=== design 1 ===
Design 1, clock network drawn from the DEF:
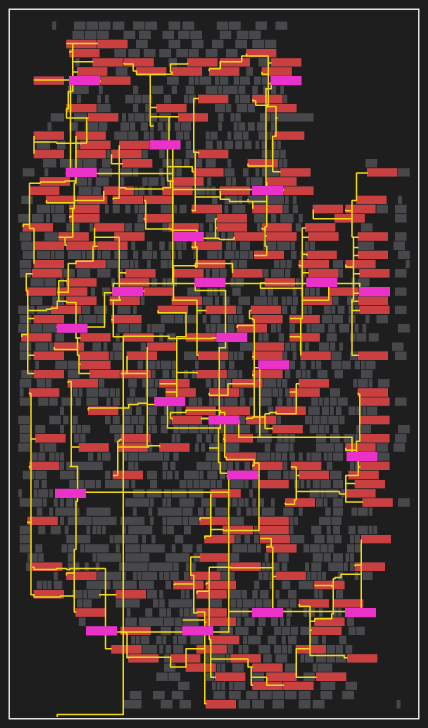

[src/rtl/obi_burst_writer.sv]
// obi_burst_writer: OBI write-DMA with config subordinate, pattern writer and popcount; optional irq_o via OBI_BURST_WRITER_IRQ_EN
package obi_pkg;
    typedef struct packed {
        int unsigned AddrWidth;
        int unsigned DataWidth;
        int unsigned IdWidth;
    } obi_cfg_t;
    localparam obi_cfg_t ObiDefaultConfig = '{AddrWidth: 32, DataWidth: 32, IdWidth: 1};
    typedef struct packed {
        logic [31:0] addr;
        logic        we;
        logic [3:0]  be;
        logic [31:0] wdata;
        logic [0:0]  aid;
    } obi_a_chan_t;
    typedef struct packed {
        obi_a_chan_t a;
        logic        req;
    } obi_req_t;
    typedef struct packed {
        logic [31:0] rdata;
        logic [0:0]  rid;
        logic        err;
    } obi_r_chan_t;
    typedef struct packed {
        logic        gnt;
        logic        rvalid;
        obi_r_chan_t r;
    } obi_rsp_t;
endpackage

module obi_burst_writer #(
    parameter obi_pkg::obi_cfg_t ObiCfg = obi_pkg::ObiDefaultConfig,
    parameter type obi_req_t = obi_pkg::obi_req_t,
    parameter type obi_rsp_t = obi_pkg::obi_rsp_t,
    parameter int unsigned MaxOutstanding = 2,
    parameter int unsigned LenWidth = 16,
    parameter int unsigned PopWidth = 16
) (
    input  logic     clk_i,
    input  logic     rst_ni,
    input  obi_req_t sbr_req_i,
    output obi_rsp_t sbr_rsp_o,
    output obi_req_t mgr_req_o,
    input  obi_rsp_t mgr_rsp_i
`ifdef OBI_BURST_WRITER_IRQ_EN
    ,
    output logic     irq_o
`endif
);
    localparam int unsigned AW = ObiCfg.AddrWidth;
    localparam int unsigned OW = $clog2(MaxOutstanding + 1);
    localparam logic [OW-1:0] MaxO = OW'(MaxOutstanding);

    typedef enum logic [1:0] {IDLE, ISSUE, DRAIN} state_t;
    state_t state, state_d;

    logic [AW-1:0]       dst, cur_addr;
    logic [LenWidth-1:0] len, cnt;
    logic [31:0]         seed, cur_data, rd_mux, rdata_q;
    logic [PopWidth-1:0] popcnt;
    logic [OW-1:0]       outst;
    logic                inc, done, sts_err, rvalid_q, err_q, irq_mask;
    logic [0:0]          rid_q;
    logic [2:0]          off;
    logic                busy, bad, wr_ok, start, stat_rd, gnt_fire, rsp_fire;
    logic                unused;

    assign off     = sbr_req_i.a.addr[4:2];
    assign busy    = state != IDLE;
    assign bad     = (off > 3'd5) || (sbr_req_i.a.we && (off >= 3'd4 || busy));
    assign wr_ok   = sbr_req_i.req && sbr_req_i.a.we && !bad;
    assign start   = wr_ok && off == 3'd3 && sbr_req_i.a.wdata[0];
    assign stat_rd = sbr_req_i.req && !sbr_req_i.a.we && off == 3'd4;
    assign unused  = ^{sbr_req_i.a.addr[31:5], sbr_req_i.a.addr[1:0], sbr_req_i.a.be,
                       mgr_rsp_i.r.rdata, mgr_rsp_i.r.rid};

`ifdef OBI_BURST_WRITER_IRQ_EN
    // irq mask bit lives in CTRL and only exists in the irq build
    always_ff @(posedge clk_i or negedge rst_ni) begin
        if (!rst_ni) irq_mask <= 1'b0;
        else if (wr_ok && off == 3'd3) irq_mask <= sbr_req_i.a.wdata[2];
    end
    assign irq_o = done & irq_mask;
`else
    assign irq_mask = 1'b0;
`endif

    // register read mux; START always reads back as 0
    always_comb begin
        rd_mux = off == 3'd0 ? 32'(dst) :
                 off == 3'd1 ? 32'(len) :
                 off == 3'd2 ? seed :
                 off == 3'd3 ? {29'd0, irq_mask, inc, 1'b0} :
                 off == 3'd4 ? {29'd0, sts_err, done, busy} :
                 off == 3'd5 ? 32'(popcnt) : 32'd0;
    end

    // subordinate response is the registered result of the granted request
    always_comb begin
        sbr_rsp_o          = '0;
        sbr_rsp_o.gnt      = sbr_req_i.req;
        sbr_rsp_o.rvalid   = rvalid_q;
        sbr_rsp_o.r.rdata  = rdata_q;
        sbr_rsp_o.r.rid    = rid_q;
        sbr_rsp_o.r.err    = err_q;
    end

    // manager request generation and next-state logic
    always_comb begin
        state_d           = state;
        mgr_req_o         = '0;
        mgr_req_o.req     = (state == ISSUE) && (outst != MaxO);
        mgr_req_o.a.we    = 1'b1;
        mgr_req_o.a.be    = '1;
        mgr_req_o.a.addr  = cur_addr;
        mgr_req_o.a.wdata = cur_data;
        gnt_fire          = mgr_req_o.req && mgr_rsp_i.gnt;
        rsp_fire          = mgr_rsp_i.rvalid && (outst != '0);
        if (state == IDLE && start && len != '0) state_d = ISSUE;
        if (state == ISSUE && gnt_fire && cnt == len - LenWidth'(1)) state_d = DRAIN;
        if (state == DRAIN && rsp_fire && outst == OW'(1)) state_d = IDLE;
    end

    // state register
    always_ff @(posedge clk_i or negedge rst_ni) begin
        if (!rst_ni) state <= IDLE;
        else state <= state_d;
    end

    // config registers, status flags, burst counters and popcount
    always_ff @(posedge clk_i or negedge rst_ni) begin
        if (!rst_ni) begin
            dst      <= '0;
            len      <= '0;
            seed     <= '0;
            inc      <= 1'b0;
            done     <= 1'b0;
            sts_err  <= 1'b0;
            popcnt   <= '0;
            outst    <= '0;
            cnt      <= '0;
            cur_addr <= '0;
            cur_data <= '0;
            rvalid_q <= 1'b0;
            err_q    <= 1'b0;
            rid_q    <= '0;
            rdata_q  <= '0;
        end else begin
            rvalid_q <= sbr_req_i.req;
            rid_q    <= sbr_req_i.a.aid;
            err_q    <= sbr_req_i.req && bad;
            rdata_q  <= (sbr_req_i.req && !sbr_req_i.a.we && !bad) ? rd_mux : 32'd0;
            if (wr_ok && off == 3'd0) dst <= sbr_req_i.a.wdata[AW-1:0];
            if (wr_ok && off == 3'd1) len <= sbr_req_i.a.wdata[LenWidth-1:0];
            if (wr_ok && off == 3'd2) seed <= sbr_req_i.a.wdata;
            if (wr_ok && off == 3'd3) inc <= sbr_req_i.a.wdata[1];
            outst <= outst + OW'(gnt_fire) - OW'(rsp_fire);
            if (stat_rd) begin
                done    <= 1'b0;
                sts_err <= 1'b0;
            end
            if (rsp_fire && mgr_rsp_i.r.err) sts_err <= 1'b1;
            if (state == DRAIN && state_d == IDLE) done <= 1'b1;
            if (gnt_fire) begin
                cur_addr <= cur_addr + AW'(4);
                cur_data <= inc ? cur_data + 32'd1 : cur_data;
                cnt      <= cnt + LenWidth'(1);
                popcnt   <= popcnt + PopWidth'($countones(cur_data));
            end
            if (start) begin
                cur_addr <= dst;
                cur_data <= seed;
                cnt      <= '0;
                popcnt   <= '0;
                sts_err  <= 1'b0;
                done     <= len == '0;
            end
        end
    end
endmodule

[config.mk]
export PLATFORM = sky130hd
export DESIGN_NAME = obi_burst_writer
export DESIGN_NICKNAME = d
export VERILOG_FILES = /design/src/rtl/obi_burst_writer.sv
export SDC_FILE = /design/constraint.sdc
export NUM_CORES = 1
export LEC_CHECK = 0
export ABC_CLOCK_PERIOD_IN_PS = 14500
export CORE_AREA = 2 2 119 208
export DETAILED_ROUTE_END_ITERATION = 8
export DIE_AREA = 0 0 121 210
export MAX_ROUTING_LAYER = met4
export PLACE_DENSITY = 0.76
export SYNTH_ARGS = -nofsm -noshare
export SYNTH_HDL_FRONTEND = slang
export SYNTH_SLANG_ARGS = --single-unit
[constraint.sdc]
create_clock -name clk_i -period 14.5 [get_ports clk_i]
set_input_delay 1.45 -clock clk_i [delete_from_list [all_inputs] [get_ports clk_i]]
set_output_delay 1.45 -clock clk_i [all_outputs]
set_load 0.02 [all_outputs]
=== design 2 ===
<file path="config.mk">
export PLATFORM = sky130hd
export DESIGN_NAME = amplitude_ramp_scaler
export DESIGN_NICKNAME = d
export VERILOG_FILES = /design/src/rtl/amplitude_ramp_scaler_pkg.sv /design/src/rtl/amplitude_shift_unit.sv /design/src/rtl/amplitude_ramp_scaler.sv
export SDC_FILE = /design/constraint.sdc
export NUM_CORES = 1
export LEC_CHECK = 0
export CORE_AREA = 2 2 49 42
export CTS_CLUSTER_SIZE = 40
export DETAILED_ROUTE_END_ITERATION = 6
export DIE_AREA = 0 0 51 44
export GPL_TIMING_DRIVEN = 0
export MAX_ROUTING_LAYER = met4
export PLACE_DENSITY = 0.89
export SYNTH_ARGS = -nofsm -noshare
export SYNTH_HDL_FRONTEND = slang
export SYNTH_SLANG_ARGS = --single-unit
</file>
<file path="constraint.sdc">
create_clock -name clk -period 4.95 [get_ports clk]
set_clock_uncertainty 0.15 [all_clocks]
set_input_delay 0.99 -clock clk [delete_from_list [all_inputs] [get_ports clk]]
set_output_delay 0.99 -clock clk [all_outputs]
set_load 0.05 [all_outputs]
</file>
<file path="src/rtl/amplitude_ramp_scaler_pkg.sv">
// amplitude_ramp_scaler_pkg: shared FSM state encoding and sizing helpers.
package amplitude_ramp_scaler_pkg;

    typedef logic [0:0] state_t;
    localparam state_t STEADY = 1'b0;
    localparam state_t RAMP   = 1'b1;

    function automatic int clog2(int v);
        int r = 0;
        while ((1 << r) < v) r++;
        return r;
    endfunction

    function automatic int cnt_w(int hold);
        return clog2(hold) < 1 ? 1 : clog2(hold);
    endfunction

    function automatic int mid_code(int w);
        return 1 << (w - 1);
    endfunction

endpackage

</file>
<file path="src/rtl/amplitude_shift_unit.sv">
// amplitude_shift_unit: combinational power-of-two attenuation, toward zero or toward mid-code.
module amplitude_shift_unit
    import amplitude_ramp_scaler_pkg::*;
#(
    parameter int DATA_W   = 8,
    parameter int SEL_W    = 2,
    parameter int CENTERED = 0
) (
    input  logic [DATA_W-1:0] data_i,
    input  logic [SEL_W-1:0]  level_i,
    output logic [DATA_W-1:0] data_o
);

    localparam logic [DATA_W:0] MID = (DATA_W + 1)'(mid_code(DATA_W));

    logic signed [DATA_W:0] d;
    logic signed [DATA_W:0] s;

    // One extra bit keeps the offset sample signed; mid + floor(d/2^n) always fits DATA_W.
    assign d      = $signed({1'b0, data_i}) - $signed(MID);
    assign s      = d >>> level_i;
    assign data_o = CENTERED != 0 ? DATA_W'(MID + $unsigned(s)) : data_i >> level_i;

endmodule

</file>
<file path="src/rtl/amplitude_ramp_scaler.sv">
// amplitude_ramp_scaler: click-free attenuator stepping one level every HOLD accepted samples.
module amplitude_ramp_scaler
    import amplitude_ramp_scaler_pkg::*;
#(
    parameter int DATA_W   = 8,
    parameter int SEL_W    = 2,
    parameter int HOLD     = 4,
    parameter int CENTERED = 0
) (
    input  logic              clk,
    input  logic              rst,
    input  logic [DATA_W-1:0] dataIn,
    input  logic              inValid,
    input  logic [SEL_W-1:0]  selector,
    output logic [DATA_W-1:0] dataOut,
    output logic              outValid,
    output logic [SEL_W-1:0]  currentLevel,
    output logic              ramping
);

    localparam int CW = cnt_w(HOLD);
    localparam logic [DATA_W-1:0] RST_DATA = CENTERED != 0 ? DATA_W'(mid_code(DATA_W)) : '0;

    state_t            state_q, state_d;
    logic [SEL_W-1:0]  lvl_q, lvl_d;
    logic [CW-1:0]     cnt_q, cnt_d, cnt_cur;
    logic [DATA_W-1:0] data_q, scaled;
    logic              valid_q, step;

    amplitude_shift_unit #(
        .DATA_W  (DATA_W),
        .SEL_W   (SEL_W),
        .CENTERED(CENTERED)
    ) u_shift (
        .data_i (dataIn),
        .level_i(lvl_q),
        .data_o (scaled)
    );

    assign ramping      = selector != lvl_q;
    assign dataOut      = data_q;
    assign outValid     = valid_q;
    assign currentLevel = lvl_q;

    // A mismatch acts as RAMP immediately; the state register only lags by one cycle.
    always_comb begin
        cnt_cur = state_q == RAMP ? cnt_q : '0;
        step    = ramping && inValid && cnt_cur == CW'(HOLD - 1);
        lvl_d   = step ? (selector > lvl_q ? lvl_q + 1'b1 : lvl_q - 1'b1) : lvl_q;
        cnt_d   = !ramping ? '0 : step ? '0 : inValid ? cnt_cur + 1'b1 : cnt_cur;
        state_d = lvl_d == selector ? STEADY : RAMP;
    end

    always_ff @(posedge clk) begin
        if (rst) begin
            state_q <= STEADY;
            lvl_q   <= '0;
            cnt_q   <= '0;
            data_q  <= RST_DATA;
            valid_q <= 1'b0;
        end else begin
            state_q <= state_d;
            lvl_q   <= lvl_d;
            cnt_q   <= cnt_d;
            valid_q <= inValid;
            if (inValid) data_q <= scaled;
        end
    end

endmodule
</file>

==> gallery <==
Routed metal, one colour a layer.
Bar = 20 um.
(a)
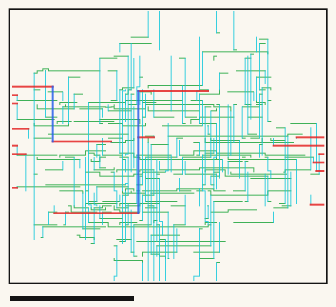
(b)
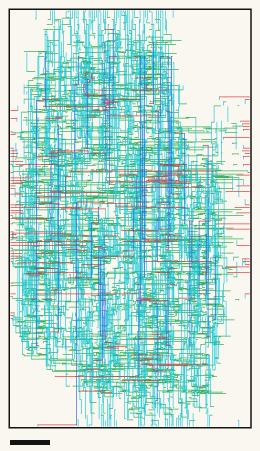
(a): design 2
(b): design 1

Design 1, cells coloured by class:
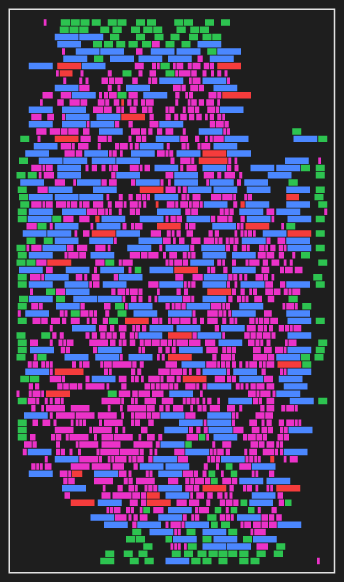
combinational and other logic: shown in magenta, cells 921. sequential cells: shown in blue, cells 218. clock drivers and dummy loads: shown in red, cells 35. remaining buffers and delay cells: shown in green, cells 158.

Notes on 'clock network drawn from the DEF' of design 1 above:
clock drivers: shown in magenta, count 22. clock wires: shown in yellow, length 2770 um. flip-flops: shown in red, count 218.
Position of the flops: widely spread. There are 23 routed clock nets.
Clock Power: 0.595 mW
Clock Power Share: 0.298
Clk Latency, worst-skew pair: 0.52 ns
Setup Skew: 0.0141 ns

==> impl_metrics.py, design 1 <==
# Physical implementation metrics
metrics = {
    "job": {
        "warnings": 92,
        "maxCapViolCount": 0,
    },
    "final_timing": {
        "finalHoldViolations": 0,
        "worstMarginPinSlew_ns": 1.14,
        "fin_crit_ns": 5.73,
    },
    "power_and_ir_drop": {
        "maxPowerGroup": "sequential cells",
        "p_seq_mw": 0.819,
        "p_switching_mw": 0.676,
    },
    "worst_setup_path": {
        "critPathBufInv": 2,
    },
    "status": {
        "outcome": "complete, no violations",
    },
    "synth": {
        "ys_top_cells_by_count": "dfrtp_1, nand2_1, nor2_1, o21ai_0, mux2_2",
        "yosys_cells": 1205,
    },
    "clocking": {
        "cts_root_buffer": "clkbuf_16",
    },
    "final_layout": {
        "drive_gt1_frac": 0.101,
    },
    "grt": {
        "track_usage": 0.275,
        "grt.overflow.total": 0,
    },
    "placement": {
        "place_hpwl_um": 24200,
    },
    "min_path": {
        "min_path_cells": 2,
    },
}
-- design 1: logic make-up after synthesis --
group | synth area share
flip-flops | 0.467
buffers and inverters | 0.0488
adder cells (fa/ha/maj) | 0.0670
multiplexers | 0.0645
AND-OR/OR-AND | 0.136
other | 0.000643
AND/OR/NAND/NOR | 0.175
XOR/XNOR | 0.0412
-- design 1: cell type report --
type	count	area (um2)	share of cell area
clock inverters	7	116	0.00826
flip-flops and latches	218	5460	0.387
inverters	67	251	0.0178
well taps	308	385	0.0274
multi-input cells	854	5710	0.405
repair buffers	158	1550	0.110
clock buffers	28	624	0.0443
Design 2, track usage over the die:
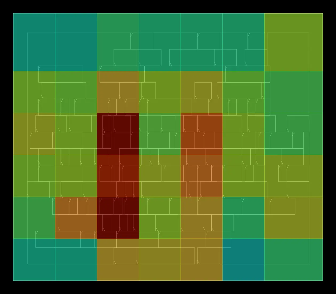
met3 Usage GRT: 0.0517
fin util: 0.605
Most Used Layer, Global Route: met2
WL/cell: 13.1 um
met2 Usage GRT: 0.338

==> impl_metrics.py, design 2 <==
# Physical implementation metrics
metrics = {
    "status": {
        "outcome": "complete, no violations",
    },
    "clocking": {
        "cts_tree": "yes",
        "clock_insertion_delay_worst_skew_ns": 0.29,
        "clk_pin_slew_ns": 0.08,
    },
    "grt": {
        "grt_pass1_vias": 712,
        "grt_max_degree": 11,
        "antenna_found_initial": 0,
    },
    "worst_setup_path": {
        "path_depth": 5,
        "crit_path_end": "ramping",
        "cp.required_ns": 3.81,
        "critPathBufInv": 3,
        "startpoint_type": "input port",
    },
    "final_layout": {
        "fillCellCount": 163,
    },
    "synth": {
        "mux_share": 0.163,
        "synth.distinct_cells": 24,
        "netlist_instances": 86,
        "simple_gate_area_frac": 0.217,
        "synthTopLogicFamily": "simple AND/OR/NAND/NOR gates",
    },
    "placement": {
        "io_buffers": 23,
        "place_hpwl_um": 1370,
    },
    "min_path": {
        "min_path_cells": 2,
    },
    "route": {
        "wirelength_um": 1790,
        "first_iter_violations": 10,
        "drc": 0,
    },
    "floorplan": {
        "dieArea_mm2": 0.00224,
        "die_y_um": 44,
    },
    "final_timing": {
        "finalWorstSetupSlack_ns": 1.09,
        "fin_crit_ns": 3.86,
        "setup_violations": 0,
        "finalHoldViolations": 0,
    },
}
==> design 2: power groups by stage <==
stage	clock (mW)	combinational [mW]	sequential, mW
after detailed placement	0	0.0580	0.123
final	0.0837	0.0582	0.120
after floorplan	0	0.0197	0.138
after global placement	0	0.0567	0.123
after global routing	0.0912	0.0621	0.121
after CTS	0.0853	0.0584	0.120
==> design 2: routing by layer <==
layer	vias up	share of wire	global-route usage
met5	-	0	-
met4	0	0.016	0.0649
met3	5	0.038	0.0517
met2	16	0.49	0.338
met1	324	0.46	0.217
li1	343	-	-

=== design 3 ===
Design 3, cells coloured by class:
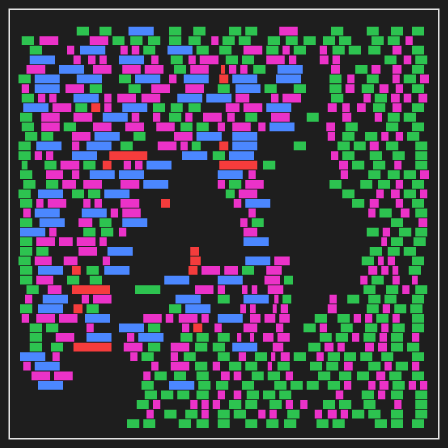

`config.mk`:
```
export PLATFORM = sky130hd
export DESIGN_NAME = mips_avalon_bus_arbiter
export DESIGN_NICKNAME = d
export VERILOG_FILES = /design/src/rtl/mips_avalon_bus_arbiter.sv
export SDC_FILE = /design/constraint.sdc
export NUM_CORES = 1
export LEC_CHECK = 0
export CAP_MARGIN = 15
export CELL_PAD_IN_SITES_DETAIL_PLACEMENT = 1
export CELL_PAD_IN_SITES_GLOBAL_PLACEMENT = 1
export CORE_MARGIN = 2
export CORE_UTILIZATION = 27
export CTS_BUF_LIST = sky130_fd_sc_hd__clkbuf_4
export DETAILED_ROUTE_END_ITERATION = 8
export GPL_TIMING_DRIVEN = 1
export PLACE_DENSITY = 0.86
export SETUP_SLACK_MARGIN = 0.5
export SLEW_MARGIN = 5
export SYNTH_ARGS = -nofsm -noshare
export SYNTH_HDL_FRONTEND = slang
export SYNTH_SLANG_ARGS = --single-unit
export TNS_END_PERCENT = 20
```
`constraint.sdc`:
```
create_clock -name clk -period 4.45 [get_ports clk]
set_clock_uncertainty 0.1 [all_clocks]
set_input_delay 0.445 -clock clk [delete_from_list [all_inputs] [get_ports clk]]
set_output_delay 0.445 -clock clk [all_outputs]
set_load 0.02 [all_outputs]
```
`src/rtl/mips_avalon_bus_arbiter.sv`:
```
// Round-robin arbiter sharing one Avalon-MM master between the instruction-fetch and
// data-access ports of a Harvard core; read data is forwarded to the owner of the transfer.
module mips_avalon_bus_arbiter #(
    parameter int unsigned ADDR_W = 32,
    parameter int unsigned DATA_W = 32
) (
    input  logic                clk,
    input  logic                reset,
    // instruction requester
    input  logic                i_read,
    input  logic [ADDR_W-1:0]   i_address,
    output logic [DATA_W-1:0]   i_readdata,
    output logic                i_waitrequest,
    // data requester
    input  logic                d_read,
    input  logic                d_write,
    input  logic [ADDR_W-1:0]   d_address,
    input  logic [DATA_W/8-1:0] d_byteenable,
    input  logic [DATA_W-1:0]   d_writedata,
    output logic [DATA_W-1:0]   d_readdata,
    output logic                d_waitrequest,
    // bus master side
    output logic [ADDR_W-1:0]   address,
    output logic                read,
    output logic                write,
    output logic [DATA_W/8-1:0] byteenable,
    output logic [DATA_W-1:0]   writedata,
    input  logic [DATA_W-1:0]   readdata,
    input  logic                waitrequest,
    output logic                busy
);

    localparam logic [1:0] IDLE    = 2'd0;
    localparam logic [1:0] GRANT_I = 2'd1;
    localparam logic [1:0] GRANT_D = 2'd2;

    logic [1:0]        state_q, state_d;
    logic              last_d_q, last_d_d;
    logic [DATA_W-1:0] i_rdata_q, d_rdata_q;
    logic              d_req;
    logic              i_done, d_done;

    assign d_req  = d_read | d_write;
    assign i_done = (state_q == GRANT_I) && !waitrequest;
    assign d_done = (state_q == GRANT_D) && !waitrequest;

    always_comb begin
        state_d  = state_q;
        last_d_d = last_d_q;
        case (state_q)
            IDLE: begin
                // On a tie, the side that did not win last time goes first.
                if (i_read && d_req) begin
                    state_d = last_d_q ? GRANT_I : GRANT_D;
                end else if (i_read) begin
                    state_d = GRANT_I;
                end else if (d_req) begin
                    state_d = GRANT_D;
                end
            end
            GRANT_I, GRANT_D: begin
                if (!waitrequest) begin
                    state_d  = IDLE;
                    last_d_d = (state_q == GRANT_D);
                end
            end
            default: state_d = IDLE;
        endcase
    end

    always_ff @(posedge clk) begin
        if (reset) begin
            state_q   <= IDLE;
            last_d_q  <= 1'b0;
            i_rdata_q <= '0;
            d_rdata_q <= '0;
        end else begin
            state_q  <= state_d;
            last_d_q <= last_d_d;
            if (i_done) i_rdata_q <= readdata;
            if (d_done) d_rdata_q <= readdata;
        end
    end

    always_comb begin
        address    = '0;
        read       = 1'b0;
        write      = 1'b0;
        byteenable = '0;
        writedata  = '0;
        case (state_q)
            GRANT_I: begin
                address    = i_address;
                read       = 1'b1;
                byteenable = '1;
            end
            GRANT_D: begin
                address    = d_address;
                // Illegal read+write is treated as a write.
                read       = d_read & ~d_write;
                write      = d_write;
                byteenable = d_byteenable;
                writedata  = d_writedata;
            end
            default: ;
        endcase
    end

    assign busy          = (state_q != IDLE);
    assign i_waitrequest = !i_done;
    assign d_waitrequest = !d_done;
    assign i_readdata    = i_done ? readdata : i_rdata_q;
    assign d_readdata    = d_done ? readdata : d_rdata_q;

endmodule
```
=== design 4 ===
**src/rtl/counter_pkg.sv**
```systemverilog
// Shared types and constants for the BCD counter / seven-segment display block.
package counter_pkg;

  // Number of BCD digits in the count and anodes on the display.
  localparam int NUM_DIGITS = 4;

  // One BCD digit.
  typedef logic [3:0] digit_t;

  // Active-low cathode pattern with every segment off. Bit order is g..a.
  localparam logic [6:0] SEG_BLANK = 7'b1111111;

  // Active-low glyphs for digits 0..9. Bit order is g..a.
  // Element 9 is written first because the concatenation fills from the MSB.
  localparam logic [9:0][6:0] SEG_GLYPHS = {
    7'b0010000,  // 9
    7'b0000000,  // 8
    7'b1111000,  // 7
    7'b0000010,  // 6
    7'b0010010,  // 5
    7'b0011001,  // 4
    7'b0110000,  // 3
    7'b0100100,  // 2
    7'b1111001,  // 1
    7'b1000000   // 0
  };

endpackage

```
**src/rtl/bcd_counter_display_if.sv**
```systemverilog
// Control inputs and display/count outputs of the BCD counter block.
interface bcd_counter_display_if;

  logic        slow_clk;
  logic        en;
  logic        up;
  logic        clr;
  logic [15:0] count;
  logic        carry;
  logic [3:0]  an;
  logic [6:0]  seg;

  // Driver side: supplies the slow wave and controls, observes the results.
  modport master (
    output slow_clk, en, up, clr,
    input  count, carry, an, seg
  );

  // Counter side: consumes the slow wave and controls, drives the results.
  modport slave (
    input  slow_clk, en, up, clr,
    output count, carry, an, seg
  );

endinterface

```
**src/rtl/seg7_decode.sv**
```systemverilog
// Combinational BCD to active-low seven-segment decoder; non-BCD codes blank.
module seg7_decode
  import counter_pkg::*;
(
  input  digit_t      digit,
  output logic [6:0]  seg
);

  // Map each legal digit onto its glyph and everything else onto blank.
  always_comb begin
    seg = SEG_BLANK;
    case (digit)
      4'd0:    seg = SEG_GLYPHS[0];
      4'd1:    seg = SEG_GLYPHS[1];
      4'd2:    seg = SEG_GLYPHS[2];
      4'd3:    seg = SEG_GLYPHS[3];
      4'd4:    seg = SEG_GLYPHS[4];
      4'd5:    seg = SEG_GLYPHS[5];
      4'd6:    seg = SEG_GLYPHS[6];
      4'd7:    seg = SEG_GLYPHS[7];
      4'd8:    seg = SEG_GLYPHS[8];
      4'd9:    seg = SEG_GLYPHS[9];
      default: seg = SEG_BLANK;
    endcase
  end

endmodule

```
**src/rtl/bcd_counter_display.sv**
```systemverilog
// Four-digit BCD up/down counter stepped by rising edges of a slow square wave,
// with a time-multiplexed common-anode seven-segment display driver.
// The slow wave is only ever treated as data in the clk domain.
module bcd_counter_display
  import counter_pkg::*;
#(
  parameter int SCAN_DIV = 50000,
  parameter int SCAN_W   = 16
)
(
  input  logic                    clk,
  input  logic                    rst,
  bcd_counter_display_if.slave    bus
);

  localparam logic [SCAN_W-1:0] SCAN_LAST = SCAN_W'(SCAN_DIV - 1);

  // Edge detect: slow_r is the clk-domain sample of the wave, slow_q_r the
  // previous sample. The extra input register gives the two-edge latency
  // from the wave first being sampled high to the count moving.
  logic slow_r;
  logic slow_q_r;
  logic step_s;

  // Counter state and next-value candidates.
  logic [15:0] count_r;
  logic        carry_r;
  logic [15:0] count_inc_s;
  logic [15:0] count_dec_s;
  logic        inc_ripple_s;
  logic        dec_ripple_s;

  // Display scan state.
  logic [SCAN_W-1:0] scan_cnt_r;
  logic [1:0]        digit_idx_r;
  digit_t            sel_digit_s;
  logic [3:0]        an_next_s;
  logic [6:0]        seg_dec_s;
  logic [3:0]        an_r;
  logic [6:0]        seg_r;

  assign step_s = slow_r & ~slow_q_r;

  // Register the slow wave and keep the previous sample for edge detection.
  always_ff @(posedge clk) begin
    if (rst) begin
      slow_r   <= 1'b0;
      slow_q_r <= 1'b0;
    end else begin
      slow_r   <= bus.slow_clk;
      slow_q_r <= slow_r;
    end
  end

  // BCD increment: 9 rolls to 0 and ripples a carry into the next digit.
  always_comb begin
    count_inc_s  = count_r;
    inc_ripple_s = 1'b1;
    for (int i = 0; i < NUM_DIGITS; i++) begin
      if (inc_ripple_s) begin
        if (count_r[i*4 +: 4] == 4'd9) begin
          count_inc_s[i*4 +: 4] = 4'd0;
        end else begin
          count_inc_s[i*4 +: 4] = count_r[i*4 +: 4] + 4'd1;
          inc_ripple_s          = 1'b0;
        end
      end else begin
        count_inc_s[i*4 +: 4] = count_r[i*4 +: 4];
      end
    end
  end

  // BCD decrement: 0 rolls to 9 and ripples a borrow into the next digit.
  always_comb begin
    count_dec_s  = count_r;
    dec_ripple_s = 1'b1;
    for (int i = 0; i < NUM_DIGITS; i++) begin
      if (dec_ripple_s) begin
        if (count_r[i*4 +: 4] == 4'd0) begin
          count_dec_s[i*4 +: 4] = 4'd9;
        end else begin
          count_dec_s[i*4 +: 4] = count_r[i*4 +: 4] - 4'd1;
          dec_ripple_s          = 1'b0;
        end
      end else begin
        count_dec_s[i*4 +: 4] = count_r[i*4 +: 4];
      end
    end
  end

  // Count register with clear over enabled steps; a ripple out of the top
  // digit is the wrap and raises carry for exactly that one cycle.
  always_ff @(posedge clk) begin
    if (rst) begin
      count_r <= 16'h0000;
      carry_r <= 1'b0;
    end else if (bus.clr) begin
      count_r <= 16'h0000;
      carry_r <= 1'b0;
    end else if (step_s && bus.en) begin
      if (bus.up) begin
        count_r <= count_inc_s;
        carry_r <= inc_ripple_s;
      end else begin
        count_r <= count_dec_s;
        carry_r <= dec_ripple_s;
      end
    end else begin
      count_r <= count_r;
      carry_r <= 1'b0;
    end
  end

  // Scan prescaler; the digit index advances each time the prescaler wraps.
  always_ff @(posedge clk) begin
    if (rst) begin
      scan_cnt_r  <= {SCAN_W{1'b0}};
      digit_idx_r <= 2'd0;
    end else if (scan_cnt_r == SCAN_LAST) begin
      scan_cnt_r  <= {SCAN_W{1'b0}};
      digit_idx_r <= digit_idx_r + 2'd1;
    end else begin
      scan_cnt_r  <= scan_cnt_r + {{(SCAN_W-1){1'b0}}, 1'b1};
      digit_idx_r <= digit_idx_r;
    end
  end

  // Pick the count digit and the active-low anode for the current index.
  always_comb begin
    sel_digit_s = count_r[3:0];
    an_next_s   = 4'b1110;
    case (digit_idx_r)
      2'd0: begin
        sel_digit_s = count_r[3:0];
        an_next_s   = 4'b1110;
      end
      2'd1: begin
        sel_digit_s = count_r[7:4];
        an_next_s   = 4'b1101;
      end
      2'd2: begin
        sel_digit_s = count_r[11:8];
        an_next_s   = 4'b1011;
      end
      2'd3: begin
        sel_digit_s = count_r[15:12];
        an_next_s   = 4'b0111;
      end
      default: begin
        sel_digit_s = count_r[3:0];
        an_next_s   = 4'b1110;
      end
    endcase
  end

  seg7_decode u_seg7_decode (
    .digit (sel_digit_s),
    .seg   (seg_dec_s)
  );

  // Register anode and cathode drive so the pins never glitch.
  always_ff @(posedge clk) begin
    if (rst) begin
      an_r  <= 4'b1110;
      seg_r <= SEG_GLYPHS[0];
    end else begin
      an_r  <= an_next_s;
      seg_r <= seg_dec_s;
    end
  end

  assign bus.count = count_r;
  assign bus.carry = carry_r;
  assign bus.an    = an_r;
  assign bus.seg   = seg_r;

endmodule

```
**src/flat_wrapper.sv**
```systemverilog
// flat-port wrapper written by rule: the top's interface ports become plain ports
module bcd_counter_display_flat import counter_pkg::*;
#(
  parameter int SCAN_DIV = 50000,
  parameter int SCAN_W   = 16
)
  (clk, rst, bus_slow_clk, bus_en, bus_up, bus_clr, bus_count, bus_carry, bus_an, bus_seg);
  bcd_counter_display_if bus_i ();
  input  logic clk;
  input  logic rst;
  input wire logic [$bits(bus_i.slow_clk)-1:0] bus_slow_clk;
  input wire logic [$bits(bus_i.en)-1:0] bus_en;
  input wire logic [$bits(bus_i.up)-1:0] bus_up;
  input wire logic [$bits(bus_i.clr)-1:0] bus_clr;
  output wire logic [$bits(bus_i.count)-1:0] bus_count;
  output wire logic [$bits(bus_i.carry)-1:0] bus_carry;
  output wire logic [$bits(bus_i.an)-1:0] bus_an;
  output wire logic [$bits(bus_i.seg)-1:0] bus_seg;
  assign bus_i.slow_clk = bus_slow_clk;
  assign bus_i.en = bus_en;
  assign bus_i.up = bus_up;
  assign bus_i.clr = bus_clr;
  assign bus_count = bus_i.count;
  assign bus_carry = bus_i.carry;
  assign bus_an = bus_i.an;
  assign bus_seg = bus_i.seg;
  bcd_counter_display #(.SCAN_DIV(SCAN_DIV), .SCAN_W(SCAN_W)) u_core (.clk(clk), .rst(rst), .bus(bus_i));
endmodule
```
**config.mk**
```make
export PLATFORM = sky130hd
export DESIGN_NAME = bcd_counter_display_flat
export DESIGN_NICKNAME = d
export VERILOG_FILES = /design/src/rtl/counter_pkg.sv /design/src/rtl/bcd_counter_display_if.sv /design/src/rtl/seg7_decode.sv /design/src/rtl/bcd_counter_display.sv /design/src/flat_wrapper.sv
export SDC_FILE = /design/constraint.sdc
export NUM_CORES = 1
export LEC_CHECK = 0
export CAP_MARGIN = 5
export CELL_PAD_IN_SITES_DETAIL_PLACEMENT = 0
export CELL_PAD_IN_SITES_GLOBAL_PLACEMENT = 1
export CORE_ASPECT_RATIO = 1.4
export CORE_MARGIN = 2
export CORE_UTILIZATION = 37
export CTS_BUF_LIST = sky130_fd_sc_hd__clkbuf_4 sky130_fd_sc_hd__clkbuf_8 sky130_fd_sc_hd__clkbuf_16
export DETAILED_ROUTE_END_ITERATION = 8
export GPL_TIMING_DRIVEN = 0
export HOLD_SLACK_MARGIN = 0.03
export PLACE_DENSITY = 0.87
export SYNTH_ARGS = -nofsm -noshare
export SYNTH_HDL_FRONTEND = slang
export SYNTH_SLANG_ARGS = --single-unit
```
**constraint.sdc**
```tcl
create_clock -name clk -period 2 [get_ports clk]
set_input_delay 0.4 -clock clk [delete_from_list [all_inputs] [get_ports clk]]
set_output_delay 0.4 -clock clk [all_outputs]
set_load 0.01 [all_outputs]
```
=== design 5 ===
### src/rtl/control_sequencer_if.sv
// Control-strobe bundle from the sequencer to the single-bus CPU datapath.
// The sequencer drives through master; the CPU top listens through slave.
interface control_sequencer_if;
    logic [11:0] drv;
    logic [10:0] ld;
    logic [2:0]  sel;
    logic        Rout;
    logic [12:0] alu;
    logic        Read;
    logic        IncPC;
    logic        run;
    logic        illegal;
    logic [3:0]  state_dbg;

    modport master (
        output drv, ld, sel, Rout, alu, Read, IncPC,
        output run, illegal, state_dbg
    );

    modport slave (
        input drv, ld, sel, Rout, alu, Read, IncPC,
        input run, illegal, state_dbg
    );
endinterface

### src/rtl/control_sequencer.sv
// Hardwired Moore control unit: fetch T0-T2, per-opcode execute T3-T6.
// Optional single-step mode is enabled by defining CONTROL_SINGLE_STEP_EN.
module control_sequencer #(
    parameter int unsigned MEM_WAIT = 1,
    parameter int unsigned OPC_W    = 5
) (
    input  logic                clk,
    input  logic                reset,
    input  logic [31:0]         IR,
`ifdef CONTROL_SINGLE_STEP_EN
    input  logic                step,
`endif
    control_sequencer_if.master ctl
);

    typedef enum logic [3:0] {
        S_RST     = 4'd0,
        T0        = 4'd1,
        T1        = 4'd2,
        T2        = 4'd3,
        T3        = 4'd4,
        T4        = 4'd5,
        T5        = 4'd6,
        T6        = 4'd7,
        HALT      = 4'd8,
        STEP_WAIT = 4'd9
    } state_e;

    typedef enum logic [3:0] {
        C_RR, C_IMM, C_LDI, C_MD, C_UN,
        C_MFLO, C_MFHI, C_IN, C_OUT, C_NOP, C_HALT
    } cls_e;

    localparam logic [OPC_W-1:0] OP_LDI  = OPC_W'(5'b00001);
    localparam logic [OPC_W-1:0] OP_ADD  = OPC_W'(5'b00011);
    localparam logic [OPC_W-1:0] OP_SUB  = OPC_W'(5'b00100);
    localparam logic [OPC_W-1:0] OP_AND  = OPC_W'(5'b00101);
    localparam logic [OPC_W-1:0] OP_OR   = OPC_W'(5'b00110);
    localparam logic [OPC_W-1:0] OP_ROR  = OPC_W'(5'b00111);
    localparam logic [OPC_W-1:0] OP_ROL  = OPC_W'(5'b01000);
    localparam logic [OPC_W-1:0] OP_SHR  = OPC_W'(5'b01001);
    localparam logic [OPC_W-1:0] OP_SHRA = OPC_W'(5'b01010);
    localparam logic [OPC_W-1:0] OP_SHL  = OPC_W'(5'b01011);
    localparam logic [OPC_W-1:0] OP_ADDI = OPC_W'(5'b01100);
    localparam logic [OPC_W-1:0] OP_ANDI = OPC_W'(5'b01101);
    localparam logic [OPC_W-1:0] OP_ORI  = OPC_W'(5'b01110);
    localparam logic [OPC_W-1:0] OP_DIV  = OPC_W'(5'b01111);
    localparam logic [OPC_W-1:0] OP_MUL  = OPC_W'(5'b10000);
    localparam logic [OPC_W-1:0] OP_NEG  = OPC_W'(5'b10001);
    localparam logic [OPC_W-1:0] OP_NOT  = OPC_W'(5'b10010);
    localparam logic [OPC_W-1:0] OP_IN   = OPC_W'(5'b10110);
    localparam logic [OPC_W-1:0] OP_OUT  = OPC_W'(5'b10111);
    localparam logic [OPC_W-1:0] OP_MFLO = OPC_W'(5'b11000);
    localparam logic [OPC_W-1:0] OP_MFHI = OPC_W'(5'b11001);
    localparam logic [OPC_W-1:0] OP_NOP  = OPC_W'(5'b11010);
    localparam logic [OPC_W-1:0] OP_HALT = OPC_W'(5'b11011);

    localparam logic [12:0] A_AND  = 13'b1 << 12;
    localparam logic [12:0] A_OR   = 13'b1 << 11;
    localparam logic [12:0] A_ADD  = 13'b1 << 10;
    localparam logic [12:0] A_SUB  = 13'b1 << 9;
    localparam logic [12:0] A_MUL  = 13'b1 << 8;
    localparam logic [12:0] A_DIV  = 13'b1 << 7;
    localparam logic [12:0] A_SHR  = 13'b1 << 6;
    localparam logic [12:0] A_SHRA = 13'b1 << 5;
    localparam logic [12:0] A_SHL  = 13'b1 << 4;
    localparam logic [12:0] A_ROR  = 13'b1 << 3;
    localparam logic [12:0] A_ROL  = 13'b1 << 2;
    localparam logic [12:0] A_NEG  = 13'b1 << 1;
    localparam logic [12:0] A_NOT  = 13'b1;

    localparam logic [3:0] WAIT_LAST = 4'(MEM_WAIT - 1);

`ifdef CONTROL_SINGLE_STEP_EN
    localparam state_e DONE_S = STEP_WAIT;
`else
    localparam state_e DONE_S = T0;
`endif

    state_e           state_q, state_d;
    logic [3:0]       wait_q, wait_d;
    logic [OPC_W-1:0] opc;
    cls_e             cls;
    logic [12:0]      aluop;
    logic             bad;
    logic             unused_ir;

    logic [11:0] drv;
    logic [10:0] ld;
    logic [2:0]  sel;
    logic        rout, rd, inc, run, ill;
    logic [12:0] alu;
    logic        step_go;

    assign opc       = IR[31 -: OPC_W];
    assign unused_ir = ^IR[31-OPC_W:0];

`ifdef CONTROL_SINGLE_STEP_EN
    logic [2:0] step_q;

    always_ff @(posedge clk or negedge reset) begin
        if (!reset) step_q <= '0;
        else        step_q <= {step_q[1:0], step};
    end

    assign step_go = step_q[1] & ~step_q[2];
`else
    assign step_go = 1'b0;
`endif

    always_comb begin
        cls   = C_NOP;
        aluop = '0;
        bad   = 1'b0;
        case (opc)
            OP_ADD:  begin cls = C_RR;  aluop = A_ADD;  end
            OP_SUB:  begin cls = C_RR;  aluop = A_SUB;  end
            OP_AND:  begin cls = C_RR;  aluop = A_AND;  end
            OP_OR:   begin cls = C_RR;  aluop = A_OR;   end
            OP_ROR:  begin cls = C_RR;  aluop = A_ROR;  end
            OP_ROL:  begin cls = C_RR;  aluop = A_ROL;  end
            OP_SHR:  begin cls = C_RR;  aluop = A_SHR;  end
            OP_SHRA: begin cls = C_RR;  aluop = A_SHRA; end
            OP_SHL:  begin cls = C_RR;  aluop = A_SHL;  end
            OP_ADDI: begin cls = C_IMM; aluop = A_ADD;  end
            OP_ANDI: begin cls = C_IMM; aluop = A_AND;  end
            OP_ORI:  begin cls = C_IMM; aluop = A_OR;   end
            OP_LDI:  begin cls = C_LDI; aluop = A_ADD;  end
            OP_MUL:  begin cls = C_MD;  aluop = A_MUL;  end
            OP_DIV:  begin cls = C_MD;  aluop = A_DIV;  end
            OP_NEG:  begin cls = C_UN;  aluop = A_NEG;  end
            OP_NOT:  begin cls = C_UN;  aluop = A_NOT;  end
            OP_MFLO: cls = C_MFLO;
            OP_MFHI: cls = C_MFHI;
            OP_IN:   cls = C_IN;
            OP_OUT:  cls = C_OUT;
            OP_NOP:  cls = C_NOP;
            OP_HALT: cls = C_HALT;
            default: bad = 1'b1;
        endcase
    end

    always_ff @(posedge clk or negedge reset) begin
        if (!reset) begin
            state_q <= S_RST;
            wait_q  <= '0;
        end else begin
            state_q <= state_d;
            wait_q  <= wait_d;
        end
    end

    always_comb begin
        state_d = state_q;
        wait_d  = wait_q;
        drv     = '0;
        ld      = '0;
        sel     = '0;
        rout    = 1'b0;
        alu     = '0;
        rd      = 1'b0;
        inc     = 1'b0;
        run     = 1'b0;
        ill     = 1'b0;
        case (state_q)
            S_RST: state_d = DONE_S;
            T0: begin
                run     = 1'b1;
                inc     = 1'b1;
                ld[4]   = 1'b1;
                ld[8]   = 1'b1;
                wait_d  = '0;
                state_d = T1;
            end
            T1: begin
                run   = 1'b1;
                rd    = 1'b1;
                ld[3] = 1'b1;
                if (wait_q == WAIT_LAST) state_d = T2;
                else                     wait_d  = wait_q + 4'd1;
            end
            T2: begin
                run    = 1'b1;
                drv[5] = 1'b1;
                ld[7]  = 1'b1;
                ill    = bad;
                if (cls == C_HALT)     state_d = HALT;
                else if (cls == C_NOP) state_d = DONE_S;
                else                   state_d = T3;
            end
            T3: begin
                run     = 1'b1;
                state_d = T4;
                case (cls)
                    C_RR, C_IMM: begin sel[1] = 1'b1; rout = 1'b1; ld[5] = 1'b1; end
                    C_LDI:  begin sel[1] = 1'b1; drv[0] = 1'b1; ld[5] = 1'b1; end
                    C_MD:   begin sel[2] = 1'b1; rout = 1'b1; ld[5] = 1'b1; end
                    C_UN: begin
                        sel[1] = 1'b1;
                        rout   = 1'b1;
                        alu    = aluop;
                        ld[6]  = 1'b1;
                    end
                    C_MFLO: begin drv[10] = 1'b1; sel[2] = 1'b1; ld[0] = 1'b1; end
                    C_MFHI: begin drv[11] = 1'b1; sel[2] = 1'b1; ld[0] = 1'b1; end
                    C_IN:   begin drv[4]  = 1'b1; sel[2] = 1'b1; ld[0] = 1'b1; end
                    C_OUT:  begin sel[2]  = 1'b1; rout = 1'b1; ld[1] = 1'b1; end
                    default: ;
                endcase
                if (cls inside {C_MFLO, C_MFHI, C_IN, C_OUT}) state_d = DONE_S;
            end
            T4: begin
                run     = 1'b1;
                state_d = T5;
                case (cls)
                    C_RR: begin
                        sel[0] = 1'b1;
                        rout   = 1'b1;
                        alu    = aluop;
                        ld[6]  = 1'b1;
                    end
                    C_IMM, C_LDI: begin drv[3] = 1'b1; alu = aluop; ld[6] = 1'b1; end
                    C_MD: begin
                        sel[1] = 1'b1;
                        rout   = 1'b1;
                        alu    = aluop;
                        ld[6]  = 1'b1;
                    end
                    C_UN: begin
                        drv[8]  = 1'b1;
                        sel[2]  = 1'b1;
                        ld[0]   = 1'b1;
                        state_d = DONE_S;
                    end
                    default: ;
                endcase
            end
            T5: begin
                run     = 1'b1;
                state_d = T6;
                drv[8]  = 1'b1;
                if (cls == C_MD) ld[9] = 1'b1;
                else begin sel[2] = 1'b1; ld[0] = 1'b1; end
            end
            // ALU classes spend a quiet T6 so every long op retires from T6
            T6: begin
                run     = 1'b1;
                state_d = DONE_S;
                if (cls == C_MD) begin drv[9] = 1'b1; ld[10] = 1'b1; end
            end
            HALT: state_d = HALT;
`ifdef CONTROL_SINGLE_STEP_EN
            STEP_WAIT: begin
                run = 1'b1;
                if (step_go) state_d = T0;
            end
`endif
            default: state_d = S_RST;
        endcase
    end

    assign ctl.drv       = drv;
    assign ctl.ld        = ld;
    assign ctl.sel       = sel;
    assign ctl.Rout      = rout;
    assign ctl.alu       = alu;
    assign ctl.Read      = rd;
    assign ctl.IncPC     = inc;
    assign ctl.run       = run;
    assign ctl.illegal   = ill;
    assign ctl.state_dbg = state_q;

    logic unused_step;
    assign unused_step = step_go;

endmodule

### src/flat_wrapper.sv
// flat-port wrapper written by rule: the top's interface ports become plain ports
module control_sequencer_flat 
#(
    parameter int unsigned MEM_WAIT = 1,
    parameter int unsigned OPC_W    = 5
)
  (clk, reset, IR, ctl_drv, ctl_ld, ctl_sel, ctl_Rout, ctl_alu, ctl_Read, ctl_IncPC, ctl_run, ctl_illegal, ctl_state_dbg);
  control_sequencer_if ctl_i ();
  input  logic clk;
  input  logic reset;
  input  logic [31:0] IR;
  output wire logic [$bits(ctl_i.drv)-1:0] ctl_drv;
  output wire logic [$bits(ctl_i.ld)-1:0] ctl_ld;
  output wire logic [$bits(ctl_i.sel)-1:0] ctl_sel;
  output wire logic [$bits(ctl_i.Rout)-1:0] ctl_Rout;
  output wire logic [$bits(ctl_i.alu)-1:0] ctl_alu;
  output wire logic [$bits(ctl_i.Read)-1:0] ctl_Read;
  output wire logic [$bits(ctl_i.IncPC)-1:0] ctl_IncPC;
  output wire logic [$bits(ctl_i.run)-1:0] ctl_run;
  output wire logic [$bits(ctl_i.illegal)-1:0] ctl_illegal;
  output wire logic [$bits(ctl_i.state_dbg)-1:0] ctl_state_dbg;
  assign ctl_drv = ctl_i.drv;
  assign ctl_ld = ctl_i.ld;
  assign ctl_sel = ctl_i.sel;
  assign ctl_Rout = ctl_i.Rout;
  assign ctl_alu = ctl_i.alu;
  assign ctl_Read = ctl_i.Read;
  assign ctl_IncPC = ctl_i.IncPC;
  assign ctl_run = ctl_i.run;
  assign ctl_illegal = ctl_i.illegal;
  assign ctl_state_dbg = ctl_i.state_dbg;
  control_sequencer #(.MEM_WAIT(MEM_WAIT), .OPC_W(OPC_W)) u_core (.clk(clk), .reset(reset), .IR(IR), .ctl(ctl_i));
endmodule
### config.mk
export PLATFORM = sky130hd
export DESIGN_NAME = control_sequencer_flat
export DESIGN_NICKNAME = d
export VERILOG_FILES = /design/src/rtl/control_sequencer_if.sv /design/src/rtl/control_sequencer.sv /design/src/flat_wrapper.sv
export SDC_FILE = /design/constraint.sdc
export NUM_CORES = 1
export LEC_CHECK = 0
export CELL_PAD_IN_SITES_DETAIL_PLACEMENT = 0
export CELL_PAD_IN_SITES_GLOBAL_PLACEMENT = 2
export CORE_MARGIN = 8
export CORE_UTILIZATION = 16
export CTS_CLUSTER_SIZE = 14
export DETAILED_ROUTE_END_ITERATION = 10
export PLACE_DENSITY_LB_ADDON = 0.1
export SYNTH_ARGS = -nofsm -noshare
export SYNTH_HDL_FRONTEND = slang
export SYNTH_SLANG_ARGS = --single-unit
export TNS_END_PERCENT = 20
### constraint.sdc
create_clock -name clk -period 1.77 [get_ports clk]
set_input_delay 0.4425 -clock clk [delete_from_list [all_inputs] [get_ports clk]]
set_output_delay 0.4425 -clock clk [all_outputs]
set_load 0.03 [all_outputs]
=== design 6 ===
`config.mk`:
```
export PLATFORM = sky130hd
export DESIGN_NAME = l2_request_arbiter
export DESIGN_NICKNAME = d
export VERILOG_FILES = /design/src/rtl/l2_request_arbiter.sv
export SDC_FILE = /design/constraint.sdc
export NUM_CORES = 1
export LEC_CHECK = 0
export CAP_MARGIN = 0
export CORE_AREA = 2 2 476 478
export CTS_CLUSTER_DIAMETER = 50
export DETAILED_ROUTE_END_ITERATION = 16
export DIE_AREA = 0 0 478 480
export PLACE_DENSITY_LB_ADDON = 0.1
export SYNTH_ARGS = -nofsm -noshare
export SYNTH_HDL_FRONTEND = slang
export SYNTH_SLANG_ARGS = --single-unit
```
`constraint.sdc`:
```
create_clock -name clk -period 22.6 [get_ports clk]
set_input_delay 4.52 -clock clk [delete_from_list [all_inputs] [get_ports clk]]
set_output_delay 4.52 -clock clk [all_outputs]
set_load 0.01 [all_outputs]
```
`src/rtl/l2_request_arbiter.sv`:
```
// L2 front-end arbiter: fixed-priority fill queue over round-robin cores, one registered grant per cycle.
// Optional L2_ARB_STARVE_GUARD_EN bounds consecutive fill grants to MAX_FILL_BURST while a core waits.
module l2_request_arbiter #(
  parameter int NUM_CORES      = 4,
  parameter int ADDR_WIDTH     = 26,
  parameter int LINE_BITS      = 512,
  parameter int MAX_FILL_BURST = 4,
  localparam int CW            = (NUM_CORES > 1) ? $clog2(NUM_CORES) : 1
) (
  input  logic                            clk,
  input  logic                            reset,
  input  logic [NUM_CORES-1:0]            core_req_valid,
  input  logic [3*NUM_CORES-1:0]          core_req_op,
  input  logic [ADDR_WIDTH*NUM_CORES-1:0] core_req_addr,
  output logic [NUM_CORES-1:0]            core_req_ack,
  input  logic                            fill_valid,
  input  logic [2:0]                      fill_op,
  input  logic [ADDR_WIDTH-1:0]           fill_addr,
  input  logic [CW-1:0]                   fill_core,
  input  logic [1:0]                      fill_way,
  input  logic [LINE_BITS-1:0]            fill_data,
  output logic                            fill_ack,
  input  logic                            stall,
  output logic                            arb_valid,
  output logic [2:0]                      arb_op,
  output logic [ADDR_WIDTH-1:0]           arb_addr,
  output logic [CW-1:0]                   arb_core,
  output logic                            arb_is_l2_fill,
  output logic [1:0]                      arb_fill_way,
  output logic [LINE_BITS-1:0]            arb_data
);

  if (NUM_CORES < 1 || NUM_CORES > 8 || MAX_FILL_BURST < 1) begin : g_bad_cfg
    $error("l2_request_arbiter: unsupported NUM_CORES/MAX_FILL_BURST");
  end

  logic [CW-1:0]         rr_ptr_q, rr_ptr_d;
  logic [CW-1:0]         rr_idx, cand;
  logic                  rr_hit;
  logic                  core_any, force_core;
  logic                  grant_fill, grant_core;
  logic [2:0]            sel_op;
  logic [ADDR_WIDTH-1:0] sel_addr;

  logic                  arb_valid_q, arb_is_l2_fill_q;
  logic [2:0]            arb_op_q;
  logic [ADDR_WIDTH-1:0] arb_addr_q;
  logic [CW-1:0]         arb_core_q;
  logic [1:0]            arb_fill_way_q;
  logic [LINE_BITS-1:0]  arb_data_q;

  // First valid core at or after rr_ptr, scanning upward with wrap.
  always_comb begin
    rr_hit = 1'b0;
    rr_idx = '0;
    cand   = '0;
    for (int i = 0; i < NUM_CORES; i++) begin
      cand = CW'((int'(rr_ptr_q) + i) % NUM_CORES);
      if (!rr_hit && core_req_valid[cand]) begin
        rr_hit = 1'b1;
        rr_idx = cand;
      end
    end
  end

  assign core_any = |core_req_valid;

`ifdef L2_ARB_STARVE_GUARD_EN
  localparam int BW = $clog2(MAX_FILL_BURST + 1);
  logic [BW-1:0] fill_burst_cnt_q;

  assign force_core = (fill_burst_cnt_q == BW'(MAX_FILL_BURST)) && core_any;

  always_ff @(posedge clk or posedge reset) begin
    if (reset) begin
      fill_burst_cnt_q <= '0;
    end else if (grant_core || !core_any) begin
      fill_burst_cnt_q <= '0;
    end else if (grant_fill && fill_burst_cnt_q != BW'(MAX_FILL_BURST)) begin
      fill_burst_cnt_q <= fill_burst_cnt_q + BW'(1);
    end
  end
`else
  assign force_core = 1'b0;
`endif

  assign grant_fill = !reset && !stall && fill_valid && !force_core;
  assign grant_core = !reset && !stall && rr_hit && !grant_fill;
  assign fill_ack   = grant_fill;

  always_comb begin
    core_req_ack = '0;
    for (int i = 0; i < NUM_CORES; i++) begin
      core_req_ack[i] = grant_core && (rr_idx == CW'(i));
    end
  end

  assign sel_op   = core_req_op[rr_idx*3 +: 3];
  assign sel_addr = core_req_addr[rr_idx*ADDR_WIDTH +: ADDR_WIDTH];
  assign rr_ptr_d = (NUM_CORES == 1) ? '0 :
                    grant_core       ? CW'((int'(rr_idx) + 1) % NUM_CORES) : rr_ptr_q;

  always_ff @(posedge clk or posedge reset) begin
    if (reset) begin
      rr_ptr_q         <= '0;
      arb_valid_q      <= 1'b0;
      arb_op_q         <= '0;
      arb_addr_q       <= '0;
      arb_core_q       <= '0;
      arb_is_l2_fill_q <= 1'b0;
      arb_fill_way_q   <= '0;
      arb_data_q       <= '0;
    end else begin
      rr_ptr_q    <= rr_ptr_d;
      arb_valid_q <= grant_fill || grant_core;
      // Payload only moves on a grant; idle cycles keep the last request visible.
      if (grant_fill) begin
        arb_op_q         <= fill_op;
        arb_addr_q       <= fill_addr;
        arb_core_q       <= fill_core;
        arb_is_l2_fill_q <= 1'b1;
        arb_fill_way_q   <= fill_way;
        arb_data_q       <= fill_data;
      end else if (grant_core) begin
        arb_op_q         <= sel_op;
        arb_addr_q       <= sel_addr;
        arb_core_q       <= rr_idx;
        arb_is_l2_fill_q <= 1'b0;
        arb_fill_way_q   <= '0;
        arb_data_q       <= '0;
      end
    end
  end

  assign arb_valid      = arb_valid_q;
  assign arb_op         = arb_op_q;
  assign arb_addr       = arb_addr_q;
  assign arb_core       = arb_core_q;
  assign arb_is_l2_fill = arb_is_l2_fill_q;
  assign arb_fill_way   = arb_fill_way_q;
  assign arb_data       = arb_data_q;

`ifndef SYNTHESIS
  a_ack_onehot0: assert property (@(posedge clk) disable iff (reset) $onehot0(core_req_ack));
  a_ack_exclusive: assert property (@(posedge clk) disable iff (reset) !(fill_ack && |core_req_ack));
`endif

endmodule

```

==> notes/layouts.md <==
Pictures saved along the way, in no particular order.

Routed metal, one colour a layer.
picture 1
Bar = 100 um.
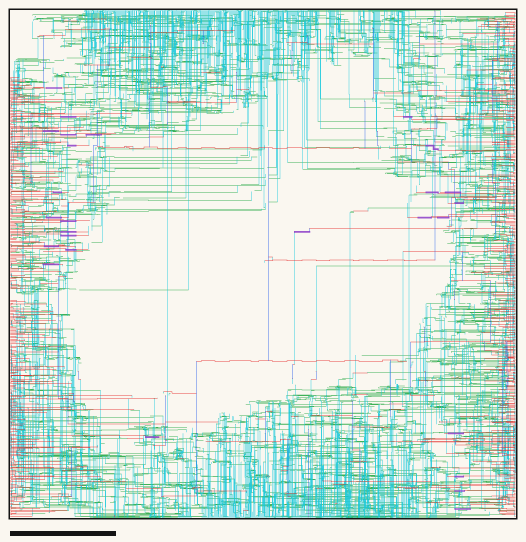
picture 2
Bar = 20 um.
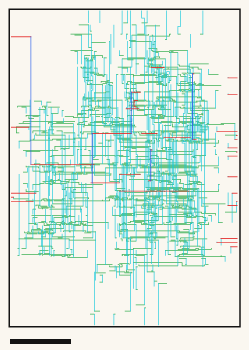
picture 3
Bar = 20 um.
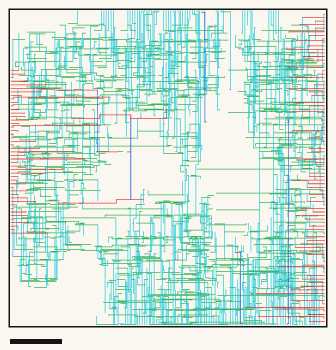
picture 4
Bar = 20 um.
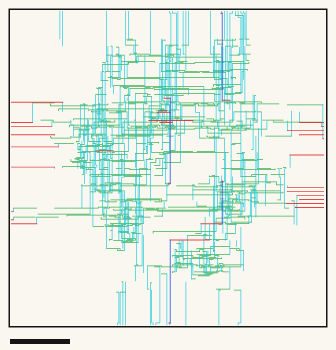
- largest die: picture 1
- smallest die: picture 2
Picture 1 comes from design 6.
Picture 3 comes from design 3.
Picture 4 comes from design 5.
Picture 2 comes from design 4.

Key to picture 4:
metal 2: shown in cyan, wire length 2940 um. metal 3: shown in red, wire length 255 um. metal 1: shown in green, wire length 2500 um. metal 4: shown in blue, wire length 100 um.

Design 5, floorplan with the power grid:
Bar = 20 um. Pins as bars on the die edge.
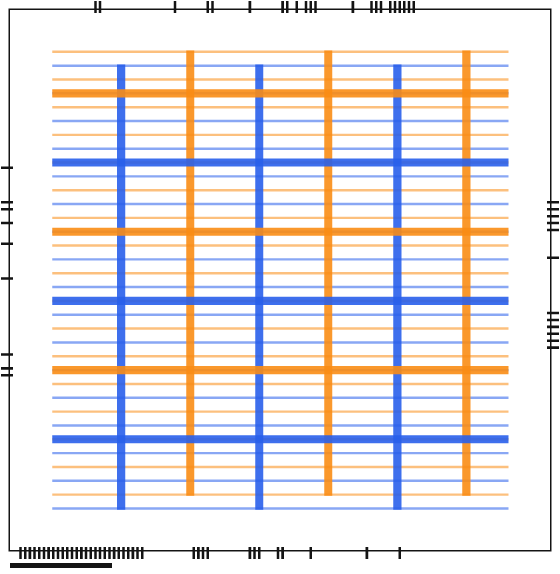
VSS: shown in blue. VDD: shown in orange.
6 straps on met5. 82 signal pins sit on the boundary. The core has 33 rows. 34 met1 rails follow the rows.

==> impl_metrics.py, design 5 <==
# Physical implementation metrics
metrics = {
    "status": {
        "outcome": "finished, violations left",
        "violations": "negative setup slack",
    },
    "synth": {
        "synth-main-ff-cell": "dfrtp_1",
        "simple_gate_area_frac": 0.377,
    },
    "worst_setup_path": {
        "crit_path_end": "ctl_Rout",
        "timing.rr.start": "u_core.ctl.state_dbg[0]$_DFFE_PN0P_",
        "critPathLaunch": "IR[28]",
        "ff2ff_setup_slack_ns": 0.02,
        "path_depth": 8,
    },
    "final_timing": {
        "finalHoldViolations": 0,
        "clock.fmax_mhz": 467,
        "finalWorstSetupSlack_ns": -0.373,
        "setup_violations": 38,
    },
    "grt": {
        "use_met1": 0.131,
        "antenna_found_initial": 0,
    },
    "power_and_ir_drop": {
        "power_mw": 2.79,
        "p_comb_mw": 2.27,
    },
    "final_layout": {
        "seq_share": 0.0696,
        "nets": 324,
    },
    "floorplan": {
        "taps": 105,
    },
    "clocking": {
        "postCtsSetupRepairBufs": 5,
    },
    "min_path": {
        "min_path_type": "input port to asynchronous set/reset pin",
    },
    "route": {
        "route.met3.wl_um": 255,
        "drc": 0,
    },
}
## design 5: cells in the final DEF (no fill, tap or decap), types with 5 or more instances in the layout
master | Yosys | layout
nor3_4 | 0 | 11
conb_1 | 1 | 5
buf_12 | 0 | 9
nand2_1 | 16 | 12
nor2_2 | 1 | 11
nand2b_4 | 1 | 7
nor2_4 | 1 | 8
nand2b_1 | 11 | 6
nor2_1 | 27 | 10
buf_4 | 13 | 68
buf_6 | 1 | 37
## design 5: sequential cells by signal, summed over array words and instances (netlist names)
name / flops
u_core.wait_q: 4
u_core.ctl.state_dbg: 4
Design 4, clock network drawn from the DEF:
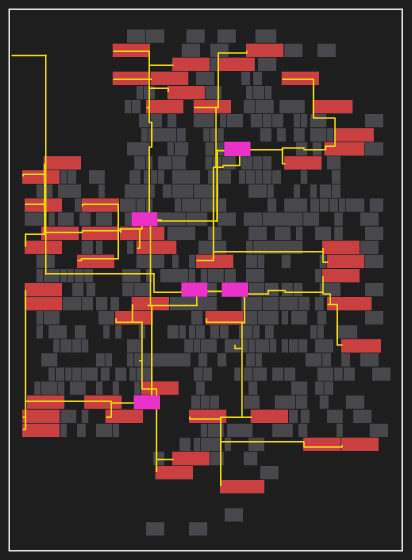
flip-flops: shown in red, count 48. clock drivers: shown in magenta, count 5. clock wires: shown in yellow, length 670 um.
Position of the flops: widely spread. There are 6 routed clock nets.

Design 4, floorplan with the power grid:
Bar = 20 um. Pins as bars on the die edge.
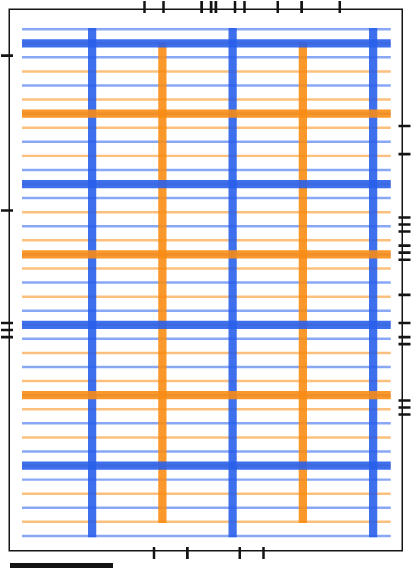
VDD: shown in orange. VSS: shown in blue.
37 met1 rails follow the rows. The core has 36 rows. 34 signal pins sit on the boundary.
die x size: 75.7 um
Core Area: 0.00698 mm2
worst vdd ir: 0.000424 V
DIE HEIGHT: 104 um

==> impl_metrics.py, design 4 <==
# Physical implementation metrics
metrics = {
    "status": {
        "outcome": "complete, no violations",
    },
    "clocking": {
        "cts_root_buffer": "clkbuf_8",
        "cts.sinks": 48,
    },
    "synth": {
        "synth-edff-count": 0,
        "synth-adder-area-share": 0.0376,
        "fp_nets": 338,
        "synthTopLogicFamily": "simple AND/OR/NAND/NOR gates",
        "synth_top_area_share": 0.361,
        "xor_area_frac": 0.0790,
    },
    "final_timing": {
        "fin_worst_skew_ns": 0.0113,
        "slew_viol_final": 0,
    },
    "power_and_ir_drop": {
        "p_comb_mw": 0.130,
        "sequentialPowerShare": 0.529,
    },
    "final_layout": {
        "clkCellAreaFrac": 0.0344,
        "fillCellCount": 687,
    },
    "worst_setup_path": {
        "reg2regPathDepth": 9,
        "worstSetupPathType": "register to register",
        "r2r-end": "u_core.bus.seg[6]$_SDFF_PP1_",
    },
    "placement": {
        "place_inst": 450,
        "place_congestion": 0.813,
    },
    "route": {
        "ant_nets": 0,
    },
}
-- design 4: sequential cells by signal, summed over array words and instances (netlist names) --
name	cells
u_core.bus.count	16
u_core.slow_r	1
u_core.digit_idx_r	2
u_core.bus.an	4
u_core.slow_q_r	1
u_core.bus.carry	1
u_core.scan_cnt_r	16
u_core.bus.seg	7
-- design 4: metal layers --
layer / global-route usage / share of wire
met5: 0 / 0
met1: 0.189 / 0.42
met4: 0.0589 / 0.016
met3: 0.0281 / 0.027
met2: 0.296 / 0.54
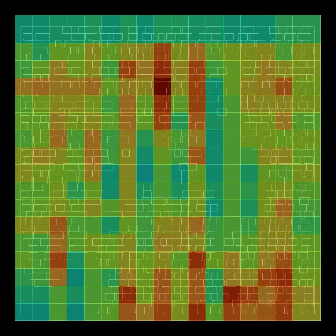
Design 3: track usage over the die
WL/cell: 18.3 um
met2 Usage GRT: 0.354
fin util: 0.508

## Picture notes: 'cells coloured by class' of design 3
remaining buffers and delay cells: shown in green, cells 279. sequential cells: shown in blue, cells 67. combinational and other logic: shown in magenta, cells 257. clock drivers and dummy loads: shown in red, cells 16.
Core Area: 0.0133 mm2
final instance area: 0.00678 mm2
row count: 42

==> impl_metrics.py, design 3 <==
# Physical implementation metrics
metrics = {
    "floorplan": {
        "pin_count": 275,
    },
    "min_path": {
        "min_path_cells": 2,
    },
    "synth": {
        "synth-main-ff-cell": "dfxtp_1",
        "yosysWarnings": 0,
    },
    "worst_setup_path": {
        "crit_family": "buffers and inverters",
        "critPathMaxFanout": 34,
        "r2r-end": "d_rdata_q[23]$_SDFF_PP0_",
        "startpoint_type": "register",
    },
    "placement": {
        "place_inst": 779,
        "dp_slack_ns": 1.09,
    },
    "final_timing": {
        "rsz0062_at_grt": "no",
        "worstMarginPinSlew_ns": 1.06,
        "fin_crit_sh": 0.805,
    },
    "status": {
        "outcome": "complete, no violations",
    },
    "power_and_ir_drop": {
        "maxPowerGroup": "combinational logic",
        "power_density_mw_per_mm2": 272,
    },
    "job": {
        "maxCapViolCount": 0,
    },
    "final_layout": {
        "seq_share": 0.198,
        "drive_gt1_frac": 0.145,
    },
    "clocking": {
        "htreeDepth": 3,
        "cts_buffer_depth": 2,
    },
}
[design 3: cell families (layout without fill, tap and decap cells)]
logic type	after synthesis	count (layout)	synth area share
AND-OR/OR-AND	43	43	0.0824
adder cells (fa/ha/maj)	4	4	0.0134
buffers and inverters	34	298	0.0506
flip-flops	67	67	0.359
AND/OR/NAND/NOR	142	142	0.243
other	0	1	0
multiplexers	65	65	0.251
[design 3: routing by layer]
layer / wire length, um / share of wire / global-route usage
met5: 0 / 0 / 0
met4: 206 / 0.014 / 0.0489
met3: 1050 / 0.072 / 0.0506
met2: 7590 / 0.52 / 0.354
met1: 5760 / 0.39 / 0.208
Design 6, track usage over the die:
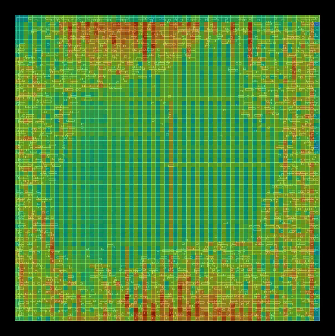
fin util: 0.181
WL/cell: 23.8 um
Most Used Layer, Global Route: met2

==> impl_metrics.py, design 6 <==
# Physical implementation metrics
metrics = {
    "power_and_ir_drop": {
        "p_leak_nw": 16.5,
        "power_density_mw_per_mm2": 95.6,
        "clockPowerShare": 0.497,
    },
    "placement": {
        "place_area_mm2": 0.0360,
    },
    "route": {
        "wirelength_um": 137000,
        "vias": 18100,
        "ant_nets": 0,
        "dr.pass1.iters": 5,
    },
    "final_timing": {
        "fin_worst_skew_ns": 0.0751,
        "finalWorstSetupSlack_ns": 10.90,
        "fin_crit_sh": 0.518,
    },
    "synth": {
        "synth_top_cell_by_count": "dfrtp_1",
        "mux_share": 0.0447,
    },
    "clocking": {
        "cts.sinks": 549,
        "clock_insertion_delay_worst_skew_ns": 0.76,
        "htreeDepth": 3,
    },
    "job": {
        "warnings": 50,
    },
    "final_layout": {
        "layout.buffer.nonclock.area_share": 0.308,
        "lay_top_cells": "clkdlybuf4s50_1, dfrtp_1, a22o_1, clkbuf_16, mux2i_1",
        "combGateArea_mm2": 0.00605,
    },
    "min_path": {
        "min_to": "arb_data[62]$_DFFE_PP0P_",
        "min_path_type": "register to register",
        "hp-start": "arb_data[62]$_DFFE_PP0P_",
    },
    "floorplan": {
        "num_rows": 174,
    },
    "status": {
        "outcome": "complete, no violations",
    },
    "worst_setup_path": {
        "arrival_ns": 7.18,
    },
}
==> design 6: routing by layer <==
| metal | track usage | vias up | part of all wire |
|---|---|---|---|
| met2 | 0.185 | 913 | 0.47 |
| met3 | 0.0562 | 212 | 0.11 |
| met4 | 0.0262 | 54 | 0.018 |
| met1 | 0.136 | 8968 | 0.40 |
| met5 | 0 | - | 0.0023 |
| li1 | - | 7942 | - |
==> design 6: state kept, by name, indices dropped and copies added, names as in the netlist <==
signal / count
arb_addr: 26
arb_fill_way: 2
arb_is_l2_fill: 1
arb_valid: 1
arb_core: 2
rr_ptr_q: 2
arb_data: 512
arb_op: 3

=== design 7 ===
Design 7, track usage over the die:
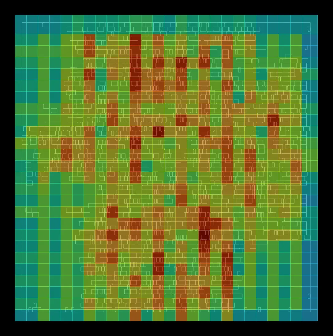

<file path="src/rtl/sdram_mem_tester.sv">
// Burst-oriented SDRAM self-test: writes a pattern over a page range, reads it back,
// counts mismatches and captures the first failing word.
module sdram_mem_tester #(
    parameter int          SDRAM_ROW_WIDTH_BIT  = 12,
    parameter int          SDRAM_COL_WIDTH_BIT  = 8,
    parameter int          SDRAM_BANK_WIDTH_BIT = 2,
    parameter int          SDRAM_DATA_WIDTH_BIT = 16,
    parameter int          ERR_CNT_WIDTH        = 16,
    parameter int unsigned TIMEOUT              = 16'd4096,
    parameter logic [15:0] LFSR_SEED            = 16'hACE1
) (
    input  logic                                            i_clk,
    input  logic                                            i_rst_n,
    input  logic                                            i_start,
    input  logic                                            i_abort,
    input  logic [1:0]                                      i_mode,
    input  logic                                            i_loop,
    input  logic [SDRAM_BANK_WIDTH_BIT+SDRAM_ROW_WIDTH_BIT-1:0] i_page_first,
    input  logic [SDRAM_BANK_WIDTH_BIT+SDRAM_ROW_WIDTH_BIT-1:0] i_page_last,
    input  logic                                            i_ram_ready,
    output logic [SDRAM_BANK_WIDTH_BIT+SDRAM_ROW_WIDTH_BIT+SDRAM_COL_WIDTH_BIT-1:0] o_ram_addr,
    output logic [SDRAM_COL_WIDTH_BIT:0]                    o_ram_len,
    output logic                                            o_ram_write_req,
    output logic                                            o_ram_read_req,
    input  logic                                            i_ram_write_valid,
    input  logic                                            i_ram_read_valid,
    output logic [SDRAM_DATA_WIDTH_BIT-1:0]                 o_ram_wdata,
    input  logic [SDRAM_DATA_WIDTH_BIT-1:0]                 i_ram_rdata,
    output logic                                            o_busy,
    output logic                                            o_done,
    output logic                                            o_pass,
    output logic                                            o_timeout,
    output logic [ERR_CNT_WIDTH-1:0]                        o_err_cnt,
    output logic [SDRAM_BANK_WIDTH_BIT+SDRAM_ROW_WIDTH_BIT+SDRAM_COL_WIDTH_BIT-1:0] o_err_addr,
    output logic [SDRAM_DATA_WIDTH_BIT-1:0]                 o_err_exp,
    output logic [SDRAM_DATA_WIDTH_BIT-1:0]                 o_err_got,
    output logic [2:0]                                      o_pass_num,
    output logic [15:0]                                     o_loop_cnt
);
    localparam int COL = SDRAM_COL_WIDTH_BIT;
    localparam int PA  = SDRAM_BANK_WIDTH_BIT + SDRAM_ROW_WIDTH_BIT;
    localparam int A   = PA + COL;
    localparam int DW  = SDRAM_DATA_WIDTH_BIT;
    localparam logic [COL:0]  BURST_LEN = {1'b1, {COL{1'b0}}};
    localparam logic [31:0]   TMO_LAST  = 32'(TIMEOUT - 1);

    typedef enum logic [3:0] {
        IDLE, WAIT_RDY, WR_REQ, WR_BURST, WR_NEXT,
        RD_REQ, RD_BURST, RD_NEXT, PASS_NEXT, DONE
    } state_t;

    state_t                   state_q, state_d;
    logic [1:0]               mode_q;
    logic [PA-1:0]            first_q, last_q, page_q;
    logic [COL-1:0]           word_q;
    logic [2:0]               pass_q;
    logic [15:0]              loop_q;
    logic [15:0]              lfsr_q;
    logic [31:0]              tmo_q;
    logic [ERR_CNT_WIDTH-1:0] err_cnt_q;
    logic [A-1:0]             err_addr_q;
    logic [DW-1:0]            err_exp_q, err_got_q;
    logic                     timeout_q, abort_q;

    logic [A-1:0]  word_addr;
    logic [DW-1:0] exp_word;
    logic [2:0]    last_pass_num;
    logic          wr_vld, rd_vld, beat, in_req, tmo_hit, last_word, last_pass, abort_any, busy;

    // Galois form of x^16+x^14+x^13+x^11+1, shifting right
    function automatic logic [15:0] lfsr_step(input logic [15:0] v);
        return v[0] ? ((v >> 1) ^ 16'hB400) : (v >> 1);
    endfunction

    assign word_addr = {page_q, word_q};

    always_comb begin
        exp_word = '0;
        case (mode_q)
            2'd1: exp_word = pass_q[0] ? ~DW'(word_addr) : DW'(word_addr);
            2'd2: exp_word = DW'(lfsr_q);
            default: begin
                case (pass_q[1:0])
                    2'd0:    exp_word = '0;
                    2'd1:    exp_word = '1;
                    2'd2:    exp_word = DW'({(DW/2+1){2'b10}});
                    default: exp_word = DW'({(DW/2+1){2'b01}});
                endcase
            end
        endcase
    end

    always_comb begin
        case (mode_q)
            2'd1:    last_pass_num = 3'd1;
            2'd2:    last_pass_num = 3'd0;
            default: last_pass_num = 3'd3;
        endcase
    end

    assign wr_vld    = i_ram_write_valid && (state_q == WR_REQ || state_q == WR_BURST);
    assign rd_vld    = i_ram_read_valid  && (state_q == RD_REQ || state_q == RD_BURST);
    assign beat      = wr_vld || rd_vld;
    assign in_req    = (state_q == WR_REQ) || (state_q == RD_REQ);
    assign tmo_hit   = in_req && !beat && (tmo_q == TMO_LAST);
    assign last_word = &word_q;
    assign last_pass = (pass_q == last_pass_num);
    assign abort_any = abort_q || i_abort;
    assign busy      = (state_q != IDLE) && (state_q != DONE);

    always_ff @(posedge i_clk or negedge i_rst_n) begin
        if (!i_rst_n) state_q <= IDLE;
        else          state_q <= state_d;
    end

    always_comb begin
        state_d = state_q;
        case (state_q)
            IDLE, DONE: if (i_start) state_d = WAIT_RDY;
            WAIT_RDY:   if (i_ram_ready) state_d = WR_REQ;
            WR_REQ: begin
                if (wr_vld)       state_d = last_word ? WR_NEXT : WR_BURST;
                else if (tmo_hit) state_d = DONE;
            end
            WR_BURST:   if (wr_vld && last_word) state_d = WR_NEXT;
            WR_NEXT: begin
                if (abort_any)            state_d = DONE;
                else if (page_q < last_q) state_d = WR_REQ;
                else                      state_d = RD_REQ;
            end
            RD_REQ: begin
                if (rd_vld)       state_d = last_word ? RD_NEXT : RD_BURST;
                else if (tmo_hit) state_d = DONE;
            end
            RD_BURST:   if (rd_vld && last_word) state_d = RD_NEXT;
            RD_NEXT: begin
                if (abort_any)            state_d = DONE;
                else if (page_q < last_q) state_d = RD_REQ;
                else                      state_d = PASS_NEXT;
            end
            PASS_NEXT: begin
                if (abort_any)                  state_d = DONE;
                else if (!last_pass || i_loop)  state_d = WR_REQ;
                else                            state_d = DONE;
            end
            default: state_d = IDLE;
        endcase
    end

    always_ff @(posedge i_clk or negedge i_rst_n) begin
        if (!i_rst_n) begin
            mode_q     <= '0;
            first_q    <= '0;
            last_q     <= '0;
            page_q     <= '0;
            word_q     <= '0;
            pass_q     <= '0;
            loop_q     <= '0;
            lfsr_q     <= LFSR_SEED;
            tmo_q      <= '0;
            err_cnt_q  <= '0;
            err_addr_q <= '0;
            err_exp_q  <= '0;
            err_got_q  <= '0;
            timeout_q  <= 1'b0;
            abort_q    <= 1'b0;
        end else begin
            if (beat) begin
                word_q <= word_q + 1'b1;
                lfsr_q <= lfsr_step(lfsr_q);
            end
            tmo_q <= (in_req && !beat) ? tmo_q + 32'd1 : 32'd0;
            if (tmo_hit) timeout_q <= 1'b1;
            if (busy && i_abort) abort_q <= 1'b1;

            if (rd_vld && (i_ram_rdata != exp_word)) begin
                if (err_cnt_q == '0) begin
                    err_addr_q <= word_addr;
                    err_exp_q  <= exp_word;
                    err_got_q  <= i_ram_rdata;
                end
                if (err_cnt_q != '1) err_cnt_q <= err_cnt_q + 1'b1;
            end

            case (state_q)
                IDLE, DONE: begin
                    abort_q <= 1'b0;
                    if (i_start) begin
                        mode_q     <= i_mode;
                        first_q    <= i_page_first;
                        // an inverted range collapses to the first page alone
                        last_q     <= (i_page_first > i_page_last) ? i_page_first : i_page_last;
                        page_q     <= i_page_first;
                        word_q     <= '0;
                        pass_q     <= '0;
                        loop_q     <= '0;
                        lfsr_q     <= LFSR_SEED;
                        err_cnt_q  <= '0;
                        err_addr_q <= '0;
                        err_exp_q  <= '0;
                        err_got_q  <= '0;
                        timeout_q  <= 1'b0;
                    end
                end
                WAIT_RDY: begin
                    page_q <= first_q;
                    word_q <= '0;
                    lfsr_q <= LFSR_SEED;
                end
                WR_NEXT, RD_NEXT: begin
                    word_q <= '0;
                    if (page_q < last_q) begin
                        page_q <= page_q + 1'b1;
                    end else begin
                        page_q <= first_q;
                        lfsr_q <= LFSR_SEED;
                    end
                end
                PASS_NEXT: begin
                    page_q <= first_q;
                    word_q <= '0;
                    lfsr_q <= LFSR_SEED;
                    if (!abort_any) begin
                        if (!last_pass) begin
                            pass_q <= pass_q + 1'b1;
                        end else if (i_loop) begin
                            pass_q <= '0;
                            loop_q <= loop_q + 1'b1;
                        end
                    end
                end
                default: ;
            endcase
        end
    end

    assign o_ram_addr      = {page_q, {COL{1'b0}}};
    assign o_ram_len       = BURST_LEN;
    assign o_ram_write_req = (state_q == WR_REQ);
    assign o_ram_read_req  = (state_q == RD_REQ);
    assign o_ram_wdata     = exp_word;
    assign o_busy          = busy;
    assign o_done          = (state_q == DONE);
    assign o_pass          = (state_q == DONE) && (err_cnt_q == '0) && !timeout_q;
    assign o_timeout       = timeout_q;
    assign o_err_cnt       = err_cnt_q;
    assign o_err_addr      = err_addr_q;
    assign o_err_exp       = err_exp_q;
    assign o_err_got       = err_got_q;
    assign o_pass_num      = pass_q;
    assign o_loop_cnt      = loop_q;
endmodule

</file>
<file path="config.mk">
export PLATFORM = sky130hd
export DESIGN_NAME = sdram_mem_tester
export DESIGN_NICKNAME = d
export VERILOG_FILES = /design/src/rtl/sdram_mem_tester.sv
export SDC_FILE = /design/constraint.sdc
export NUM_CORES = 1
export LEC_CHECK = 0
export CAP_MARGIN = 20
export CORE_AREA = 4 4 178 180
export DETAILED_ROUTE_END_ITERATION = 16
export DIE_AREA = 0 0 182 184
export PLACE_DENSITY = 0.61
export SYNTH_ARGS = -nofsm -noshare
export SYNTH_HDL_FRONTEND = slang
export SYNTH_SLANG_ARGS = --single-unit
</file>
<file path="constraint.sdc">
create_clock -name i_clk -period 3.9 [get_ports i_clk]
set_clock_uncertainty 0.05 [all_clocks]
set_input_delay 0.78 -clock i_clk [delete_from_list [all_inputs] [get_ports i_clk]]
set_output_delay 0.78 -clock i_clk [all_outputs]
set_load 0.005 [all_outputs]
</file>
=== design 8 ===
[config.mk]
export PLATFORM = sky130hd
export DESIGN_NAME = run_length_serializer
export DESIGN_NICKNAME = d
export VERILOG_FILES = /design/src/rtl/run_length_serializer.sv
export SDC_FILE = /design/constraint.sdc
export NUM_CORES = 1
export LEC_CHECK = 0
export ABC_AREA = 1
export CAP_MARGIN = 20
export CORE_ASPECT_RATIO = 0.6
export CORE_MARGIN = 2
export CORE_UTILIZATION = 40
export CTS_CLUSTER_DIAMETER = 30
export CTS_CLUSTER_SIZE = 20
export DETAILED_ROUTE_END_ITERATION = 7
export PLACE_DENSITY = 0.7
export SKIP_CTS_REPAIR_TIMING = 1
export SLEW_MARGIN = 20
export SYNTH_ARGS = -nofsm -noshare
export SYNTH_HDL_FRONTEND = slang
export SYNTH_SLANG_ARGS = --single-unit
[constraint.sdc]
create_clock -name clk -period 2.4 [get_ports clk]
set_input_delay 0.24 -clock clk [delete_from_list [all_inputs] [get_ports clk]]
set_output_delay 0.24 -clock clk [all_outputs]
set_load 0.05 [all_outputs]
[src/rtl/run_length_serializer.sv]
// run_length_serializer
// Queues 2-bit symbols in a small FIFO. Each symbol v goes out on the serial
// line x as v ones followed by one terminating zero, with frames back to back.
// After reset a single guard zero is sent first so the downstream run-length
// detector can sync. The line is held at zero when there is nothing to send.
module run_length_serializer #(
    parameter int DEPTH = 4,
    parameter int LW    = 3
) (
    input  logic          clk,
    input  logic          rst,
    input  logic [1:0]    sym,
    input  logic          sym_valid,
    output logic          sym_ready,
    output logic          x,
    output logic          sym_done,
    output logic          busy,
    output logic [LW-1:0] level
);

    localparam int AW = $clog2(DEPTH);

    typedef enum logic [1:0] {
        GUARD = 2'd0,
        IDLE  = 2'd1,
        ONES  = 2'd2,
        ZERO  = 2'd3
    } state_t;

    state_t        state_r;
    state_t        state_s;
    logic [1:0]    rem_r;
    logic [1:0]    rem_s;
    logic          x_r;
    logic          sym_done_r;

    // Pointers carry one extra wrap bit so full and empty can be told apart.
    logic [AW:0]   wr_ptr_r;
    logic [AW:0]   rd_ptr_r;
    logic [1:0]    mem_r [DEPTH];

    logic [LW-1:0] level_s;
    logic          full_s;
    logic          push_s;
    logic          pop_s;
    logic [1:0]    head_s;

    assign level_s = LW'(wr_ptr_r - rd_ptr_r);
    assign full_s  = (level_s == LW'(DEPTH));
    // Readiness depends only on registered occupancy, so a pop on the same
    // edge cannot make room for a push into a full FIFO.
    assign push_s  = sym_valid && !full_s;
    assign pop_s   = ((state_r == IDLE) || (state_r == ZERO)) && (level_s != {LW{1'b0}});
    assign head_s  = mem_r[rd_ptr_r[AW-1:0]];

    // Next-state logic: choose the next frame phase and the remaining-ones count.
    always_comb begin
        state_s = state_r;
        rem_s   = rem_r;
        case (state_r)
            GUARD: begin
                state_s = IDLE;
            end
            IDLE, ZERO: begin
                if (pop_s) begin
                    if (head_s == 2'd0) begin
                        state_s = ZERO;
                        rem_s   = 2'd0;
                    end else begin
                        state_s = ONES;
                        rem_s   = head_s - 2'd1;
                    end
                end else begin
                    state_s = IDLE;
                end
            end
            ONES: begin
                if (rem_r == 2'd0) begin
                    state_s = ZERO;
                end else begin
                    rem_s = rem_r - 2'd1;
                end
            end
            default: begin
                state_s = GUARD;
                rem_s   = 2'd0;
            end
        endcase
    end

    // State register with registered Moore outputs for the serial line.
    always_ff @(posedge clk or negedge rst) begin
        if (!rst) begin
            state_r    <= GUARD;
            rem_r      <= 2'd0;
            x_r        <= 1'b0;
            sym_done_r <= 1'b0;
        end else begin
            state_r    <= state_s;
            rem_r      <= rem_s;
            x_r        <= (state_s == ONES);
            sym_done_r <= (state_s == ZERO);
        end
    end

    // FIFO pointer update; reset discards everything queued.
    always_ff @(posedge clk or negedge rst) begin
        if (!rst) begin
            wr_ptr_r <= {(AW+1){1'b0}};
            rd_ptr_r <= {(AW+1){1'b0}};
        end else begin
            if (push_s) begin
                wr_ptr_r <= wr_ptr_r + {{AW{1'b0}}, 1'b1};
            end
            if (pop_s) begin
                rd_ptr_r <= rd_ptr_r + {{AW{1'b0}}, 1'b1};
            end
        end
    end

    // FIFO storage write at the tail.
    always_ff @(posedge clk or negedge rst) begin
        if (!rst) begin
            for (int i = 0; i < DEPTH; i++) begin
                mem_r[i] <= 2'd0;
            end
        end else begin
            if (push_s) begin
                mem_r[wr_ptr_r[AW-1:0]] <= sym;
            end
        end
    end

    assign sym_ready = !full_s;
    assign busy      = (state_r == ONES) || (state_r == ZERO) || (level_s != {LW{1'b0}});
    assign level     = level_s;
    assign x         = x_r;
    assign sym_done  = sym_done_r;

endmodule

=== design 9 ===
**config.mk**
```make
export PLATFORM = sky130hd
export DESIGN_NAME = button_reader_flat
export DESIGN_NICKNAME = d
export VERILOG_FILES = /design/src/rtl/button_reader_if.sv /design/src/rtl/button_reader.sv /design/src/flat_wrapper.sv
export SDC_FILE = /design/constraint.sdc
export NUM_CORES = 1
export LEC_CHECK = 0
export ABC_AREA = 1
export CORE_MARGIN = 2
export CORE_UTILIZATION = 55
export DETAILED_ROUTE_END_ITERATION = 16
export PLACE_DENSITY_LB_ADDON = 0.2
export SYNTH_ARGS = -nofsm -noshare
export SYNTH_HDL_FRONTEND = slang
export SYNTH_SLANG_ARGS = --single-unit
```
**constraint.sdc**
```tcl
create_clock -name clk -period 1.9 [get_ports clk]
set_input_delay 0.19 -clock clk [delete_from_list [all_inputs] [get_ports clk]]
set_output_delay 0.19 -clock clk [all_outputs]
set_load 0.01 [all_outputs]
```
**src/rtl/button_reader_if.sv**
```systemverilog
// Push-button reader bus: raw button level in, debounced level, press count and strobes out.
interface button_reader_if;
  localparam int unsigned LED_W = 4;

  logic             btn;
  logic [LED_W-1:0] leds;
  logic             press_pulse;
  logic             long_pulse;
  logic             pressed;

  modport master (
    output btn,
    input  leds,
    input  press_pulse,
    input  long_pulse,
    input  pressed
  );

  modport slave (
    input  btn,
    output leds,
    output press_pulse,
    output long_pulse,
    output pressed
  );
endinterface

```
**src/rtl/button_reader.sv**
```systemverilog
// Debounced push-button reader: counts short presses on leds, flags a long hold once,
// and clears the count when a long press fires.
module button_reader #(
  parameter int unsigned DEBOUNCE_CYCLES = 1000000,
  parameter int unsigned LONG_CYCLES     = 100000000
) (
  input  logic           clk,
  input  logic           rst,
  button_reader_if.slave bus
);

  localparam int unsigned LED_W  = 4;
  localparam int unsigned DB_W   = (DEBOUNCE_CYCLES > 1) ? $clog2(DEBOUNCE_CYCLES) : 1;
  localparam int unsigned HOLD_W = (LONG_CYCLES > 1) ? $clog2(LONG_CYCLES) : 1;
  localparam logic [DB_W-1:0]   DB_LAST   = DB_W'(DEBOUNCE_CYCLES - 1);
  localparam logic [HOLD_W-1:0] HOLD_LAST = HOLD_W'(LONG_CYCLES - 1);

  typedef enum logic [1:0] {
    ST_IDLE = 2'd0,
    ST_DOWN = 2'd1,
    ST_HELD = 2'd2
  } state_e;

  logic              r_sync1;
  logic              r_sync2;
  logic [DB_W-1:0]   r_db_cnt;
  logic              r_pressed;

  state_e            r_state;
  logic [HOLD_W-1:0] r_hold;
  logic [LED_W-1:0]  r_leds;
  logic              r_press;
  logic              r_long;

  logic              w_differs;
  logic              w_accept;
  logic              w_rise;
  logic              w_fall;

  state_e            w_state_nx;
  logic [HOLD_W-1:0] w_hold_nx;
  logic [LED_W-1:0]  w_leds_nx;
  logic              w_press_nx;
  logic              w_long_nx;

  // Two-flop synchronizer for the asynchronous button level
  always_ff @(posedge clk or posedge rst) begin
    if (rst) begin
      r_sync1 <= 1'b0;
      r_sync2 <= 1'b0;
    end else begin
      r_sync1 <= bus.btn;
      r_sync2 <= r_sync1;
    end
  end

  assign w_differs = (r_sync2 != r_pressed);
  assign w_accept  = w_differs && (r_db_cnt == DB_LAST);
  assign w_rise    = w_accept && !r_pressed;
  assign w_fall    = w_accept && r_pressed;

  // Debounce: a change must persist DEBOUNCE_CYCLES edges; any bounce back restarts the count
  always_ff @(posedge clk or posedge rst) begin
    if (rst) begin
      r_db_cnt  <= '0;
      r_pressed <= 1'b0;
    end else if (!w_differs) begin
      r_db_cnt  <= '0;
    end else if (w_accept) begin
      r_db_cnt  <= '0;
      r_pressed <= ~r_pressed;
    end else begin
      r_db_cnt  <= r_db_cnt + DB_W'(1);
    end
  end

  // Press FSM state and registered outputs
  always_ff @(posedge clk or posedge rst) begin
    if (rst) begin
      r_state <= ST_IDLE;
      r_hold  <= '0;
      r_leds  <= '0;
      r_press <= 1'b0;
      r_long  <= 1'b0;
    end else begin
      r_state <= w_state_nx;
      r_hold  <= w_hold_nx;
      r_leds  <= w_leds_nx;
      r_press <= w_press_nx;
      r_long  <= w_long_nx;
    end
  end

  // A long press that matures on the same edge as the release still fires once
  always_comb begin
    w_state_nx = r_state;
    w_hold_nx  = r_hold;
    w_leds_nx  = r_leds;
    w_press_nx = 1'b0;
    w_long_nx  = 1'b0;

    unique case (r_state)
      ST_IDLE: begin
        w_hold_nx = '0;
        if (w_rise) begin
          w_state_nx = ST_DOWN;
          w_press_nx = 1'b1;
          w_leds_nx  = r_leds + LED_W'(1);
        end
      end
      ST_DOWN: begin
        if (r_hold == HOLD_LAST) begin
          w_long_nx  = 1'b1;
          w_leds_nx  = '0;
          w_hold_nx  = '0;
          w_state_nx = w_fall ? ST_IDLE : ST_HELD;
        end else if (w_fall) begin
          w_hold_nx  = '0;
          w_state_nx = ST_IDLE;
        end else begin
          w_hold_nx  = r_hold + HOLD_W'(1);
        end
      end
      ST_HELD: begin
        w_hold_nx = '0;
        if (w_fall) begin
          w_state_nx = ST_IDLE;
        end
      end
      default: begin
        w_hold_nx  = '0;
        w_state_nx = ST_IDLE;
      end
    endcase
  end

  assign bus.leds        = r_leds;
  assign bus.press_pulse = r_press;
  assign bus.long_pulse  = r_long;
  assign bus.pressed     = r_pressed;

endmodule
```
**src/flat_wrapper.sv**
```systemverilog
// flat-port wrapper written by rule: the top's interface ports become plain ports
module button_reader_flat 
#(
  parameter int unsigned DEBOUNCE_CYCLES = 1000000,
  parameter int unsigned LONG_CYCLES     = 100000000
)
  (clk, rst, bus_btn, bus_leds, bus_press_pulse, bus_long_pulse, bus_pressed);
  button_reader_if bus_i ();
  input  logic clk;
  input  logic rst;
  input wire logic [$bits(bus_i.btn)-1:0] bus_btn;
  output wire logic [$bits(bus_i.leds)-1:0] bus_leds;
  output wire logic [$bits(bus_i.press_pulse)-1:0] bus_press_pulse;
  output wire logic [$bits(bus_i.long_pulse)-1:0] bus_long_pulse;
  output wire logic [$bits(bus_i.pressed)-1:0] bus_pressed;
  assign bus_i.btn = bus_btn;
  assign bus_leds = bus_i.leds;
  assign bus_press_pulse = bus_i.press_pulse;
  assign bus_long_pulse = bus_i.long_pulse;
  assign bus_pressed = bus_i.pressed;
  button_reader #(.DEBOUNCE_CYCLES(DEBOUNCE_CYCLES), .LONG_CYCLES(LONG_CYCLES)) u_core (.clk(clk), .rst(rst), .bus(bus_i));
endmodule
```
=== design 10 ===
### config.mk
export PLATFORM = sky130hd
export DESIGN_NAME = jk_count_driver
export DESIGN_NICKNAME = d
export VERILOG_FILES = /design/src/rtl/jk_count_driver.sv
export SDC_FILE = /design/constraint.sdc
export NUM_CORES = 1
export LEC_CHECK = 0
export CAP_MARGIN = 15
export CORE_AREA = 2 2 39 41
export CTS_BUF_LIST = sky130_fd_sc_hd__clkbuf_8
export DETAILED_ROUTE_END_ITERATION = 12
export DIE_AREA = 0 0 41 43
export PLACE_DENSITY = 0.72
export SKIP_CTS_REPAIR_TIMING = 1
export SLEW_MARGIN = 5
export SYNTH_ARGS = -nofsm -noshare
export SYNTH_HDL_FRONTEND = slang
export SYNTH_SLANG_ARGS = --single-unit
### constraint.sdc
create_clock -name clk_i -period 3.25 [get_ports clk_i]
set_input_delay 0.65 -clock clk_i [delete_from_list [all_inputs] [get_ports clk_i]]
set_output_delay 0.65 -clock clk_i [all_outputs]
set_load 0.01 [all_outputs]
### src/rtl/jk_count_driver.sv
// Excitation stage for a bank of JK flops forming a modulo-N up/down counter with load.
// Keeps a shadow count, a sticky feedback-mismatch flag and a registered wrap pulse.
module jk_count_driver #(
   parameter int WIDTH   = 3,
   parameter int MODULUS = 8
) (
   input  logic             clk_i,
   input  logic             rst_i,
   input  logic             en_i,
   input  logic             up_dn_i,
   input  logic             load_i,
   input  logic [WIDTH-1:0] load_val_i,
   input  logic [WIDTH-1:0] q_fb_i,
   output logic [WIDTH-1:0] j_o,
   output logic [WIDTH-1:0] k_o,
   output logic [WIDTH-1:0] count_o,
   output logic             tc_o,
   output logic             mismatch_o
);

   localparam int CW = WIDTH + 1;
   localparam logic [CW-1:0] MOD_X = CW'(MODULUS);
   localparam logic [CW-1:0] TOP_X = CW'(MODULUS - 1);

   logic [CW-1:0]    cur_x;
   logic [CW-1:0]    ldv_x;
   logic [CW-1:0]    nxt_x;
   logic [WIDTH-1:0] count_d;
   logic             tc_d;

   logic [WIDTH-1:0] count_q;
   logic             tc_q;
   logic             mismatch_q;
   logic             chk_valid_q;

   // Widened by one bit so MODULUS == 2**WIDTH compares and wraps correctly.
   always_comb begin
      cur_x = {1'b0, q_fb_i};
      ldv_x = {1'b0, load_val_i};
      nxt_x = cur_x;
      tc_d  = 1'b0;
      if (load_i) begin
         nxt_x = (ldv_x < MOD_X) ? ldv_x : '0;
      end else if (cur_x >= MOD_X) begin
         nxt_x = '0;
      end else if (en_i) begin
         if (up_dn_i) begin
            if (cur_x == TOP_X) begin
               nxt_x = '0;
               tc_d  = 1'b1;
            end else begin
               nxt_x = cur_x + 1'b1;
            end
         end else begin
            if (cur_x == '0) begin
               nxt_x = TOP_X;
               tc_d  = 1'b1;
            end else begin
               nxt_x = cur_x - 1'b1;
            end
         end
      end
      count_d = nxt_x[WIDTH-1:0];
   end

   // Set/reset excitation only; the toggle code is never produced.
   always_comb begin
      if (rst_i) begin
         j_o = '0;
         k_o = '1;
      end else begin
         j_o = count_d & ~q_fb_i;
         k_o = ~count_d & q_fb_i;
      end
   end

   always_ff @(posedge clk_i) begin
      if (rst_i) begin
         count_q     <= '0;
         tc_q        <= 1'b0;
         mismatch_q  <= 1'b0;
         chk_valid_q <= 1'b0;
      end else begin
         count_q     <= count_d;
         tc_q        <= tc_d;
         chk_valid_q <= 1'b1;
         if (chk_valid_q && (q_fb_i != count_q)) begin
            mismatch_q <= 1'b1;
         end
      end
   end

   assign count_o    = count_q;
   assign tc_o       = tc_q;
   assign mismatch_o = mismatch_q;

endmodule

Design 7, floorplan with the power grid:
Bar = 50 um. Pins as bars on the die edge.
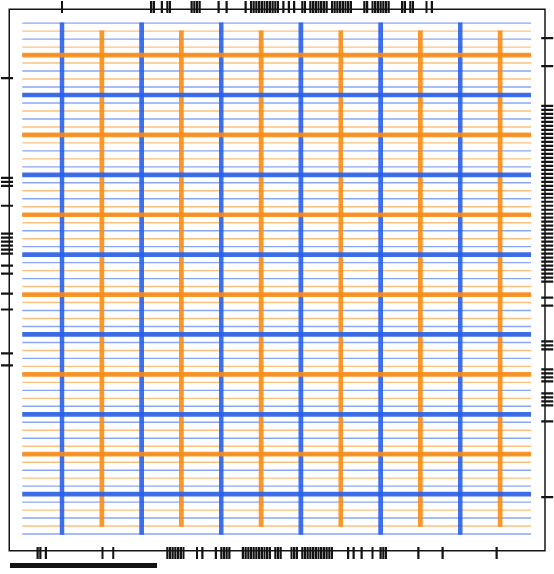
VSS: shown in blue. VDD: shown in orange.
196 signal pins sit on the boundary. 12 straps on met4. 12 straps on met5.
DIE HEIGHT: 184 um
die x size: 182 um

## Picture notes: 'track usage over the die' of design 7
GR met1 Demand/Resource: 0.250
Total GRT Usage: 0.183
met3 Usage GRT: 0.0364
met2 Usage GRT: 0.296

==> impl_metrics.py, design 7 <==
# Physical implementation metrics
metrics = {
    "synth": {
        "synthTopLogicFamily": "simple AND/OR/NAND/NOR gates",
        "yosys_cells": 1177,
    },
    "final_layout": {
        "drive_gt1_frac": 0.0657,
        "area_growth_pct": 25.0,
        "largest_reg_flops": 32,
        "ff_count": 195,
        "ff_latch_area_mm2": 0.00489,
        "final_cell_count_no_fill": 1750,
    },
    "clocking": {
        "htreeDepth": 4,
        "cts_tree": "yes",
    },
    "final_timing": {
        "slew-limit-headroom": 0.366,
    },
    "route": {
        "ant_nets": 0,
    },
    "placement": {
        "place_hpwl_um": 22500,
    },
    "status": {
        "outcome": "complete, no violations",
    },
    "worst_setup_path": {
        "timing.rr.start": "mode_q[1]$_DFFE_PN0P_",
        "critPathMaxStageDelay_ns": 0.56,
        "reg2regPathDepth": 10,
    },
}
design 7: cell usage after synthesis (11+ instances only):
master / instances
dfrtp_1: 187
inv_1: 43
nand2b_1: 11
nand4_1: 23
nand3_1: 40
nor2_1: 158
a21oi_1: 38
clkbuf_1: 40
a221oi_1: 15
o21ai_0: 50
nand2_1: 129
buf_4: 18
xnor2_1: 32
nor3_1: 18
mux2i_1: 94
ha_1: 37
xor2_1: 57
and3_1: 24
Design 10, cells coloured by class:
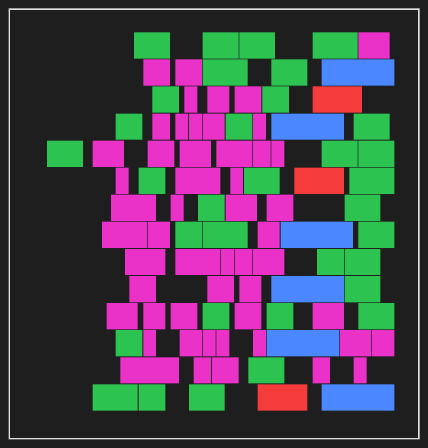
sequential cells: shown in blue, cells 6. combinational and other logic: shown in magenta, cells 52. clock drivers: shown in red, cells 3. remaining buffers and delay cells: shown in green, cells 33.
flop share of the area: 0.141
fin util: 0.618

==> impl_metrics.py, design 10 <==
# Physical implementation metrics
metrics = {
    "worst_setup_path": {
        "worstSetupPathType": "input port to output pin",
        "path_depth": 5,
        "crit_path_end": "k_o[0]",
        "crit_chain": "clkdlybuf4s50_1 > nand2b_1 > a211o_1 > o311ai_1 > clkdlybuf4s50_1",
    },
    "status": {
        "outcome": "complete, no violations",
    },
    "final_layout": {
        "largest_class": "multi-input combinational cells",
        "final_cell_count_no_fill": 110,
        "drive_gt1_frac": 0.181,
        "diodes": 0,
    },
    "final_timing": {
        "finalWorstSetupSlack_ns": 0.119,
        "setup_violations": 0,
        "tns_ns": 0,
        "rsz0062_at_grt": "no",
    },
    "route": {
        "route.met3.wl_um": 51,
    },
    "clocking": {
        "clk_pin_slew_ns": 0.03,
    },
    "job": {
        "warnings": 28,
    },
    "synth": {
        "ys_ff": 6,
    },
}
[design 10: flip-flops by register name, indices dropped and copies added (netlist names)]
signal,cells
chk_valid_q,1
count_o,3
mismatch_o,1
tc_o,1
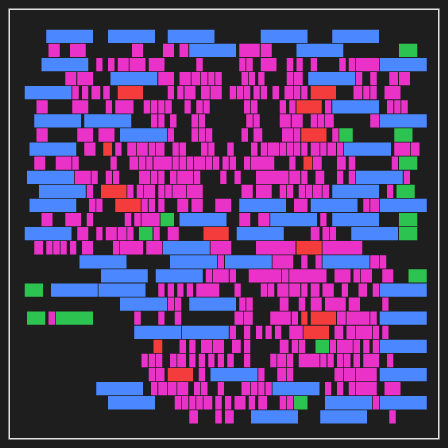
Design 9: cells coloured by class
clock drivers and dummy loads: shown in red, cells 15. sequential cells: shown in blue, cells 58. combinational and other logic: shown in magenta, cells 372. remaining buffers and delay cells: shown in green, cells 15.

Design 9, floorplan with the power grid:
Bar = 20 um. Pins as bars on the die edge.
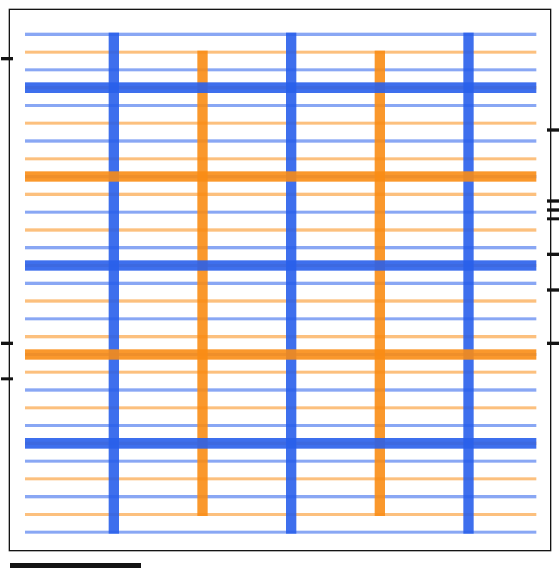
VDD: shown in orange. VSS: shown in blue.
10 signal pins sit on the boundary. 29 met1 rails follow the rows.
die x size: 82.6 um
Core Area: 0.00596 mm2
DIE HEIGHT: 82.6 um

==> impl_metrics.py, design 9 <==
# Physical implementation metrics
metrics = {
    "status": {
        "outcome": "complete, no violations",
    },
    "min_path": {
        "min_path_type": "input port to asynchronous set/reset pin",
    },
    "final_layout": {
        "inverters_excl_clock": 50,
        "final_cell_count_no_fill": 535,
        "largest_register": "u_core.r_hold",
        "utilization": 0.633,
        "drive_gt1_frac": 0.150,
        "nClkBuffers": 12,
        "combGateArea_mm2": 0.00172,
    },
    "worst_setup_path": {
        "timing.rr.start": "u_core.r_hold[0]$_DFF_PP0_",
        "end_kind": "register",
        "critPathMaxFanout": 11,
        "cpMostUsedCell": "nand3_2",
        "reg2regPathDepth": 8,
    },
    "clocking": {
        "cts_resized": 0,
        "cts_tree": "yes",
        "cts.sinks": 58,
    },
    "synth": {
        "yosysWarnings": 0,
        "ys_async_sr_fraction": 1.00,
        "synthTopLogicFamily": "simple AND/OR/NAND/NOR gates",
        "fp_nets": 439,
    },
    "placement": {
        "place_inst": 519,
        "place_congestion": 0.937,
    },
    "grt": {
        "grt.overflow.total": 0,
    },
    "job": {
        "maxCapViolCount": 0,
    },
}
==> design 9: routing by layer <==
layer,vias up,wire length (um),global-route usage
met4,0,123,0.108
met2,64,3030,0.331
met1,1279,3550,0.342
met3,14,423,0.0435
met5,-,0,0
li1,1418,-,-
==> design 9: worst max-delay path: cells and delay by family (launching register included) <==
| kind | cells | cell delay, ns |
|---|---|---|
| adders and majority gates | 1 | 0.24 |
| buffers and inverters | 2 | 0.11 |
| DFF | 1 | 0.38 |
| and+or+nand+nor | 5 | 0.90 |
Design 8, floorplan with the power grid:
Bar = 20 um. Pins as bars on the die edge.
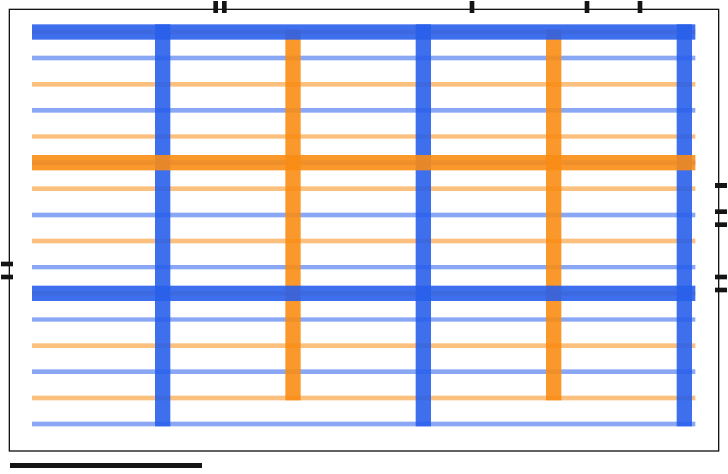
VSS: shown in blue. VDD: shown in orange.
5 straps on met4. 12 signal pins sit on the boundary. 3 straps on met5.
die x size: 73.7 um
DIE HEIGHT: 45.8 um

==> impl_metrics.py, design 8 <==
# Physical implementation metrics
metrics = {
    "synth": {
        "fp_nets": 143,
        "synth_top_area_share": 0.430,
        "synth-main-ff-cell": "dfrtp_1",
        "mux_share": 0,
        "syn_area_mm2": 0.00116,
    },
    "clocking": {
        "cts_buffer_depth": 2,
        "cts_root_buffer": "clkbuf_8",
        "clk_pin_slew_ns": 0.08,
    },
    "route": {
        "vias": 918,
    },
    "grt": {
        "grt_max_degree": 21,
        "grt_busiest_layer": "met1",
    },
    "worst_setup_path": {
        "critPathMaxStageDelay_ns": 0.55,
    },
    "status": {
        "outcome": "complete, no violations",
    },
    "final_timing": {
        "tns_ns": 0,
        "slew_viol_final": 0,
    },
    "final_layout": {
        "diodes": 0,
        "comb_share": 0.415,
        "ff_latch_area_um2": 500,
    },
    "placement": {
        "place_area_mm2": 0.00134,
    },
}
## design 8: per-stage QoR
stage	setup WS [ns]	utilization
CTS	-0.00685	0.501
global placement	0.385	0.476
detailed placement	0.313	0.476
finish	0.0221	0.511
global route	-0.0415	0.511
floorplan	0.357	-
## design 8: registers in the layout (all words and copies together), names as in the netlist
signal and flops:
state_r 2, x 1, wr_ptr_r 3, rd_ptr_r 3, rem_r 2, mem_r 8, sym_done 1
## design 8: worst max-delay path: cells and delay by family (launching register included)
kind          cells  cell delay (ns)
simple gates      2             0.23
buf+inv           3             0.46
flops             1             0.39
fa+ha+maj         2             0.79

=== design 11 ===
Design 11, cells coloured by class:
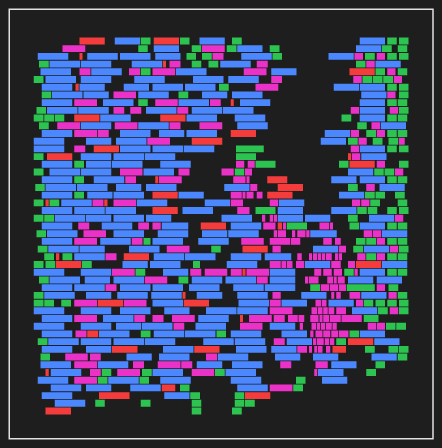

--- src/rtl/rc5_pkg.sv ---
// Shared types for the RC5 job controller: job descriptor, opcode, error codes, FSM states.
package rc5_pkg;

  localparam int RC5_MAX_ROUNDS = 16;

  typedef enum logic {
    OP_ENC = 1'b0,
    OP_DEC = 1'b1
  } op_e;

  typedef enum logic [1:0] {
    ERR_OK      = 2'b00,
    ERR_ROUNDS  = 2'b01,
    ERR_TIMEOUT = 2'b10
  } err_e;

  typedef struct packed {
    op_e         op;
    logic [4:0]  rounds;
    logic [31:0] data;
  } job_t;

  typedef enum logic [2:0] {
    ST_IDLE,
    ST_CHECK,
    ST_LAUNCH,
    ST_WAIT,
    ST_HOLD,
    ST_RELEASE,
    ST_ABORT
  } state_e;

endpackage

--- src/rtl/rc5_job_ctrl_if.sv ---
// Request/response handshake bundle between a job producer and rc5_job_ctrl.
interface rc5_job_ctrl_if;
  logic        req_valid;
  logic        req_ready;
  logic        req_op;
  logic [4:0]  req_rounds;
  logic [31:0] req_data;
  logic        rsp_valid;
  logic        rsp_ready;
  logic [31:0] rsp_data;
  logic [1:0]  rsp_err;

  modport master (
    output req_valid, req_op, req_rounds, req_data, rsp_ready,
    input  req_ready, rsp_valid, rsp_data, rsp_err
  );

  modport slave (
    input  req_valid, req_op, req_rounds, req_data, rsp_ready,
    output req_ready, rsp_valid, rsp_data, rsp_err
  );
endinterface

--- src/rtl/rc5_job_fifo.sv ---
// Synchronous job queue; pointers wrap naturally because FIFO_DEPTH is a power of two.
module rc5_job_fifo
  import rc5_pkg::*;
#(
  parameter int FIFO_DEPTH = 4
) (
  input  logic                        clk,
  input  logic                        rst,
  input  logic                        push,
  input  job_t                        push_job,
  input  logic                        pop,
  output job_t                        head,
  output logic                        full,
  output logic                        empty,
  output logic [$clog2(FIFO_DEPTH):0] count
);
  localparam int AW = $clog2(FIFO_DEPTH);

  job_t          mem [FIFO_DEPTH];
  logic [AW-1:0] wr_ptr;
  logic [AW-1:0] rd_ptr;
  logic          do_push;
  logic          do_pop;

  assign do_push = push && !full;
  assign do_pop  = pop && !empty;
  assign full    = (count == (AW+1)'(FIFO_DEPTH));
  assign empty   = (count == '0);
  assign head    = mem[rd_ptr];

  always_ff @(posedge clk or posedge rst) begin
    if (rst) begin
      wr_ptr <= '0;
      rd_ptr <= '0;
      count  <= '0;
    end else begin
      if (do_push) wr_ptr <= wr_ptr + 1'b1;
      if (do_pop)  rd_ptr <= rd_ptr + 1'b1;
      case ({do_push, do_pop})
        2'b10:   count <= count + 1'b1;
        2'b01:   count <= count - 1'b1;
        default: ;
      endcase
    end
  end

  always_ff @(posedge clk) begin
    if (do_push) mem[wr_ptr] <= push_job;
  end

endmodule

--- src/rtl/rc5_job_ctrl.sv ---
// Sequences queued RC5 jobs into the round core: validate, launch, wait, hold result, release.
// A hung core is recovered by a two-cycle core reset and reported as a timeout.
module rc5_job_ctrl
  import rc5_pkg::*;
#(
  parameter int FIFO_DEPTH = 4,
  parameter int MAX_ROUNDS = RC5_MAX_ROUNDS,
  parameter int TIMEOUT    = 64
) (
  input  logic                clk,
  input  logic                rst,
  input  logic                key_ready,
  rc5_job_ctrl_if.slave       bus,
  output logic                core_encrypt,
  output logic                core_decrypt,
  output logic [4:0]          core_rounds,
  output logic [31:0]         core_din,
  output logic                core_begin_validate,
  output logic                core_rst,
  input  logic                core_done,
  input  logic [31:0]         core_dout,
  output logic                busy
);
  localparam int         CW    = $clog2(FIFO_DEPTH) + 1;
  localparam int         TW    = $clog2(TIMEOUT);
  localparam logic [5:0] MAX_R = 6'(MAX_ROUNDS);

  state_e        state, state_nx;
  job_t          job, head, push_job;
  logic          fifo_full, fifo_empty, pop;
  logic [CW-1:0] fifo_count;
  logic          rounds_bad;
  logic          launched;
  logic          rst_hold;
  logic          abort_cnt;
  logic [TW-1:0] tmo_cnt;
  logic [31:0]   rsp_data_q;
  err_e          rsp_err_q;

  always_comb begin
    push_job        = '0;
    push_job.op     = op_e'(bus.req_op);
    push_job.rounds = bus.req_rounds;
    push_job.data   = bus.req_data;
  end

  rc5_job_fifo #(.FIFO_DEPTH(FIFO_DEPTH)) u_fifo (
    .clk      (clk),
    .rst      (rst),
    .push     (bus.req_valid),
    .push_job (push_job),
    .pop      (pop),
    .head     (head),
    .full     (fifo_full),
    .empty    (fifo_empty),
    .count    (fifo_count)
  );

  assign rounds_bad = ({1'b0, job.rounds} > MAX_R);

  always_ff @(posedge clk or posedge rst) begin
    if (rst) state <= ST_IDLE;
    else     state <= state_nx;
  end

  always_comb begin
    state_nx = state;
    pop      = 1'b0;
    unique case (state)
      ST_IDLE: begin
        if (!fifo_empty && key_ready) begin
          pop      = 1'b1;
          state_nx = ST_CHECK;
        end
      end
      ST_CHECK:   state_nx = rounds_bad ? ST_HOLD : ST_LAUNCH;
      ST_LAUNCH:  state_nx = ST_WAIT;
      ST_WAIT: begin
        if (core_done)                        state_nx = ST_HOLD;
        else if (tmo_cnt == TW'(TIMEOUT - 1)) state_nx = ST_ABORT;
      end
      ST_HOLD: begin
        if (bus.rsp_ready) state_nx = launched ? ST_RELEASE : ST_IDLE;
      end
      ST_RELEASE: state_nx = ST_IDLE;
      ST_ABORT:   if (abort_cnt) state_nx = ST_HOLD;
      default:    state_nx = ST_IDLE;
    endcase
  end

  // Core reset stays high until the first clock edge after rst deasserts.
  always_ff @(posedge clk or posedge rst) begin
    if (rst) rst_hold <= 1'b1;
    else     rst_hold <= 1'b0;
  end

  always_ff @(posedge clk or posedge rst) begin
    if (rst) begin
      job        <= '0;
      launched   <= 1'b0;
      tmo_cnt    <= '0;
      abort_cnt  <= 1'b0;
      rsp_data_q <= '0;
      rsp_err_q  <= ERR_OK;
    end else begin
      if (pop) job <= head;
      case (state)
        ST_CHECK: begin
          if (rounds_bad) begin
            rsp_data_q <= '0;
            rsp_err_q  <= ERR_ROUNDS;
            launched   <= 1'b0;
          end
        end
        ST_LAUNCH: begin
          tmo_cnt  <= '0;
          launched <= 1'b1;
        end
        ST_WAIT: begin
          if (core_done) begin
            rsp_data_q <= core_dout;
            rsp_err_q  <= ERR_OK;
          end else begin
            tmo_cnt <= tmo_cnt + 1'b1;
          end
        end
        ST_ABORT: begin
          abort_cnt <= !abort_cnt;
          if (abort_cnt) begin
            rsp_data_q <= '0;
            rsp_err_q  <= ERR_TIMEOUT;
            launched   <= 1'b0;
          end
        end
        default: ;
      endcase
    end
  end

  assign core_encrypt        = (state == ST_LAUNCH) && (job.op == OP_ENC);
  assign core_decrypt        = (state == ST_LAUNCH) && (job.op == OP_DEC);
  assign core_rounds         = job.rounds;
  assign core_din            = job.data;
  assign core_begin_validate = (state == ST_WAIT) || ((state == ST_HOLD) && launched);
  assign core_rst            = rst_hold || (state == ST_ABORT);

  assign bus.req_ready = !fifo_full;
  assign bus.rsp_valid = (state == ST_HOLD);
  assign bus.rsp_data  = rsp_data_q;
  assign bus.rsp_err   = rsp_err_q;
  assign busy          = (state != ST_IDLE) || (fifo_count != '0);

endmodule
--- src/flat_wrapper.sv ---
// flat-port wrapper written by rule: the top's interface ports become plain ports
module rc5_job_ctrl_flat import rc5_pkg::*;
#(
  parameter int FIFO_DEPTH = 4,
  parameter int MAX_ROUNDS = RC5_MAX_ROUNDS,
  parameter int TIMEOUT    = 64
)
  (clk, rst, key_ready, core_encrypt, core_decrypt, core_rounds, core_din, core_begin_validate, core_rst, core_done, core_dout, busy, bus_req_valid, bus_req_op, bus_req_rounds, bus_req_data, bus_rsp_ready, bus_req_ready, bus_rsp_valid, bus_rsp_data, bus_rsp_err);
  rc5_job_ctrl_if bus_i ();
  input  logic clk;
  input  logic rst;
  input  logic key_ready;
  output logic core_encrypt;
  output logic core_decrypt;
  output logic [4:0] core_rounds;
  output logic [31:0] core_din;
  output logic core_begin_validate;
  output logic core_rst;
  input  logic core_done;
  input  logic [31:0] core_dout;
  output logic busy;
  input wire logic [$bits(bus_i.req_valid)-1:0] bus_req_valid;
  input wire logic [$bits(bus_i.req_op)-1:0] bus_req_op;
  input wire logic [$bits(bus_i.req_rounds)-1:0] bus_req_rounds;
  input wire logic [$bits(bus_i.req_data)-1:0] bus_req_data;
  input wire logic [$bits(bus_i.rsp_ready)-1:0] bus_rsp_ready;
  output wire logic [$bits(bus_i.req_ready)-1:0] bus_req_ready;
  output wire logic [$bits(bus_i.rsp_valid)-1:0] bus_rsp_valid;
  output wire logic [$bits(bus_i.rsp_data)-1:0] bus_rsp_data;
  output wire logic [$bits(bus_i.rsp_err)-1:0] bus_rsp_err;
  assign bus_i.req_valid = bus_req_valid;
  assign bus_i.req_op = bus_req_op;
  assign bus_i.req_rounds = bus_req_rounds;
  assign bus_i.req_data = bus_req_data;
  assign bus_i.rsp_ready = bus_rsp_ready;
  assign bus_req_ready = bus_i.req_ready;
  assign bus_rsp_valid = bus_i.rsp_valid;
  assign bus_rsp_data = bus_i.rsp_data;
  assign bus_rsp_err = bus_i.rsp_err;
  rc5_job_ctrl #(.FIFO_DEPTH(FIFO_DEPTH), .MAX_ROUNDS(MAX_ROUNDS), .TIMEOUT(TIMEOUT)) u_core (.clk(clk), .rst(rst), .key_ready(key_ready), .bus(bus_i), .core_encrypt(core_encrypt), .core_decrypt(core_decrypt), .core_rounds(core_rounds), .core_din(core_din), .core_begin_validate(core_begin_validate), .core_rst(core_rst), .core_done(core_done), .core_dout(core_dout), .busy(busy));
endmodule
--- config.mk ---
export PLATFORM = sky130hd
export DESIGN_NAME = rc5_job_ctrl_flat
export DESIGN_NICKNAME = d
export VERILOG_FILES = /design/src/rtl/rc5_pkg.sv /design/src/rtl/rc5_job_ctrl_if.sv /design/src/rtl/rc5_job_fifo.sv /design/src/rtl/rc5_job_ctrl.sv /design/src/flat_wrapper.sv
export SDC_FILE = /design/constraint.sdc
export NUM_CORES = 1
export LEC_CHECK = 0
export CAP_MARGIN = 25
export CORE_AREA = 8 8 141 143
export DETAILED_ROUTE_END_ITERATION = 6
export DIE_AREA = 0 0 149 151
export GPL_TIMING_DRIVEN = 1
export HOLD_SLACK_MARGIN = 0.05
export MAX_ROUTING_LAYER = met4
export PLACE_DENSITY = 0.89
export SYNTH_ARGS = -nofsm -noshare
export SYNTH_HDL_FRONTEND = slang
export SYNTH_SLANG_ARGS = --single-unit
export TNS_END_PERCENT = 10
--- constraint.sdc ---
create_clock -name clk -period 6 [get_ports clk]
set_clock_uncertainty 0.1 [all_clocks]
set_input_delay 1.2 -clock clk [delete_from_list [all_inputs] [get_ports clk]]
set_output_delay 1.2 -clock clk [all_outputs]
set_load 0.03 [all_outputs]
=== design 12 ===
**config.mk**
```make
export PLATFORM = sky130hd
export DESIGN_NAME = program_loader
export DESIGN_NICKNAME = d
export VERILOG_FILES = /design/src/rtl/loader_pkg.sv /design/src/rtl/rate_divider.sv /design/src/rtl/program_loader.sv
export SDC_FILE = /design/constraint.sdc
export NUM_CORES = 1
export LEC_CHECK = 0
export CAP_MARGIN = 20
export CORE_ASPECT_RATIO = 1.4
export CORE_MARGIN = 2
export CORE_UTILIZATION = 58
export CTS_CLUSTER_SIZE = 16
export DETAILED_ROUTE_END_ITERATION = 6
export GPL_ROUTABILITY_DRIVEN = 0
export PLACE_DENSITY = 0.9
export SYNTH_ARGS = -nofsm -noshare
export SYNTH_HDL_FRONTEND = slang
export SYNTH_SLANG_ARGS = --single-unit
```
**constraint.sdc**
```tcl
create_clock -name clk -period 3 [get_ports clk]
set_input_delay 0.45 -clock clk [delete_from_list [all_inputs] [get_ports clk]]
set_output_delay 0.45 -clock clk [all_outputs]
set_load 0.02 [all_outputs]
```
**src/rtl/loader_pkg.sv**
```systemverilog
// Shared definitions for the program loader: loader state codes and data width.
package loader_pkg;

  localparam int DATA_W = 8;

  typedef enum logic [1:0] {
    S_LOAD  = 2'd0,
    S_WRITE = 2'd1,
    S_RUN   = 2'd2,
    S_STEP  = 2'd3
  } state_e;

endpackage

```
**src/rtl/rate_divider.sv**
```systemverilog
// Free-running modulo-DIV counter that emits a one-cycle tick on the cycle it wraps.
module rate_divider #(
  parameter int DIV = 4
) (
  input  logic clk,
  input  logic rst,
  input  logic clr,
  input  logic en,
  output logic tick
);

  localparam int W = (DIV > 1) ? $clog2(DIV) : 1;
  localparam logic [W-1:0] LAST = W'(DIV - 1);

  logic [W-1:0] cnt_q;

  assign tick = en && (cnt_q == LAST);

  always_ff @(posedge clk or posedge rst) begin
    if (rst) begin
      cnt_q <= '0;
    end else if (clr) begin
      cnt_q <= '0;
    end else if (en) begin
      cnt_q <= tick ? '0 : cnt_q + 1'b1;
    end
  end

endmodule

```
**src/rtl/program_loader.sv**
```systemverilog
// Front-panel program loader: writes switch bytes into program RAM, then
// releases the CPU in free-run or single-step mode.
module program_loader
  import loader_pkg::*;
#(
  parameter int ADDR_W  = 4,
  parameter int RUN_DIV = 50_000_000
) (
  input  logic              clk,
  input  logic              rst,
  input  logic              load_pulse,
  input  logic              run_pulse,
  input  logic              step_pulse,
  input  logic [DATA_W-1:0] sw_data,
  input  logic              mem_ready,
  output logic [ADDR_W-1:0] mem_addr,
  output logic [DATA_W-1:0] mem_wdata,
  output logic              mem_we,
  output logic              mem_full,
  output logic              cpu_rst,
  output logic              cpu_en,
  output logic [1:0]        mode
);

  localparam logic [ADDR_W-1:0] ADDR_LAST = '1;

  state_e              state_q, state_d;
  logic [ADDR_W-1:0]   addr_q, addr_d;
  logic [DATA_W-1:0]   wdata_q, wdata_d;
  logic                we_q, we_d;
  logic                full_q, full_d;
  logic                cpu_rst_q, cpu_rst_d;
  logic                cpu_en_q, cpu_en_d;
  logic                div_clr, div_en, div_tick;

  // Divider sits at zero outside RUN, so every RUN entry starts a fresh period.
  assign div_en  = (state_q == S_RUN);
  assign div_clr = !div_en;

  rate_divider #(.DIV(RUN_DIV)) u_div (
    .clk  (clk),
    .rst  (rst),
    .clr  (div_clr),
    .en   (div_en),
    .tick (div_tick)
  );

  always_comb begin
    state_d   = state_q;
    addr_d    = addr_q;
    wdata_d   = wdata_q;
    we_d      = we_q;
    full_d    = full_q;
    cpu_rst_d = cpu_rst_q;
    cpu_en_d  = 1'b0;

    case (state_q)
      S_LOAD: begin
        if (load_pulse) begin
          wdata_d = sw_data;
          we_d    = 1'b1;
          state_d = S_WRITE;
        end else if (run_pulse) begin
          state_d   = S_RUN;
          cpu_rst_d = 1'b0;
        end else if (step_pulse) begin
          state_d   = S_STEP;
          cpu_rst_d = 1'b0;
        end
      end
      S_WRITE: begin
        if (we_q && mem_ready) begin
          we_d    = 1'b0;
          addr_d  = addr_q + 1'b1;
          state_d = S_LOAD;
          if (addr_q == ADDR_LAST) full_d = 1'b1;
        end
      end
      S_RUN: begin
        if (load_pulse) begin
          state_d   = S_LOAD;
          cpu_rst_d = 1'b1;
          addr_d    = '0;
          full_d    = 1'b0;
        end else if (run_pulse || step_pulse) begin
          state_d = S_STEP;
        end else begin
          cpu_en_d = div_tick;
        end
      end
      S_STEP: begin
        if (load_pulse) begin
          state_d   = S_LOAD;
          cpu_rst_d = 1'b1;
          addr_d    = '0;
          full_d    = 1'b0;
        end else if (run_pulse) begin
          state_d = S_RUN;
        end else begin
          cpu_en_d = step_pulse;
        end
      end
      default: state_d = S_LOAD;
    endcase
  end

  always_ff @(posedge clk or posedge rst) begin
    if (rst) begin
      state_q   <= S_LOAD;
      addr_q    <= '0;
      wdata_q   <= '0;
      we_q      <= 1'b0;
      full_q    <= 1'b0;
      cpu_rst_q <= 1'b1;
      cpu_en_q  <= 1'b0;
    end else begin
      state_q   <= state_d;
      addr_q    <= addr_d;
      wdata_q   <= wdata_d;
      we_q      <= we_d;
      full_q    <= full_d;
      cpu_rst_q <= cpu_rst_d;
      cpu_en_q  <= cpu_en_d;
    end
  end

  assign mem_addr  = addr_q;
  assign mem_wdata = wdata_q;
  assign mem_we    = we_q;
  assign mem_full  = full_q;
  assign cpu_rst   = cpu_rst_q;
  assign cpu_en    = cpu_en_q;
  assign mode      = state_q;

endmodule

```
Design 11, track usage over the die:
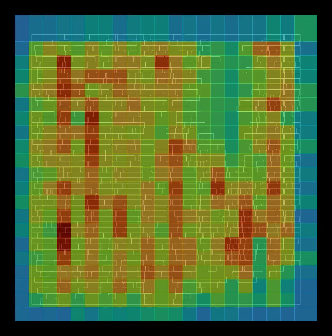
met2 Usage GRT: 0.301
WL/cell: 21.9 um

Design 11, floorplan with the power grid:
Bar = 50 um. Pins as bars on the die edge.
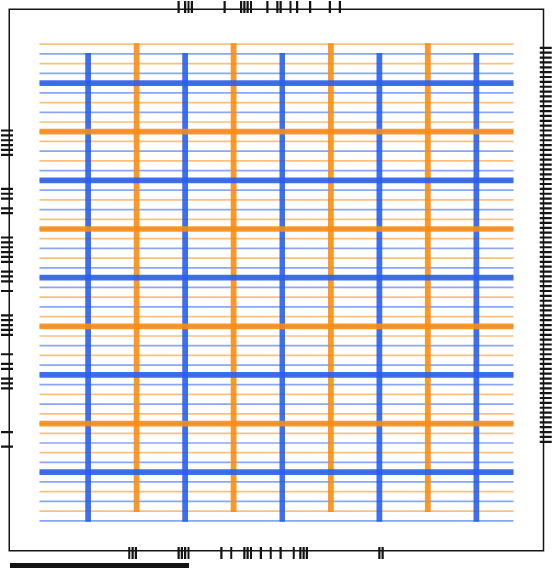
VSS: shown in blue. VDD: shown in orange.
50 met1 rails follow the rows. 154 signal pins sit on the boundary. 9 straps on met4. The core has 49 rows.
die x size: 149 um
worst vdd ir: 0.000348 V
DIE HEIGHT: 151 um
Core Area: 0.0177 mm2

About 'cells coloured by class' of design 11:
remaining buffers and delay cells: shown in green, cells 162. combinational and other logic: shown in magenta, cells 208. sequential cells: shown in blue, cells 243. clock drivers and dummy loads: shown in red, cells 45.

==> impl_metrics.py, design 11 <==
# Physical implementation metrics
metrics = {
    "power_and_ir_drop": {
        "p_switching_mw": 2.15,
        "p_int_mw": 4.33,
    },
    "clocking": {
        "clk_pin_slew_ns": 0.06,
        "clock_insertion_delay_worst_skew_ns": 0.53,
        "htreeDepth": 1,
        "hold_buffers": 0,
    },
    "synth": {
        "ys_top_cells_by_count": "edfxtp_1, dfrtp_1, mux4_2, buf_4, mux2_2",
        "simple_gate_area_frac": 0.0281,
        "synth-main-ff-cell": "edfxtp_1",
        "synth_top_area_share": 0.479,
        "ys_ff": 243,
        "fp_nets": 594,
    },
    "final_layout": {
        "ff_latch_area_mm2": 0.00685,
        "nets": 723,
        "design_area_mm2": 0.0119,
        "clkCellAreaFrac": 0.0671,
    },
    "worst_setup_path": {
        "ff2ff_setup_slack_ns": 3.33,
        "timing.rr.start": "u_core.state[2]$_DFFE_PP0P_",
        "reg2regPathDepth": 9,
    },
    "grt": {
        "grt_pass1_vias": 5504,
        "grt_max_degree": 59,
    },
    "status": {
        "outcome": "complete, no violations",
    },
    "placement": {
        "io_buffers": 153,
    },
}
[design 11: layer usage]
metal  share of wire  vias up  global-route usage  wire length, um
li1                -     2205                   -                -
met3           0.078       42              0.0400             1510
met4           0.026        0              0.0520              509
met1            0.40     2572               0.210             7700
met2            0.50      224               0.301             9710
met5               0        -                   -                0
[design 11: stage by stage]
stage | std cells | setup slack [ns] | utilization
6_report | 887 | 2.21 | 0.674
5_1_grt | 887 | 2.11 | 0.674
4_1_cts | 883 | 2.21 | 0.669
3_5_place_dp | 838 | 2.48 | 0.623
3_3_place_gp | 835 | 2.10 | 0.620
2_1_floorplan | 511 | 2.34 | -
Design 12, track usage over the die:
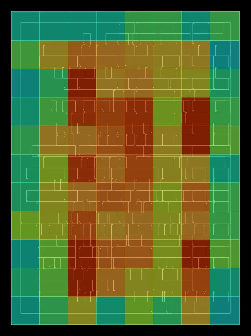
met2 Usage GRT: 0.400
WL/cell: 15.7 um

==> impl_metrics.py, design 12 <==
# Physical implementation metrics
metrics = {
    "status": {
        "outcome": "complete, no violations",
    },
    "min_path": {
        "min_path_cells": 1,
        "min_to": "u_div.cnt_q[0]$_DFF_PP0_",
    },
    "power_and_ir_drop": {
        "switching_share": 0.324,
        "p_int_mw": 1.24,
    },
    "clocking": {
        "htreeDepth": 2,
    },
    "floorplan": {
        "coreArea_mm2": 0.00361,
        "die_w_um": 55.5,
    },
    "route": {
        "first_iter_violations": 75,
    },
    "final_timing": {
        "slew-limit-headroom": 0.577,
        "setup_violations": 0,
    },
    "final_layout": {
        "multi_input_comb_cells": 155,
        "fillCellCount": 235,
        "area_growth_pct": 21.1,
        "utilization": 0.723,
    },
    "placement": {
        "place_hpwl_um": 3170,
    },
    "synth": {
        "simple_gate_area_frac": 0.225,
        "ys_async_sr_fraction": 1.00,
    },
    "worst_setup_path": {
        "crit_family": "simple AND/OR/NAND/NOR gates",
    },
}
-- design 12: registers in the layout, indices dropped and copies added (netlist names) --
register and flops:
cpu_en 1, mem_addr 4, mem_we 1, mem_wdata 8, mem_full 1, cpu_rst 1
u_div.cnt_q 26, mode 2
-- design 12: per-layer routing --
layer  part of all wire  GRT usage
met1               0.39      0.259
met2               0.54      0.400
met3              0.037     0.0509
met4              0.025      0.129
met5                  0          0
-- design 12: worst register-to-register path, cell delays in order, from the launching register on --
cell       delay (ns)
dfrtp_1          0.39
ha_1             0.25
and4_1           0.36
nand4_2          0.15
or4_4            0.51
a2111oi_4        0.37

==> notes/layouts.md <==
Pictures saved along the way, in no particular order.

Clock network drawn from the DEF.
image #1
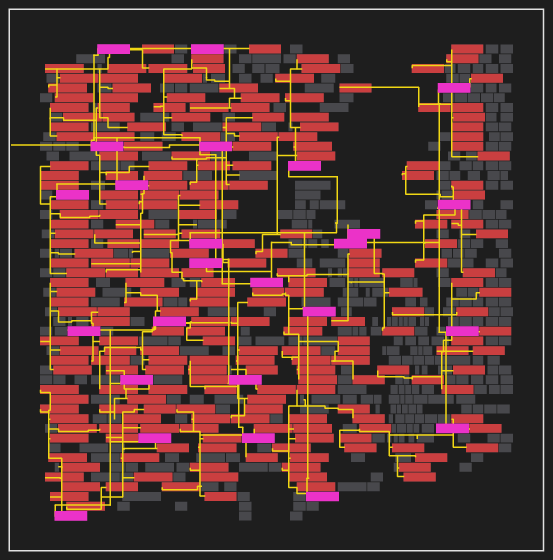
image #2
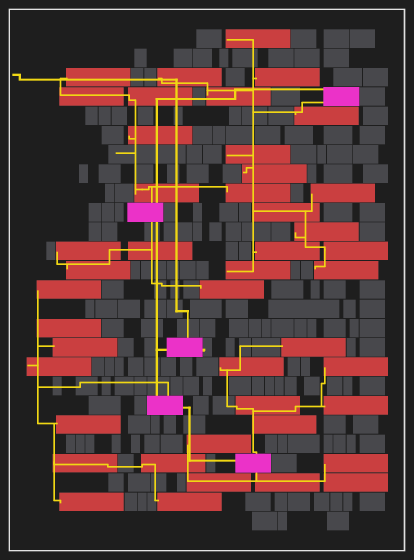
The one with the most sequential cells is image #1.
- design 11 = image #1
- design 12 = image #2

Key to image #2:
flip-flops: shown in red, count 44. clock wires: shown in yellow, length 515 um. clock drivers: shown in magenta, count 5.
Position of the flops: widely spread.


=== design 13 ===
Design 13, clock network drawn from the DEF:
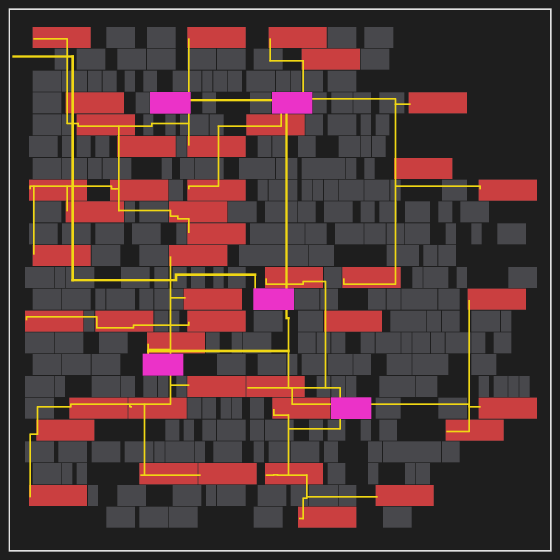

--- src/rtl/dp_feed_ctrl_pkg.sv ---
// rtl/dp_feed_ctrl_pkg.sv - shared widths and types for the DP feed sequencer
package dp_feed_ctrl_pkg;

    localparam int N             = 8;
    localparam int LOG_N         = 3;
    localparam int BP_WIDTH      = 4;
    localparam int CALC_WIDTH    = 8;
    localparam int ADDRESS_WIDTH = 6;

    // Shared by query and reference phases, so it must cover the wider length.
    localparam int CNT_WIDTH = (LOG_N > ADDRESS_WIDTH) ? LOG_N : ADDRESS_WIDTH;

    typedef struct packed {
        logic [LOG_N-1:0]         qlen;
        logic [ADDRESS_WIDTH-1:0] rlen;
    } feed_cmd_t;

endpackage

--- src/rtl/dp_feed_ctrl_if.sv ---
// rtl/dp_feed_ctrl_if.sv - host streams, DP control and result handshake bundle
interface dp_feed_ctrl_if;
    import dp_feed_ctrl_pkg::*;

    logic                     cmd_valid;
    logic                     cmd_ready;
    logic [LOG_N-1:0]         cmd_qlen;
    logic [ADDRESS_WIDTH-1:0] cmd_rlen;

    logic [BP_WIDTH-1:0]      q_data;
    logic                     q_valid;
    logic                     q_ready;
    logic [BP_WIDTH-1:0]      r_data;
    logic                     r_valid;
    logic                     r_ready;

    logic                     abort;

    logic [BP_WIDTH-1:0]      S;
    logic [BP_WIDTH-1:0]      T;
    logic                     s_update;
    logic                     valid;
    logic                     new_seq;
    logic [LOG_N-1:0]         PE_end;
    logic                     busy;
    logic [CALC_WIDTH-1:0]    max_o;
    logic                     ack;

    logic [CALC_WIDTH-1:0]    score;
    logic                     score_valid;
    logic                     score_ready;

    modport master (
        input  cmd_valid, cmd_qlen, cmd_rlen,
        input  q_data, q_valid, r_data, r_valid, abort,
        input  busy, max_o, score_ready,
        output cmd_ready, q_ready, r_ready,
        output S, T, s_update, valid, new_seq, PE_end, ack,
        output score, score_valid
    );

    modport slave (
        output cmd_valid, cmd_qlen, cmd_rlen,
        output q_data, q_valid, r_data, r_valid, abort,
        output busy, max_o, score_ready,
        input  cmd_ready, q_ready, r_ready,
        input  S, T, s_update, valid, new_seq, PE_end, ack,
        input  score, score_valid
    );

endinterface

--- src/rtl/dp_feed_ctrl_feed_counter.sv ---
// rtl/dp_feed_ctrl_feed_counter.sv - loadable up/down counter with terminal-equality flag
module feed_counter
    import dp_feed_ctrl_pkg::*;
#(
    parameter int W = CNT_WIDTH
) (
    input  logic         clk,
    input  logic         reset_i,
    input  logic         load_i,
    input  logic [W-1:0] load_val_i,
    input  logic         inc_i,
    input  logic         dec_i,
    input  logic [W-1:0] cmp_i,
    output logic         term_o
);

    logic [W-1:0] cnt_q;
    logic [W-1:0] cnt_d;

    always_comb begin
        cnt_d = cnt_q;
        if (load_i) begin
            cnt_d = load_val_i;
        end else if (inc_i) begin
            cnt_d = cnt_q + 1'b1;
        end else if (dec_i) begin
            cnt_d = cnt_q - 1'b1;
        end
    end

    always_ff @(posedge clk) begin
        if (!reset_i) begin
            cnt_q <= '0;
        end else begin
            cnt_q <= cnt_d;
        end
    end

    assign term_o = (cnt_q == cmp_i);

endmodule

--- src/rtl/dp_feed_ctrl.sv ---
// rtl/dp_feed_ctrl.sv - sequences query load, reference stream, drain and result hand-off for one DP engine
module dp_feed_ctrl
    import dp_feed_ctrl_pkg::*;
(
    input  logic           clk,
    input  logic           reset_i,
    dp_feed_ctrl_if.master bus
);

    typedef enum logic [2:0] {
        IDLE     = 3'd0,
        LOAD_S   = 3'd1,
        STREAM_T = 3'd2,
        DRAIN    = 3'd3,
        SEQ_END  = 3'd4,
        RESULT   = 3'd5
    } state_t;

    state_t                state_q, state_d;
    feed_cmd_t             cmd_q, cmd_d;
    logic                  alive_q;
    logic [BP_WIDTH-1:0]   s_q, s_d;
    logic [BP_WIDTH-1:0]   t_q, t_d;
    logic                  s_update_q, s_update_d;
    logic                  valid_q, valid_d;
    logic                  new_seq_q, new_seq_d;
    logic                  ack_q, ack_d;
    logic [LOG_N-1:0]      pe_end_q, pe_end_d;
    logic [CALC_WIDTH-1:0] score_q, score_d;
    logic                  score_valid_q, score_valid_d;

    logic                  cnt_load;
    logic                  cnt_inc;
    logic                  cnt_dec;
    logic [CNT_WIDTH-1:0]  cnt_load_val;
    logic [CNT_WIDTH-1:0]  cnt_cmp;
    logic                  cnt_term;
    logic                  q_fire;
    logic                  r_fire;

    // alive_q holds cmd_ready low for the first cycle after reset release.
    assign bus.cmd_ready = alive_q && (state_q == IDLE);
    assign bus.q_ready   = (state_q == LOAD_S);
    assign bus.r_ready   = (state_q == STREAM_T) && !bus.busy;

    assign q_fire = bus.q_valid && bus.q_ready;
    assign r_fire = bus.r_valid && bus.r_ready;

    feed_counter #(.W(CNT_WIDTH)) u_counter (
        .clk        (clk),
        .reset_i    (reset_i),
        .load_i     (cnt_load),
        .load_val_i (cnt_load_val),
        .inc_i      (cnt_inc),
        .dec_i      (cnt_dec),
        .cmp_i      (cnt_cmp),
        .term_o     (cnt_term)
    );

    always_comb begin
        state_d       = state_q;
        cmd_d         = cmd_q;
        s_d           = s_q;
        t_d           = t_q;
        s_update_d    = 1'b0;
        valid_d       = 1'b0;
        new_seq_d     = 1'b0;
        ack_d         = 1'b0;
        pe_end_d      = pe_end_q;
        score_d       = score_q;
        score_valid_d = score_valid_q;
        cnt_load      = 1'b0;
        cnt_load_val  = '0;
        cnt_inc       = 1'b0;
        cnt_dec       = 1'b0;
        cnt_cmp       = '0;

        case (state_q)
            IDLE: begin
                if (bus.cmd_valid && bus.cmd_ready) begin
                    cmd_d.qlen = bus.cmd_qlen;
                    cmd_d.rlen = bus.cmd_rlen;
                    pe_end_d   = bus.cmd_qlen;
                    cnt_load   = 1'b1;
                    state_d    = LOAD_S;
                end
            end
            LOAD_S: begin
                cnt_cmp = CNT_WIDTH'(cmd_q.qlen);
                if (q_fire) begin
                    s_d        = bus.q_data;
                    s_update_d = 1'b1;
                    if (cnt_term) begin
                        cnt_load = 1'b1;
                        state_d  = STREAM_T;
                    end else begin
                        cnt_inc = 1'b1;
                    end
                end
            end
            STREAM_T: begin
                cnt_cmp = CNT_WIDTH'(cmd_q.rlen);
                if (r_fire) begin
                    t_d     = bus.r_data;
                    valid_d = 1'b1;
                    if (cnt_term) begin
                        cnt_load     = 1'b1;
                        cnt_load_val = CNT_WIDTH'(pe_end_q);
                        state_d      = DRAIN;
                    end else begin
                        cnt_inc = 1'b1;
                    end
                end
            end
            DRAIN: begin
                // One idle PE-step per remaining PE lets the last T symbol reach PE_end.
                if (!bus.busy) begin
                    if (cnt_term) begin
                        state_d = SEQ_END;
                    end else begin
                        cnt_dec = 1'b1;
                    end
                end
            end
            SEQ_END: begin
                new_seq_d = 1'b1;
                state_d   = RESULT;
            end
            RESULT: begin
                // First RESULT cycle captures max_o, after DP has seen new_seq.
                if (!score_valid_q) begin
                    score_d       = bus.max_o;
                    score_valid_d = 1'b1;
                end else if (bus.score_ready) begin
                    ack_d         = 1'b1;
                    score_valid_d = 1'b0;
                    state_d       = IDLE;
                end
            end
            default: begin
                state_d = IDLE;
            end
        endcase

        if (bus.abort) begin
            state_d       = IDLE;
            cmd_d         = '0;
            s_d           = s_q;
            t_d           = t_q;
            pe_end_d      = pe_end_q;
            s_update_d    = 1'b0;
            valid_d       = 1'b0;
            new_seq_d     = 1'b0;
            ack_d         = 1'b0;
            score_valid_d = 1'b0;
            cnt_load      = 1'b1;
            cnt_load_val  = '0;
            cnt_inc       = 1'b0;
            cnt_dec       = 1'b0;
        end
    end

    always_ff @(posedge clk) begin
        if (!reset_i) begin
            state_q       <= IDLE;
            cmd_q         <= '0;
            alive_q       <= 1'b0;
            s_q           <= '0;
            t_q           <= '0;
            s_update_q    <= 1'b0;
            valid_q       <= 1'b0;
            new_seq_q     <= 1'b0;
            ack_q         <= 1'b0;
            pe_end_q      <= '0;
            score_q       <= '0;
            score_valid_q <= 1'b0;
        end else begin
            state_q       <= state_d;
            cmd_q         <= cmd_d;
            alive_q       <= 1'b1;
            s_q           <= s_d;
            t_q           <= t_d;
            s_update_q    <= s_update_d;
            valid_q       <= valid_d;
            new_seq_q     <= new_seq_d;
            ack_q         <= ack_d;
            pe_end_q      <= pe_end_d;
            score_q       <= score_d;
            score_valid_q <= score_valid_d;
        end
    end

    assign bus.S           = s_q;
    assign bus.T           = t_q;
    assign bus.s_update    = s_update_q;
    assign bus.valid       = valid_q;
    assign bus.new_seq     = new_seq_q;
    assign bus.ack         = ack_q;
    assign bus.PE_end      = pe_end_q;
    assign bus.score       = score_q;
    assign bus.score_valid = score_valid_q;

endmodule

--- src/flat_wrapper.sv ---
// flat-port wrapper written by rule: the top's interface ports become plain ports
module dp_feed_ctrl_flat import dp_feed_ctrl_pkg::*;
  (clk, reset_i, bus_cmd_valid, bus_cmd_qlen, bus_cmd_rlen, bus_q_data, bus_q_valid, bus_r_data, bus_r_valid, bus_abort, bus_busy, bus_max_o, bus_score_ready, bus_cmd_ready, bus_q_ready, bus_r_ready, bus_S, bus_T, bus_s_update, bus_valid, bus_new_seq, bus_PE_end, bus_ack, bus_score, bus_score_valid);
  dp_feed_ctrl_if bus_i ();
  input  logic clk;
  input  logic reset_i;
  input wire logic [$bits(bus_i.cmd_valid)-1:0] bus_cmd_valid;
  input wire logic [$bits(bus_i.cmd_qlen)-1:0] bus_cmd_qlen;
  input wire logic [$bits(bus_i.cmd_rlen)-1:0] bus_cmd_rlen;
  input wire logic [$bits(bus_i.q_data)-1:0] bus_q_data;
  input wire logic [$bits(bus_i.q_valid)-1:0] bus_q_valid;
  input wire logic [$bits(bus_i.r_data)-1:0] bus_r_data;
  input wire logic [$bits(bus_i.r_valid)-1:0] bus_r_valid;
  input wire logic [$bits(bus_i.abort)-1:0] bus_abort;
  input wire logic [$bits(bus_i.busy)-1:0] bus_busy;
  input wire logic [$bits(bus_i.max_o)-1:0] bus_max_o;
  input wire logic [$bits(bus_i.score_ready)-1:0] bus_score_ready;
  output wire logic [$bits(bus_i.cmd_ready)-1:0] bus_cmd_ready;
  output wire logic [$bits(bus_i.q_ready)-1:0] bus_q_ready;
  output wire logic [$bits(bus_i.r_ready)-1:0] bus_r_ready;
  output wire logic [$bits(bus_i.S)-1:0] bus_S;
  output wire logic [$bits(bus_i.T)-1:0] bus_T;
  output wire logic [$bits(bus_i.s_update)-1:0] bus_s_update;
  output wire logic [$bits(bus_i.valid)-1:0] bus_valid;
  output wire logic [$bits(bus_i.new_seq)-1:0] bus_new_seq;
  output wire logic [$bits(bus_i.PE_end)-1:0] bus_PE_end;
  output wire logic [$bits(bus_i.ack)-1:0] bus_ack;
  output wire logic [$bits(bus_i.score)-1:0] bus_score;
  output wire logic [$bits(bus_i.score_valid)-1:0] bus_score_valid;
  assign bus_i.cmd_valid = bus_cmd_valid;
  assign bus_i.cmd_qlen = bus_cmd_qlen;
  assign bus_i.cmd_rlen = bus_cmd_rlen;
  assign bus_i.q_data = bus_q_data;
  assign bus_i.q_valid = bus_q_valid;
  assign bus_i.r_data = bus_r_data;
  assign bus_i.r_valid = bus_r_valid;
  assign bus_i.abort = bus_abort;
  assign bus_i.busy = bus_busy;
  assign bus_i.max_o = bus_max_o;
  assign bus_i.score_ready = bus_score_ready;
  assign bus_cmd_ready = bus_i.cmd_ready;
  assign bus_q_ready = bus_i.q_ready;
  assign bus_r_ready = bus_i.r_ready;
  assign bus_S = bus_i.S;
  assign bus_T = bus_i.T;
  assign bus_s_update = bus_i.s_update;
  assign bus_valid = bus_i.valid;
  assign bus_new_seq = bus_i.new_seq;
  assign bus_PE_end = bus_i.PE_end;
  assign bus_ack = bus_i.ack;
  assign bus_score = bus_i.score;
  assign bus_score_valid = bus_i.score_valid;
  dp_feed_ctrl u_core (.clk(clk), .reset_i(reset_i), .bus(bus_i));
endmodule
--- config.mk ---
export PLATFORM = sky130hd
export DESIGN_NAME = dp_feed_ctrl_flat
export DESIGN_NICKNAME = d
export VERILOG_FILES = /design/src/rtl/dp_feed_ctrl_pkg.sv /design/src/rtl/dp_feed_ctrl_if.sv /design/src/rtl/dp_feed_ctrl_feed_counter.sv /design/src/rtl/dp_feed_ctrl.sv /design/src/flat_wrapper.sv
export SDC_FILE = /design/constraint.sdc
export NUM_CORES = 1
export LEC_CHECK = 0
export CAP_MARGIN = 10
export CORE_MARGIN = 1.5
export CORE_UTILIZATION = 51
export DETAILED_ROUTE_END_ITERATION = 16
export PLACE_DENSITY = 0.85
export SYNTH_ARGS = -nofsm -noshare
export SYNTH_HDL_FRONTEND = slang
export SYNTH_HIERARCHICAL = 1
export SYNTH_SLANG_ARGS = --single-unit
--- constraint.sdc ---
create_clock -name clk -period 6.6 [get_ports clk]
set_input_delay 1.32 -clock clk [delete_from_list [all_inputs] [get_ports clk]]
set_output_delay 1.32 -clock clk [all_outputs]
set_load 0.02 [all_outputs]
=== design 14 ===
===== config.mk =====
export PLATFORM = sky130hd
export DESIGN_NAME = load_store_unit
export DESIGN_NICKNAME = d
export VERILOG_FILES = /design/src/rtl/load_store_unit.sv
export SDC_FILE = /design/constraint.sdc
export NUM_CORES = 1
export LEC_CHECK = 0
export CAP_MARGIN = 20
export CORE_MARGIN = 5
export CORE_UTILIZATION = 25
export CTS_CLUSTER_SIZE = 10
export DETAILED_ROUTE_END_ITERATION = 6
export PLACE_DENSITY_LB_ADDON = 0.1
export SKIP_LAST_GASP = 1
export SYNTH_ARGS = -nofsm -noshare
export SYNTH_HDL_FRONTEND = slang
export SYNTH_SLANG_ARGS = --single-unit

===== constraint.sdc =====
create_clock -name clk -period 4.4 [get_ports clk]
set_clock_uncertainty 0.05 [all_clocks]
set_input_delay 0.88 -clock clk [delete_from_list [all_inputs] [get_ports clk]]
set_output_delay 0.88 -clock clk [all_outputs]
set_load 0.005 [all_outputs]

===== src/rtl/load_store_unit.sv =====
// Load/store unit bridging the execute stage to a one-cycle registered-read memory port.
// Handles byte/halfword/word accesses with lane steering, extension and alignment faults.
module load_store_unit #(
  parameter int ADDR_WIDTH = 32,
  parameter int DATA_WIDTH = 32
) (
  input  logic                  clk,
  input  logic                  rst,
  input  logic                  req_valid,
  output logic                  req_ready,
  input  logic                  req_we,
  input  logic [ADDR_WIDTH-1:0] req_addr,
  input  logic [DATA_WIDTH-1:0] req_wdata,
  input  logic [2:0]            req_funct3,
  output logic                  resp_valid,
  output logic [DATA_WIDTH-1:0] resp_rdata,
  output logic                  resp_fault,
  output logic [ADDR_WIDTH-1:0] mem_addr,
  output logic                  mem_wr_en,
  output logic [DATA_WIDTH-1:0] mem_wr_data,
  output logic [3:0]            mem_byte_en,
  input  logic [DATA_WIDTH-1:0] mem_rd_data
);

  typedef enum logic [1:0] {IDLE, ISSUE, WAIT} state_t;

  state_t state_q, state_d;
  logic we_q, we_d;
  logic [1:0] off_q, off_d;
  logic [2:0] f3_q, f3_d;
  logic resp_valid_q, resp_valid_d;
  logic resp_fault_q, resp_fault_d;
  logic [31:0] resp_rdata_q, resp_rdata_d;
  logic [ADDR_WIDTH-1:0] mem_addr_q, mem_addr_d;
  logic mem_wr_en_q, mem_wr_en_d;
  logic [31:0] mem_wr_data_q, mem_wr_data_d;
  logic [3:0] mem_byte_en_q, mem_byte_en_d;

  logic [1:0] sz;
  logic misal, illegal, fault;
  logic [7:0] lb;
  logic [15:0] lh;
  logic [31:0] ld;

  always_comb begin
    sz = req_funct3[1:0];
    misal = (sz == 2'b01 && req_addr[0]) ||
            (sz == 2'b10 && req_addr[1:0] != 2'b00);
    if (req_we) illegal = req_funct3[2] || sz == 2'b11;
    else        illegal = sz == 2'b11 || req_funct3 == 3'b110;
    fault = misal || illegal;
  end

  // Lane selection uses the offset captured at acceptance
  always_comb begin
    lb = 8'(mem_rd_data >> {off_q, 3'b000});
    lh = off_q[1] ? mem_rd_data[31:16] : mem_rd_data[15:0];
    case (f3_q)
      3'b000:  ld = {{24{lb[7]}}, lb};
      3'b001:  ld = {{16{lh[15]}}, lh};
      3'b100:  ld = {24'd0, lb};
      3'b101:  ld = {16'd0, lh};
      default: ld = mem_rd_data;
    endcase
  end

  always_comb begin
    state_d       = state_q;
    we_d          = we_q;
    off_d         = off_q;
    f3_d          = f3_q;
    resp_valid_d  = 1'b0;
    resp_fault_d  = resp_fault_q;
    resp_rdata_d  = resp_rdata_q;
    mem_addr_d    = mem_addr_q;
    mem_wr_en_d   = 1'b0;
    mem_wr_data_d = mem_wr_data_q;
    mem_byte_en_d = 4'b0000;
    case (state_q)
      IDLE: begin
        if (req_valid) begin
          if (fault) begin
            resp_valid_d = 1'b1;
            resp_fault_d = 1'b1;
            resp_rdata_d = 32'd0;
          end else begin
            we_d       = req_we;
            off_d      = req_addr[1:0];
            f3_d       = req_funct3;
            mem_addr_d = {req_addr[ADDR_WIDTH-1:2], 2'b00};
            state_d    = ISSUE;
            if (req_we) begin
              mem_wr_en_d = 1'b1;
              case (sz)
                2'b00: begin
                  mem_byte_en_d = 4'b0001 << req_addr[1:0];
                  mem_wr_data_d = {4{req_wdata[7:0]}};
                end
                2'b01: begin
                  mem_byte_en_d = req_addr[1] ? 4'b1100 : 4'b0011;
                  mem_wr_data_d = {2{req_wdata[15:0]}};
                end
                default: begin
                  mem_byte_en_d = 4'b1111;
                  mem_wr_data_d = req_wdata;
                end
              endcase
            end
          end
        end
      end
      ISSUE: begin
        if (we_q) begin
          resp_valid_d = 1'b1;
          resp_fault_d = 1'b0;
          resp_rdata_d = 32'd0;
          state_d      = IDLE;
        end else begin
          state_d = WAIT;
        end
      end
      WAIT: begin
        resp_valid_d = 1'b1;
        resp_fault_d = 1'b0;
        resp_rdata_d = ld;
        state_d      = IDLE;
      end
      default: state_d = IDLE;
    endcase
  end

  always_ff @(posedge clk or posedge rst) begin
    if (rst) begin
      state_q       <= IDLE;
      we_q          <= 1'b0;
      off_q         <= 2'b00;
      f3_q          <= 3'b000;
      resp_valid_q  <= 1'b0;
      resp_fault_q  <= 1'b0;
      resp_rdata_q  <= 32'd0;
      mem_addr_q    <= '0;
      mem_wr_en_q   <= 1'b0;
      mem_wr_data_q <= 32'd0;
      mem_byte_en_q <= 4'b0000;
    end else begin
      state_q       <= state_d;
      we_q          <= we_d;
      off_q         <= off_d;
      f3_q          <= f3_d;
      resp_valid_q  <= resp_valid_d;
      resp_fault_q  <= resp_fault_d;
      resp_rdata_q  <= resp_rdata_d;
      mem_addr_q    <= mem_addr_d;
      mem_wr_en_q   <= mem_wr_en_d;
      mem_wr_data_q <= mem_wr_data_d;
      mem_byte_en_q <= mem_byte_en_d;
    end
  end

  assign req_ready   = (state_q == IDLE);
  assign resp_valid  = resp_valid_q;
  assign resp_fault  = resp_fault_q;
  assign resp_rdata  = resp_rdata_q;
  assign mem_addr    = mem_addr_q;
  assign mem_wr_en   = mem_wr_en_q;
  assign mem_wr_data = mem_wr_data_q;
  assign mem_byte_en = mem_byte_en_q;

endmodule


=== design 15 ===
[src/rtl/lane_sink.sv]
// Multi-lane merge sink: round-robin lane arbiter feeding a small FWFT FIFO,
// with per-lane sticky expected-value checking and a saturating word counter.
module lane_sink #(
  parameter int                   NLANES = 3,
  parameter int                   DW     = 8,
  parameter int                   DEPTH  = 4,
  parameter logic [NLANES*DW-1:0] EXP    = {8'hFF, 8'h00, 8'hFF}
) (
  input  logic                 i_clk,
  input  logic                 i_rst_n,
  input  logic [NLANES*DW-1:0] i_data,
  input  logic [NLANES-1:0]    i_valid,
  output logic [NLANES-1:0]    o_ready,
  output logic [DW-1:0]        o_data,
  output logic [1:0]           o_lane,
  output logic                 o_valid,
  input  logic                 i_ready,
  output logic [2:0]           o_level,
  output logic [NLANES-1:0]    o_mismatch,
  output logic [15:0]          o_total
);

  localparam int LW  = (NLANES > 1) ? $clog2(NLANES) : 1;
  localparam int LW1 = LW + 1;
  localparam int AW  = (DEPTH > 1) ? $clog2(DEPTH) : 1;
  localparam int EW  = 2 + DW;

  logic [LW-1:0]     rr_q, rr_d;
  logic [AW-1:0]     wr_q, wr_d;
  logic [AW-1:0]     rd_q, rd_d;
  logic [2:0]        level_q, level_d;
  logic [NLANES-1:0] mism_q, mism_d;
  logic [15:0]       total_q, total_d;
  logic [EW-1:0]     mem_q [DEPTH];

  logic [LW-1:0]     gnt;
  logic              gnt_vld;
  logic [LW:0]       idx;
  logic [DW-1:0]     gdat;
  logic [DW-1:0]     gexp;
  logic [EW-1:0]     head;
  logic              full;
  logic              push;
  logic              pop;

  // First valid lane at or above rr, wrapping back to lane 0.
  always_comb begin
    gnt     = '0;
    gnt_vld = 1'b0;
    idx     = '0;
    for (int k = 0; k < NLANES; k++) begin
      idx = {1'b0, rr_q} + LW1'(k);
      if (idx >= LW1'(NLANES)) idx = idx - LW1'(NLANES);
      if (!gnt_vld && i_valid[idx[LW-1:0]]) begin
        gnt     = idx[LW-1:0];
        gnt_vld = 1'b1;
      end
    end
  end

  assign full    = (level_q == 3'(DEPTH));
  assign push    = gnt_vld && !full && i_rst_n;
  assign o_ready = push ? (NLANES'(1) << gnt) : '0;
  assign gdat    = i_data[int'(gnt)*DW +: DW];
  assign gexp    = EXP[int'(gnt)*DW +: DW];

  assign head    = mem_q[rd_q];
  assign o_valid = (level_q != 3'd0);
  assign pop     = o_valid && i_ready;
  assign o_data  = o_valid ? head[DW-1:0] : '0;
  assign o_lane  = o_valid ? head[EW-1 -: 2] : '0;
  assign o_level = level_q;
  assign o_mismatch = mism_q;
  assign o_total = total_q;

  always_comb begin
    rr_d    = rr_q;
    wr_d    = wr_q;
    rd_d    = rd_q;
    level_d = level_q;
    mism_d  = mism_q;
    total_d = total_q;
    if (push) begin
      rr_d = (gnt == LW'(NLANES - 1)) ? '0 : gnt + 1'b1;
      wr_d = (wr_q == AW'(DEPTH - 1)) ? '0 : wr_q + 1'b1;
      if (gdat != gexp) mism_d = mism_q | (NLANES'(1) << gnt);
      if (total_q != 16'hFFFF) total_d = total_q + 16'd1;
    end
    if (pop) rd_d = (rd_q == AW'(DEPTH - 1)) ? '0 : rd_q + 1'b1;
    unique case ({push, pop})
      2'b10:   level_d = level_q + 3'd1;
      2'b01:   level_d = level_q - 3'd1;
      default: level_d = level_q;
    endcase
  end

  always_ff @(posedge i_clk or negedge i_rst_n) begin
    if (!i_rst_n) begin
      rr_q    <= '0;
      wr_q    <= '0;
      rd_q    <= '0;
      level_q <= '0;
      mism_q  <= '0;
      total_q <= '0;
    end else begin
      rr_q    <= rr_d;
      wr_q    <= wr_d;
      rd_q    <= rd_d;
      level_q <= level_d;
      mism_q  <= mism_d;
      total_q <= total_d;
    end
  end

  // Storage needs no reset: o_valid masks whatever the array holds.
  always_ff @(posedge i_clk) begin
    if (push) mem_q[wr_q] <= {2'(gnt), gdat};
  end

endmodule

[config.mk]
export PLATFORM = sky130hd
export DESIGN_NAME = lane_sink
export DESIGN_NICKNAME = d
export VERILOG_FILES = /design/src/rtl/lane_sink.sv
export SDC_FILE = /design/constraint.sdc
export NUM_CORES = 1
export LEC_CHECK = 0
export ABC_AREA = 1
export CORE_MARGIN = 10
export CORE_UTILIZATION = 50
export CTS_CLUSTER_DIAMETER = 40
export DETAILED_ROUTE_END_ITERATION = 16
export GPL_TIMING_DRIVEN = 0
export PLACE_DENSITY = 0.77
export SLEW_MARGIN = 20
export SYNTH_ARGS = -nofsm -noshare
export SYNTH_HDL_FRONTEND = slang
export SYNTH_SLANG_ARGS = --single-unit
[constraint.sdc]
create_clock -name i_clk -period 3.1 [get_ports i_clk]
set_input_delay 0.62 -clock i_clk [delete_from_list [all_inputs] [get_ports i_clk]]
set_output_delay 0.62 -clock i_clk [all_outputs]
set_load 0.1 [all_outputs]
=== design 16 ===
==> src/rtl/smart_parking_system.sv <==
// Car-park occupancy controller: edge-detects entry/exit sensors, keeps the occupied count,
// pulses the gate for each accepted event and drives a 3-digit 7-segment free-space display.
module smart_parking_system #(
    parameter int CAPACITY = 100,
    parameter int CNT_W    = 10
) (
    input  logic       CLK,
    input  logic       RST,
    input  logic       Car_Enter,
    input  logic       Car_Exit,
    output logic       Gate_Open,
    output logic [6:0] seg0,
    output logic [6:0] seg1,
    output logic [6:0] seg2
);

    localparam logic [CNT_W-1:0] CAP = CNT_W'(CAPACITY);

    logic             r_enter_d;
    logic             r_exit_d;
    logic             r_armed;
    logic [CNT_W-1:0] r_occupied;
    logic             r_gate;

    logic             w_enter_evt;
    logic             w_exit_evt;
    logic [CNT_W-1:0] w_occ_nxt;
    logic             w_gate_nxt;
    logic [CNT_W-1:0] w_free;
    logic [3:0]       w_hund;
    logic [3:0]       w_tens;
    logic [3:0]       w_ones;

    function automatic logic [6:0] seg_encode(input logic [3:0] d);
        case (d)
            4'd0:    seg_encode = 7'b0111111;
            4'd1:    seg_encode = 7'b0000110;
            4'd2:    seg_encode = 7'b1011011;
            4'd3:    seg_encode = 7'b1001111;
            4'd4:    seg_encode = 7'b1100110;
            4'd5:    seg_encode = 7'b1101101;
            4'd6:    seg_encode = 7'b1111101;
            4'd7:    seg_encode = 7'b0000111;
            4'd8:    seg_encode = 7'b1111111;
            4'd9:    seg_encode = 7'b1101111;
            default: seg_encode = 7'b0000000;
        endcase
    endfunction

    // r_armed masks the first clock after reset so an input already high is not seen as an edge
    assign w_enter_evt = r_armed & Car_Enter & ~r_enter_d;
    assign w_exit_evt  = r_armed & Car_Exit  & ~r_exit_d;

    always_comb begin
        w_occ_nxt  = r_occupied;
        w_gate_nxt = 1'b0;
        case ({w_enter_evt, w_exit_evt})
            2'b11: w_gate_nxt = 1'b1;
            2'b10: begin
                if (r_occupied < CAP) begin
                    w_occ_nxt  = r_occupied + CNT_W'(1);
                    w_gate_nxt = 1'b1;
                end
            end
            2'b01: begin
                if (r_occupied != '0) begin
                    w_occ_nxt  = r_occupied - CNT_W'(1);
                    w_gate_nxt = 1'b1;
                end
            end
            default: ;
        endcase
    end

    always_ff @(posedge CLK or negedge RST) begin
        if (!RST) begin
            r_enter_d  <= 1'b0;
            r_exit_d   <= 1'b0;
            r_armed    <= 1'b0;
            r_occupied <= '0;
            r_gate     <= 1'b0;
        end else begin
            r_enter_d  <= Car_Enter;
            r_exit_d   <= Car_Exit;
            r_armed    <= 1'b1;
            r_occupied <= w_occ_nxt;
            r_gate     <= w_gate_nxt;
        end
    end

    assign w_free = CAP - r_occupied;
    assign w_hund = 4'(w_free / CNT_W'(100));
    assign w_tens = 4'((w_free / CNT_W'(10)) % CNT_W'(10));
    assign w_ones = 4'(w_free % CNT_W'(10));

    assign Gate_Open = r_gate;
    assign seg2      = seg_encode(w_hund);
    assign seg1      = seg_encode(w_tens);
    assign seg0      = seg_encode(w_ones);

endmodule

==> config.mk <==
export PLATFORM = sky130hd
export DESIGN_NAME = smart_parking_system
export DESIGN_NICKNAME = d
export VERILOG_FILES = /design/src/rtl/smart_parking_system.sv
export SDC_FILE = /design/constraint.sdc
export NUM_CORES = 1
export LEC_CHECK = 0
export CAP_MARGIN = 20
export CORE_MARGIN = 4
export CORE_UTILIZATION = 25
export DETAILED_ROUTE_END_ITERATION = 8
export GPL_ROUTABILITY_DRIVEN = 0
export PLACE_DENSITY = 0.43
export SYNTH_ARGS = -nofsm -noshare
export SYNTH_HDL_FRONTEND = slang
export SYNTH_SLANG_ARGS = --single-unit
==> constraint.sdc <==
create_clock -name CLK -period 21.7 [get_ports CLK]
set_clock_uncertainty 0.2 [all_clocks]
set_input_delay 3.255 -clock CLK [delete_from_list [all_inputs] [get_ports CLK]]
set_output_delay 3.255 -clock CLK [all_outputs]
set_load 0.03 [all_outputs]
Design 15, cells coloured by class:
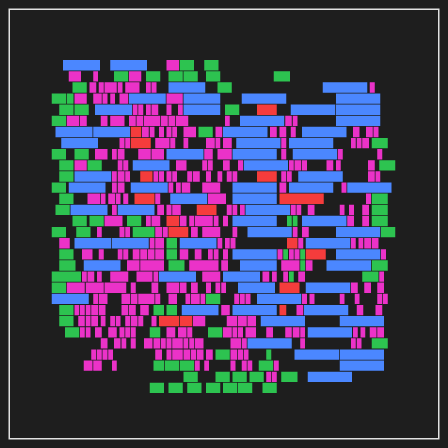
combinational and other logic: shown in magenta, cells 321. remaining buffers and delay cells: shown in green, cells 79. sequential cells: shown in blue, cells 68. clock drivers and dummy loads: shown in red, cells 16.

==> impl_metrics.py, design 15 <==
# Physical implementation metrics
metrics = {
    "final_layout": {
        "ff_latch_area_mm2": 0.00190,
        "utilization": 0.676,
        "signal_buffers": 79,
        "lay_top_count": "nor2_1",
    },
    "route": {
        "via_per_inst": 5.02,
        "wl_per_cell_um": 15.1,
    },
    "placement": {
        "io_buffers": 65,
    },
    "synth": {
        "simple_gate_area_frac": 0.253,
        "mux_share": 0,
        "xor_area_frac": 0.0391,
        "synth-adder-area-share": 0.0440,
        "netlist_instances": 398,
    },
    "worst_setup_path": {
        "cp_slowest_cell": "dfrtp_1",
        "timing.rr.start": "rr_q[0]$_DFFE_PN0P_",
    },
    "job": {
        "warnings": 35,
    },
    "grt": {
        "grt_pass1_vias": 2984,
        "track_usage": 0.157,
    },
    "status": {
        "outcome": "complete, no violations",
    },
    "floorplan": {
        "num_rows": 30,
    },
}
design 15: kinds of logic after synthesis:
group | Yosys count
simple gates | 195
buf+inv | 63
fa+ha+maj | 12
compound gates | 44
xor+xnor | 16
flops | 68
design 15: flip-flops by register name, summed over array words and instances, names as in the netlist:
signal	count
mem_q	40
o_total	16
o_level	3
o_mismatch	3
rd_q	2
rr_q	2
wr_q	2
design 15: routing by layer:
metal	GRT usage	share of wire
met1	0.192	0.44
met2	0.260	0.49
met3	0.0448	0.061
met4	0.0529	0.014
met5	0	0
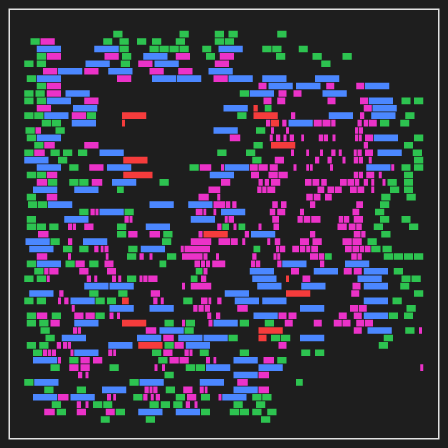
Design 14: cells coloured by class
remaining buffers and delay cells: shown in green, cells 214. sequential cells: shown in blue, cells 109. clock drivers and dummy loads: shown in red, cells 16. combinational and other logic: shown in magenta, cells 337.

==> impl_metrics.py, design 14 <==
# Physical implementation metrics
metrics = {
    "grt": {
        "track_usage": 0.142,
        "grt.overflow.total": 0,
    },
    "final_timing": {
        "slew-limit-headroom": 0.377,
        "worstMarginPinSlew_ns": 0.931,
    },
    "min_path": {
        "min_path_type": "register to register",
        "hp-start": "mem_wr_data[21]$_DFFE_PP0P_",
    },
    "floorplan": {
        "die_w_um": 157,
    },
    "placement": {
        "place_hpwl_um": 12900,
    },
    "route": {
        "routed.top_layer": "met5",
        "routed-wl-met2_um": 8050,
        "first_iter_violations": 143,
        "drc": 0,
    },
    "status": {
        "outcome": "complete, no violations",
    },
    "worst_setup_path": {
        "end_kind": "register",
    },
    "synth": {
        "synth_area_leader_cell": "dfrtp_1",
        "ys_sh_aoi": 0.178,
        "xor_area_frac": 0,
        "mux_share": 0.153,
        "ys_ff": 109,
    },
    "clocking": {
        "postCtsSetupRepairBufs": 0,
    },
    "final_layout": {
        "design_area_mm2": 0.00795,
        "ff_count": 109,
    },
    "job": {
        "warnings": 29,
    },
}
## design 14: cells in the final DEF (no fill, tap or decap), drive strengths merged, types with 5 or more instances in the layout
cell type	instances
nand3	20
o21ai	41
o2111ai	8
mux2	41
a21oi	23
a32o	7
clkbuf	11
mux2i	29
nor2	12
buf	10
o2bb2ai	31
nand2	46
nand3b	7
nor2b	5
inv	20
clkdlybuf4s50	204
a211oi	7
or3	7
o211ai	8
dfrtp	109
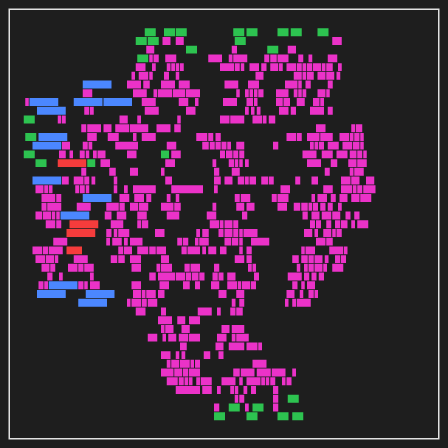
Design 16: cells coloured by class
remaining buffers and delay cells: shown in green, cells 27. sequential cells: shown in blue, cells 14. clock drivers and dummy loads: shown in red, cells 4. combinational and other logic: shown in magenta, cells 511.

Design 16, routed metal, one colour a layer:
Bar = 50 um.
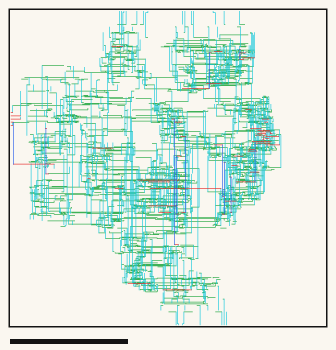
metal 3: shown in red, wire length 277 um. metal 2: shown in cyan, wire length 5130 um. metal 1: shown in green, wire length 5300 um. metal 4: shown in blue, wire length 240 um.

==> impl_metrics.py, design 16 <==
# Physical implementation metrics
metrics = {
    "synth": {
        "mux_share": 0.0547,
        "synth_top_cell_by_count": "nand2_1",
    },
    "worst_setup_path": {
        "critPathMaxStageDelay_ns": 0.70,
        "worstSetupPathType": "register to output pin",
        "reg2regPathDepth": 14,
        "startpoint_type": "register",
    },
    "min_path": {
        "min_path_cells": 2,
    },
    "final_timing": {
        "rsz0062_at_grt": "no",
        "tns_ns": 0,
        "finalWorstSetupSlack_ns": 9.14,
        "clock.fmax_mhz": 79.6,
        "slew_viol_final": 0,
    },
    "route": {
        "via_per_inst": 5.30,
        "ant_nets": 0,
        "dr.pass1.iters": 5,
    },
    "status": {
        "outcome": "complete, no violations",
    },
    "final_layout": {
        "clkCellAreaFrac": 0.0201,
        "largest_register": "r_occupied",
        "seq_share": 0.0791,
    },
    "floorplan": {
        "die_y_um": 133,
    },
}
==> design 16: per-layer routing <==
layer  vias up  global-route usage
li1       2046                   -
met1      1900               0.158
met2        99               0.197
met3        23             0.00566
met4         0              0.0291
met5         -                   0
==> design 16: through the flow <==
step / instances / utilization
after floorplan: 546 / -
after global placement: 763 / 0.283
after detailed placement: 763 / 0.283
after CTS: 767 / 0.289
after global routing: 767 / 0.289
final: 767 / 0.289
Design 13, track usage over the die:
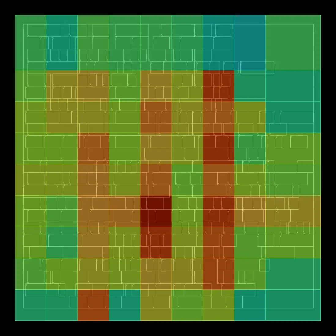
Most Used Layer, Global Route: met2
fin util: 0.698
met2 Usage GRT: 0.373
WL/cell: 14.0 um
Total GRT Usage: 0.233

Notes on 'clock network drawn from the DEF' of design 13 above:
clock wires: shown in yellow, length 531 um. clock drivers: shown in magenta, count 5. flip-flops: shown in red, count 43.
There are 6 routed clock nets. Position of the flops: widely spread.

==> impl_metrics.py, design 13 <==
# Physical implementation metrics
metrics = {
    "status": {
        "outcome": "complete, no violations",
    },
    "final_timing": {
        "finalHoldViolations": 0,
        "holdWs_ns": 0.456,
        "fin_crit_ns": 4.06,
        "clock.fmax_mhz": 246,
    },
    "grt": {
        "grt_pass1_wl_um": 8010,
    },
    "final_layout": {
        "lay_top_count": "clkdlybuf4s50_1",
        "final_cell_count_no_fill": 346,
        "lay_top_cells": "clkdlybuf4s50_1, dfxtp_1, nand2_1, a21oi_1, nor2_1",
    },
    "synth": {
        "area_leaders": "dfxtp_1, a21oi_1, mux2i_1",
        "synth-main-ff-cell": "dfxtp_1",
        "netlist_instances": 240,
        "ys_top_cells_by_count": "dfxtp_1, a21oi_1, nand2_1, nor2_1, o21ai_0",
        "synth_top_cell_by_count": "dfxtp_1",
        "synth_seq_share": 0.408,
    },
    "route": {
        "via_per_inst": 5.45,
        "route.met3.wl_um": 332,
    },
    "placement": {
        "place_hpwl_um": 3520,
    },
    "clocking": {
        "cts_resized": 0,
        "htreeDepth": 2,
        "cts_made_buffers": 5,
        "hold_buffers": 0,
    },
    "worst_setup_path": {
        "reg2regPathDepth": 13,
        "critPathBufInv": 2,
        "r2r-end": "u_core/u_counter/cnt_q[5]$_SDFFE_PN0P_",
    },
    "floorplan": {
        "pin_count": 60,
    },
    "min_path": {
        "min_path_type": "register to register",
        "min_path_cells": 2,
    },
    "job": {
        "maxCapViolCount": 0,
    },
}
-- design 13: flip-flops by register name (all words and copies together) (netlist names), 3 cells and up --
signal	cells
u_core/cmd_q	9
u_core/bus.S	4
u_core/bus.T	4
u_core/u_counter/cnt_q	6
u_core/state_q	3
u_core/bus.score	8
u_core/bus.PE_end	3
-- design 13: area by class of cell --
type | count | area, um2
fillers | 317 | 1210
repair buffers | 59 | 591
clock inverters | 2 | 12.5
clock buffers | 6 | 72.6
flip-flops and latches | 43 | 861
inverters | 6 | 22.5
well taps | 50 | 62.6
multi-input cells | 180 | 1170


==> gallery <==
Track usage over the die.
Plate I
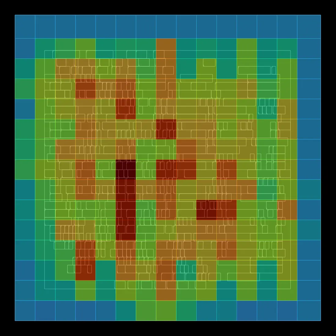
Plate II
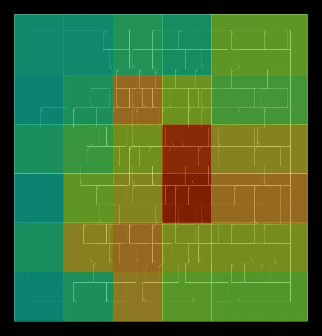
Plate III
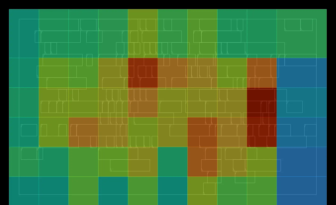
Plate IV
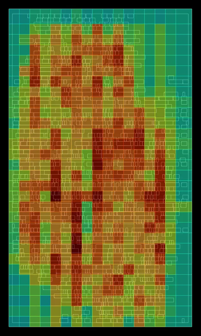
Plate V
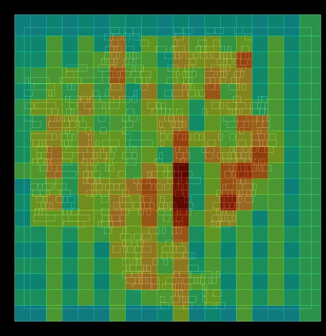
Plate VI
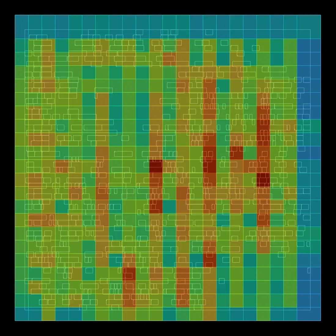
design 15: Plate I
design 16: Plate V
design 1: Plate IV
design 8: Plate III
design 14: Plate VI
design 10: Plate II
- lowest utilization: Plate V
- highest track usage: Plate IV


==> notes/layouts.md <==
Pictures saved along the way, in no particular order.

Clock network drawn from the DEF.
panel A
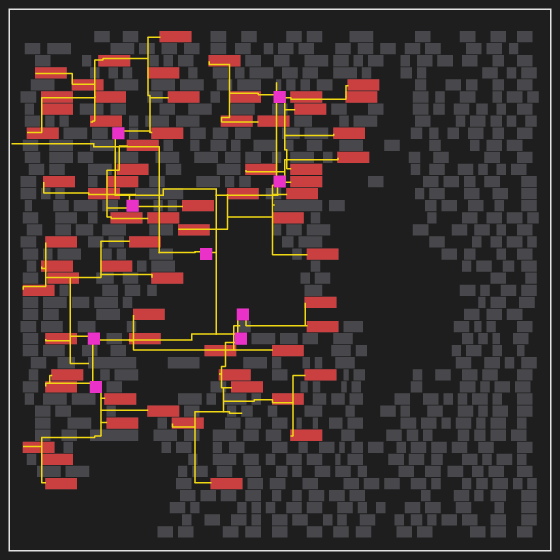
panel B
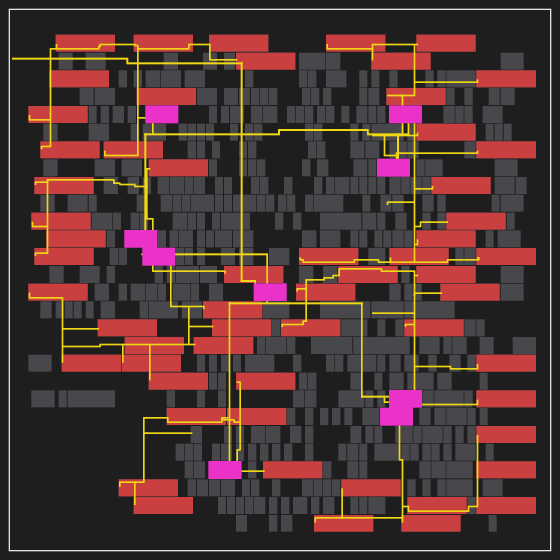
panel C
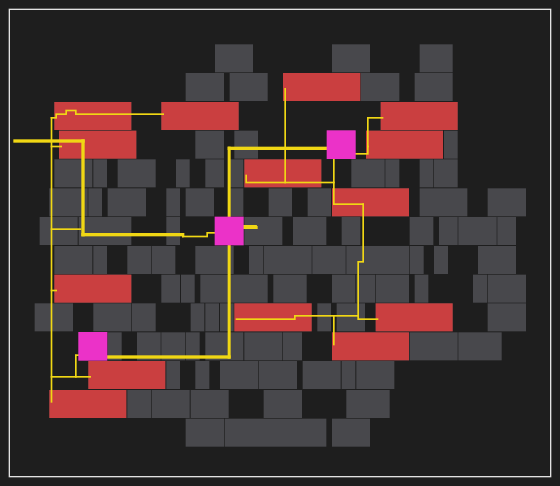
panel D
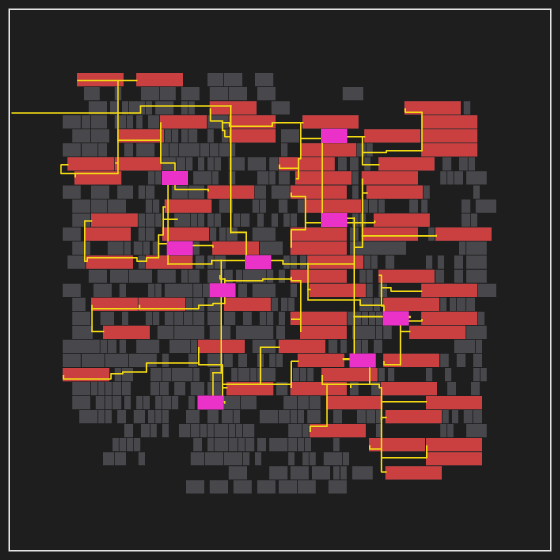
panel E
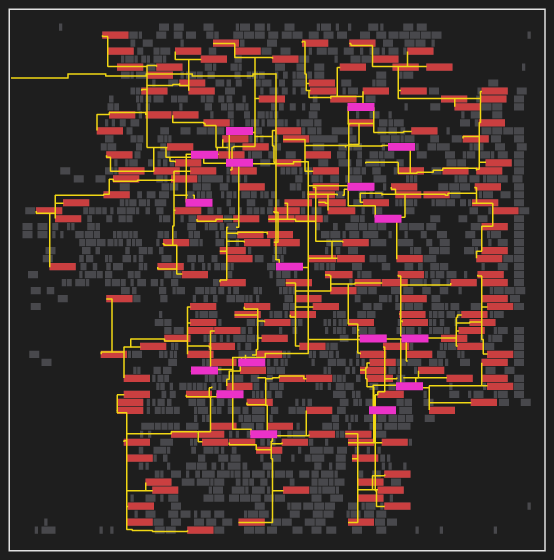
panel F
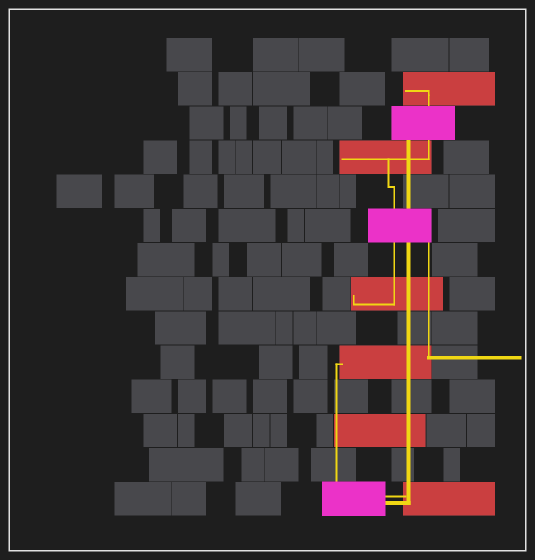
panel A -> design 3
panel E -> design 7
panel B -> design 9
panel D -> design 15
panel F -> design 10
panel C -> design 2

Power and IR drop assume default switching activity.
